=== design 1 ===
design_1/io_fan.png
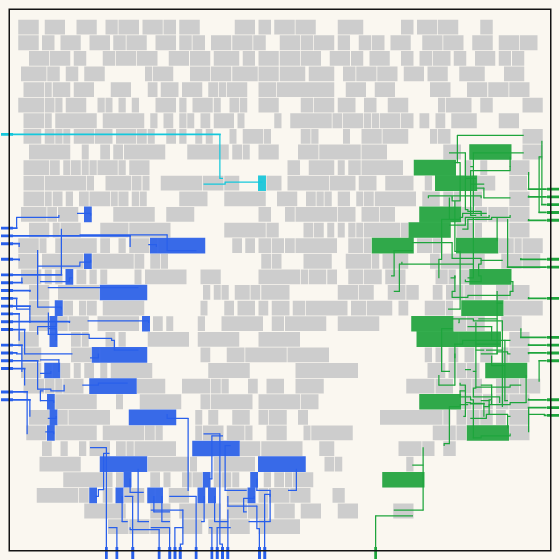

==> config.mk <==
export PLATFORM = sky130hd
export DESIGN_NAME = imem_port_arbiter
export DESIGN_NICKNAME = d
export VERILOG_FILES = /design/src/rtl/imem_port_arbiter.sv
export SDC_FILE = /design/constraint.sdc
export NUM_CORES = 1
export LEC_CHECK = 0
export CAP_MARGIN = 20
export CORE_UTILIZATION = 40
export DETAILED_ROUTE_END_ITERATION = 7
export PLACE_DENSITY = 0.85
export SYNTH_ARGS = -nofsm -noshare
export SYNTH_HDL_FRONTEND = slang
export SYNTH_SLANG_ARGS = --single-unit
==> constraint.sdc <==
create_clock -name clk -period 3.3 [get_ports clk]
set_clock_uncertainty 0.05 [all_clocks]
set_input_delay 0.66 -clock clk [delete_from_list [all_inputs] [get_ports clk]]
set_output_delay 0.66 -clock clk [all_outputs]
set_load 0.005 [all_outputs]
==> src/rtl/imem_port_arbiter.sv <==
// Shares one byte-addressed big-endian instruction-memory port between fetch and a word loader.
// Latency: fetch is served combinationally in the request cycle; an accepted word is written over the next 4 cycles.
// Backpressure: fetch stalls on !if_grant, the loader holds its word until ld_ready; fetch wins unless the loader is starved.
module imem_port_arbiter #(
  parameter int ADDR_W     = 14,
  parameter int STARVE_MAX = 4
) (
  input  logic              clk,
  input  logic              reset,
  input  logic              if_req,
  input  logic [31:0]       if_pc,
  output logic              if_grant,
  output logic [31:0]       if_instr,
  output logic              if_misalign,
  input  logic              ld_valid,
  input  logic [31:0]       ld_addr,
  input  logic [31:0]       ld_data,
  output logic              ld_ready,
  output logic              ld_done,
  output logic              ld_busy,
  output logic [15:0]       load_count,
  output logic [ADDR_W-1:0] mem_addr,
  input  logic [31:0]       mem_rdata,
  output logic              mem_we,
  output logic [7:0]        mem_wdata
);

  // Starve counter only needs to reach STARVE_MAX, where it saturates.
  localparam int            SW         = (STARVE_MAX < 1) ? 1 : $clog2(STARVE_MAX + 1);
  localparam logic [SW-1:0] STARVE_LIM = SW'(STARVE_MAX);

  typedef enum logic [2:0] {
    IDLE,
    W0,
    W1,
    W2,
    W3
  } state_t;

  state_t            r_state;
  logic [ADDR_W-3:0] r_word;        // word index of the load base; byte offset comes from r_byte_sel
  logic [31:0]       r_data;
  logic [SW-1:0]     r_starve;
  logic [15:0]       r_load_count;
  logic              r_mem_we;
  logic [1:0]        r_byte_sel;
  logic [7:0]        r_wbyte;
  logic              r_done;

  logic w_idle;
  logic w_misalign;
  logic w_starved;
  logic w_accept;
  logic w_fetch;
  logic w_unused_bits;

  // Address bits outside the memory window and the loader's byte offset carry no information here.
  assign w_unused_bits = ^{if_pc[31:ADDR_W], ld_addr[31:ADDR_W], ld_addr[1:0]};

  // Arbitration is decided in the same cycle so a fetch can be served with zero latency.
  always_comb begin
    w_idle     = (r_state == IDLE) && !reset;
    w_misalign = if_req && (if_pc[1:0] != 2'b00);
    w_starved  = (r_starve == STARVE_LIM);
    w_accept   = w_idle && ld_valid && (!if_req || w_misalign || w_starved);
    w_fetch    = w_idle && !w_accept && if_req && !w_misalign;
  end

  // Memory port and handshake outputs; write-phase values come straight from registers.
  always_comb begin
    if_grant    = w_fetch;
    if_instr    = w_fetch ? mem_rdata : 32'h0;
    if_misalign = !reset && w_misalign;
    ld_ready    = w_accept;
    ld_done     = r_done && !reset;
    ld_busy     = (r_state != IDLE);
    load_count  = r_load_count;
    mem_we      = r_mem_we;
    mem_wdata   = r_wbyte;
    mem_addr    = '0;
    if (r_mem_we) begin
      mem_addr = {r_word, r_byte_sel};
    end else if (w_fetch) begin
      mem_addr = if_pc[ADDR_W-1:0];
    end
  end

  // Write sequencer: captures an accepted word and emits its bytes MSB first, one per cycle.
  always_ff @(posedge clk) begin
    if (reset) begin
      r_state      <= IDLE;
      r_word       <= '0;
      r_data       <= '0;
      r_starve     <= '0;
      r_load_count <= '0;
      r_mem_we     <= 1'b0;
      r_byte_sel   <= 2'd0;
      r_wbyte      <= 8'h00;
      r_done       <= 1'b0;
    end else begin
      case (r_state)
        IDLE: begin
          if (w_accept) begin
            r_state    <= W0;
            r_word     <= ld_addr[ADDR_W-1:2];
            r_data     <= ld_data;
            r_starve   <= '0;
            r_mem_we   <= 1'b1;
            r_byte_sel <= 2'd0;
            r_wbyte    <= ld_data[31:24];
            r_done     <= 1'b0;
          end else if (w_fetch) begin
            // Only consecutive fetch wins against a waiting loader count toward starvation.
            if (ld_valid) begin
              if (r_starve != STARVE_LIM) begin
                r_starve <= r_starve + SW'(1);
              end
            end else begin
              r_starve <= '0;
            end
          end
        end
        W0: begin
          r_state    <= W1;
          r_byte_sel <= 2'd1;
          r_wbyte    <= r_data[23:16];
        end
        W1: begin
          r_state    <= W2;
          r_byte_sel <= 2'd2;
          r_wbyte    <= r_data[15:8];
        end
        W2: begin
          r_state    <= W3;
          r_byte_sel <= 2'd3;
          r_wbyte    <= r_data[7:0];
          r_done     <= 1'b1;
        end
        W3: begin
          r_state      <= IDLE;
          r_load_count <= r_load_count + 16'd1;
          r_mem_we     <= 1'b0;
          r_byte_sel   <= 2'd0;
          r_wbyte      <= 8'h00;
          r_done       <= 1'b0;
        end
        default: begin
          r_state    <= IDLE;
          r_mem_we   <= 1'b0;
          r_byte_sel <= 2'd0;
          r_wbyte    <= 8'h00;
          r_done     <= 1'b0;
        end
      endcase
    end
  end

endmodule

=== design 2 ===
[src/rtl/split_fsm.sv]
// split_fsm: registered 1-to-N_SLAVES splitter for the IOb native bus.
// Accepts one master request at a time and decodes the slave-select field
// m_req[P_SLAVES -: $clog2(N_SLAVES)]. The request is forwarded to the selected
// slave until that slave answers. A registered one-cycle response then goes back
// to the master. Out-of-range selects are answered locally with ERR_DATA.
// Optional feature macro: SPLIT_TIMEOUT_EN. When it is defined, a slave that
// stays silent for TIMEOUT_CYC cycles is abandoned and answered with ERR_DATA.
// Request packing:  {valid, addr[ADDR_W], wdata[DATA_W], wstrb[DATA_W/8]}.
// Response packing: {rdata[DATA_W], ready}.
module split_fsm #(
  parameter int          DATA_W      = 32,
  parameter int          ADDR_W      = 32,
  parameter int          N_SLAVES    = 2,
  parameter int          P_SLAVES    = 1 + ADDR_W + DATA_W + DATA_W/8 - 2,
  parameter logic [31:0] ERR_DATA    = 32'hDEADBEEF,
  parameter int          TIMEOUT_CYC = 1024
) (
  input  logic                                                clk,
  input  logic                                                rst,
  input  logic [1+ADDR_W+DATA_W+DATA_W/8-1:0]                 m_req,
  output logic [DATA_W:0]                                     m_resp,
  output logic [N_SLAVES*(1+ADDR_W+DATA_W+DATA_W/8)-1:0]      s_req,
  input  logic [N_SLAVES*(DATA_W+1)-1:0]                      s_resp,
  output logic                                                busy,
  output logic                                                s_err
);

  localparam int REQ_W  = 1 + ADDR_W + DATA_W + DATA_W/8;
  localparam int RESP_W = DATA_W + 1;
  localparam int NB     = $clog2(N_SLAVES);
  localparam logic [DATA_W-1:0] ERR_RDATA = DATA_W'(ERR_DATA);

  typedef enum logic [1:0] {IDLE, FWD, ERR, DONE} state_t;

  state_t             state_reg, state_next;
  logic [NB-1:0]      sel_reg, sel_next;
  logic [REQ_W-1:0]   slot_reg  [N_SLAVES];
  logic [REQ_W-1:0]   slot_next [N_SLAVES];
  logic [DATA_W-1:0]  rdata_reg, rdata_next;
  logic               ready_reg, ready_next;
  logic               err_reg, err_next;

`ifdef SPLIT_TIMEOUT_EN
  localparam int CNT_W = $clog2(TIMEOUT_CYC + 1);
  logic [CNT_W-1:0]   cnt_reg, cnt_next;
`endif

  logic               sl_ready [N_SLAVES];
  logic [DATA_W-1:0]  sl_rdata [N_SLAVES];
  logic [NB-1:0]      field;
  logic               field_ok;
  logic               sel_ready;
  logic [DATA_W-1:0]  sel_rdata;

  // Unpack the slave responses and drive each request slot from its own register.
  for (genvar gi = 0; gi < N_SLAVES; gi++) begin : g_slot
    assign sl_ready[gi]                 = s_resp[gi*RESP_W];
    assign sl_rdata[gi]                 = s_resp[gi*RESP_W+1 +: DATA_W];
    assign s_req[gi*REQ_W +: REQ_W]     = slot_reg[gi];
  end

  assign field    = m_req[P_SLAVES -: NB];
  assign field_ok = ({1'b0, field} < (NB+1)'(N_SLAVES));
  assign m_resp   = {rdata_reg, ready_reg};
  assign busy     = (state_reg != IDLE);
  assign s_err    = err_reg;

  // Pick the latched slave's response. The latched select never exceeds the
  // slot range while in FWD, so an explicit mux avoids out-of-range indexing.
  always_comb begin
    sel_ready = 1'b0;
    sel_rdata = '0;
    for (int i = 0; i < N_SLAVES; i++) begin
      if (sel_reg == NB'(i)) begin
        sel_ready = sl_ready[i];
        sel_rdata = sl_rdata[i];
      end
    end
  end

  // Next-state and datapath decisions; response strobes default low every cycle.
  always_comb begin
    state_next = state_reg;
    sel_next   = sel_reg;
    slot_next  = slot_reg;
    rdata_next = rdata_reg;
    ready_next = 1'b0;
    err_next   = 1'b0;
`ifdef SPLIT_TIMEOUT_EN
    cnt_next   = cnt_reg;
`endif
    case (state_reg)
      IDLE: begin
        if (m_req[REQ_W-1]) begin
          sel_next = field;
          if (field_ok) begin
            for (int i = 0; i < N_SLAVES; i++) begin
              if (field == NB'(i)) slot_next[i] = m_req;
            end
`ifdef SPLIT_TIMEOUT_EN
            cnt_next = '0;
`endif
            state_next = FWD;
          end else begin
            state_next = ERR;
          end
        end
      end
      FWD: begin
        if (sel_ready) begin
          // A ready in the last allowed cycle still completes normally.
          for (int i = 0; i < N_SLAVES; i++) slot_next[i] = '0;
          rdata_next = sel_rdata;
          ready_next = 1'b1;
          state_next = DONE;
        end
`ifdef SPLIT_TIMEOUT_EN
        else if (cnt_reg == CNT_W'(TIMEOUT_CYC - 1)) begin
          for (int i = 0; i < N_SLAVES; i++) slot_next[i] = '0;
          rdata_next = ERR_RDATA;
          ready_next = 1'b1;
          err_next   = 1'b1;
          state_next = DONE;
        end else begin
          cnt_next = cnt_reg + 1'b1;
        end
`endif
      end
      ERR: begin
        rdata_next = ERR_RDATA;
        ready_next = 1'b1;
        err_next   = 1'b1;
        state_next = DONE;
      end
      DONE: begin
        state_next = IDLE;
      end
      default: state_next = IDLE;
    endcase
  end

  // State register.
  always_ff @(posedge clk or negedge rst) begin
    if (!rst) state_reg <= IDLE;
    else      state_reg <= state_next;
  end

  // Datapath registers: latched select, request slots and master response.
  always_ff @(posedge clk or negedge rst) begin
    if (!rst) begin
      sel_reg   <= '0;
      rdata_reg <= '0;
      ready_reg <= 1'b0;
      err_reg   <= 1'b0;
      for (int i = 0; i < N_SLAVES; i++) slot_reg[i] <= '0;
`ifdef SPLIT_TIMEOUT_EN
      cnt_reg   <= '0;
`endif
    end else begin
      sel_reg   <= sel_next;
      rdata_reg <= rdata_next;
      ready_reg <= ready_next;
      err_reg   <= err_next;
      for (int i = 0; i < N_SLAVES; i++) slot_reg[i] <= slot_next[i];
`ifdef SPLIT_TIMEOUT_EN
      cnt_reg   <= cnt_next;
`endif
    end
  end

endmodule

[config.mk]
export PLATFORM = sky130hd
export DESIGN_NAME = split_fsm
export DESIGN_NICKNAME = d
export VERILOG_FILES = /design/src/rtl/split_fsm.sv
export SDC_FILE = /design/constraint.sdc
export NUM_CORES = 1
export LEC_CHECK = 0
export CORE_MARGIN = 4
export CORE_UTILIZATION = 40
export DETAILED_ROUTE_END_ITERATION = 7
export GPL_TIMING_DRIVEN = 0
export HOLD_SLACK_MARGIN = 0.02
export PLACE_DENSITY = 0.76
export REMOVE_ABC_BUFFERS = 1
export SYNTH_ARGS = -nofsm -noshare
export SYNTH_HDL_FRONTEND = slang
export SYNTH_SLANG_ARGS = --single-unit
[constraint.sdc]
create_clock -name clk -period 5.3 [get_ports clk]
set_clock_uncertainty 0.1 [all_clocks]
set_input_delay 0.795 -clock clk [delete_from_list [all_inputs] [get_ports clk]]
set_output_delay 0.795 -clock clk [all_outputs]
set_load 0.1 [all_outputs]
=== design 3 ===
`config.mk`:
```
export PLATFORM = sky130hd
export DESIGN_NAME = alu_arbiter
export DESIGN_NICKNAME = d
export VERILOG_FILES = /design/src/rtl/alu_arbiter_pkg.sv /design/src/rtl/alu_arbiter_rr_arb2.sv /design/src/rtl/alu_arbiter.sv
export SDC_FILE = /design/constraint.sdc
export NUM_CORES = 1
export LEC_CHECK = 0
export CAP_MARGIN = 20
export CORE_UTILIZATION = 30
export CTS_CLUSTER_DIAMETER = 100
export DETAILED_ROUTE_END_ITERATION = 8
export PLACE_DENSITY = 0.66
export RECOVER_POWER = 100
export SYNTH_ARGS = -nofsm -noshare
export SYNTH_HDL_FRONTEND = slang
export SYNTH_SLANG_ARGS = --single-unit
```
`constraint.sdc`:
```
create_clock -name clk -period 2.1 [get_ports clk]
set_input_delay 0.315 -clock clk [delete_from_list [all_inputs] [get_ports clk]]
set_output_delay 0.315 -clock clk [all_outputs]
set_load 0.005 [all_outputs]
```
`src/rtl/alu_arbiter_pkg.sv`:
```
// Shared definitions for the ALU and the two-requester ALU arbiter.
//   - ALU op encodings (ADD, SUB, AND, OR, SLT)
//   - arbiter FSM state encoding, also exported on the arbiter's debug port
package alu_arbiter_pkg;

  localparam logic [2:0] OP_ADD = 3'b010;
  localparam logic [2:0] OP_SUB = 3'b110;
  localparam logic [2:0] OP_AND = 3'b000;
  localparam logic [2:0] OP_OR  = 3'b001;
  localparam logic [2:0] OP_SLT = 3'b111;

  typedef enum logic [1:0] {
    ST_IDLE = 2'd0,
    ST_EXEC = 2'd1,
    ST_WAIT = 2'd2,
    ST_RESP = 2'd3
  } state_t;

endpackage

```
`src/rtl/alu_arbiter_rr_arb2.sv`:
```
// Two-way round-robin grant.
// Ports:
//   valid : request lines, bit N = requester N
//   last  : requester granted most recently (pointer held by the caller)
//   gnt   : one-hot grant, zero when nothing is valid
// A lone requester always wins; on a tie the one not granted last wins.
module rr_arb2 (
  input  logic [1:0] valid,
  input  logic       last,
  output logic [1:0] gnt
);

  always_comb begin
    gnt = 2'b00;
    case (valid)
      2'b01:   gnt = 2'b01;
      2'b10:   gnt = 2'b10;
      2'b11:   gnt = last ? 2'b01 : 2'b10;
      default: gnt = 2'b00;
    endcase
  end

endmodule

```
`src/rtl/alu_arbiter.sv`:
```
// Arbitrates two requesters onto one shared external ALU, one operation at a time.
// Ports:
//   clk, reset              : clock, synchronous active-high reset
//   reqN_valid/a/b/op       : requester N operation
//   reqN_ready              : one-cycle acceptance pulse (only in IDLE)
//   rspN_valid/res/zero     : captured result, held until rspN_ready
//   rspN_ready              : requester N consumes its response
//   alu_a/alu_b/alu_op      : registered drive to the shared ALU
//   alu_res/alu_zero        : shared ALU outputs
//   dbg_state               : current FSM state
// Handshake: a request transfers on the cycle reqN_valid && reqN_ready; a
// response transfers on the cycle rspN_valid && rspN_ready. rspN_ready while
// rspN_valid is low has no effect.
// Timing: grant (IDLE) -> EXEC (ALU settles) -> WAIT (capture) -> RESP, so
// rspN_valid rises three cycles after the reqN_ready pulse.
module alu_arbiter
  import alu_arbiter_pkg::*;
#(
  parameter int W = 32
) (
  input  logic         clk,
  input  logic         reset,
  input  logic         req0_valid,
  input  logic [W-1:0] req0_a,
  input  logic [W-1:0] req0_b,
  input  logic [2:0]   req0_op,
  output logic         req0_ready,
  input  logic         req1_valid,
  input  logic [W-1:0] req1_a,
  input  logic [W-1:0] req1_b,
  input  logic [2:0]   req1_op,
  output logic         req1_ready,
  output logic         rsp0_valid,
  output logic [W-1:0] rsp0_res,
  output logic         rsp0_zero,
  input  logic         rsp0_ready,
  output logic         rsp1_valid,
  output logic [W-1:0] rsp1_res,
  output logic         rsp1_zero,
  input  logic         rsp1_ready,
  output logic [W-1:0] alu_a,
  output logic [W-1:0] alu_b,
  output logic [2:0]   alu_op,
  input  logic [W-1:0] alu_res,
  input  logic         alu_zero,
  output state_t       dbg_state
);

  state_t     state;
  logic       last_gnt;  // 1 = requester 1 granted most recently
  logic       cur;       // requester owning the operation in flight
  logic [1:0] gnt;
  logic       take;

  rr_arb2 u_arb (
    .valid ({req1_valid, req0_valid}),
    .last  (last_gnt),
    .gnt   (gnt)
  );

  // The acceptance pulse has to coincide with the cycle the operands are
  // latched, so it is decoded from the registered state. Gating with reset
  // keeps reset dominant over a request seen in IDLE.
  assign take       = (state == ST_IDLE) && !reset;
  assign req0_ready = take && gnt[0];
  assign req1_ready = take && gnt[1];
  assign dbg_state  = state;

  always_ff @(posedge clk) begin
    if (reset) begin
      state      <= ST_IDLE;
      last_gnt   <= 1'b1;
      cur        <= 1'b0;
      rsp0_valid <= 1'b0;
      rsp0_res   <= '0;
      rsp0_zero  <= 1'b0;
      rsp1_valid <= 1'b0;
      rsp1_res   <= '0;
      rsp1_zero  <= 1'b0;
      alu_a      <= '0;
      alu_b      <= '0;
      alu_op     <= OP_ADD;
    end else begin
      case (state)
        ST_IDLE: begin
          if (gnt != 2'b00) begin
            cur      <= gnt[1];
            last_gnt <= gnt[1];
            alu_a    <= gnt[1] ? req1_a  : req0_a;
            alu_b    <= gnt[1] ? req1_b  : req0_b;
            alu_op   <= gnt[1] ? req1_op : req0_op;
            state    <= ST_EXEC;
          end
        end
        ST_EXEC: state <= ST_WAIT;
        ST_WAIT: begin
          if (cur) begin
            rsp1_valid <= 1'b1;
            rsp1_res   <= alu_res;
            rsp1_zero  <= alu_zero;
          end else begin
            rsp0_valid <= 1'b1;
            rsp0_res   <= alu_res;
            rsp0_zero  <= alu_zero;
          end
          state <= ST_RESP;
        end
        ST_RESP: begin
          if (cur && rsp1_ready) begin
            rsp1_valid <= 1'b0;
            state      <= ST_IDLE;
          end else if (!cur && rsp0_ready) begin
            rsp0_valid <= 1'b0;
            state      <= ST_IDLE;
          end
        end
        default: state <= ST_IDLE;
      endcase
    end
  end

endmodule

```
=== design 4 ===
<file path="src/rtl/noc_local_injector.sv">
// noc_local_injector
// Packet source for one router Local input port. Accepts a command (target {X,Y}, payload
// length) and a payload word stream, then serialises header, size and payload flits toward
// the router under its credit-based flow control.
//
// Ports:
//   clock, reset            single clock, synchronous active-high reset
//   cmd_valid/cmd_ready     command handshake; cmd_target = {X,Y}, cmd_len = payload flits
//   pl_valid/pl_ready       payload handshake; pl_data = payload word
//   tx, data_out            flit valid and flit toward router (router rx / data_in)
//   credit_i                router credit; a flit moves on an edge with tx && credit_i
//   busy                    packet in progress
//   pkt_sent                one-cycle pulse after the last flit has moved
//   stall_cycles            (only with INJ_STALL_CNT_EN) saturating count of tx && !credit_i
//                           cycles since the last command accept
//
// Optional feature macro: INJ_STALL_CNT_EN.
// A reset mid-packet aborts it; whatever already reached the network is not recovered.
module noc_local_injector #(
    parameter int unsigned TAM_FLIT   = 16,
    parameter int unsigned METADEFLIT = 8,
    parameter int unsigned FIFO_DEPTH = 4
) (
    input  logic                clock,
    input  logic                reset,
    input  logic                cmd_valid,
    output logic                cmd_ready,
    input  logic [TAM_FLIT-1:0] cmd_target,
    input  logic [TAM_FLIT-1:0] cmd_len,
    input  logic                pl_valid,
    output logic                pl_ready,
    input  logic [TAM_FLIT-1:0] pl_data,
    output logic                tx,
    output logic [TAM_FLIT-1:0] data_out,
    input  logic                credit_i,
    output logic                busy,
`ifdef INJ_STALL_CNT_EN
    output logic [31:0]         stall_cycles,
`endif
    output logic                pkt_sent
);

    localparam int unsigned PtrW = $clog2(FIFO_DEPTH);
    localparam int unsigned CntW = PtrW + 1;

    typedef enum logic [1:0] {StIdle, StHeader, StSize, StPayload} state_e;

    state_e                state_q, state_d;
    logic                  tx_q, tx_d;
    logic [TAM_FLIT-1:0]   data_q, data_d;
    logic [TAM_FLIT-1:0]   len_q, len_d;
    logic [TAM_FLIT-1:0]   send_cnt_q, send_cnt_d;
    logic [TAM_FLIT-1:0]   acc_cnt_q, acc_cnt_d;
    logic                  pkt_sent_q, pkt_sent_d;

    logic [TAM_FLIT-1:0]   fifo_mem [FIFO_DEPTH];
    logic [PtrW-1:0]       rd_ptr_q, wr_ptr_q;
    logic [CntW-1:0]       fifo_cnt_q;

    logic xfer, fifo_empty, fifo_full, cmd_accept, push, pop;
    logic [TAM_FLIT-1:0] header;

    assign xfer       = tx_q & credit_i;
    assign fifo_empty = (fifo_cnt_q == '0);
    assign fifo_full  = (fifo_cnt_q == CntW'(FIFO_DEPTH));
    assign cmd_ready  = ~reset & (state_q == StIdle) & ~pkt_sent_q;
    assign cmd_accept = cmd_valid & cmd_ready;
    // Header flit is {X, Y}, each coordinate METADEFLIT bits wide.
    assign header     = {cmd_target[TAM_FLIT-1 -: METADEFLIT], cmd_target[METADEFLIT-1:0]};

    // pop depends only on registered state and credit_i, so a full FIFO can still take a word
    // in the same cycle that its head is moved into data_out.
    assign pl_ready = ~reset & (state_q != StIdle) & (acc_cnt_q != '0) & (~fifo_full | pop);
    assign push     = pl_valid & pl_ready;

    assign tx       = tx_q;
    assign data_out = data_q;
    assign busy     = ~reset & (state_q != StIdle);
    assign pkt_sent = pkt_sent_q;

    always_comb begin
        state_d    = state_q;
        tx_d       = tx_q;
        data_d     = data_q;
        len_d      = len_q;
        send_cnt_d = send_cnt_q;
        pkt_sent_d = 1'b0;
        pop        = 1'b0;
        unique case (state_q)
            StIdle: begin
                if (cmd_accept) begin
                    state_d    = StHeader;
                    tx_d       = 1'b1;
                    data_d     = header;
                    len_d      = cmd_len;
                    send_cnt_d = cmd_len;
                end
            end
            StHeader: begin
                if (xfer) begin
                    data_d  = len_q;
                    state_d = StSize;
                end
            end
            StSize: begin
                if (xfer) begin
                    if (len_q == '0) begin
                        tx_d       = 1'b0;
                        pkt_sent_d = 1'b1;
                        state_d    = StIdle;
                    end else begin
                        state_d = StPayload;
                        tx_d    = ~fifo_empty;
                        if (!fifo_empty) begin
                            data_d = fifo_mem[rd_ptr_q];
                            pop    = 1'b1;
                        end
                    end
                end
            end
            StPayload: begin
                if (xfer) begin
                    send_cnt_d = send_cnt_q - TAM_FLIT'(1);
                    if (send_cnt_q == TAM_FLIT'(1)) begin
                        tx_d       = 1'b0;
                        pkt_sent_d = 1'b1;
                        state_d    = StIdle;
                    end else begin
                        tx_d = ~fifo_empty;
                        if (!fifo_empty) begin
                            data_d = fifo_mem[rd_ptr_q];
                            pop    = 1'b1;
                        end
                    end
                end else if (!tx_q && !fifo_empty) begin
                    // Refill an empty output slot; a word pushed this cycle waits one cycle.
                    tx_d   = 1'b1;
                    data_d = fifo_mem[rd_ptr_q];
                    pop    = 1'b1;
                end
            end
            default: state_d = StIdle;
        endcase
    end

    always_comb begin
        acc_cnt_d = acc_cnt_q;
        if (cmd_accept) begin
            acc_cnt_d = cmd_len;
        end else if (push) begin
            acc_cnt_d = acc_cnt_q - TAM_FLIT'(1);
        end
    end

    always_ff @(posedge clock) begin
        if (reset) begin
            state_q    <= StIdle;
            tx_q       <= 1'b0;
            data_q     <= '0;
            len_q      <= '0;
            send_cnt_q <= '0;
            acc_cnt_q  <= '0;
            pkt_sent_q <= 1'b0;
            rd_ptr_q   <= '0;
            wr_ptr_q   <= '0;
            fifo_cnt_q <= '0;
        end else begin
            state_q    <= state_d;
            tx_q       <= tx_d;
            data_q     <= data_d;
            len_q      <= len_d;
            send_cnt_q <= send_cnt_d;
            acc_cnt_q  <= acc_cnt_d;
            pkt_sent_q <= pkt_sent_d;
            if (push) wr_ptr_q <= wr_ptr_q + PtrW'(1);
            if (pop)  rd_ptr_q <= rd_ptr_q + PtrW'(1);
            fifo_cnt_q <= fifo_cnt_q + CntW'(push) - CntW'(pop);
        end
    end

    // Storage needs no reset: pointers and count define which entries are live.
    always_ff @(posedge clock) begin
        if (push) fifo_mem[wr_ptr_q] <= pl_data;
    end

`ifdef INJ_STALL_CNT_EN
    logic [31:0] stall_q;

    always_ff @(posedge clock) begin
        if (reset || cmd_accept) begin
            stall_q <= '0;
        end else if (tx_q && !credit_i && (stall_q != 32'hFFFF_FFFF)) begin
            stall_q <= stall_q + 32'd1;
        end
    end

    assign stall_cycles = stall_q;
`endif

endmodule
</file>
<file path="config.mk">
export PLATFORM = sky130hd
export DESIGN_NAME = noc_local_injector
export DESIGN_NICKNAME = d
export VERILOG_FILES = /design/src/rtl/noc_local_injector.sv
export SDC_FILE = /design/constraint.sdc
export NUM_CORES = 1
export LEC_CHECK = 0
export CELL_PAD_IN_SITES_DETAIL_PLACEMENT = 2
export CELL_PAD_IN_SITES_GLOBAL_PLACEMENT = 2
export CORE_AREA = 2 2 136 138
export DETAILED_ROUTE_END_ITERATION = 12
export DIE_AREA = 0 0 138 140
export PLACE_DENSITY_LB_ADDON = 0.3
export SETUP_SLACK_MARGIN = 0.5
export SLEW_MARGIN = 20
export SYNTH_ARGS = -nofsm -noshare
export SYNTH_HDL_FRONTEND = slang
export SYNTH_SLANG_ARGS = --single-unit
</file>
<file path="constraint.sdc">
create_clock -name clock -period 3.92 [get_ports clock]
set_input_delay 0.784 -clock clock [delete_from_list [all_inputs] [get_ports clock]]
set_output_delay 0.784 -clock clock [all_outputs]
set_load 0.05 [all_outputs]
</file>
=== design 5 ===
`src/rtl/mux_4x_rr_arbiter.sv`:
```
// mux_4x_rr_arbiter
//   Round-robin arbiter and registered output stage in front of a shared
//   4:1 mux (mux_4x_nbit1). Each cycle it picks one active requester, steers
//   the mux through sel, and captures the mux output into a valid/ready
//   output register. A requester keeps the mux for at most MAX_BURST
//   consecutive grants while others are waiting.
//
// Parameters
//   BUS_WIDTH  data width, must match the mux instance
//   MAX_BURST  max back-to-back grants to one requester (1..15)
//
// Ports
//   clk        rising-edge clock
//   reset      synchronous active-high reset
//   req[3:0]   request vector, bit i = mux input i (a,b,c,d = 0..3)
//   gnt[3:0]   one-hot accept pulse, requester's data captured this edge
//   sel[1:0]   select to the mux instance
//   mux_y      mux output
//   out_data   registered output word
//   out_valid  out_data holds an unconsumed word
//   out_ready  consumer takes out_data this edge
module mux_4x_rr_arbiter #(
  parameter int BUS_WIDTH = 8,
  parameter int MAX_BURST = 2
) (
  input  logic                 clk,
  input  logic                 reset,
  input  logic [3:0]           req,
  output logic [3:0]           gnt,
  output logic [1:0]           sel,
  input  logic [BUS_WIDTH-1:0] mux_y,
  output logic [BUS_WIDTH-1:0] out_data,
  output logic                 out_valid,
  input  logic                 out_ready
);

  localparam logic [3:0] BURST_LIMIT = 4'(MAX_BURST);

  logic [1:0] owner;
  logic [3:0] burst_cnt;
  logic       load;
  logic       burst_cont;
  logic [1:0] winner;

  // First set bit of r scanning last+1, last+2, last+3, last (mod 4).
  function automatic logic [1:0] rr_pick(input logic [3:0] r, input logic [1:0] last);
    logic [1:0] pick;
    logic [1:0] idx;
    logic       found;
    pick  = last;
    found = 1'b0;
    for (int k = 1; k <= 4; k++) begin
      idx = last + 2'(k);
      if (!found && r[idx]) begin
        pick  = idx;
        found = 1'b1;
      end
    end
    return pick;
  endfunction

  // Arbitration (combinational): reset suppresses any grant so the held
  // word is simply discarded on that cycle.
  always_comb begin
    load       = !reset && (|req) && (!out_valid || out_ready);
    burst_cont = req[owner] && (burst_cnt != 4'd0) && (burst_cnt < BURST_LIMIT);
    winner     = burst_cont ? owner : rr_pick(req, owner);
    sel        = load ? winner : owner;
    gnt        = 4'b0000;
    if (load) gnt[winner] = 1'b1;
  end

  // Output register stage
  always_ff @(posedge clk) begin
    if (reset) begin
      out_valid <= 1'b0;
      out_data  <= '0;
      owner     <= 2'd3;
      burst_cnt <= 4'd0;
    end else if (load) begin
      out_data  <= mux_y;
      out_valid <= 1'b1;
      owner     <= winner;
      // A continued burst implies winner == owner; anything else (including
      // the work-conserving re-grant of a lone owner) starts a fresh burst.
      burst_cnt <= burst_cont ? burst_cnt + 4'd1 : 4'd1;
    end else begin
      if (out_ready) out_valid <= 1'b0;
      if (!req[owner]) burst_cnt <= 4'd0;
    end
  end

endmodule

```
`config.mk`:
```
export PLATFORM = sky130hd
export DESIGN_NAME = mux_4x_rr_arbiter
export DESIGN_NICKNAME = d
export VERILOG_FILES = /design/src/rtl/mux_4x_rr_arbiter.sv
export SDC_FILE = /design/constraint.sdc
export NUM_CORES = 1
export LEC_CHECK = 0
export CAP_MARGIN = 30
export CORE_MARGIN = 5
export CORE_UTILIZATION = 40
export DETAILED_ROUTE_END_ITERATION = 16
export PLACE_DENSITY = 0.74
export SYNTH_ARGS = -nofsm -noshare
export SYNTH_HDL_FRONTEND = slang
export SYNTH_SLANG_ARGS = --single-unit
```
`constraint.sdc`:
```
create_clock -name clk -period 2 [get_ports clk]
set_input_delay 0.3 -clock clk [delete_from_list [all_inputs] [get_ports clk]]
set_output_delay 0.3 -clock clk [all_outputs]
set_load 0.05 [all_outputs]
```
design_1/congestion.png
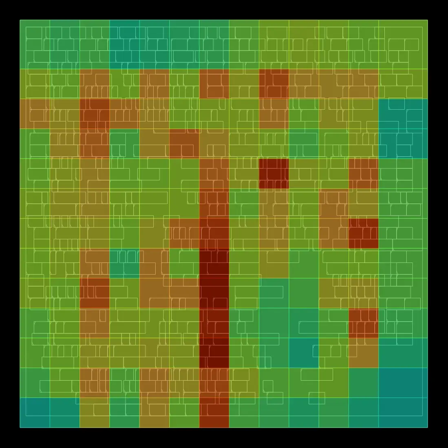
Routed wire per std cell: 13.8 um
post-layout util: 66.0%

design_1/placement_by_type.png
Scale bar: 20 um.
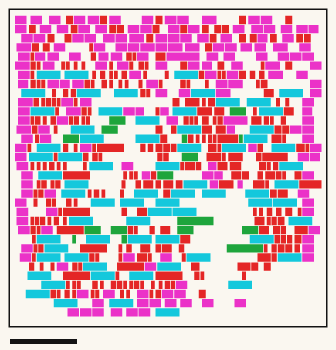
legend:
  red:
    class: combinational and other logic
    cells: 321
    share_of_their_area: 35%
  cyan:
    class: flops
    cells: 70
    share_of_their_area: 27%
  green:
    class: clock drivers and dummy loads
    cells: 16
    share_of_their_area: 4.1%
  magenta:
    class: other buffers and delay cells
    cells: 179
    share_of_their_area: 34%

About design_1/io_fan.png:
legend:
  green:
    port: `load_count`
    bits: 16
    direction: output
    end_cells: 16
    buffers: 16
    wire: 584 um
  cyan:
    port: `ld_ready`
    bits: 1
    direction: output
    end_cells: 1
    buffers: 1
    wire: 54.7 um
  blue:
    port: `ld_data`
    bits: 32
    direction: input
    end_cells: 32
    buffers: 32
    wire: 548 um

==> flow_summary.json, design 1 <==
{
  "slew_headroom_pct": 43.9,
  "vias": 3400,
  "layout.cells.non_filler": 691,
  "htreeDepth": 3,
  "ant_nets": 0,
  "dr_wl_met3_um": 434,
  "syn-cell-area_um2": 3390,
  "cp_cell_sequence": "clkdlybuf4s50_1 > nor3b_4 > buf_4 > o211a_4 > buf_12 > and2_1 > clkdlybuf4s50_1",
  "crit_family": "buffers and inverters",
  "logic_gate_count": 314,
  "clkbuf_count": 12,
  "cts_made_buffers": 9,
  "cts_buffer_depth": 2,
  "finalClockPeriodUsage_pct": 97.9,
  "status": "complete, no violations",
  "final.min_clock_period_ns": 3.23,
  "dp_hpwl_um": 6740,
  "grt_overflow": 0,
  "yosys.stat.chipArea_um2": 3390,
  "antenna_found_initial": 0,
  "clock.fmax_mhz": 310,
  "signal_buffers": 179
}
design 1: worst min-delay path by stage:
stage | start | end | cells after the start
4_1_cts | r_data[9] | r_data[9] | 2
5_1_grt | r_word[9] | r_word[9] | 2
3_5_place_dp | r_data[9] | r_data[9] | 2
3_3_place_gp | r_data[15] | r_data[15] | 2
2_1_floorplan | r_data[10] | r_data[10] | 2
6_report | r_data[0] | r_data[0] | 2
design 1: routing by layer:
metal / vias to the layer above / track usage (%)
met5: - / 0
met1: 1590 / 29.0
met3: 4 / 6.96
met4: 0 / 4.62
met2: 72 / 35.0
li1: 1734 / -
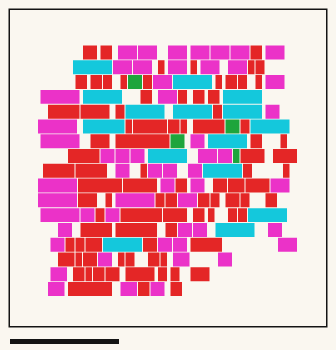
design_5/placement_by_type.png
Scale bar: 20 um.
legend:
  cyan:
    class: flops
    cells: 15
    share_of_their_area: 19%
  magenta:
    class: other buffers and delay cells
    cells: 54
    share_of_their_area: 34%
  green:
    class: clock drivers and dummy loads
    cells: 4
    share_of_their_area: 1.6%
  red:
    class: combinational and other logic
    cells: 90
    share_of_their_area: 46%

==> flow_summary.json, design 5 <==
{
  "status": "finished with violations",
  "violations": "setup timing",
  "wl_um": 2960,
  "grt_util_met3_pct": 4.01,
  "syn_inst": 112,
  "inverters": 4,
  "firstDrtPassIters": 4,
  "cts_tree": "done",
  "signal_buffers": 54,
  "layout_setup_ws_ns": -0.472,
  "grt_usage_pct": 18.9,
  "grt_overflow": 0,
  "setup-violations-final": 6,
  "fa_ha_area_share_pct": 2.70,
  "top_area_share_pct": 32.4,
  "viasPerCell": 5.42,
  "required_ns": 1.70,
  "antenna_found_initial": 0,
  "clkTransAtPathRegs_ns": 0.09,
  "die-area_um2": 3380,
  "fp.dieW_um": 58.1,
  "crit_family": "multiplexers"
}
## design 5: flip-flops by register name (all words and copies together) (netlist names)
register / cells
out_valid: 1
out_data: 8
burst_cnt: 4
owner: 2
## design 5: worst min-delay path: cells and delay by family, from the launching register on
family	cells	cell delay [ns]
flip-flops	1	0.32
AND/OR/NAND/NOR	1	0.06
AND-OR/OR-AND	1	0.06
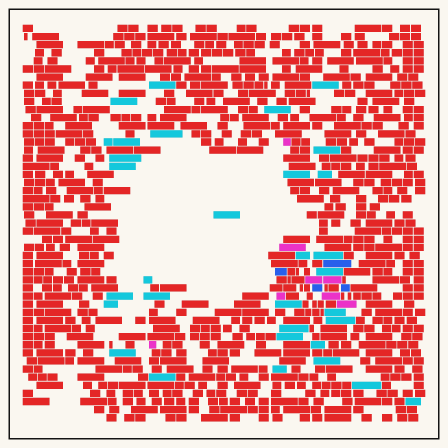
design_2/sizes.png
legend:
  magenta:
    size: _3 and _4 cells
    cells: 8
    share: 0.97%
    most_used: clkinvlp_4
  red:
    size: _0 and _1 cells
    cells: 778
    share: 95%
    most_used: clkdlybuf4s50_1
  blue:
    size: _2 cells
    cells: 4
    share: 0.49%
  cyan:
    size: _6 and larger
    cells: 32
    share: 3.9%
    most_used: clkbuf_16

==> flow_summary.json, design 2 <==
{
  "dp_hpwl_um": 15700,
  "drt_iter0_drc": 254,
  "vias": 5821,
  "cp_common_cell": "inv_1",
  "clock-sinks": 173,
  "regArea_um2": 4330,
  "critical_path_cell_count": 4,
  "synth.area.top_cells": "dfrtp_1 59%, mux2i_1 14%, o2bb2ai_1 8.9%",
  "drv_cap": 0,
  "clkTransAtPathRegs_ns": 0.06,
  "status": "complete, no violations",
  "worst_pin_slew_ns": 1.16,
  "viasPerCell": 5.53,
  "signal_buffers": 313,
  "r2r_end": "s_req[61]",
  "firstDrtPassIters": 4
}
[design 2: per-layer routing]
layer / GRT usage, % / vias to the layer above
li1: - / 2600
met1: 25.5 / 2944
met2: 34.3 / 243
met3: 6.56 / 34
met4: 8.42 / 0
met5: 0 / -
[design 2: metrics by stage]
stage | cell area (um^2) | TNS (ns)
floorplan | 7070 | 0
global placement | 10400 | -819.46
detailed placement | 10600 | 0
CTS | 11200 | 0
global route | 11200 | 0
finish | 11200 | 0
[design 2: worst reg2reg max path: stages (launching register included)]
cell and delay (ns):
dfrtp_2 1.01, mux2i_1 1.00, a22o_2 0.70, buf_12 0.30
a22o_1 0.21
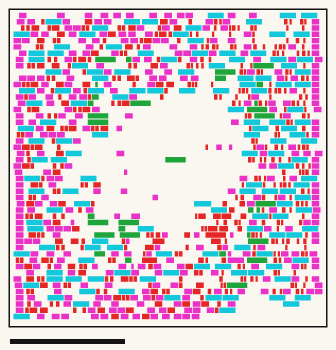
design_3/placement_by_type.png
Scale bar: 50 um.
legend:
  red:
    class: combinational and other logic
    cells: 437
    share_of_their_area: 27%
  magenta:
    class: other buffers and delay cells
    cells: 329
    share_of_their_area: 36%
  green:
    class: clock drivers and dummy loads
    cells: 32
    share_of_their_area: 6.1%
  cyan:
    class: flops
    cells: 139
    share_of_their_area: 31%

design_3/io_fan.png
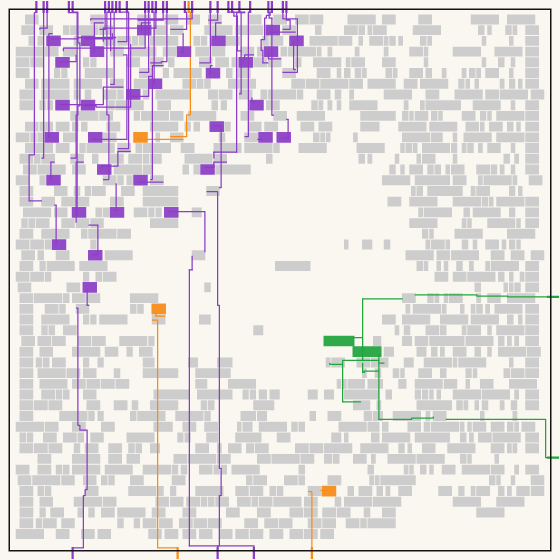
legend:
  orange:
    port: `req1_op`
    bits: 3
    direction: input
    end_cells: 3
    buffers: 3
    wire: 134 um
  purple:
    port: `req1_b`
    bits: 32
    direction: input
    end_cells: 32
    buffers: 32
    wire: 1300 um
  green:
    port: `dbg_state`
    bits: 2
    direction: output
    end_cells: 2
    buffers: 2
    wire: 166 um

==> flow_summary.json, design 3 <==
{
  "top_area_share_pct": 50.9,
  "antenna_found_initial": 1,
  "syn_avg_cell_area_um2": 8.70,
  "largest_area_cell": "dfxtp_1",
  "place_ws_ns": 0.116,
  "sh_seq_area_pct": 29.9,
  "rows": 49,
  "status": "complete, no violations",
  "synth.area.top_cells": "dfxtp_1 51%, a21oi_1 12%, mux2i_1 12%",
  "dp_cells": 1132,
  "final.min_clock_period_ns": 1.99,
  "r2r_end": "rsp0_res[31]",
  "start_kind": "flip-flop",
  "yosys.cell_count.top_type": "dfxtp_1",
  "final_common_cell": "clkdlybuf4s50_1",
  "hold_viol_final": 0
}
## design 3: metrics by stage
step | utilization [%] | area [um^2] | hold WS (ns)
floorplan | - | 5470 | 0.451
finish | 52.0 | 9320 | 0.197
CTS | 52.4 | 9390 | 0.187
detailed placement | 49.3 | 8830 | 0.446
global route | 52.0 | 9320 | 0.219
global placement | 49.3 | 8830 | 0.441
design_4/congestion.png
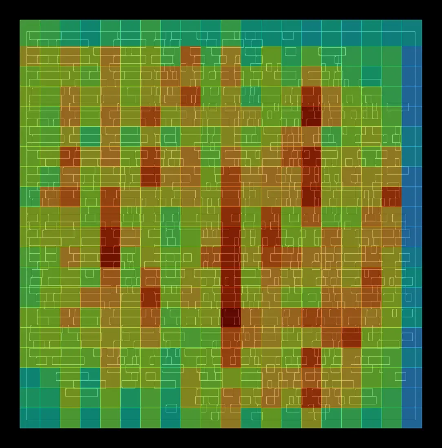
Routed wire per std cell: 22.5 um
met1 Usage GRT: 28.4%
GR Layer Usage met3: 4.68%
Overall Global Routing Usage: 22.0%
met2 Usage GRT: 37.2%

==> flow_summary.json, design 4 <==
{
  "status": "complete, no violations",
  "post_cts_resize_count": 6,
  "lay_top_cells": "76 x dfxtp_1, 70 x clkdlybuf4s50_1, 68 x nand2_1",
  "top_usage_layer": "met2",
  "simple_gate_share_pct": 15.8,
  "viasPerCell": 5.61,
  "antenna_found_initial": 0,
  "largest_area_cell": "edfxtp_1",
  "clkLatencyLatePin_ns": 0.45,
  "yosys_warnings": 0,
  "vias": 5187,
  "edf_count": 64,
  "syn_to_final_growth_pct": 25.0
}
-- design 4: routing by layer --
metal | vias up | routed length (um)
li1 | 2444 | -
met1 | 2631 | 9450
met2 | 93 | 10300
met3 | 19 | 658
met4 | 0 | 331
met5 | - | 0
-- design 4: path summary, 6_finish.rpt --
check	end	cells after the start	slack, ns
hold / removal	send_cnt_q[8]	1	0.47
hold reg to reg	send_cnt_q[8]	1	0.47
setup / recovery	pl_ready	6	0.63
setup reg to reg	fifo_cnt_q[2]	11	0.77

==> screenshots <==
Wiring heat map.
Plate I
Scale bar: 50 um. 28 x 28 tiles, from dark purple (low) to yellow (high), scaled to the fullest tile. Values are wire area over tile area, all layers added.
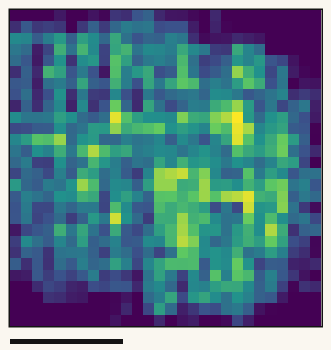
Plate II
Scale bar: 20 um. 12 x 12 tiles, from dark purple (low) to yellow (high), scaled to the fullest tile. Values are wire area over tile area, all layers added.
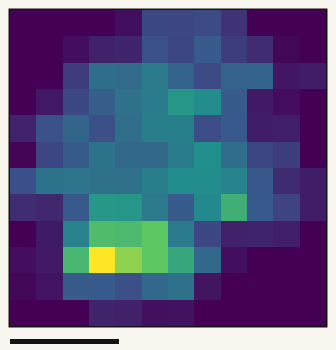
Plate III
Scale bar: 20 um. 19 x 19 tiles, from dark purple (low) to yellow (high), scaled to the fullest tile. Values are wire area over tile area, all layers added.
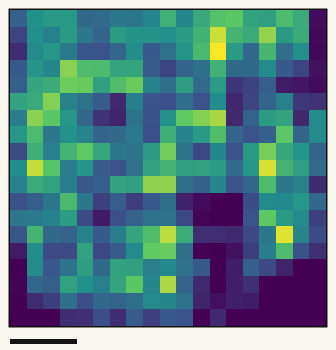
Plate IV
Scale bar: 50 um. 29 x 29 tiles, from dark purple (low) to yellow (high), scaled to the fullest tile. Values are wire area over tile area, all layers added.
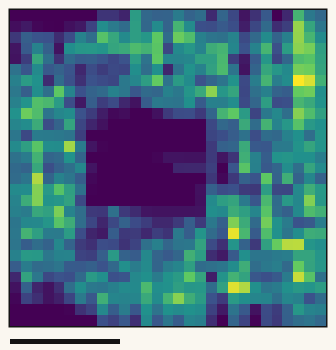
Plate V
Scale bar: 50 um. 27 x 27 tiles, from dark purple (low) to yellow (high), scaled to the fullest tile. Values are wire area over tile area, all layers added.
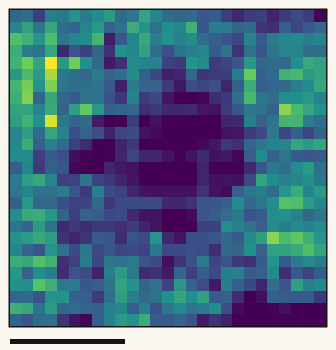
Plate III comes from design 1.
Plate V comes from design 3.
Plate I comes from design 4.
Plate IV comes from design 2.
Plate II comes from design 5.
Of these, smallest die: Plate II

Key to Plate IV:
mean over tiles: 0.17
emptiest ninth of the die: centre
tiles over half the peak: 24%


=== design 6 ===
File: src/rtl/recursion_scheduler.sv
// recursion_scheduler
//   Sequences the forward/backward recursion over n steps. For each step t it
//   launches both engines, waits until each has reported completion, then
//   commits the alpha slice (address t) followed by the beta slice (address n-t).
//
// Ports
//   clk, rst          rising-edge clock, synchronous active-high reset
//   start, strand     run request and received strand (captured on accept)
//   strand_q          captured strand, stable for the whole run
//   fwd_start/bwd_start, fwd_t/bwd_t   engine launch pulses and step indices
//   fwd_done/bwd_done engine completion pulses (honoured only while waiting)
//   wr_en/wr_sel/wr_t result-store write strobe, slice select, address
//   busy/done/error   run in progress / completion pulse / timeout flag
//
// Optional feature: define RECURSION_TIMEOUT_EN to bound each wait to TIMEOUT
// cycles; on expiry the scheduler parks in an error state until restarted.
module recursion_scheduler #(
  parameter int DATA_WIDTH = 32,
  parameter int N          = 16,
  parameter int n          = 10,
  parameter int TIMEOUT    = 1024
) (
  input  logic                     clk,
  input  logic                     rst,
  input  logic                     start,
  input  logic [DATA_WIDTH-1:0]    strand,
  output logic [DATA_WIDTH-1:0]    strand_q,
  output logic                     fwd_start,
  output logic                     bwd_start,
  output logic [$clog2(n+1)-1:0]   fwd_t,
  output logic [$clog2(n+1)-1:0]   bwd_t,
  input  logic                     fwd_done,
  input  logic                     bwd_done,
  output logic                     wr_en,
  output logic                     wr_sel,
  output logic [$clog2(n+1)-1:0]   wr_t,
  output logic                     busy,
  output logic                     done,
  output logic                     error
);

  localparam int TW = $clog2(n+1);
  localparam logic [TW-1:0] T_N    = TW'(n);
  localparam logic [TW-1:0] T_LAST = TW'(n-1);

  if (n < 1 || N < 1 || TIMEOUT < 1) begin : g_bad_params
    $error("recursion_scheduler: n, N and TIMEOUT must all be >= 1");
  end

  typedef enum logic [2:0] {
    S_IDLE,
    S_LAUNCH,
    S_WAIT,
    S_COMMIT_A,
    S_COMMIT_B,
    S_FINISH,
    S_ERROR
  } state_t;

  state_t        state, state_nx;
  logic [TW-1:0] t;
  logic          f_seen, b_seen;
  logic          both_done;
  logic          in_step;

  // A done arriving in the same cycle as the other flag already counts.
  assign both_done = (f_seen | fwd_done) & (b_seen | bwd_done);

`ifdef RECURSION_TIMEOUT_EN
  localparam int CW = $clog2(TIMEOUT+1);
  localparam logic [CW-1:0] CNT_LAST = CW'(TIMEOUT-1);
  logic [CW-1:0] wait_cnt;
`endif

  always_ff @(posedge clk) begin
    if (rst) begin
      state    <= S_IDLE;
      t        <= '0;
      f_seen   <= 1'b0;
      b_seen   <= 1'b0;
      strand_q <= '0;
`ifdef RECURSION_TIMEOUT_EN
      wait_cnt <= '0;
`endif
    end else begin
      state <= state_nx;
      case (state)
        S_IDLE, S_ERROR: begin
          if (start) begin
            strand_q <= strand;
            t        <= '0;
          end
        end
        S_LAUNCH: begin
          f_seen <= 1'b0;
          b_seen <= 1'b0;
`ifdef RECURSION_TIMEOUT_EN
          wait_cnt <= '0;
`endif
        end
        S_WAIT: begin
          if (fwd_done) f_seen <= 1'b1;
          if (bwd_done) b_seen <= 1'b1;
`ifdef RECURSION_TIMEOUT_EN
          wait_cnt <= wait_cnt + 1'b1;
`endif
        end
        S_COMMIT_B: begin
          if (t != T_LAST) t <= t + 1'b1;
        end
        default: ;
      endcase
    end
  end

  always_comb begin
    state_nx = state;
    case (state)
      S_IDLE, S_ERROR: if (start) state_nx = S_LAUNCH;
      S_LAUNCH:        state_nx = S_WAIT;
      S_WAIT: begin
        if (both_done) state_nx = S_COMMIT_A;
`ifdef RECURSION_TIMEOUT_EN
        else if (wait_cnt == CNT_LAST) state_nx = S_ERROR;
`endif
      end
      S_COMMIT_A:      state_nx = S_COMMIT_B;
      S_COMMIT_B:      state_nx = (t == T_LAST) ? S_FINISH : S_LAUNCH;
      S_FINISH:        state_nx = S_IDLE;
      default:         state_nx = S_IDLE;
    endcase
  end

  // Step indices are only meaningful inside a step; elsewhere they read 0.
  assign in_step = (state == S_LAUNCH) || (state == S_WAIT) ||
                   (state == S_COMMIT_A) || (state == S_COMMIT_B);

  always_comb begin
    fwd_start = 1'b0;
    bwd_start = 1'b0;
    wr_en     = 1'b0;
    wr_sel    = 1'b0;
    wr_t      = '0;
    fwd_t     = '0;
    bwd_t     = '0;
    if (in_step) begin
      fwd_t = t;
      bwd_t = T_N - t;
    end
    case (state)
      S_LAUNCH: begin
        fwd_start = 1'b1;
        bwd_start = 1'b1;
      end
      S_COMMIT_A: begin
        wr_en = 1'b1;
        wr_t  = t;
      end
      S_COMMIT_B: begin
        wr_en  = 1'b1;
        wr_sel = 1'b1;
        wr_t   = T_N - t;
      end
      default: ;
    endcase
  end

  assign busy = in_step;
  assign done = (state == S_FINISH);
`ifdef RECURSION_TIMEOUT_EN
  assign error = (state == S_ERROR);
`else
  assign error = 1'b0;
`endif

endmodule
File: config.mk
export PLATFORM = sky130hd
export DESIGN_NAME = recursion_scheduler
export DESIGN_NICKNAME = d
export VERILOG_FILES = /design/src/rtl/recursion_scheduler.sv
export SDC_FILE = /design/constraint.sdc
export NUM_CORES = 1
export LEC_CHECK = 0
export CAP_MARGIN = 20
export CORE_MARGIN = 4
export CORE_UTILIZATION = 38
export CTS_BUF_LIST = sky130_fd_sc_hd__clkbuf_8
export DETAILED_ROUTE_END_ITERATION = 8
export PLACE_DENSITY = 0.83
export SLEW_MARGIN = 5
export SYNTH_ARGS = -nofsm -noshare
export SYNTH_HDL_FRONTEND = slang
export SYNTH_SLANG_ARGS = --single-unit
File: constraint.sdc
create_clock -name clk -period 1.7 [get_ports clk]
set_input_delay 0.51 -clock clk [delete_from_list [all_inputs] [get_ports clk]]
set_output_delay 0.51 -clock clk [all_outputs]
set_load 0.005 [all_outputs]
=== design 7 ===
File: src/rtl/uart_rx_ctrl_if.sv
// Host/receiver-facing signal bundle of the UART receive controller.
// The slave modport is the controller's view; master is the surrounding logic.
interface uart_rx_ctrl_if #(
    parameter int DEPTH = 4
) ();
    localparam int CW = $clog2(DEPTH) + 1;

    logic          enable;
    logic          rx_busy;
    logic [7:0]    rx_dout;
    logic          rxclken;
    logic [7:0]    rd_data;
    logic          rd_valid;
    logic          rd_en;
    logic [CW-1:0] fifo_count;
    logic          overrun;
    logic          timeout;
    logic          err_clr;

    modport slave (
        input  enable, rx_busy, rx_dout, rd_en, err_clr,
        output rxclken, rd_data, rd_valid, fifo_count, overrun, timeout
    );

    modport master (
        output enable, rx_busy, rx_dout, rd_en, err_clr,
        input  rxclken, rd_data, rd_valid, fifo_count, overrun, timeout
    );
endinterface

File: src/rtl/uart_rx_ctrl.sv
// UART receive sequencing controller: gates the receiver, detects finished frames,
// buffers bytes in a first-word-fall-through FIFO and flags overrun/watchdog timeout.
module uart_rx_ctrl #(
    parameter int DEPTH          = 4,
    parameter int MAX_FRAME_CLKS = 11935
) (
    input  logic           rxclk,
    input  logic           rst,
    uart_rx_ctrl_if.slave  bus
);
    localparam int          PW      = $clog2(DEPTH);
    localparam int          CW      = PW + 1;
    localparam logic [15:0] WD_LAST = 16'(MAX_FRAME_CLKS - 1);
    localparam logic [15:0] WD_MAX  = 16'hFFFF;

    typedef enum logic [1:0] {
        S_DISABLED = 2'd0,
        S_IDLE     = 2'd1,
        S_RECV     = 2'd2,
        S_ABORT    = 2'd3
    } state_t;

    state_t        state_q, state_d;
    logic          rxclken_q, rxclken_d;
    logic [15:0]   watchdog_q, watchdog_d;
    logic          busy_q, en_q;
    logic          overrun_q, overrun_d;
    logic          timeout_q, timeout_d;
    logic [7:0]    mem_q [DEPTH];
    logic [PW-1:0] wr_ptr_q, wr_ptr_d;
    logic [PW-1:0] rd_ptr_q, rd_ptr_d;
    logic [CW-1:0] count_q, count_d;
    logic [7:0]    rd_data_q, rd_data_d;
    logic          rd_valid_q, rd_valid_d;

    logic frame_done_s;
    logic timeout_set_s;
    logic overrun_set_s;
    logic full_s;
    logic do_pop_s;
    logic do_push_s;

    // Frame boundary and FIFO push/pop decisions.
    always_comb begin
        frame_done_s  = busy_q & ~bus.rx_busy & en_q & (state_q == S_RECV);
        full_s        = (count_q == CW'(DEPTH));
        do_pop_s      = bus.rd_en & (count_q != CW'(0));
        do_push_s     = frame_done_s & (~full_s | do_pop_s);
        overrun_set_s = frame_done_s & full_s & ~do_pop_s;
    end

    // Sequencing FSM with watchdog; rxclken decoded from the next state.
    always_comb begin
        state_d       = state_q;
        watchdog_d    = watchdog_q;
        timeout_set_s = 1'b0;
        case (state_q)
            S_DISABLED: begin
                if (bus.enable) state_d = S_IDLE;
                else            state_d = S_DISABLED;
            end
            S_IDLE: begin
                if (!bus.enable) begin
                    state_d = S_DISABLED;
                end else if (bus.rx_busy) begin
                    state_d    = S_RECV;
                    watchdog_d = 16'd0;
                end else begin
                    state_d = S_IDLE;
                end
            end
            S_RECV: begin
                if (!bus.enable) begin
                    state_d = S_ABORT;
                end else if (frame_done_s) begin
                    state_d = S_IDLE;
                end else if (watchdog_q == WD_LAST) begin
                    state_d       = S_ABORT;
                    timeout_set_s = 1'b1;
                end else if (watchdog_q != WD_MAX) begin
                    watchdog_d = watchdog_q + 16'd1;
                end else begin
                    watchdog_d = watchdog_q;
                end
            end
            S_ABORT: begin
                if (bus.enable) state_d = S_IDLE;
                else            state_d = S_DISABLED;
            end
            default: state_d = S_DISABLED;
        endcase
        rxclken_d = (state_d == S_IDLE) || (state_d == S_RECV);
    end

    // Pointer/count update and next head byte; a byte written this cycle can be the new head.
    always_comb begin
        wr_ptr_d   = wr_ptr_q;
        rd_ptr_d   = rd_ptr_q;
        count_d    = count_q;
        rd_data_d  = rd_data_q;
        if (do_push_s) wr_ptr_d = wr_ptr_q + PW'(1);
        else           wr_ptr_d = wr_ptr_q;
        if (do_pop_s)  rd_ptr_d = rd_ptr_q + PW'(1);
        else           rd_ptr_d = rd_ptr_q;
        if (do_push_s && !do_pop_s)      count_d = count_q + CW'(1);
        else if (!do_push_s && do_pop_s) count_d = count_q - CW'(1);
        else                             count_d = count_q;
        if (count_d != CW'(0)) begin
            if (do_push_s && (wr_ptr_q == rd_ptr_d)) rd_data_d = bus.rx_dout;
            else                                     rd_data_d = mem_q[rd_ptr_d];
        end else begin
            rd_data_d = rd_data_q;
        end
        rd_valid_d = (count_d != CW'(0));
    end

    // Sticky error flags; a same-cycle set overrides the clear.
    always_comb begin
        overrun_d = overrun_q;
        timeout_d = timeout_q;
        if (bus.err_clr) begin
            overrun_d = 1'b0;
            timeout_d = 1'b0;
        end else begin
            overrun_d = overrun_q;
            timeout_d = timeout_q;
        end
        if (overrun_set_s) overrun_d = 1'b1;
        else               overrun_d = overrun_d;
        if (timeout_set_s) timeout_d = 1'b1;
        else               timeout_d = timeout_d;
    end

    // All state registers with synchronous reset.
    always_ff @(posedge rxclk) begin
        if (rst) begin
            state_q    <= S_DISABLED;
            rxclken_q  <= 1'b0;
            watchdog_q <= 16'd0;
            busy_q     <= 1'b0;
            en_q       <= 1'b0;
            overrun_q  <= 1'b0;
            timeout_q  <= 1'b0;
            wr_ptr_q   <= '0;
            rd_ptr_q   <= '0;
            count_q    <= '0;
            rd_data_q  <= 8'h00;
            rd_valid_q <= 1'b0;
            for (int i = 0; i < DEPTH; i++) mem_q[i] <= 8'h00;
        end else begin
            state_q    <= state_d;
            rxclken_q  <= rxclken_d;
            watchdog_q <= watchdog_d;
            busy_q     <= bus.rx_busy;
            en_q       <= rxclken_q;
            overrun_q  <= overrun_d;
            timeout_q  <= timeout_d;
            wr_ptr_q   <= wr_ptr_d;
            rd_ptr_q   <= rd_ptr_d;
            count_q    <= count_d;
            rd_data_q  <= rd_data_d;
            rd_valid_q <= rd_valid_d;
            if (do_push_s) mem_q[wr_ptr_q] <= bus.rx_dout;
        end
    end

    assign bus.rxclken    = rxclken_q;
    assign bus.rd_data    = rd_data_q;
    assign bus.rd_valid   = rd_valid_q;
    assign bus.fifo_count = count_q;
    assign bus.overrun    = overrun_q;
    assign bus.timeout    = timeout_q;
endmodule
File: src/flat_wrapper.sv
// flat-port wrapper written by rule: the top's interface ports become plain ports
module uart_rx_ctrl_flat 
#(
    parameter int DEPTH          = 4,
    parameter int MAX_FRAME_CLKS = 11935
)
  (rxclk, rst, bus_enable, bus_rx_busy, bus_rx_dout, bus_rd_en, bus_err_clr, bus_rxclken, bus_rd_data, bus_rd_valid, bus_fifo_count, bus_overrun, bus_timeout);
  uart_rx_ctrl_if #(.DEPTH(DEPTH)) bus_i ();
  input  logic rxclk;
  input  logic rst;
  input wire logic [$bits(bus_i.enable)-1:0] bus_enable;
  input wire logic [$bits(bus_i.rx_busy)-1:0] bus_rx_busy;
  input wire logic [$bits(bus_i.rx_dout)-1:0] bus_rx_dout;
  input wire logic [$bits(bus_i.rd_en)-1:0] bus_rd_en;
  input wire logic [$bits(bus_i.err_clr)-1:0] bus_err_clr;
  output wire logic [$bits(bus_i.rxclken)-1:0] bus_rxclken;
  output wire logic [$bits(bus_i.rd_data)-1:0] bus_rd_data;
  output wire logic [$bits(bus_i.rd_valid)-1:0] bus_rd_valid;
  output wire logic [$bits(bus_i.fifo_count)-1:0] bus_fifo_count;
  output wire logic [$bits(bus_i.overrun)-1:0] bus_overrun;
  output wire logic [$bits(bus_i.timeout)-1:0] bus_timeout;
  assign bus_i.enable = bus_enable;
  assign bus_i.rx_busy = bus_rx_busy;
  assign bus_i.rx_dout = bus_rx_dout;
  assign bus_i.rd_en = bus_rd_en;
  assign bus_i.err_clr = bus_err_clr;
  assign bus_rxclken = bus_i.rxclken;
  assign bus_rd_data = bus_i.rd_data;
  assign bus_rd_valid = bus_i.rd_valid;
  assign bus_fifo_count = bus_i.fifo_count;
  assign bus_overrun = bus_i.overrun;
  assign bus_timeout = bus_i.timeout;
  uart_rx_ctrl #(.DEPTH(DEPTH), .MAX_FRAME_CLKS(MAX_FRAME_CLKS)) u_core (.rxclk(rxclk), .rst(rst), .bus(bus_i));
endmodule
File: config.mk
export PLATFORM = sky130hd
export DESIGN_NAME = uart_rx_ctrl_flat
export DESIGN_NICKNAME = d
export VERILOG_FILES = /design/src/rtl/uart_rx_ctrl_if.sv /design/src/rtl/uart_rx_ctrl.sv /design/src/flat_wrapper.sv
export SDC_FILE = /design/constraint.sdc
export NUM_CORES = 1
export LEC_CHECK = 0
export ABC_AREA = 1
export CORE_ASPECT_RATIO = 1.5
export CORE_MARGIN = 2
export CORE_UTILIZATION = 40
export DETAILED_ROUTE_END_ITERATION = 12
export GPL_ROUTABILITY_DRIVEN = 0
export PLACE_DENSITY_LB_ADDON = 0.3
export SYNTH_ARGS = -nofsm -noshare
export SYNTH_HDL_FRONTEND = slang
export SYNTH_SLANG_ARGS = --single-unit
File: constraint.sdc
create_clock -name rxclk -period 2.8 [get_ports rxclk]
set_input_delay 0.42 -clock rxclk [delete_from_list [all_inputs] [get_ports rxclk]]
set_output_delay 0.42 -clock rxclk [all_outputs]
set_load 0.05 [all_outputs]
=== design 8 ===
[src/rtl/exc_redirect_ctrl.sv]
// Exception / ERET redirect sequencer: flush the pipeline, wait for the
// instruction and data buses to drain, then hand fetch a redirect PC.
module exc_redirect_ctrl #(
    parameter int unsigned OUTST_W = 3
) (
    input  logic        clk,
    input  logic        rst,
    input  logic        exc_req,
    input  logic        exc_tlb_refill,
    input  logic        eret_req,
    input  logic [31:0] cp0_epc,
    input  logic        cp0_status_bev,
    input  logic        i_issue,
    input  logic        i_done,
    input  logic        d_issue,
    input  logic        d_done,
    input  logic        redirect_ready,
    output logic        flush,
    output logic        stall,
    output logic        redirect_valid,
    output logic [31:0] redirect_pc,
    output logic        busy,
    output logic        cnt_err
);

    typedef enum logic [1:0] {
        S_IDLE,
        S_FLUSH,
        S_DRAIN,
        S_REDIR
    } state_t;

    localparam logic [OUTST_W-1:0] CNT_MAX = '1;
    localparam logic [OUTST_W-1:0] CNT_ONE = {{(OUTST_W-1){1'b0}}, 1'b1};

    state_t             state_q, state_d;
    logic [OUTST_W-1:0] ic_q, ic_d;
    logic [OUTST_W-1:0] dc_q, dc_d;
    logic               err_q, err_d;
    logic [31:0]        pc_q, pc_d;
    logic               ic_bad, dc_bad;

    // Vector selection by cause class and Status.BEV.
    function automatic logic [31:0] exc_vector(input logic bev, input logic refill);
        logic [31:0] v;
        if (bev) v = refill ? 32'hBFC0_0200 : 32'hBFC0_0380;
        else     v = refill ? 32'h8000_0000 : 32'h8000_0180;
        return v;
    endfunction

    // Outstanding-transaction counters: saturate at both ends and flag the error.
    always_comb begin
        ic_d   = ic_q;
        dc_d   = dc_q;
        ic_bad = 1'b0;
        dc_bad = 1'b0;
        if (i_issue && !i_done) begin
            if (ic_q == CNT_MAX) ic_bad = 1'b1;
            else                 ic_d   = ic_q + CNT_ONE;
        end else if (!i_issue && i_done) begin
            if (ic_q == '0)      ic_bad = 1'b1;
            else                 ic_d   = ic_q - CNT_ONE;
        end
        if (d_issue && !d_done) begin
            if (dc_q == CNT_MAX) dc_bad = 1'b1;
            else                 dc_d   = dc_q + CNT_ONE;
        end else if (!d_issue && d_done) begin
            if (dc_q == '0)      dc_bad = 1'b1;
            else                 dc_d   = dc_q - CNT_ONE;
        end
        err_d = err_q | ic_bad | dc_bad;
    end

    // Sequencer next state and target capture; requests outside IDLE are dropped.
    always_comb begin
        state_d = state_q;
        pc_d    = pc_q;
        unique case (state_q)
            S_IDLE: begin
                if (exc_req) begin
                    pc_d    = exc_vector(cp0_status_bev, exc_tlb_refill);
                    state_d = S_FLUSH;
                end else if (eret_req) begin
                    pc_d    = cp0_epc;
                    state_d = S_FLUSH;
                end
            end
            S_FLUSH: state_d = S_DRAIN;
            // Uses next-value counts so a done in this cycle ends the drain now.
            S_DRAIN: if (ic_d == '0 && dc_d == '0) state_d = S_REDIR;
            S_REDIR: if (redirect_ready) state_d = S_IDLE;
            default: state_d = S_IDLE;
        endcase
    end

    // State, counters, sticky error and captured target.
    always_ff @(posedge clk or posedge rst) begin
        if (rst) begin
            state_q <= S_IDLE;
            ic_q    <= '0;
            dc_q    <= '0;
            err_q   <= 1'b0;
            pc_q    <= '0;
        end else begin
            state_q <= state_d;
            ic_q    <= ic_d;
            dc_q    <= dc_d;
            err_q   <= err_d;
            pc_q    <= pc_d;
        end
    end

    // Moore outputs decoded from the state register.
    always_comb begin
        flush          = (state_q == S_FLUSH);
        busy           = (state_q != S_IDLE);
        stall          = (state_q != S_IDLE);
        redirect_valid = (state_q == S_REDIR);
        redirect_pc    = pc_q;
        cnt_err        = err_q;
    end

endmodule

[config.mk]
export PLATFORM = sky130hd
export DESIGN_NAME = exc_redirect_ctrl
export DESIGN_NICKNAME = d
export VERILOG_FILES = /design/src/rtl/exc_redirect_ctrl.sv
export SDC_FILE = /design/constraint.sdc
export NUM_CORES = 1
export LEC_CHECK = 0
export CORE_MARGIN = 2
export CORE_UTILIZATION = 43
export CTS_CLUSTER_SIZE = 24
export DETAILED_ROUTE_END_ITERATION = 6
export PLACE_DENSITY = 0.79
export SETUP_SLACK_MARGIN = 0.3
export SYNTH_ARGS = -nofsm -noshare
export SYNTH_HDL_FRONTEND = slang
export SYNTH_SLANG_ARGS = --single-unit
[constraint.sdc]
create_clock -name clk -period 2.7 [get_ports clk]
set_input_delay 0.54 -clock clk [delete_from_list [all_inputs] [get_ports clk]]
set_output_delay 0.54 -clock clk [all_outputs]
set_load 0.01 [all_outputs]

==> notes/layouts.md <==
Pictures saved along the way, in no particular order.

Nets reached from selected ports.
shot_01.png
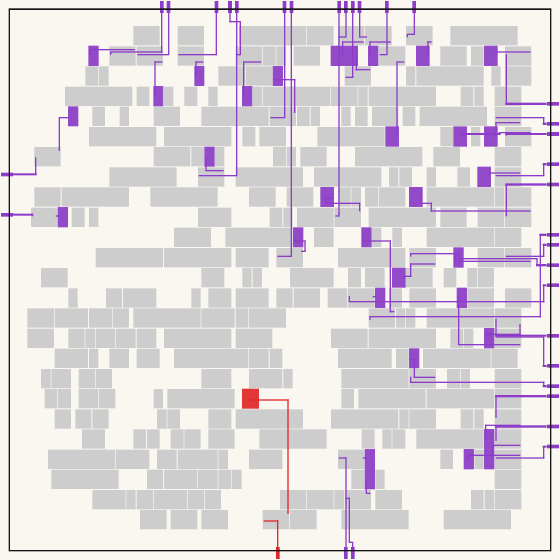
shot_02.png
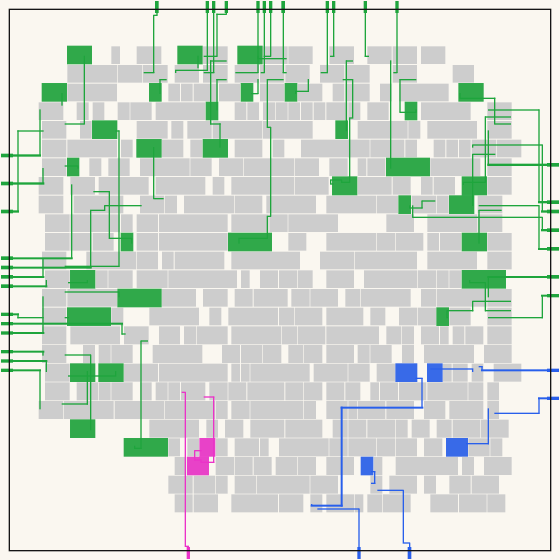
shot_03.png
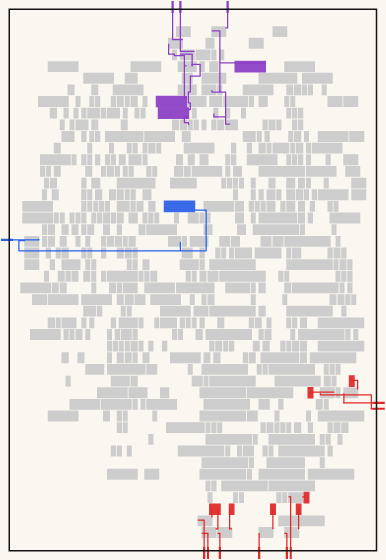
design 7 -> shot_03.png
design 6 -> shot_02.png
design 8 -> shot_01.png
The one with the fewest cells is shot_01.png.

Key to shot_02.png:
legend:
  blue:
    port: `wr_t`
    bits: 4
    direction: output
    end_cells: 4
    buffers: 4
    wire: 97.9 um
  green:
    port: `strand`
    bits: 32
    direction: input
    end_cells: 32
    buffers: 32
    wire: 708 um
  magenta:
    port: `bwd_done`
    bits: 1
    direction: input
    end_cells: 2
    buffers: 1
    wire: 39.8 um

design_8/metal_density.png
Scale bar: 20 um. 15 x 15 tiles, from dark purple (low) to yellow (high), scaled to the fullest tile. Values are wire area over tile area, all layers added.
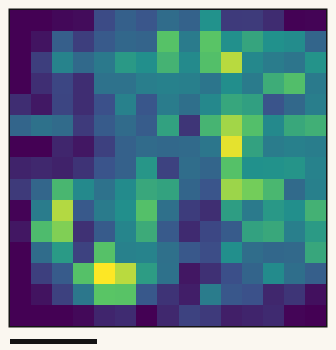
tiles over half the peak: 24%
mean over tiles: 0.14
fullest tile: 0.41
densest ninth of the die: middle right

==> flow_summary.json, design 8 <==
{
  "top_area_share_pct": 50.4,
  "die_height_um": 72.8,
  "ys_types": 36,
  "htreeDepth": 2,
  "inverters": 11,
  "crit_end": "busy",
  "pwr.group.clock_uw": 421,
  "p_clk_share_pct": 14.0,
  "pg_comb_mw": 1.53,
  "setup_tns_ns": 0,
  "routabilityCongestion": 0.786,
  "syn_to_final_growth_pct": 47.4,
  "grt_util_met3_pct": 4.42,
  "required_ns": 2.16,
  "status": "complete, no violations",
  "holdWs_ns": 0.485,
  "layout_setup_ws_ns": 0.422,
  "logic_gate_count": 158,
  "top_usage_layer": "met2",
  "cp.buffers_inverters": 3,
  "drt-met1-wl_um": 2120,
  "worst_pin_slew_ns": 0.760,
  "post_cts_buffers": 0,
  "critPathArrivalTime_ns": 1.74,
  "ys_seq_elements": 41
}
[design 8: stage by stage]
step | power, mW | instances
2_1_floorplan | 1.86 | 222
3_3_place_gp | 2.56 | 348
3_5_place_dp | 2.61 | 348
4_1_cts | 3.04 | 356
5_1_grt | 3.25 | 356
6_report | 3.00 | 356
[design 8: cell families after synthesis]
family | count (synthesis) | share of synthesized area [%]
buffers and inverters | 23 | 4.48
AND-OR/OR-AND | 64 | 19.6
XOR/XNOR | 2 | 0.860
AND/OR/NAND/NOR | 81 | 18.0
adder cells (fa/ha/maj) | 10 | 6.14
flip-flops | 41 | 50.4
multiplexers | 1 | 0.553
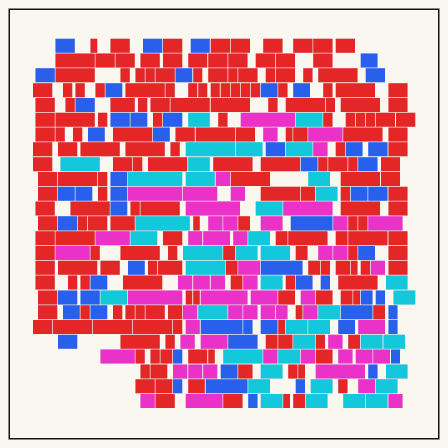
design_6/sizes.png
legend:
  red:
    size: _0 and _1 cells
    cells: 209
    share: 57%
    most_used: clkdlybuf4s50_1
  blue:
    size: _2 cells
    cells: 59
    share: 16%
    most_used: a21oi_2
  cyan:
    size: _6 and larger
    cells: 41
    share: 11%
    most_used: buf_6
  magenta:
    size: _3 and _4 cells
    cells: 57
    share: 16%
    most_used: buf_4

==> flow_summary.json, design 6 <==
{
  "status": "finished with violations",
  "violations": "setup timing",
  "p_int_mw": 1.88,
  "edf_count": 0,
  "layout_setup_ws_ns": -0.366,
  "switching_share_pct": 30.0,
  "worstPathMaxFanout": 4,
  "lay_top_cells": "65 x clkdlybuf4s50_1, 36 x dfxtp_1, 32 x buf_4",
  "die_height_um": 78.7,
  "p_clk_share_pct": 24.0,
  "yosys.stat.chipArea_um2": 1900,
  "wl_per_cell_um": 19.3,
  "rsz0062_at_grt": "true",
  "signal_buffers": 146,
  "required_ns": 1.19,
  "tapCellCount": 67,
  "whs_endpoint": "strand_q[28]",
  "endpoint_kind": "primary output",
  "wl_um": 8360,
  "power.density_nw_per_um2": 696,
  "final_net_count": 405,
  "finalClockPeriodUsage_pct": 122,
  "fp_util_pct": 39.6,
  "setup-violations-final": 39,
  "synth.area.top_cells": "dfxtp_1 43%, o21ai_0 11%, a21oi_1 9.5%",
  "ys_types": 33
}
-- design 6: metal layers --
layer  vias to the layer above  routed length, um
met3                        32                589
met5                         -                  0
met1                      1202               3180
met4                         0                333
li1                       1107                  -
met2                       149               4260
-- design 6: state kept, by name, summed over array words and instances (netlist names) --
name,cells
strand_q,32
t,4
state,3
b_seen,1
f_seen,1
-- design 6: repair_timing --
item,in CTS,in global routing
resized,147,71
pin swaps,26,39
setup buffers,37,4
gates cloned,5,1
endpoints found under the setup margin,50,59
hold buffers,0,0
design_7/placement_by_type.png
Scale bar: 20 um.
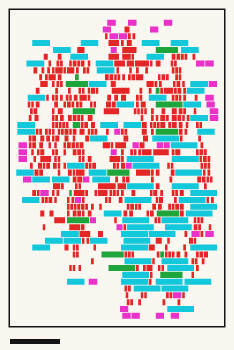
legend:
  magenta:
    class: other buffers and delay cells
    cells: 39
    share_of_their_area: 7.9%
  red:
    class: combinational and other logic
    cells: 451
    share_of_their_area: 47%
  cyan:
    class: flops
    cells: 71
    share_of_their_area: 38%
  green:
    class: clock drivers and dummy loads
    cells: 16
    share_of_their_area: 6.8%

==> flow_summary.json, design 7 <==
{
  "status": "complete, no violations",
  "clock_area_share_pct": 6.62,
  "antenna_cells": 0,
  "antenna_found_initial": 0,
  "warnings": 31,
  "nFillCells": 937,
  "worstPathMaxFanout": 8,
  "worst_pin_slew_ns": 1.07,
  "rsz0062_at_grt": "false",
  "mux_area_share_pct": 0,
  "total_power_mw": 4.27,
  "num_io_pins": 29,
  "endpoint_kind": "flip-flop",
  "vias": 3546,
  "p_int_mw": 2.54,
  "grt_usage_pct": 18.9,
  "ff2ff_setup_slack_ns": 0.31,
  "drv_cap": 0,
  "rows": 44,
  "max_stage_delay_ns": 0.86,
  "logic_area_um2": 1900,
  "simple_gate_share_pct": 36.4,
  "async_reset_ff_share_pct": 0,
  "io_buffers": 28,
  "yosys_warnings": 0,
  "slew_headroom_pct": 27.8,
  "syn_to_final_growth_pct": 18.9
}
==> design 7: through the flow <==
step | instances | utilization (%) | hold WS (ns) | cell area, um^2
6_report | 692 | 48.8 | 0.432 | 4730
2_1_floorplan | 536 | - | 0.441 | 3980
3_3_place_gp | 676 | 45.6 | 0.417 | 4410
5_1_grt | 692 | 48.8 | 0.460 | 4730
4_1_cts | 692 | 48.8 | 0.443 | 4730
3_5_place_dp | 676 | 45.6 | 0.424 | 4410

=== design 9 ===
design_9/placement_by_type.png
Scale bar: 20 um.
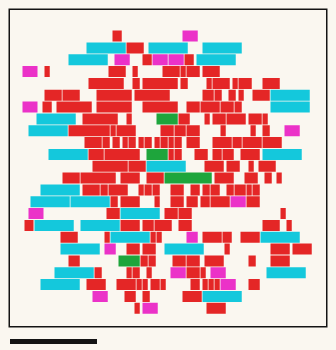

`src/rtl/cmp_sort_ctrl.sv`:
```
// cmp_sort_ctrl: loads DEPTH words, bubble-sorts them in place with one shared comparator, unloads ascending.
// Optional CMP_SORT_EARLY_EXIT_EN: leave SORT after the first pass that makes no swap.
module cmp_sort_ctrl #(
    parameter int WIDTH = 4,
    parameter int DEPTH = 4
) (
    input  logic             clk,
    input  logic             rst,
    input  logic             in_valid,
    output logic             in_ready,
    input  logic [WIDTH-1:0] in_data,
    output logic             out_valid,
    input  logic             out_ready,
    output logic [WIDTH-1:0] out_data,
    output logic             busy
);
    localparam int PW = $clog2(DEPTH);
    localparam logic [PW-1:0] LAST_PTR = PW'(DEPTH - 1);
    localparam logic [PW-1:0] LAST_CMP = PW'(DEPTH - 2);

    typedef enum logic [1:0] {LOAD, SORT, UNLOAD} state_t;

    state_t           state_q, state_d;
    logic [PW-1:0]    wr_ptr_q, wr_ptr_d, rd_ptr_q, rd_ptr_d;
    logic [PW-1:0]    idx_q, idx_d, pass_q, pass_d;
    logic [WIDTH-1:0] mem_q [DEPTH];
    logic [WIDTH-1:0] mem_d [DEPTH];

    logic [PW-1:0]    idx_nx;
    logic [WIDTH-1:0] a, b;
    logic             lt, gt, eq, swap, pass_end, done;

    assign idx_nx   = idx_q + 1'b1;
    assign a        = mem_q[idx_q];
    assign b        = mem_q[idx_nx];
    assign lt       = a < b;
    assign gt       = a > b;
    assign eq       = a == b;
    // swap only on a clean gt so equal words keep input order
    assign swap     = {lt, eq, gt} == 3'b001;
    assign pass_end = idx_q == LAST_CMP - pass_q;

`ifdef CMP_SORT_EARLY_EXIT_EN
    logic swapped_q, swapped_d;
    assign swapped_d = (idx_q == '0 ? 1'b0 : swapped_q) | swap;
    assign done      = pass_end & ((pass_q == LAST_CMP) | ~swapped_d);
    always_ff @(posedge clk or posedge rst)
        if (rst) swapped_q <= 1'b0;
        else if (state_q == SORT) swapped_q <= swapped_d;
`else
    assign done = pass_end & (pass_q == LAST_CMP);
`endif

    assign in_ready  = state_q == LOAD;
    assign out_valid = state_q == UNLOAD;
    assign busy      = (state_q == SORT) | (state_q == UNLOAD);
    assign out_data  = out_valid ? mem_q[rd_ptr_q] : '0;

    always_comb begin
        state_d  = state_q;
        wr_ptr_d = wr_ptr_q;
        rd_ptr_d = rd_ptr_q;
        idx_d    = idx_q;
        pass_d   = pass_q;
        mem_d    = mem_q;
        case (state_q)
            LOAD: if (in_valid) begin
                mem_d[wr_ptr_q] = in_data;
                wr_ptr_d = wr_ptr_q == LAST_PTR ? '0 : wr_ptr_q + 1'b1;
                state_d  = wr_ptr_q == LAST_PTR ? SORT : LOAD;
            end
            SORT: begin
                if (swap) begin
                    mem_d[idx_q]  = b;
                    mem_d[idx_nx] = a;
                end
                idx_d   = pass_end ? '0 : idx_nx;
                pass_d  = done ? '0 : pass_end ? pass_q + 1'b1 : pass_q;
                state_d = done ? UNLOAD : SORT;
            end
            UNLOAD: if (out_ready) begin
                rd_ptr_d = rd_ptr_q == LAST_PTR ? '0 : rd_ptr_q + 1'b1;
                state_d  = rd_ptr_q == LAST_PTR ? LOAD : UNLOAD;
            end
            default: state_d = LOAD;
        endcase
    end

    always_ff @(posedge clk or posedge rst) begin
        if (rst) begin
            state_q  <= LOAD;
            wr_ptr_q <= '0;
            rd_ptr_q <= '0;
            idx_q    <= '0;
            pass_q   <= '0;
            for (int i = 0; i < DEPTH; i++) mem_q[i] <= '0;
        end else begin
            state_q  <= state_d;
            wr_ptr_q <= wr_ptr_d;
            rd_ptr_q <= rd_ptr_d;
            idx_q    <= idx_d;
            pass_q   <= pass_d;
            mem_q    <= mem_d;
        end
    end
endmodule

```
`config.mk`:
```
export PLATFORM = sky130hd
export DESIGN_NAME = cmp_sort_ctrl
export DESIGN_NICKNAME = d
export VERILOG_FILES = /design/src/rtl/cmp_sort_ctrl.sv
export SDC_FILE = /design/constraint.sdc
export NUM_CORES = 1
export LEC_CHECK = 0
export CAP_MARGIN = 15
export CORE_MARGIN = 2
export CORE_UTILIZATION = 45
export CTS_CLUSTER_DIAMETER = 30
export DETAILED_ROUTE_END_ITERATION = 10
export GPL_ROUTABILITY_DRIVEN = 0
export PLACE_DENSITY_LB_ADDON = 0.2
export SLEW_MARGIN = 20
export SYNTH_ARGS = -nofsm -noshare
export SYNTH_HDL_FRONTEND = slang
export SYNTH_SLANG_ARGS = --single-unit
```
`constraint.sdc`:
```
create_clock -name clk -period 3.7 [get_ports clk]
set_input_delay 0.37 -clock clk [delete_from_list [all_inputs] [get_ports clk]]
set_output_delay 0.37 -clock clk [all_outputs]
set_load 0.1 [all_outputs]
```
=== design 10 ===
<file path="src/rtl/seq_divider.sv">
`default_nettype none
// ============================================================================
//  Module      : seq_divider
//  Description : Multi-cycle unsigned restoring divider. It retires one
//                quotient bit per clock, so an N-bit divide takes N cycles.
//                The FSM has three states: IDLE -> CALC -> DONE -> IDLE.
//                A zero divisor skips CALC and goes straight to DONE, with
//                quotient = all ones, remainder = dividend and div_by_zero set.
//  Revision    : 1.0 - initial release
// ----------------------------------------------------------------------------
//  Parameters
//    N            operand, quotient and remainder width (even, >= 4)
//  Ports
//    clk          single clock; all state updates on its rising edge
//    rst_n        synchronous, active-low reset
//    start        request to begin a division; sampled only in IDLE
//    dividend     unsigned dividend, captured on the accepting edge
//    divisor      unsigned divisor, captured on the accepting edge
//    quotient     registered quotient; held from DONE until the next start
//    remainder    registered remainder; held from DONE until the next start
//    busy         high for exactly the N cycles spent in CALC
//    done         one-cycle pulse marking quotient/remainder/div_by_zero valid
//    div_by_zero  registered flag, set together with done for a zero divisor
// ============================================================================
module seq_divider #(
    parameter int N = 32
) (
    input  logic         clk,
    input  logic         rst_n,
    input  logic         start,
    input  logic [N-1:0] dividend,
    input  logic [N-1:0] divisor,
    output logic [N-1:0] quotient,
    output logic [N-1:0] remainder,
    output logic         busy,
    output logic         done,
    output logic         div_by_zero
);

    // ------------------------------------------------------------------------
    // Constants
    // ------------------------------------------------------------------------
    // The step counter has to reach N-1, so size it for N to keep things simple.
    localparam int               c_CW   = $clog2(N + 1);
    localparam logic [c_CW-1:0]  c_LAST = c_CW'(N - 1);

    localparam logic [1:0] c_IDLE = 2'd0;
    localparam logic [1:0] c_CALC = 2'd1;
    localparam logic [1:0] c_DONE = 2'd2;

    // ------------------------------------------------------------------------
    // Registers
    // ------------------------------------------------------------------------
    logic [1:0]      r_state;
    logic [1:0]      w_state_next;

    logic [N-1:0]    r_divisor;   // divisor captured at the accepting edge
    logic [N-1:0]    r_dvd;       // dividend bits shift out the top; quotient bits shift in the bottom
    logic [N-1:0]    r_rem;       // partial remainder
    logic [c_CW-1:0] r_count;     // number of steps already completed

    // ------------------------------------------------------------------------
    // Decodes
    // ------------------------------------------------------------------------
    logic w_accept;               // start accepted on this edge
    logic w_zero_div;             // divisor input is zero
    logic w_last_step;            // this CALC edge performs step N

    assign w_accept    = (r_state == c_IDLE) && start;
    assign w_zero_div  = (divisor == '0);
    assign w_last_step = (r_state == c_CALC) && (r_count == c_LAST);

    // ------------------------------------------------------------------------
    // One restoring-division step
    // ------------------------------------------------------------------------
    // The shifted partial remainder needs N+1 bits. The invariant rem < divisor
    // keeps it below 2*divisor, so whichever value survives (the trial
    // difference or the restored value) always fits back into N bits.
    logic [N:0]   w_shift;
    logic [N:0]   w_trial;
    logic         w_fits;
    logic [N-1:0] w_rem_next;
    logic [N-1:0] w_dvd_next;

    assign w_shift    = {r_rem, r_dvd[N-1]};
    assign w_trial    = w_shift - {1'b0, r_divisor};
    assign w_fits     = ~w_trial[N];                 // trial >= 0
    assign w_rem_next = w_fits ? w_trial[N-1:0] : w_shift[N-1:0];
    assign w_dvd_next = {r_dvd[N-2:0], w_fits};

    // ------------------------------------------------------------------------
    // FSM: state register
    // ------------------------------------------------------------------------
    always_ff @(posedge clk) begin
        if (!rst_n) begin
            r_state <= c_IDLE;
        end else begin
            r_state <= w_state_next;
        end
    end

    // ------------------------------------------------------------------------
    // FSM: next-state logic
    // ------------------------------------------------------------------------
    // start is looked at only in IDLE. In CALC and DONE it is ignored, so a
    // start held high through DONE is taken on the first IDLE edge.
    always_comb begin
        w_state_next = r_state;
        case (r_state)
            c_IDLE: begin
                if (start) begin
                    w_state_next = w_zero_div ? c_DONE : c_CALC;
                end
            end
            c_CALC: begin
                if (w_last_step) begin
                    w_state_next = c_DONE;
                end
            end
            c_DONE: begin
                w_state_next = c_IDLE;
            end
            default: begin
                w_state_next = c_IDLE;
            end
        endcase
    end

    // ------------------------------------------------------------------------
    // FSM: output decode
    // ------------------------------------------------------------------------
    always_comb begin
        busy = 1'b0;
        done = 1'b0;
        case (r_state)
            c_CALC:  busy = 1'b1;
            c_DONE:  done = 1'b1;
            default: begin
                busy = 1'b0;
                done = 1'b0;
            end
        endcase
    end

    // ------------------------------------------------------------------------
    // Datapath and result registers
    // ------------------------------------------------------------------------
    // quotient/remainder change only when a result is produced: on the
    // accepting edge for a zero divisor, otherwise on the final CALC edge.
    // So the last result stays visible through CALC and IDLE until a new
    // one replaces it.
    always_ff @(posedge clk) begin
        if (!rst_n) begin
            r_divisor   <= '0;
            r_dvd       <= '0;
            r_rem       <= '0;
            r_count     <= '0;
            quotient    <= '0;
            remainder   <= '0;
            div_by_zero <= 1'b0;
        end else begin
            if (w_accept) begin
                r_count     <= '0;
                div_by_zero <= w_zero_div;
                if (w_zero_div) begin
                    quotient  <= '1;
                    remainder <= dividend;
                end else begin
                    r_divisor <= divisor;
                    r_dvd     <= dividend;
                    r_rem     <= '0;
                end
            end else if (r_state == c_CALC) begin
                r_rem   <= w_rem_next;
                r_dvd   <= w_dvd_next;
                r_count <= r_count + c_CW'(1);
                if (w_last_step) begin
                    quotient  <= w_dvd_next;
                    remainder <= w_rem_next;
                end
            end
        end
    end

endmodule
`default_nettype wire

</file>
<file path="config.mk">
export PLATFORM = sky130hd
export DESIGN_NAME = seq_divider
export DESIGN_NICKNAME = d
export VERILOG_FILES = /design/src/rtl/seq_divider.sv
export SDC_FILE = /design/constraint.sdc
export NUM_CORES = 1
export LEC_CHECK = 0
export ABC_CLOCK_PERIOD_IN_PS = 3790
export CAP_MARGIN = 20
export CORE_UTILIZATION = 25
export CTS_BUF_LIST = sky130_fd_sc_hd__clkbuf_16
export CTS_CLUSTER_DIAMETER = 150
export DETAILED_ROUTE_END_ITERATION = 8
export PLACE_DENSITY_LB_ADDON = 0.1
export SLEW_MARGIN = 20
export SYNTH_ARGS = -nofsm -noshare
export SYNTH_HDL_FRONTEND = slang
export SYNTH_SLANG_ARGS = --single-unit
</file>
<file path="constraint.sdc">
create_clock -name clk -period 3.79 [get_ports clk]
set_clock_uncertainty 0.15 [all_clocks]
set_input_delay 0.5685 -clock clk [delete_from_list [all_inputs] [get_ports clk]]
set_output_delay 0.5685 -clock clk [all_outputs]
set_load 0.01 [all_outputs]
</file>
design_10/congestion.png
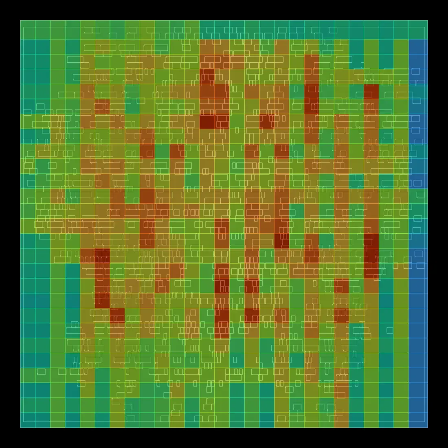
Routed wire per std cell: 18.7 um
Overall Global Routing Usage: 17.6%
post-layout util: 33.1%
met1 Usage GRT: 23.1%

==> flow_summary.json, design 10 <==
{
  "root_buffer": "clkbuf_16",
  "drc": 0,
  "lay_top_cells": "181 x nand2_1, 169 x dfxtp_1, 132 x clkdlybuf4s50_1",
  "top_usage_layer": "met2",
  "status": "complete, no violations",
  "slew_headroom_pct": 54.5,
  "die-area_um2": 35400,
  "drv_cap": 0,
  "dp_cells": 1586,
  "fp_util_pct": 25.6,
  "critical_path_class": "flip-flop to flip-flop",
  "ant_nets": 0,
  "inverters": 46,
  "regArea_um2": 3380,
  "final.min_clock_period_ns": 3.62,
  "finalClockPeriodUsage_pct": 95.5,
  "nFillCells": 3588,
  "signal_buffers": 168,
  "logic_gate_count": 757,
  "grt_pass1_vias": 8091
}
[design 10: registers in the layout, summed over array words and instances, names as in the netlist]
register,count
quotient,32
r_divisor,32
r_dvd,32
r_rem,32
remainder,32
r_count,6
r_state,2
div_by_zero,1
[design 10: timing repair]
action	in CTS	in global routing
buffers inserted	0	1
setup endpoints to repair	0	53
resized	0	6
hold endpoints to repair	0	0
design_9/sizes.png
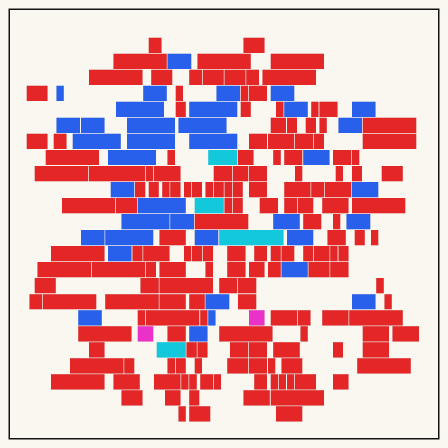
legend:
  red:
    size: _0 and _1 cells
    cells: 170
    share: 80%
    most_used: dfrtp_1
  magenta:
    size: _3 and _4 cells
    cells: 2
    share: 0.94%
    most_used: buf_4
  cyan:
    size: _6 and larger
    cells: 4
    share: 1.9%
    most_used: clkbuf_8
  blue:
    size: _2 cells
    cells: 37
    share: 17%
    most_used: mux2_2

design_9/congestion.png
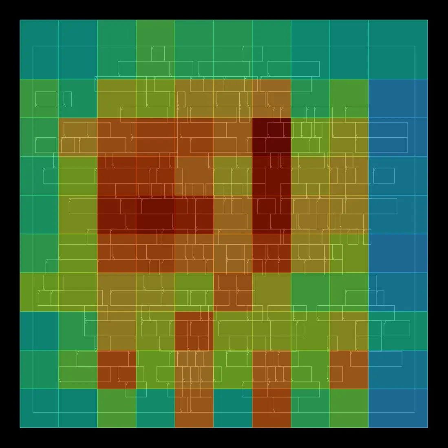
post-layout util: 53.4%
GR Layer Usage met3: 4.42%

Notes on design_9/placement_by_type.png above:
legend:
  cyan:
    class: flops
    cells: 26
    share_of_their_area: 28%
  red:
    class: combinational and other logic
    cells: 167
    share_of_their_area: 62%
  green:
    class: clock drivers and dummy loads
    cells: 4
    share_of_their_area: 3.1%
  magenta:
    class: other buffers and delay cells
    cells: 16
    share_of_their_area: 6.7%

==> flow_summary.json, design 9 <==
{
  "edf_count": 0,
  "r2r_end": "mem_q[15]",
  "aoi_share_pct": 16.3,
  "coreArea_um2": 4440,
  "drt-met1-wl_um": 2450,
  "dp_hpwl_um": 4230,
  "r2r_start": "idx_q[1]",
  "wl_um": 5570,
  "drt_iter0_drc": 246,
  "critical_path_cell_count": 9,
  "finalInstanceArea_um2": 2370,
  "slew_headroom_pct": 32.9,
  "sh_comb_area_pct": 57.6,
  "regArea_um2": 651,
  "critPathSlowestCell": "mux4_2",
  "htreeDepth": 1,
  "yosys_warnings": 0,
  "top_layer": "met4",
  "syn_inst": 200,
  "rsz0062_at_grt": "false",
  "root_buffer": "clkbuf_8",
  "clkbuf_count": 3,
  "worst_pin_slew_ns": 1.00,
  "setup-violations-final": 0,
  "antenna_cells": 0,
  "status": "complete, no violations"
}
-- design 9: stage by stage --
stage | cells | hold WS (ns)
2_1_floorplan | 200 | 0.410
3_3_place_gp | 261 | 0.501
3_5_place_dp | 261 | 0.551
4_1_cts | 265 | 0.569
5_1_grt | 265 | 0.524
6_report | 265 | 0.444

=== design 11 ===
design_11/congestion.png
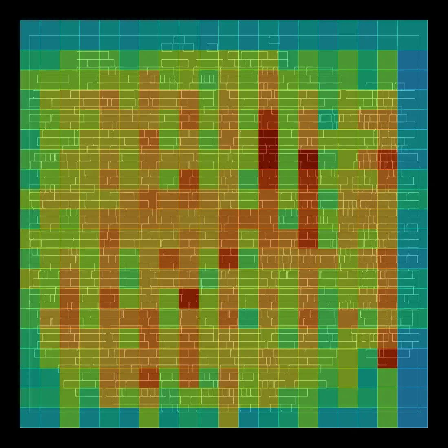

File: src/rtl/dsi_pixel_feeder.sv
// -----------------------------------------------------------------------------
// dsi_pixel_feeder
//
// Upstream stage of the DSI pixel serializer. Buffers 24-bit RGB pixels from a
// valid/ready source in a small circular FIFO. It presents one stable word per
// serializer slot: SLOT cycles, made of one load cycle followed by 24 shift
// cycles. When the source falls behind, it substitutes BLANK words.
//
// Parameters
//   DEPTH        FIFO entries (power of two, >= 4)
//   PREFILL      FIFO level required before leaving IDLE (1..DEPTH)
//   SLOT         cycles per output word (serializer load+shift period)
//   LINE_PIXELS  real pixels per line (1..65535)
//   BLANK        word presented while idle or starved
//
// Ports
//   clk, rst        single rising-edge clock, asynchronous active-high reset
//   in_pixel        source pixel {R,G,B}
//   in_valid        in_pixel valid
//   in_ready        FIFO not full (decoded from the registered level)
//   pixel_data      word for the serializer; changes only on slot boundaries
//   load_strobe     high for the first cycle of each slot
//   line_done       pulse with load_strobe when the word ends a line
//   underflow       pulse with load_strobe when BLANK is forced while running
//   fifo_level      current FIFO occupancy
//   underflow_count saturating count of underflow pulses. This port exists
//                   only when FEEDER_UNDERFLOW_CNT_EN is defined.
//
// Build option: define FEEDER_UNDERFLOW_CNT_EN to add underflow_count.
// -----------------------------------------------------------------------------
module dsi_pixel_feeder #(
  parameter int unsigned DEPTH       = 8,
  parameter int unsigned PREFILL     = 4,
  parameter int unsigned SLOT        = 25,
  parameter int unsigned LINE_PIXELS = 640,
  parameter logic [23:0] BLANK       = 24'h000000
) (
  input  logic                     clk,
  input  logic                     rst,
  input  logic [23:0]              in_pixel,
  input  logic                     in_valid,
  output logic                     in_ready,
  output logic [23:0]              pixel_data,
  output logic                     load_strobe,
  output logic                     line_done,
  output logic                     underflow,
  output logic [$clog2(DEPTH):0]   fifo_level
`ifdef FEEDER_UNDERFLOW_CNT_EN
  ,
  output logic [15:0]              underflow_count
`endif
);

  localparam int PW = $clog2(DEPTH);
  localparam int LW = PW + 1;
  localparam int SW = (SLOT > 1) ? $clog2(SLOT) : 1;

  localparam logic [LW-1:0] FULL_LVL    = LW'(DEPTH);
  localparam logic [LW-1:0] PREFILL_LVL = LW'(PREFILL);
  localparam logic [SW-1:0] SLOT_LAST   = SW'(SLOT - 1);
  localparam logic [15:0]   LINE_LAST   = 16'(LINE_PIXELS - 1);

  localparam logic [0:0] ST_IDLE = 1'b0;
  localparam logic [0:0] ST_RUN  = 1'b1;

  logic [23:0]    mem [DEPTH];
  logic [PW-1:0]  wr_ptr;
  logic [PW-1:0]  rd_ptr;
  logic [LW-1:0]  level;
  logic [SW-1:0]  slot_cnt;
  logic [0:0]     state;
  logic [15:0]    line_cnt;

  logic boundary;
  logic push;
  logic pop;
  logic starve;
  logic level_ok;
  logic line_end;

  // Every decision below uses the registered level from before the edge.
  // A push on a boundary edge therefore only becomes visible in the next slot.
  assign boundary   = (slot_cnt == SLOT_LAST);
  assign in_ready   = (level != FULL_LVL);
  assign push       = in_valid && in_ready;
  assign level_ok   = (state == ST_RUN) ? (level != '0) : (level >= PREFILL_LVL);
  assign pop        = boundary && level_ok;
  assign starve     = boundary && (state == ST_RUN) && (level == '0);
  assign line_end   = (line_cnt == LINE_LAST);
  assign fifo_level = level;

  // FIFO storage is pure data; its stale contents are unreachable after reset
  // because the pointers and the level are cleared.
  always_ff @(posedge clk) begin
    if (push) begin
      mem[wr_ptr] <= in_pixel;
    end
  end

  // FIFO pointers and level. DEPTH is a power of two, so the pointers wrap
  // naturally.
  always_ff @(posedge clk or posedge rst) begin
    if (rst) begin
      wr_ptr <= '0;
      rd_ptr <= '0;
      level  <= '0;
    end else begin
      if (push) begin
        wr_ptr <= wr_ptr + 1'b1;
      end
      if (pop) begin
        rd_ptr <= rd_ptr + 1'b1;
      end
      case ({push, pop})
        2'b10:   level <= level + 1'b1;
        2'b01:   level <= level - 1'b1;
        default: level <= level;
      endcase
    end
  end

  // Slot timing. The counter free-runs in both states, so slot phase depends
  // only on the time since reset release.
  always_ff @(posedge clk or posedge rst) begin
    if (rst) begin
      slot_cnt    <= '0;
      load_strobe <= 1'b0;
    end else begin
      slot_cnt    <= boundary ? '0 : slot_cnt + 1'b1;
      load_strobe <= boundary;
    end
  end

  // Output word and state machine. Words are loaded only on boundary edges.
  // An empty FIFO in RUN yields one underflow pulse and a return to IDLE,
  // where PREFILL entries must build up again before streaming resumes.
  always_ff @(posedge clk or posedge rst) begin
    if (rst) begin
      state      <= ST_IDLE;
      pixel_data <= BLANK;
      underflow  <= 1'b0;
    end else begin
      underflow <= starve;
      if (boundary) begin
        if (pop) begin
          pixel_data <= mem[rd_ptr];
          state      <= ST_RUN;
        end else begin
          pixel_data <= BLANK;
          state      <= ST_IDLE;
        end
      end
    end
  end

  // Line position. Only popped pixels count, so BLANK slots never move the
  // line boundary.
  always_ff @(posedge clk or posedge rst) begin
    if (rst) begin
      line_cnt  <= '0;
      line_done <= 1'b0;
    end else begin
      line_done <= pop && line_end;
      if (pop) begin
        line_cnt <= line_end ? '0 : line_cnt + 1'b1;
      end
    end
  end

`ifdef FEEDER_UNDERFLOW_CNT_EN
  // The count advances on the same edge that raises underflow, so both are
  // visible in the same cycle. It holds at all-ones instead of wrapping.
  always_ff @(posedge clk or posedge rst) begin
    if (rst) begin
      underflow_count <= '0;
    end else if (starve && (underflow_count != 16'hFFFF)) begin
      underflow_count <= underflow_count + 1'b1;
    end
  end
`endif

endmodule
File: config.mk
export PLATFORM = sky130hd
export DESIGN_NAME = dsi_pixel_feeder
export DESIGN_NICKNAME = d
export VERILOG_FILES = /design/src/rtl/dsi_pixel_feeder.sv
export SDC_FILE = /design/constraint.sdc
export NUM_CORES = 1
export LEC_CHECK = 0
export CAP_MARGIN = 20
export CORE_MARGIN = 3
export CORE_UTILIZATION = 53
export CTS_BUF_LIST = sky130_fd_sc_hd__clkbuf_8 sky130_fd_sc_hd__clkbuf_16
export DETAILED_ROUTE_END_ITERATION = 10
export PLACE_DENSITY = 0.75
export REMOVE_ABC_BUFFERS = 1
export SYNTH_ARGS = -nofsm -noshare
export SYNTH_HDL_FRONTEND = slang
export SYNTH_SLANG_ARGS = --single-unit
File: constraint.sdc
create_clock -name clk -period 3.2 [get_ports clk]
set_input_delay 0.96 -clock clk [delete_from_list [all_inputs] [get_ports clk]]
set_output_delay 0.96 -clock clk [all_outputs]
set_load 0.02 [all_outputs]
=== design 12 ===
$ cat config.mk
export PLATFORM = sky130hd
export DESIGN_NAME = track_select_flat
export DESIGN_NICKNAME = d
export VERILOG_FILES = /design/src/rtl/track_select_pkg.sv /design/src/rtl/track_select_if.sv /design/src/rtl/track_select_lfsr.sv /design/src/rtl/track_select.sv /design/src/flat_wrapper.sv
export SDC_FILE = /design/constraint.sdc
export NUM_CORES = 1
export LEC_CHECK = 0
export ABC_CLOCK_PERIOD_IN_PS = 8000
export CORE_AREA = 8 8 105 107
export CTS_CLUSTER_DIAMETER = 60
export CTS_CLUSTER_SIZE = 10
export DETAILED_ROUTE_END_ITERATION = 16
export DIE_AREA = 0 0 113 115
export GPL_TIMING_DRIVEN = 0
export PLACE_DENSITY = 0.62
export SKIP_CTS_REPAIR_TIMING = 1
export SKIP_LAST_GASP = 1
export SYNTH_ARGS = -nofsm -noshare
export SYNTH_HDL_FRONTEND = slang
export SYNTH_HIERARCHICAL = 1
export SYNTH_SLANG_ARGS = --single-unit
$ cat constraint.sdc
create_clock -name CLK -period 8 [get_ports CLK]
set_input_delay 0.8 -clock CLK [delete_from_list [all_inputs] [get_ports CLK]]
set_output_delay 0.8 -clock CLK [all_outputs]
set_load 0.03 [all_outputs]
$ cat src/rtl/track_select_pkg.sv
// Shared constants and types for the track-index selector.
package track_select_pkg;

    localparam logic [1:0] MODE_WRAP    = 2'd0;
    localparam logic [1:0] MODE_CLAMP   = 2'd1;
    localparam logic [1:0] MODE_SHUFFLE = 2'd2;

    typedef enum logic [1:0] {IDLE, LOCK, WAIT_REL} state_t;

    // x^8 + x^6 + x^5 + x^4 + 1, taps on bits 7,5,4,3
    localparam logic [7:0] LFSR_SEED = 8'hA5;
    localparam logic [7:0] LFSR_TAPS = 8'hB8;

endpackage

$ cat src/rtl/track_select_if.sv
// Command/status bundle between the command decoders, the selector and playback.
interface track_select_if #(
    parameter int TRACK_W = 4,
    parameter int STEP_W  = 3
);
    logic [1:0]         MODE;
    logic [STEP_W-1:0]  PREV;
    logic [STEP_W-1:0]  NEXT;
    logic               LOAD;
    logic [TRACK_W-1:0] LOAD_IDX;
    logic               SONG_END;
    logic [TRACK_W-1:0] SW;
    logic               CHANGE;
    logic               BUSY;
    logic               LOAD_ERR;

    modport master (
        output MODE, PREV, NEXT, LOAD, LOAD_IDX, SONG_END,
        input  SW, CHANGE, BUSY, LOAD_ERR
    );

    modport slave (
        input  MODE, PREV, NEXT, LOAD, LOAD_IDX, SONG_END,
        output SW, CHANGE, BUSY, LOAD_ERR
    );
endinterface

$ cat src/rtl/track_select_lfsr.sv
// 8-bit free-running Fibonacci LFSR used as the shuffle source.
module track_lfsr
    import track_select_pkg::*;
(
    input  logic       CLK,
    input  logic       RST,
    input  logic       ld,
    input  logic [7:0] seed,
    output logic [7:0] q
);

    always_ff @(posedge CLK or negedge RST) begin
        if (!RST)    q <= LFSR_SEED;
        else if (ld) q <= seed;
        else         q <= {q[6:0], ^(q & LFSR_TAPS)};
    end

endmodule

$ cat src/rtl/track_select.sv
// Current-track selector: prev/next/load/song-end with lockout, release wait
// and wrap/clamp/shuffle navigation.
module track_select
    import track_select_pkg::*;
#(
    parameter int NUM_TRACKS = 10,
    parameter int TRACK_W    = 4,
    parameter int STEP_W     = 3,
    parameter int LOCKOUT    = 500000,
    parameter int CNT_W      = 20
) (
    input  logic          CLK,
    input  logic          RST,
    track_select_if.slave bus
);

    typedef logic [TRACK_W:0]   ext_t;
    typedef logic [TRACK_W-1:0] idx_t;

    localparam ext_t             N_EXT    = ext_t'(NUM_TRACKS);
    localparam idx_t             LAST     = idx_t'(NUM_TRACKS - 1);
    localparam logic [CNT_W-1:0] CNT_INIT = (LOCKOUT == 0) ? '0 : CNT_W'(LOCKOUT - 1);
    localparam state_t           ACC_ST   = (LOCKOUT == 0) ? WAIT_REL : LOCK;

    if (NUM_TRACKS < 2 || (2**TRACK_W) < NUM_TRACKS) begin : g_bad_tracks
        $error("track_select: NUM_TRACKS must be >= 2 and fit in TRACK_W");
    end
    if ((2**STEP_W) - 1 >= NUM_TRACKS) begin : g_bad_step
        $error("track_select: largest step must be below NUM_TRACKS");
    end
    if (LOCKOUT >= (2**CNT_W)) begin : g_bad_cnt
        $error("track_select: CNT_W too narrow for LOCKOUT");
    end

    state_t           state;
    logic [CNT_W-1:0] cnt;
    logic             pend_end;
    logic [7:0]       lfsr;
    idx_t             rnd;
    logic             load_ok;
    logic             acc;
    logic             srv_end;
    idx_t             acc_idx;

    track_lfsr u_lfsr (
        .CLK  (CLK),
        .RST  (RST),
        .ld   (1'b0),
        .seed (LFSR_SEED),
        .q    (lfsr)
    );

    assign rnd     = idx_t'(32'(lfsr) % NUM_TRACKS);
    assign load_ok = ext_t'(bus.LOAD_IDX) < N_EXT;
    assign bus.BUSY = (state != IDLE);

    // Forward step; shuffle ignores the step and never repeats the current track.
    function automatic idx_t fwd_idx(logic [1:0] m, logic [STEP_W-1:0] s, idx_t c, idx_t r);
        ext_t sum;
        sum = ext_t'(c) + ext_t'(s);
        if (m == MODE_SHUFFLE) return (r == c) ? ((c == LAST) ? '0 : c + idx_t'(1)) : r;
        if (m == MODE_CLAMP)   return (sum > ext_t'(LAST)) ? LAST : idx_t'(sum);
        return (sum >= N_EXT) ? idx_t'(sum - N_EXT) : idx_t'(sum);
    endfunction

    function automatic idx_t prev_idx(logic [1:0] m, logic [STEP_W-1:0] s, idx_t c);
        if (ext_t'(c) >= ext_t'(s)) return idx_t'(ext_t'(c) - ext_t'(s));
        if (m == MODE_CLAMP)        return '0;
        return idx_t'(ext_t'(c) + N_EXT - ext_t'(s));
    endfunction

    always_comb begin
        acc     = 1'b0;
        srv_end = 1'b0;
        acc_idx = bus.SW;
        if (bus.LOAD && load_ok) begin
            acc     = 1'b1;
            srv_end = 1'b1;
            acc_idx = bus.LOAD_IDX;
        end else if (state == IDLE) begin
            if (|bus.PREV) begin
                acc     = 1'b1;
                acc_idx = prev_idx(bus.MODE, bus.PREV, bus.SW);
            end else if (|bus.NEXT) begin
                acc     = 1'b1;
                acc_idx = fwd_idx(bus.MODE, bus.NEXT, bus.SW, rnd);
            end else if (pend_end || bus.SONG_END) begin
                acc     = 1'b1;
                srv_end = 1'b1;
                acc_idx = fwd_idx(bus.MODE, STEP_W'(1), bus.SW, rnd);
            end
        end
    end

    always_ff @(posedge CLK or negedge RST) begin
        if (!RST) begin
            state        <= IDLE;
            cnt          <= '0;
            pend_end     <= 1'b0;
            bus.SW       <= '0;
            bus.CHANGE   <= 1'b0;
            bus.LOAD_ERR <= 1'b0;
        end else begin
            bus.CHANGE   <= acc && (acc_idx != bus.SW);
            bus.LOAD_ERR <= bus.LOAD && !load_ok;
            // A song end that loses arbitration stays pending until served.
            pend_end     <= srv_end ? 1'b0 : (pend_end | bus.SONG_END);
            if (acc) begin
                bus.SW <= acc_idx;
                cnt    <= CNT_INIT;
                state  <= ACC_ST;
            end else begin
                case (state)
                    LOCK: begin
                        if (cnt == '0) state <= WAIT_REL;
                        else           cnt   <= cnt - CNT_W'(1);
                    end
                    WAIT_REL: begin
                        if (!(|bus.PREV) && !(|bus.NEXT)) state <= IDLE;
                    end
                    default: ;
                endcase
            end
        end
    end

endmodule

$ cat src/flat_wrapper.sv
// flat-port wrapper written by rule: the top's interface ports become plain ports
module track_select_flat import track_select_pkg::*;
#(
    parameter int NUM_TRACKS = 10,
    parameter int TRACK_W    = 4,
    parameter int STEP_W     = 3,
    parameter int LOCKOUT    = 500000,
    parameter int CNT_W      = 20
)
  (CLK, RST, bus_MODE, bus_PREV, bus_NEXT, bus_LOAD, bus_LOAD_IDX, bus_SONG_END, bus_SW, bus_CHANGE, bus_BUSY, bus_LOAD_ERR);
  track_select_if #(.TRACK_W(TRACK_W), .STEP_W(STEP_W)) bus_i ();
  input  logic CLK;
  input  logic RST;
  input wire logic [$bits(bus_i.MODE)-1:0] bus_MODE;
  input wire logic [$bits(bus_i.PREV)-1:0] bus_PREV;
  input wire logic [$bits(bus_i.NEXT)-1:0] bus_NEXT;
  input wire logic [$bits(bus_i.LOAD)-1:0] bus_LOAD;
  input wire logic [$bits(bus_i.LOAD_IDX)-1:0] bus_LOAD_IDX;
  input wire logic [$bits(bus_i.SONG_END)-1:0] bus_SONG_END;
  output wire logic [$bits(bus_i.SW)-1:0] bus_SW;
  output wire logic [$bits(bus_i.CHANGE)-1:0] bus_CHANGE;
  output wire logic [$bits(bus_i.BUSY)-1:0] bus_BUSY;
  output wire logic [$bits(bus_i.LOAD_ERR)-1:0] bus_LOAD_ERR;
  assign bus_i.MODE = bus_MODE;
  assign bus_i.PREV = bus_PREV;
  assign bus_i.NEXT = bus_NEXT;
  assign bus_i.LOAD = bus_LOAD;
  assign bus_i.LOAD_IDX = bus_LOAD_IDX;
  assign bus_i.SONG_END = bus_SONG_END;
  assign bus_SW = bus_i.SW;
  assign bus_CHANGE = bus_i.CHANGE;
  assign bus_BUSY = bus_i.BUSY;
  assign bus_LOAD_ERR = bus_i.LOAD_ERR;
  track_select #(.NUM_TRACKS(NUM_TRACKS), .TRACK_W(TRACK_W), .STEP_W(STEP_W), .LOCKOUT(LOCKOUT), .CNT_W(CNT_W)) u_core (.CLK(CLK), .RST(RST), .bus(bus_i));
endmodule
design_12/io_fan.png
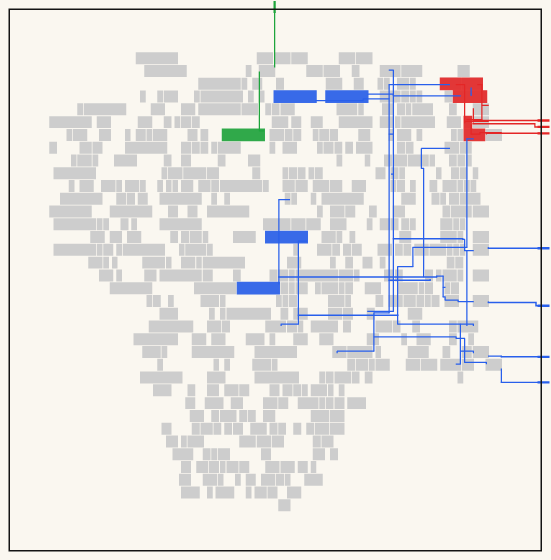
legend:
  green:
    port: `bus_LOAD_ERR`
    bits: 1
    direction: output
    end_cells: 1
    buffers: 1
    wire: 25.2 um
  blue:
    port: `bus_SW`
    bits: 4
    direction: output
    end_cells: 4
    buffers: 4
    wire: 528 um
  red:
    port: `bus_NEXT`
    bits: 3
    direction: input
    end_cells: 5
    buffers: 3
    wire: 80.1 um

==> flow_summary.json, design 12 <==
{
  "finalClockPeriodUsage_pct": 55.8,
  "ant_nets": 0,
  "cts_tree": "done",
  "clock.fmax_mhz": 224,
  "met2_usage_pct": 24.8,
  "final.min_clock_period_ns": 4.46,
  "inverters": 25,
  "layout_setup_ws_ns": 3.54,
  "endpoint_kind": "flip-flop",
  "grt_overflow": 0,
  "syn-cell-area_um2": 3630,
  "critical_path_cell_count": 14,
  "rr_worst_depth": 14,
  "top_register": "u_core/cnt",
  "dpl_cell_area_um2": 4010,
  "yosys.cell_count.top_type": "nand2_1",
  "status": "complete, no violations",
  "wl_um": 9220,
  "logic_area_um2": 2540,
  "grt_pass1_vias": 3273
}
## design 12: power by group
part / switching, mW / internal (mW)
combinational: 0.211 / 0.155
clock: 0.0662 / 0.0601
sequential: 0.0235 / 0.204
## design 12: cells by family after synthesis
family                     synth area share, %
and+or+nand+nor                           23.7
AOI/OAI and AO/OA                         23.0
buffers and inverters                     5.14
xor gates and xnor gates                  9.83
DFF                                       25.7
adders and majority gates                 7.86
muxes                                     4.52
other                                    0.207
design_11/io_fan.png
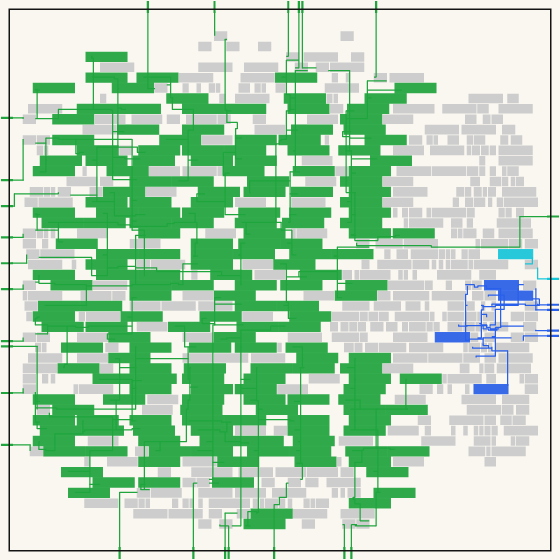
legend:
  cyan:
    port: `line_done`
    bits: 1
    direction: output
    end_cells: 1
    buffers: 1
    wire: 9.40 um
  blue:
    port: `fifo_level`
    bits: 4
    direction: output
    end_cells: 4
    buffers: 4
    wire: 199 um
  green:
    port: `in_pixel`
    bits: 24
    direction: input
    end_cells: 192
    buffers: 24
    wire: 2140 um

## Picture notes: design_11/congestion.png
Routed wire per std cell: 20.8 um
GR Layer Usage met3: 3.00%
Overall Global Routing Usage: 18.0%
GR peak layer: met2
met2 Usage GRT: 29.8%

==> flow_summary.json, design 11 <==
{
  "async_reset_ff_share_pct": 23.5,
  "ant_nets": 0,
  "pwr.group.clock_mw": 2.85,
  "antenna_cells": 0,
  "io_buffers": 58,
  "htreeDepth": 1,
  "warnings": 27,
  "lay_top_cells": "192 x edfxtp_1, 58 x clkdlybuf4s50_1, 57 x dfrtp_1",
  "fin_worst_skew_ns": 0.00913,
  "crit_end": "in_ready",
  "largestPowerGroup": "sequential cells",
  "total_power_mw": 8.73,
  "firstDrtPassIters": 4,
  "post_cts_resize_count": 0,
  "drive_gt1_share_pct": 19.0,
  "hold_buffers": 0,
  "top_layer": "met4",
  "grt_util_met1_pct": 25.2,
  "drv_cap": 0,
  "final_util_pct": 65.2,
  "start_kind": "flip-flop",
  "dpl_cell_area_um2": 10700,
  "viasPerCell": 5.73,
  "status": "complete, no violations",
  "endpoint_kind": "primary output",
  "hold_viol_final": 0,
  "yosys.stat.chipArea_um2": 9730,
  "hold_depth": 1,
  "cts_buffer_depth": 3,
  "mux_area_share_pct": 13.9
}
design 11: final cells by class:
| class | count | area, um^2 |
|---|---|---|
| fill | 1180 | 6150 |
| multi-input combinational | 243 | 2380 |
| clock inverter | 21 | 184 |
| sequential | 251 | 7240 |
| timing repair buffer | 72 | 773 |
| inverter | 5 | 18.8 |
| tap | 225 | 282 |
| clock buffer | 25 | 626 |

==> notes/layouts.md <==
Pictures saved along the way, in no particular order.

Cells by drive strength.
image #1
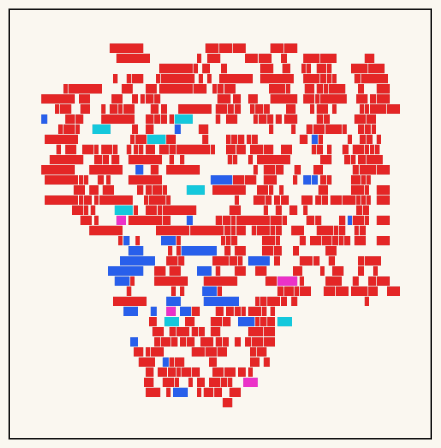
image #2
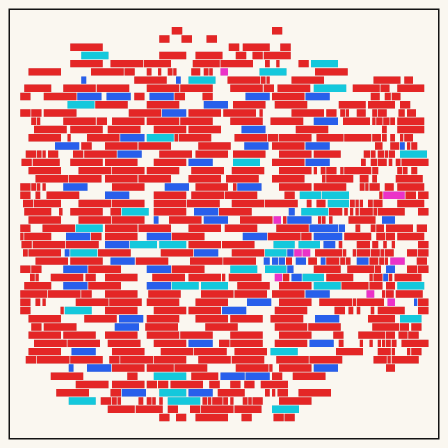
image #2: design 11
image #1: design 12
Of these, most cells: image #2


=== design 13 ===
### config.mk
export PLATFORM = sky130hd
export DESIGN_NAME = instruction_fetch
export DESIGN_NICKNAME = d
export VERILOG_FILES = /design/src/rtl/instruction_fetch.sv
export SDC_FILE = /design/constraint.sdc
export NUM_CORES = 1
export LEC_CHECK = 0
export ABC_AREA = 1
export CAP_MARGIN = 40
export CORE_UTILIZATION = 45
export CTS_BUF_LIST = sky130_fd_sc_hd__clkbuf_16
export CTS_CLUSTER_SIZE = 14
export DETAILED_ROUTE_END_ITERATION = 12
export PLACE_DENSITY = 0.88
export RECOVER_POWER = 25
export SETUP_SLACK_MARGIN = 0.02
export SLEW_MARGIN = 20
export SYNTH_ARGS = -nofsm -noshare
export SYNTH_HDL_FRONTEND = slang
export SYNTH_SLANG_ARGS = --single-unit
### constraint.sdc
create_clock -name CLK -period 3.6 [get_ports CLK]
set_clock_uncertainty 0.05 [all_clocks]
set_input_delay 0.54 -clock CLK [delete_from_list [all_inputs] [get_ports CLK]]
set_output_delay 0.54 -clock CLK [all_outputs]
set_load 0.02 [all_outputs]
### src/rtl/instruction_fetch.sv
// Fetch stage: reads one instruction word per PC value, holds it in the instruction
// register for the decoder and requests a PC increment once the word is captured.
module instruction_fetch #(
  parameter int ADDR_WIDTH     = 19,
  parameter int DATA_WIDTH     = 19,
  parameter int TIMEOUT_CYCLES = 15
) (
  input  logic                  CLK,
  input  logic                  RESET,
  input  logic [ADDR_WIDTH-1:0] pc_address,
  input  logic                  fetch_start,
  input  logic                  flush,
  output logic                  mem_rd_en,
  output logic [ADDR_WIDTH-1:0] mem_addr,
  input  logic [DATA_WIDTH-1:0] mem_rd_data,
  input  logic                  mem_rd_valid,
  output logic [DATA_WIDTH-1:0] ir_out,
  output logic                  ir_valid,
  input  logic                  ir_ready,
  output logic                  inc_pc_req,
  output logic                  fetch_busy,
  output logic                  fetch_error
);

  localparam int CNT_WIDTH = $clog2(TIMEOUT_CYCLES) + 1;
  localparam logic [CNT_WIDTH-1:0] CNT_LAST = CNT_WIDTH'(TIMEOUT_CYCLES - 1);

  typedef enum logic [2:0] {
    S_IDLE,
    S_REQ,
    S_WAIT,
    S_HOLD,
    S_ERROR
  } state_t;

  state_t                state, state_next;
  logic [CNT_WIDTH-1:0]  wait_cnt, wait_cnt_next;
  logic [ADDR_WIDTH-1:0] mem_addr_next;
  logic [DATA_WIDTH-1:0] ir_out_next;
  logic                  ir_valid_next;
  logic                  inc_pc_req_next;
  logic                  fetch_error_next;
  logic                  mem_rd_en_next;
  logic                  fetch_busy_next;

  always_ff @(posedge CLK) begin
    if (RESET) begin
      state       <= S_IDLE;
      wait_cnt    <= '0;
      mem_addr    <= '0;
      ir_out      <= '0;
      ir_valid    <= 1'b0;
      inc_pc_req  <= 1'b0;
      fetch_error <= 1'b0;
      mem_rd_en   <= 1'b0;
      fetch_busy  <= 1'b0;
    end else begin
      state       <= state_next;
      wait_cnt    <= wait_cnt_next;
      mem_addr    <= mem_addr_next;
      ir_out      <= ir_out_next;
      ir_valid    <= ir_valid_next;
      inc_pc_req  <= inc_pc_req_next;
      fetch_error <= fetch_error_next;
      mem_rd_en   <= mem_rd_en_next;
      fetch_busy  <= fetch_busy_next;
    end
  end

  always_comb begin
    state_next       = state;
    wait_cnt_next    = wait_cnt;
    mem_addr_next    = mem_addr;
    ir_out_next      = ir_out;
    ir_valid_next    = ir_valid;
    inc_pc_req_next  = 1'b0;
    fetch_error_next = fetch_error;

    unique case (state)
      S_IDLE: begin
        if (fetch_start) begin
          mem_addr_next = pc_address;
          state_next    = S_REQ;
        end
      end
      S_REQ: begin
        wait_cnt_next = '0;
        state_next    = S_WAIT;
      end
      S_WAIT: begin
        // A response in the final WAIT cycle still wins over the timeout.
        if (mem_rd_valid) begin
          ir_out_next     = mem_rd_data;
          ir_valid_next   = 1'b1;
          inc_pc_req_next = 1'b1;
          state_next      = S_HOLD;
        end else begin
          wait_cnt_next = wait_cnt + CNT_WIDTH'(1);
          if (wait_cnt == CNT_LAST) begin
            fetch_error_next = 1'b1;
            state_next       = S_ERROR;
          end
        end
      end
      S_HOLD: begin
        if (ir_ready) begin
          ir_valid_next = 1'b0;
          if (fetch_start) begin
            mem_addr_next = pc_address;
            state_next    = S_REQ;
          end else begin
            state_next = S_IDLE;
          end
        end
      end
      S_ERROR: begin
        ir_valid_next = 1'b0;
      end
      default: begin
        state_next = S_IDLE;
      end
    endcase

    // Flush discards any in-flight response but keeps the last instruction word.
    if (flush) begin
      state_next       = S_IDLE;
      mem_addr_next    = mem_addr;
      ir_out_next      = ir_out;
      ir_valid_next    = 1'b0;
      inc_pc_req_next  = 1'b0;
      fetch_error_next = 1'b0;
    end

    mem_rd_en_next  = (state_next == S_REQ);
    fetch_busy_next = (state_next == S_REQ) || (state_next == S_WAIT);
  end

  inc_pc_single_pulse: assert property (@(posedge CLK) disable iff (RESET) inc_pc_req |=> !inc_pc_req);
  rd_en_single_pulse:  assert property (@(posedge CLK) disable iff (RESET) mem_rd_en |=> !mem_rd_en);

endmodule

=== design 14 ===
--- src/rtl/cache_arbiter_if.sv ---
// Bundle of client, memory and arbiter-facing signals for the cacheline port arbiter.
// slave = arbiter view, master = surrounding clients/memory view.
interface cache_arbiter_if #(
   parameter int unsigned cacheline_size = 256
);
   logic [31:0]               from_icache_address;
   logic                      from_icache_read;
   logic [cacheline_size-1:0] to_icache_rdata;
   logic                      to_icache_resp;

   logic [31:0]               from_dcache_address;
   logic                      from_dcache_read;
   logic                      from_dcache_write;
   logic [cacheline_size-1:0] from_dcache_wdata;
   logic [cacheline_size-1:0] to_dcache_rdata;
   logic                      to_dcache_resp;

   logic [31:0]               to_mem_address;
   logic                      to_mem_read;
   logic                      to_mem_write;
   logic [cacheline_size-1:0] to_mem_wdata;
   logic [cacheline_size-1:0] from_mem_rdata;
   logic                      from_mem_resp;

   modport slave (
      input  from_icache_address, from_icache_read,
      output to_icache_rdata, to_icache_resp,
      input  from_dcache_address, from_dcache_read, from_dcache_write, from_dcache_wdata,
      output to_dcache_rdata, to_dcache_resp,
      output to_mem_address, to_mem_read, to_mem_write, to_mem_wdata,
      input  from_mem_rdata, from_mem_resp
   );

   modport master (
      output from_icache_address, from_icache_read,
      input  to_icache_rdata, to_icache_resp,
      output from_dcache_address, from_dcache_read, from_dcache_write, from_dcache_wdata,
      input  to_dcache_rdata, to_dcache_resp,
      input  to_mem_address, to_mem_read, to_mem_write, to_mem_wdata,
      output from_mem_rdata, from_mem_resp
   );
endinterface

--- src/rtl/cache_arbiter.sv ---
// Round-robin arbiter sharing one cacheline memory port between the I-cache and the
// D-side eviction buffer; the winning request is latched and held until memory responds.
module cache_arbiter #(
   parameter int unsigned cacheline_size = 256
) (
   input  logic           clk,
   input  logic           rst,
   cache_arbiter_if.slave bus
);
   localparam int unsigned AddrW = 32;
   localparam int unsigned LineW = cacheline_size;

   typedef enum logic [1:0] {IDLE, I_BUSY, D_BUSY} state_e;

   state_e             state_q, state_d;
   logic               last_d_q, last_d_d;
   logic [AddrW-1:0]   addr_q, addr_d;
   logic               rd_q, rd_d;
   logic               wr_q, wr_d;
   logic [LineW-1:0]   wdata_q, wdata_d;

   logic ireq_c, dreq_c, grant_i_c, grant_d_c, i_resp_c, d_resp_c;

   // On a tie the side that did not win last time is granted
   assign ireq_c    = bus.from_icache_read;
   assign dreq_c    = bus.from_dcache_read | bus.from_dcache_write;
   assign grant_i_c = ireq_c & (~dreq_c | last_d_q);
   assign grant_d_c = dreq_c & (~ireq_c | ~last_d_q);

   always_ff @(posedge clk) begin
      if (rst) begin
         state_q  <= IDLE;
         last_d_q <= 1'b1;
         addr_q   <= '0;
         rd_q     <= 1'b0;
         wr_q     <= 1'b0;
         wdata_q  <= '0;
      end else begin
         state_q  <= state_d;
         last_d_q <= last_d_d;
         addr_q   <= addr_d;
         rd_q     <= rd_d;
         wr_q     <= wr_d;
         wdata_q  <= wdata_d;
      end
   end

   always_comb begin
      state_d  = state_q;
      last_d_d = last_d_q;
      addr_d   = addr_q;
      rd_d     = rd_q;
      wr_d     = wr_q;
      wdata_d  = wdata_q;
      case (state_q)
         IDLE: begin
            if (grant_i_c) begin
               state_d  = I_BUSY;
               last_d_d = 1'b0;
               addr_d   = bus.from_icache_address;
               rd_d     = 1'b1;
               wr_d     = 1'b0;
               wdata_d  = '0;
            end else if (grant_d_c) begin
               // A simultaneous read and write from the D side is a write-back
               state_d  = D_BUSY;
               last_d_d = 1'b1;
               addr_d   = bus.from_dcache_address;
               rd_d     = ~bus.from_dcache_write;
               wr_d     = bus.from_dcache_write;
               wdata_d  = bus.from_dcache_wdata;
            end
         end
         I_BUSY, D_BUSY: begin
            if (bus.from_mem_resp) begin
               state_d = IDLE;
               rd_d    = 1'b0;
               wr_d    = 1'b0;
            end
         end
         default: begin
            state_d = IDLE;
            rd_d    = 1'b0;
            wr_d    = 1'b0;
         end
      endcase
   end

   assign i_resp_c = (state_q == I_BUSY) & bus.from_mem_resp;
   assign d_resp_c = (state_q == D_BUSY) & bus.from_mem_resp;

   assign bus.to_icache_resp  = i_resp_c;
   assign bus.to_icache_rdata = i_resp_c ? bus.from_mem_rdata : '0;
   assign bus.to_dcache_resp  = d_resp_c;
   assign bus.to_dcache_rdata = d_resp_c ? bus.from_mem_rdata : '0;

   assign bus.to_mem_address = addr_q;
   assign bus.to_mem_read    = rd_q;
   assign bus.to_mem_write   = wr_q;
   assign bus.to_mem_wdata   = wdata_q;
endmodule

--- src/flat_wrapper.sv ---
// flat-port wrapper written by rule: the top's interface ports become plain ports
module cache_arbiter_flat 
#(
   parameter int unsigned cacheline_size = 256
)
  (clk, rst, bus_from_icache_address, bus_from_icache_read, bus_to_icache_rdata, bus_to_icache_resp, bus_from_dcache_address, bus_from_dcache_read, bus_from_dcache_write, bus_from_dcache_wdata, bus_to_dcache_rdata, bus_to_dcache_resp, bus_to_mem_address, bus_to_mem_read, bus_to_mem_write, bus_to_mem_wdata, bus_from_mem_rdata, bus_from_mem_resp);
  cache_arbiter_if #(.cacheline_size(cacheline_size)) bus_i ();
  input  logic clk;
  input  logic rst;
  input wire logic [$bits(bus_i.from_icache_address)-1:0] bus_from_icache_address;
  input wire logic [$bits(bus_i.from_icache_read)-1:0] bus_from_icache_read;
  output wire logic [$bits(bus_i.to_icache_rdata)-1:0] bus_to_icache_rdata;
  output wire logic [$bits(bus_i.to_icache_resp)-1:0] bus_to_icache_resp;
  input wire logic [$bits(bus_i.from_dcache_address)-1:0] bus_from_dcache_address;
  input wire logic [$bits(bus_i.from_dcache_read)-1:0] bus_from_dcache_read;
  input wire logic [$bits(bus_i.from_dcache_write)-1:0] bus_from_dcache_write;
  input wire logic [$bits(bus_i.from_dcache_wdata)-1:0] bus_from_dcache_wdata;
  output wire logic [$bits(bus_i.to_dcache_rdata)-1:0] bus_to_dcache_rdata;
  output wire logic [$bits(bus_i.to_dcache_resp)-1:0] bus_to_dcache_resp;
  output wire logic [$bits(bus_i.to_mem_address)-1:0] bus_to_mem_address;
  output wire logic [$bits(bus_i.to_mem_read)-1:0] bus_to_mem_read;
  output wire logic [$bits(bus_i.to_mem_write)-1:0] bus_to_mem_write;
  output wire logic [$bits(bus_i.to_mem_wdata)-1:0] bus_to_mem_wdata;
  input wire logic [$bits(bus_i.from_mem_rdata)-1:0] bus_from_mem_rdata;
  input wire logic [$bits(bus_i.from_mem_resp)-1:0] bus_from_mem_resp;
  assign bus_i.from_icache_address = bus_from_icache_address;
  assign bus_i.from_icache_read = bus_from_icache_read;
  assign bus_to_icache_rdata = bus_i.to_icache_rdata;
  assign bus_to_icache_resp = bus_i.to_icache_resp;
  assign bus_i.from_dcache_address = bus_from_dcache_address;
  assign bus_i.from_dcache_read = bus_from_dcache_read;
  assign bus_i.from_dcache_write = bus_from_dcache_write;
  assign bus_i.from_dcache_wdata = bus_from_dcache_wdata;
  assign bus_to_dcache_rdata = bus_i.to_dcache_rdata;
  assign bus_to_dcache_resp = bus_i.to_dcache_resp;
  assign bus_to_mem_address = bus_i.to_mem_address;
  assign bus_to_mem_read = bus_i.to_mem_read;
  assign bus_to_mem_write = bus_i.to_mem_write;
  assign bus_to_mem_wdata = bus_i.to_mem_wdata;
  assign bus_i.from_mem_rdata = bus_from_mem_rdata;
  assign bus_i.from_mem_resp = bus_from_mem_resp;
  cache_arbiter #(.cacheline_size(cacheline_size)) u_core (.clk(clk), .rst(rst), .bus(bus_i));
endmodule
--- config.mk ---
export PLATFORM = sky130hd
export DESIGN_NAME = cache_arbiter_flat
export DESIGN_NICKNAME = d
export VERILOG_FILES = /design/src/rtl/cache_arbiter_if.sv /design/src/rtl/cache_arbiter.sv /design/src/flat_wrapper.sv
export SDC_FILE = /design/constraint.sdc
export NUM_CORES = 1
export LEC_CHECK = 0
export CORE_AREA = 2 2 541 543
export DETAILED_ROUTE_END_ITERATION = 8
export DIE_AREA = 0 0 543 545
export HOLD_SLACK_MARGIN = 0.05
export PLACE_DENSITY_LB_ADDON = 0.05
export SLEW_MARGIN = 10
export SYNTH_ARGS = -nofsm -noshare
export SYNTH_HDL_FRONTEND = slang
export SYNTH_SLANG_ARGS = --single-unit
--- constraint.sdc ---
create_clock -name clk -period 1.65 [get_ports clk]
set_input_delay 0.165 -clock clk [delete_from_list [all_inputs] [get_ports clk]]
set_output_delay 0.165 -clock clk [all_outputs]
set_load 0.1 [all_outputs]
=== design 15 ===
## src/rtl/sar_pkg.sv

```systemverilog
// Shared defaults and width helpers for the SAR result capture path.
package sar_pkg;

  localparam int unsigned SAR_WIDTH    = 3;
  localparam int unsigned SAR_DEPTH    = 4;
  localparam int unsigned SAR_AVG_LOG2 = 2;

  function automatic int unsigned acc_width(input int unsigned width, input int unsigned avg_log2);
    return width + avg_log2;
  endfunction

  function automatic int unsigned level_width(input int unsigned depth);
    return $clog2(depth + 1);
  endfunction

  localparam int unsigned SAR_ACC_W   = acc_width(SAR_WIDTH, SAR_AVG_LOG2);
  localparam int unsigned SAR_LEVEL_W = level_width(SAR_DEPTH);

endpackage

```

## src/rtl/sar_sync_fifo.sv

```systemverilog
// Small synchronous FIFO with occupancy count; head data reads as zero when empty.
module sar_sync_fifo #(
  parameter int unsigned WIDTH = 3,
  parameter int unsigned DEPTH = 4,
  localparam int unsigned PW = $clog2(DEPTH),
  localparam int unsigned LW = $clog2(DEPTH + 1)
) (
  input  logic             clk,
  input  logic             rst_n,
  input  logic             clr,
  input  logic             push,
  input  logic [WIDTH-1:0] push_data,
  input  logic             pop,
  output logic [WIDTH-1:0] rd_data,
  output logic             empty,
  output logic             full,
  output logic [LW-1:0]    level
);

  logic [WIDTH-1:0] mem [DEPTH];
  logic [PW-1:0]    wr_ptr;
  logic [PW-1:0]    rd_ptr;
  logic             push_en;
  logic             pop_en;

  assign empty   = (level == '0);
  assign full    = (level == LW'(DEPTH));
  assign pop_en  = pop & ~empty;
  // A pop in the same cycle frees the slot, so a push into a full FIFO is still accepted.
  assign push_en = push & (~full | pop_en);
  assign rd_data = empty ? '0 : mem[rd_ptr];

  always_ff @(posedge clk) begin
    if (push_en && !clr) begin
      mem[wr_ptr] <= push_data;
    end
  end

  always_ff @(posedge clk or negedge rst_n) begin
    if (!rst_n) begin
      wr_ptr <= '0;
      rd_ptr <= '0;
      level  <= '0;
    end else if (clr) begin
      wr_ptr <= '0;
      rd_ptr <= '0;
      level  <= '0;
    end else begin
      if (push_en) wr_ptr <= wr_ptr + 1'b1;
      if (pop_en)  rd_ptr <= rd_ptr + 1'b1;
      case ({push_en, pop_en})
        2'b10:   level <= level + 1'b1;
        2'b01:   level <= level - 1'b1;
        default: level <= level;
      endcase
    end
  end

endmodule

```

## src/rtl/sar_result_buffer.sv

```systemverilog
// Capture stage behind sar_control: optional oversampling average, result FIFO, sticky status.
// Averaging is compiled in when SAR_RESULT_AVG_EN is defined.
module sar_result_buffer
  import sar_pkg::*;
#(
  parameter int unsigned WIDTH    = SAR_WIDTH,
  parameter int unsigned DEPTH    = SAR_DEPTH,
  parameter int unsigned AVG_LOG2 = SAR_AVG_LOG2
) (
  input  logic                       clk,
  input  logic                       rst_n,
  input  logic                       load_reg,
  input  logic [WIDTH-1:0]           reg_wdata,
  input  logic                       eoc_n,
  input  logic                       clr,
  input  logic                       out_ready,
  output logic                       out_valid,
  output logic [WIDTH-1:0]           out_data,
  output logic [$clog2(DEPTH+1)-1:0] level,
  output logic                       overflow,
  output logic                       conv_seen
);

  if (AVG_LOG2 < 1 || DEPTH < 2 || (DEPTH & (DEPTH - 1)) != 0) begin : g_bad_param
    $error("sar_result_buffer: illegal DEPTH/AVG_LOG2");
  end

  logic             word_valid;
  logic [WIDTH-1:0] word_data;
  logic             fifo_empty;
  logic             fifo_full;
  logic             drop;

`ifdef SAR_RESULT_AVG_EN
  localparam int unsigned ACC_W = acc_width(WIDTH, AVG_LOG2);

  logic [ACC_W-1:0]    acc;
  logic [ACC_W-1:0]    acc_sum;
  logic [AVG_LOG2-1:0] phase;

  assign acc_sum    = acc + ACC_W'(reg_wdata);
  assign word_valid = load_reg & ~clr & (&phase);
  assign word_data  = WIDTH'(acc_sum >> AVG_LOG2);

  // The accumulator restarts on the final sample even if the FIFO drops the word.
  always_ff @(posedge clk or negedge rst_n) begin
    if (!rst_n) begin
      acc   <= '0;
      phase <= '0;
    end else if (clr) begin
      acc   <= '0;
      phase <= '0;
    end else if (load_reg) begin
      if (&phase) begin
        acc   <= '0;
        phase <= '0;
      end else begin
        acc   <= acc_sum;
        phase <= phase + 1'b1;
      end
    end
  end
`else
  assign word_valid = load_reg & ~clr;
  assign word_data  = reg_wdata;
`endif

  sar_sync_fifo #(
    .WIDTH (WIDTH),
    .DEPTH (DEPTH)
  ) u_fifo (
    .clk       (clk),
    .rst_n     (rst_n),
    .clr       (clr),
    .push      (word_valid),
    .push_data (word_data),
    .pop       (out_ready),
    .rd_data   (out_data),
    .empty     (fifo_empty),
    .full      (fifo_full),
    .level     (level)
  );

  assign out_valid = ~fifo_empty;
  assign drop      = word_valid & fifo_full & ~out_ready;

  always_ff @(posedge clk or negedge rst_n) begin
    if (!rst_n) begin
      overflow  <= 1'b0;
      conv_seen <= 1'b0;
    end else if (clr) begin
      overflow  <= 1'b0;
      conv_seen <= 1'b0;
    end else begin
      if (drop)   overflow  <= 1'b1;
      if (!eoc_n) conv_seen <= 1'b1;
    end
  end

endmodule

```

## config.mk

```make
export PLATFORM = sky130hd
export DESIGN_NAME = sar_result_buffer
export DESIGN_NICKNAME = d
export VERILOG_FILES = /design/src/rtl/sar_pkg.sv /design/src/rtl/sar_sync_fifo.sv /design/src/rtl/sar_result_buffer.sv
export SDC_FILE = /design/constraint.sdc
export NUM_CORES = 1
export LEC_CHECK = 0
export ABC_CLOCK_PERIOD_IN_PS = 3000
export CORE_MARGIN = 2
export CORE_UTILIZATION = 52
export DETAILED_ROUTE_END_ITERATION = 8
export GPL_TIMING_DRIVEN = 0
export PLACE_DENSITY_LB_ADDON = 0.12
export SLEW_MARGIN = 10
export SYNTH_ARGS = -nofsm -noshare
export SYNTH_HDL_FRONTEND = slang
export SYNTH_HIERARCHICAL = 1
export SYNTH_SLANG_ARGS = --single-unit
```

## constraint.sdc

```tcl
create_clock -name clk -period 3 [get_ports clk]
set_input_delay 0.6 -clock clk [delete_from_list [all_inputs] [get_ports clk]]
set_output_delay 0.6 -clock clk [all_outputs]
set_load 0.03 [all_outputs]
```

=== design 16 ===
===== config.mk =====
export PLATFORM = sky130hd
export DESIGN_NAME = hazard_ctrl
export DESIGN_NICKNAME = d
export VERILOG_FILES = /design/src/rtl/pipe_pkg.sv /design/src/rtl/muldiv_seq.sv /design/src/rtl/hazard_ctrl.sv
export SDC_FILE = /design/constraint.sdc
export NUM_CORES = 1
export LEC_CHECK = 0
export ABC_AREA = 1
export CORE_ASPECT_RATIO = 0.8
export CORE_MARGIN = 10
export CORE_UTILIZATION = 49
export CTS_CLUSTER_SIZE = 10
export DETAILED_ROUTE_END_ITERATION = 8
export PLACE_DENSITY = 0.86
export SKIP_CTS_REPAIR_TIMING = 1
export SYNTH_ARGS = -nofsm -noshare
export SYNTH_HDL_FRONTEND = slang
export SYNTH_HIERARCHICAL = 1
export SYNTH_SLANG_ARGS = --single-unit

===== constraint.sdc =====
create_clock -name clk -period 5.6 [get_ports clk]
set_clock_uncertainty 0.15 [all_clocks]
set_input_delay 0.84 -clock clk [delete_from_list [all_inputs] [get_ports clk]]
set_output_delay 0.84 -clock clk [all_outputs]
set_load 0.05 [all_outputs]

===== src/rtl/pipe_pkg.sv =====
// pipe_pkg: shared pipeline definitions.
//   fwd_sel_t  - execute-stage ALU operand select encodings
//   md_state_t - multi-cycle (mul/div) sequencer states
//   ex_fwd_sel - execute forwarding priority function (memory beats writeback)
package pipe_pkg;

  localparam int REG_W    = 5;
  localparam int MD_CNT_W = 4;

  typedef enum logic [1:0] {
    FWD_RF  = 2'b00,
    FWD_WB  = 2'b01,
    FWD_MEM = 2'b10
  } fwd_sel_t;

  typedef enum logic [1:0] {
    IDLE = 2'b00,
    BUSY = 2'b01,
    DONE = 2'b10
  } md_state_t;

  // Register 0 is hard-wired to zero, so it never takes a forwarded value.
  // The memory stage holds the younger result, so it wins over writeback.
  function automatic fwd_sel_t ex_fwd_sel(
    input logic [REG_W-1:0] src,
    input logic             reg_write_m,
    input logic [REG_W-1:0] write_reg_m,
    input logic             reg_write_w,
    input logic [REG_W-1:0] write_reg_w
  );
    if (src != '0 && reg_write_m && write_reg_m == src)
      return FWD_MEM;
    else if (src != '0 && reg_write_w && write_reg_w == src)
      return FWD_WB;
    else
      return FWD_RF;
  endfunction

endpackage


===== src/rtl/muldiv_seq.sv =====
// muldiv_seq: sequencer for multi-cycle multiply/divide operations.
// Ports:
//   clk, rst_n - clock, asynchronous active-low reset
//   start      - multi-cycle operation entering execute (ignored unless IDLE)
//   busy       - high while the operation is in flight (pipeline stalled)
//   done       - high for the single cycle after the operation completes
// Parameter MULDIV_LAT: execute latency in cycles, legal range 2..15.
// The pipeline stalls for MULDIV_LAT-1 cycles (the BUSY state).
module muldiv_seq
  import pipe_pkg::*;
#(
  parameter int MULDIV_LAT = 4
) (
  input  logic clk,
  input  logic rst_n,
  input  logic start,
  output logic busy,
  output logic done
);

  localparam logic [MD_CNT_W-1:0] CNT_LOAD = MD_CNT_W'(MULDIV_LAT - 1);

  md_state_t             state_q, state_d;
  logic [MD_CNT_W-1:0]   cnt_q, cnt_d;

  // State and cycle counter registers; reset aborts any operation in flight.
  always_ff @(posedge clk or negedge rst_n) begin
    if (!rst_n) begin
      state_q <= IDLE;
      cnt_q   <= '0;
    end else begin
      state_q <= state_d;
      cnt_q   <= cnt_d;
    end
  end

  // Next-state logic: the counter is loaded on acceptance and BUSY ends
  // on the cycle the counter reads 1, giving MULDIV_LAT-1 BUSY cycles.
  always_comb begin
    state_d = state_q;
    cnt_d   = cnt_q;
    case (state_q)
      IDLE: begin
        if (start) begin
          state_d = BUSY;
          cnt_d   = CNT_LOAD;
        end
      end
      BUSY: begin
        cnt_d = cnt_q - 4'd1;
        if (cnt_q == 4'd1)
          state_d = DONE;
      end
      DONE: begin
        state_d = IDLE;
      end
      default: begin
        state_d = IDLE;
        cnt_d   = '0;
      end
    endcase
  end

  // Status outputs decoded from the current state.
  always_comb begin
    busy = 1'b0;
    done = 1'b0;
    case (state_q)
      BUSY:    busy = 1'b1;
      DONE:    done = 1'b1;
      default: ;
    endcase
  end

endmodule


===== src/rtl/hazard_ctrl.sv =====
// hazard_ctrl: pipeline hazard unit for a 5-stage MIPS-style core.
// Ports:
//   clk, rst_n                 - clock, asynchronous active-low reset
//   RsD/RtD, RsE/RtE           - decode / execute source registers
//   WriteRegE/M/W              - destination registers per stage
//   RegWriteE/M/W, MemtoRegE/M - stage control bits
//   BranchD, JumpD, PCSrcD     - decode branch, jump, branch taken
//   MulDivStartE               - multi-cycle op entering execute
//   StatClr                    - synchronous clear of StallCycles
//   ForwardAE/BE               - ALU operand select (pipe_pkg::fwd_sel_t)
//   ForwardAD/BD               - decode comparator takes ALUOutM
//   StallF/D/E, FlushD/E/M     - pipeline register holds and bubbles
//   MulDivBusy, MulDivDone     - sequencer status
//   StallCycles                - saturating count of cycles with StallF high
module hazard_ctrl
  import pipe_pkg::*;
#(
  parameter int MULDIV_LAT = 4
) (
  input  logic        clk,
  input  logic        rst_n,
  input  logic [4:0]  RsD,
  input  logic [4:0]  RtD,
  input  logic [4:0]  RsE,
  input  logic [4:0]  RtE,
  input  logic [4:0]  WriteRegE,
  input  logic [4:0]  WriteRegM,
  input  logic [4:0]  WriteRegW,
  input  logic        RegWriteE,
  input  logic        RegWriteM,
  input  logic        RegWriteW,
  input  logic        MemtoRegE,
  input  logic        MemtoRegM,
  input  logic        BranchD,
  input  logic        JumpD,
  input  logic        PCSrcD,
  input  logic        MulDivStartE,
  input  logic        StatClr,
  output logic [1:0]  ForwardAE,
  output logic [1:0]  ForwardBE,
  output logic        ForwardAD,
  output logic        ForwardBD,
  output logic        StallF,
  output logic        StallD,
  output logic        StallE,
  output logic        FlushD,
  output logic        FlushE,
  output logic        FlushM,
  output logic        MulDivBusy,
  output logic        MulDivDone,
  output logic [15:0] StallCycles
);

  logic        lwstall;
  logic        brstall;
  logic        hz_stall;
  logic        md_busy;
  logic        md_done;
  logic [15:0] stall_cnt_q;

  muldiv_seq #(
    .MULDIV_LAT (MULDIV_LAT)
  ) u_muldiv_seq (
    .clk   (clk),
    .rst_n (rst_n),
    .start (MulDivStartE),
    .busy  (md_busy),
    .done  (md_done)
  );

  assign MulDivBusy = md_busy;
  assign MulDivDone = md_done;

  // Execute-stage forwarding shares its priority function with the datapath muxes.
  assign ForwardAE = ex_fwd_sel(RsE, RegWriteM, WriteRegM, RegWriteW, WriteRegW);
  assign ForwardBE = ex_fwd_sel(RtE, RegWriteM, WriteRegM, RegWriteW, WriteRegW);

  // Decode-stage branch comparator only ever forwards from ALUOutM.
  assign ForwardAD = (RsD != '0) && RegWriteM && (WriteRegM == RsD);
  assign ForwardBD = (RtD != '0) && RegWriteM && (WriteRegM == RtD);

  // Load-use: the loaded value is not available until after memory.
  assign lwstall = MemtoRegE && (WriteRegE != '0) &&
                   ((WriteRegE == RsD) || (WriteRegE == RtD));

  // Branch resolves in decode, so it must wait on an ALU result still in
  // execute or a load result still in memory.
  assign brstall = BranchD &&
                   ((RegWriteE && (WriteRegE != '0) &&
                     ((WriteRegE == RsD) || (WriteRegE == RtD))) ||
                    (MemtoRegM && (WriteRegM != '0) &&
                     ((WriteRegM == RsD) || (WriteRegM == RtD))));

  assign hz_stall = lwstall | brstall;

  // Stall/flush generation. A busy multi-cycle op freezes F/D/E and
  // bubbles memory, overriding data hazards and redirects. A redirect is
  // only flushed once decode is no longer stalled. Reset forces all low.
  always_comb begin
    StallF = 1'b0;
    StallD = 1'b0;
    StallE = 1'b0;
    FlushD = 1'b0;
    FlushE = 1'b0;
    FlushM = 1'b0;
    if (!rst_n) begin
      StallF = 1'b0;
    end else if (md_busy) begin
      StallF = 1'b1;
      StallD = 1'b1;
      StallE = 1'b1;
      FlushM = 1'b1;
    end else begin
      StallF = hz_stall;
      StallD = hz_stall;
      FlushE = hz_stall;
      FlushD = (PCSrcD | JumpD) & ~hz_stall;
    end
  end

  // Stall statistics: clear wins over increment, count sticks at all-ones.
  always_ff @(posedge clk or negedge rst_n) begin
    if (!rst_n)
      stall_cnt_q <= '0;
    else if (StatClr)
      stall_cnt_q <= '0;
    else if (StallF && stall_cnt_q != 16'hFFFF)
      stall_cnt_q <= stall_cnt_q + 16'd1;
  end

  assign StallCycles = stall_cnt_q;

endmodule



==> screenshots <==
Cells by drive strength.
(a)
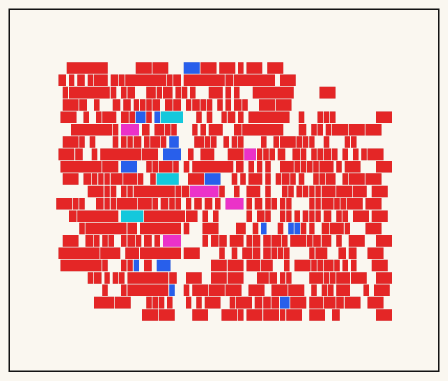
(b)
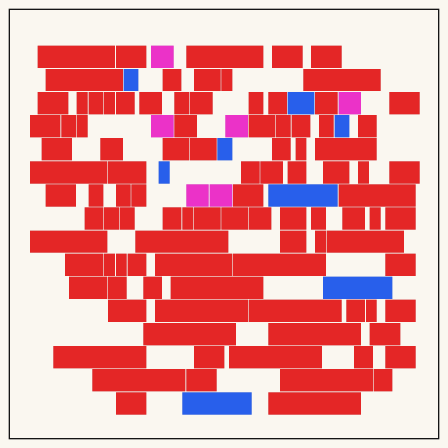
(c)
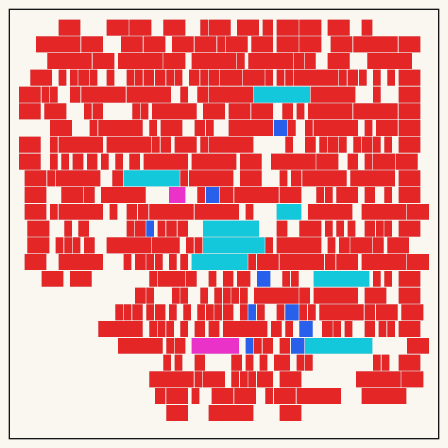
- design 16 = (a)
- design 15 = (b)
- design 13 = (c)
- fewest cells: (b)

Key to (c):
legend:
  cyan:
    size: _6 and larger
    cells: 8
    share: 2.3%
    most_used: clkbuf_16
  blue:
    size: _2 cells
    cells: 9
    share: 2.6%
  red:
    size: _0 and _1 cells
    cells: 332
    share: 95%
    most_used: nor2_1
  magenta:
    size: _3 and _4 cells
    cells: 2
    share: 0.57%

design_13/io_fan.png
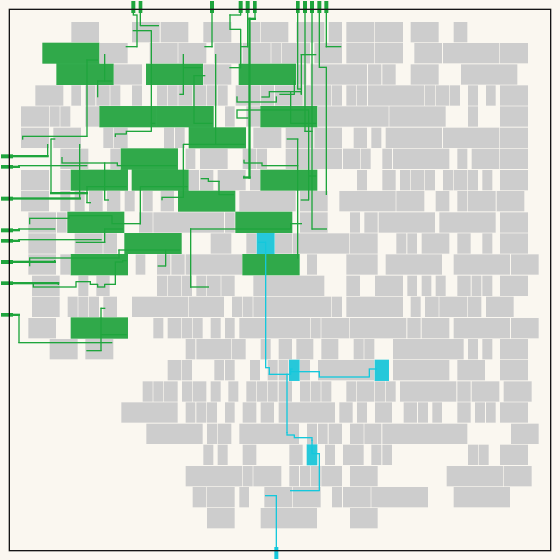
legend:
  cyan:
    port: `flush`
    bits: 1
    direction: input
    end_cells: 4
    buffers: 1
    wire: 65.5 um
  green:
    port: `ir_out`
    bits: 19
    direction: output
    end_cells: 19
    buffers: 19
    wire: 549 um

design_13/placement_by_type.png
Scale bar: 20 um.
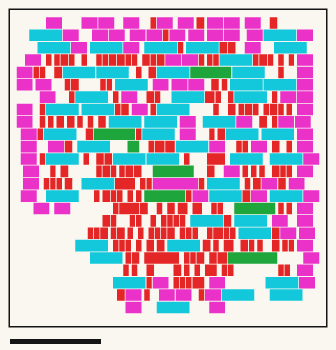
legend:
  magenta:
    class: other buffers and delay cells
    cells: 87
    share_of_their_area: 30%
  cyan:
    class: flops
    cells: 51
    share_of_their_area: 34%
  red:
    class: combinational and other logic
    cells: 206
    share_of_their_area: 31%
  green:
    class: clock drivers and dummy loads
    cells: 7
    share_of_their_area: 5.4%

==> flow_summary.json, design 13 <==
{
  "aoi_share_pct": 13.7,
  "cts_buffer_depth": 2,
  "sh_comb_area_pct": 27.3,
  "grt_util_met3_pct": 6.10,
  "r2r_start": "state[1]",
  "clkbuf_count": 5,
  "async_reset_ff_share_pct": 0,
  "final.min_clock_period_ns": 2.23,
  "whs_endpoint": "fetch_error",
  "drv_cap": 0,
  "signal_buffers": 87,
  "status": "complete, no violations",
  "yosys.cell_count.top_type": "nor2_1",
  "yosys.stat.chipArea_um2": 2050,
  "clock_area_share_pct": 5.33,
  "critical_path_cell_count": 6,
  "drt-met1-wl_um": 2060,
  "lay_top_cells": "92 x nor2_1, 75 x clkdlybuf4s50_1, 51 x dfxtp_1",
  "wl_um": 4910,
  "antenna_found_initial": 0,
  "fp.dieW_um": 69.5,
  "power_leakage_nw": 1.29,
  "post_cts_resize_count": 0,
  "finalClockPeriodUsage_pct": 61.9,
  "firstDrtPassIters": 6,
  "final_common_cell": "nor2_1",
  "syn-cell-area_um2": 2050,
  "edf_count": 0,
  "logic_gate_count": 186
}
==> design 13: logic make-up (layout without fill, tap and decap cells) <==
group	count (synthesis)	count (layout)
flops	51	51
simple gates	130	130
buf+inv	31	114
fa+ha+maj	2	2
compound gates	54	54
==> design 13: report_power, final <==
group / switching [mW] / leakage, nW / internal, mW / total, mW
sequential: 0.0118 / 0.415 / 0.585 / 0.597
combinational: 0.0810 / 0.798 / 0.0918 / 0.173
clock: 0.193 / 0.0759 / 0.324 / 0.517
total: 0.286 / 1.29 / 1.00 / 1.29
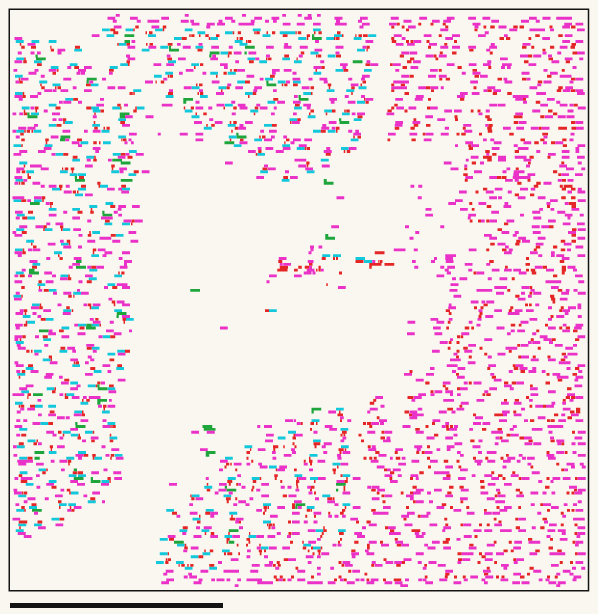
design_14/placement_by_type.png
Scale bar: 200 um.
legend:
  red:
    class: combinational and other logic
    cells: 1182
    share_of_their_area: 22%
  magenta:
    class: other buffers and delay cells
    cells: 1531
    share_of_their_area: 60%
  cyan:
    class: flops
    cells: 293
    share_of_their_area: 14%
  green:
    class: clock drivers and dummy loads
    cells: 83
    share_of_their_area: 3.6%

==> flow_summary.json, design 14 <==
{
  "htreeDepth": 2,
  "dominant_cells": "buffers",
  "logic_gate_count": 1179,
  "yosys.stat.chipArea_um2": 14300,
  "setup-violations-final": 519,
  "grt_overflow": 0,
  "logic_area_um2": 8890,
  "clkbuf_count": 68,
  "total_power_mw": 43.7,
  "hold_buffers": 1,
  "fin_worst_skew_ns": 0.0354,
  "combPwrFrac_pct": 57.2,
  "viasPerCell": 2.92,
  "violations": "setup timing",
  "async_reset_ff_share_pct": 0,
  "flop-count": 293,
  "firstDrtPassIters": 4,
  "syn-cell-area_um2": 14300,
  "clock.fmax_mhz": 432,
  "syn_to_final_growth_pct": 217,
  "die-area_um2": 296000,
  "layout_setup_ws_ns": -0.667,
  "grt_util_met3_pct": 6.66,
  "worst_pin_slew_ns": 0.485,
  "clock-sinks": 293,
  "status": "finished with violations"
}
-- design 14: power by group through the flow --
stage	logic (mW)	clock network, mW	registers, mW
floorplan	7.92	0	13.7
CTS	25.3	10.8	8.72
detailed placement	24.9	0	8.85
finish	25.0	10.0	8.70
global route	25.9	10.9	8.80
global placement	25.1	0	8.87
-- design 14: worst max-delay path, delay by kind of cell, from the launching register on --
family / cells / cell delay, ns
fa+ha+maj: 1 / 0.19
buf+inv: 5 / 0.77
flops: 1 / 0.32
simple gates: 1 / 0.23
design_16/congestion.png
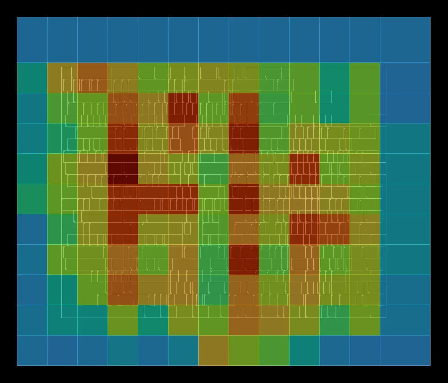
met2 Usage GRT: 29.9%
met1 Usage GRT: 23.0%
Overall Global Routing Usage: 18.1%
Routed wire per std cell: 13.9 um

==> flow_summary.json, design 16 <==
{
  "status": "complete, no violations",
  "signal_buffers": 77,
  "finalInstanceArea_um2": 2980,
  "inverters": 51,
  "aoi_share_pct": 7.93,
  "final_util_pct": 70.5,
  "rsz0062_at_grt": "false",
  "sh_comb_area_pct": 45.6,
  "fp_util_pct": 51.1,
  "coreArea_um2": 4230,
  "grt_overflow": 0,
  "async_reset_ff_share_pct": 100,
  "final_max_slew_viol_count": 0,
  "grt_util_met3_pct": 4.42,
  "synth_seq_share_pct": 25.5,
  "crit_family": "buffers and inverters"
}
==> design 16: cell families after synthesis <==
| group | count (synthesis) |
|---|---|
| XOR/XNOR | 19 |
| adder cells (fa/ha/maj) | 3 |
| AND/OR/NAND/NOR | 222 |
| AND-OR/OR-AND | 28 |
| buffers and inverters | 60 |
| flip-flops | 22 |
==> design 16: per-stage QoR <==
stage                     total power, mW  worst slack (ns)  instances
after floorplan                     0.510              1.11        354
after global placement              0.632              1.50        479
after detailed placement            0.643              1.46        479
after CTS                           0.742              1.45        482
after global routing                0.796              1.22        482
final                               0.739              1.45        482
design_15/io_fan.png
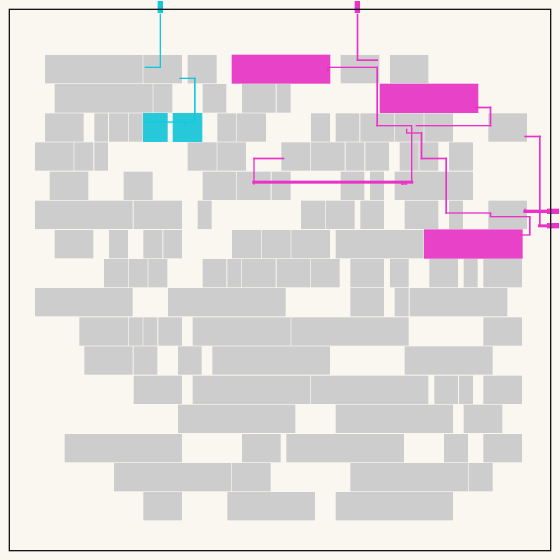
legend:
  magenta:
    port: `level`
    bits: 3
    direction: output
    end_cells: 3
    buffers: 3
    wire: 90.3 um
  cyan:
    port: `load_reg`
    bits: 1
    direction: input
    end_cells: 2
    buffers: 1
    wire: 16.7 um

==> flow_summary.json, design 15 <==
{
  "hold_viol_final": 0,
  "post_cts_resize_count": 0,
  "p_sw_uw": 167,
  "clkTransAtPathRegs_ns": 0.12,
  "critical_path_cell_count": 4,
  "crit_end": "out_data[2]",
  "layout.cells.non_filler": 142,
  "io_buffers": 17,
  "inverters": 7,
  "worst_pin_slew_ns": 0.670,
  "endpoint_kind": "primary output",
  "start_kind": "flip-flop",
  "async_reset_ff_share_pct": 42.9,
  "status": "complete, no violations",
  "worstPathMaxFanout": 5,
  "die-area_um2": 2540
}
## design 15: worst register-to-register path: cells and delay by family, from the launching register on
kind	cells	cell delay (ns)
flip-flops	1	0.47
buffers and inverters	1	0.20
adder cells (fa/ha/maj)	1	0.44
AND/OR/NAND/NOR	2	0.60
AND-OR/OR-AND	3	0.72
## design 15: flip-flops by register name (all words and copies together) (netlist names)
signal         count
conv_seen          1
u_fifo/mem        12
u_fifo/rd_ptr      2
overflow           1
u_fifo/level       3
u_fifo/wr_ptr      2


==> notes/layouts.md <==
Pictures saved along the way, in no particular order.

Wiring heat map.
panel A
Scale bar: 20 um. 19 x 16 tiles, from dark purple (low) to yellow (high), scaled to the fullest tile. Values are wire area over tile area, all layers added.
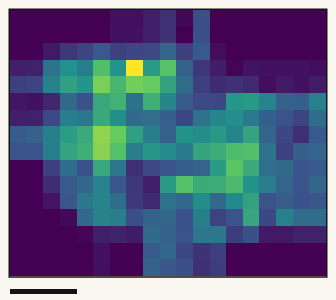
panel B
Scale bar: 20 um. 16 x 16 tiles, from dark purple (low) to yellow (high), scaled to the fullest tile. Values are wire area over tile area, all layers added.
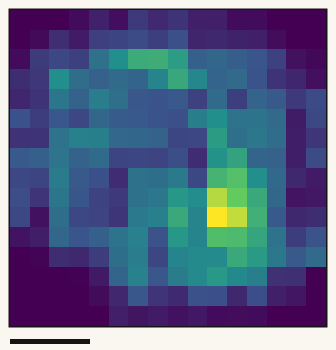
panel C
Scale bar: 20 um. 15 x 15 tiles, from dark purple (low) to yellow (high), scaled to the fullest tile. Values are wire area over tile area, all layers added.
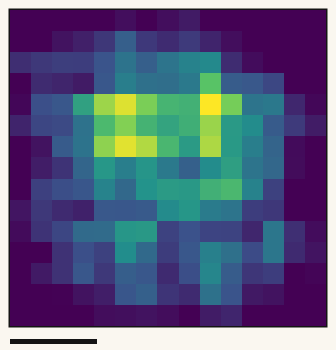
panel D
Scale bar: 50 um. 28 x 28 tiles, from dark purple (low) to yellow (high), scaled to the fullest tile. Values are wire area over tile area, all layers added.
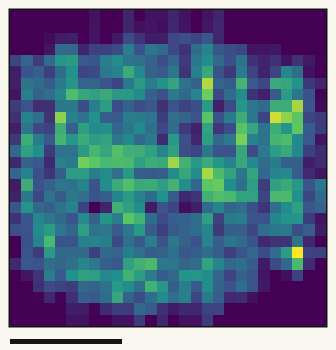
panel E
Scale bar: 50 um. 38 x 38 tiles, from dark purple (low) to yellow (high), scaled to the fullest tile. Values are wire area over tile area, all layers added.
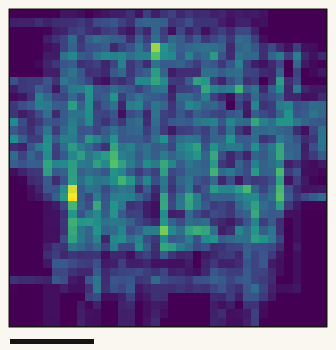
panel F
Scale bar: 20 um. 14 x 14 tiles, from dark purple (low) to yellow (high), scaled to the fullest tile. Values are wire area over tile area, all layers added.
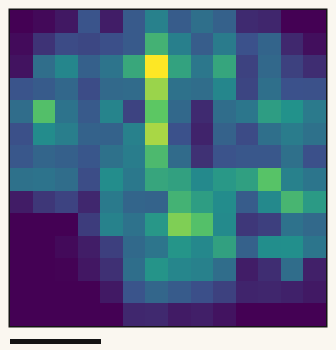
Panel C is design 9.
Panel D is design 11.
Panel F is design 13.
Panel E is design 10.
Panel A is design 16.
Panel B is design 6.
Of these, largest die: panel E

Key to panel B:
tiles over half the peak: 9.4%
emptiest ninth of the die: lower left
fullest tile: 0.88
mean over tiles: 0.22
nearly empty tiles: 11%


## Gallery

Nets reached from selected ports.
picture 1
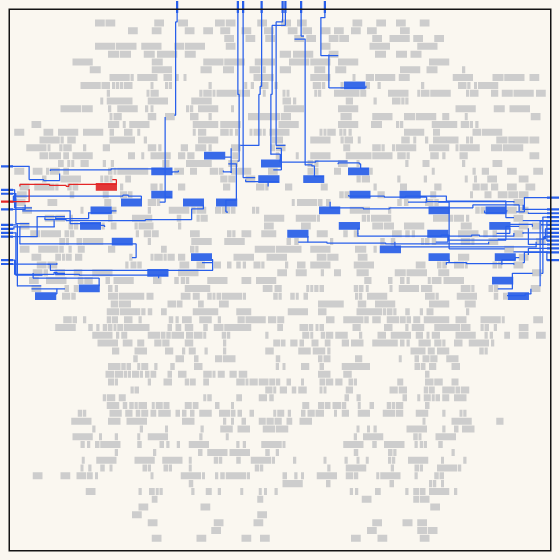
picture 2
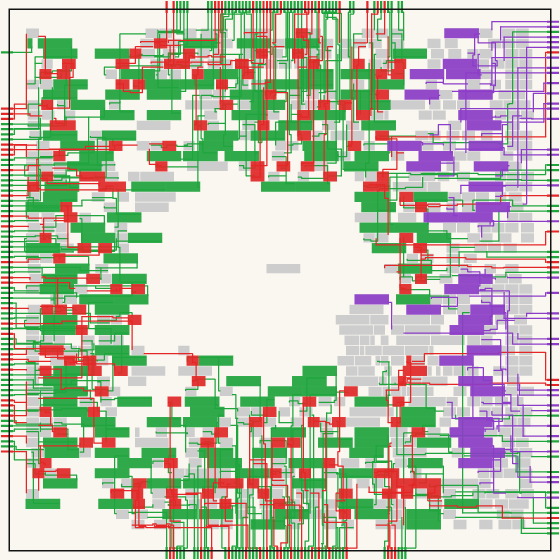
picture 3
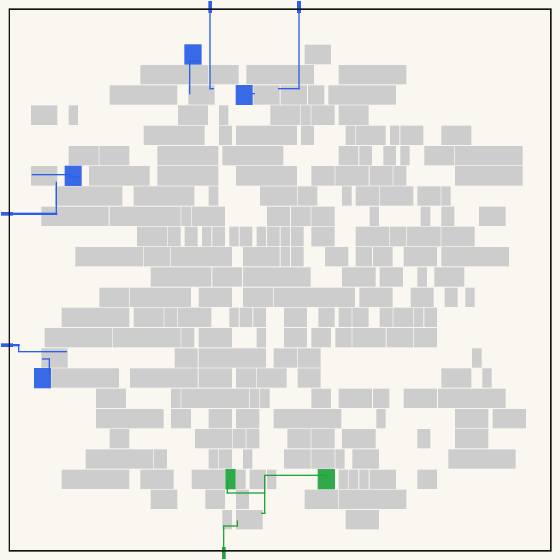
picture 4
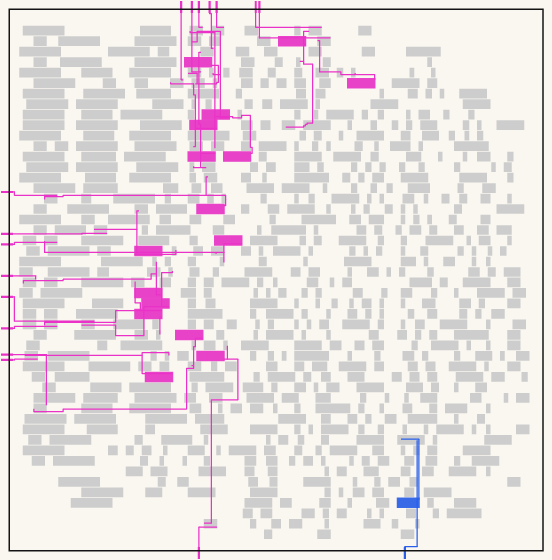
picture 5
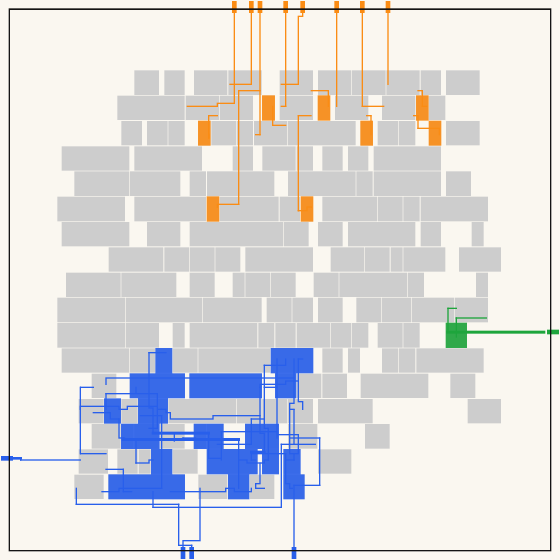
picture 6
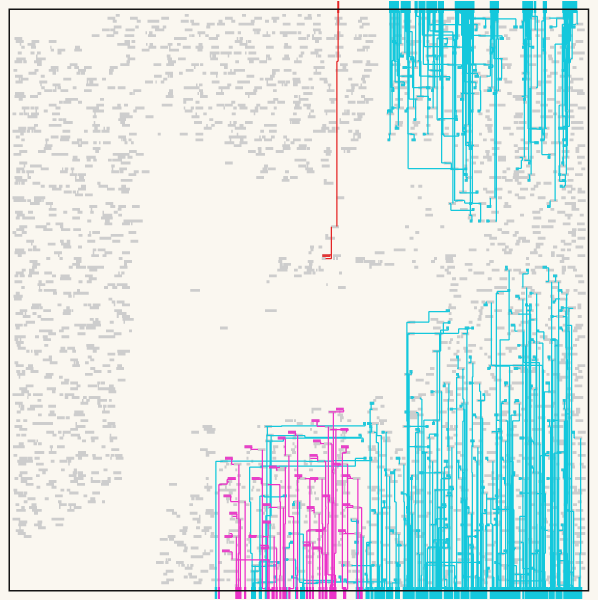
design 14: picture 6
design 4: picture 4
design 9: picture 3
design 10: picture 1
design 5: picture 5
design 2: picture 2
Of these, fewest cells: picture 5

Power figures rest on the tool's default switching activity, not on a simulated workload.
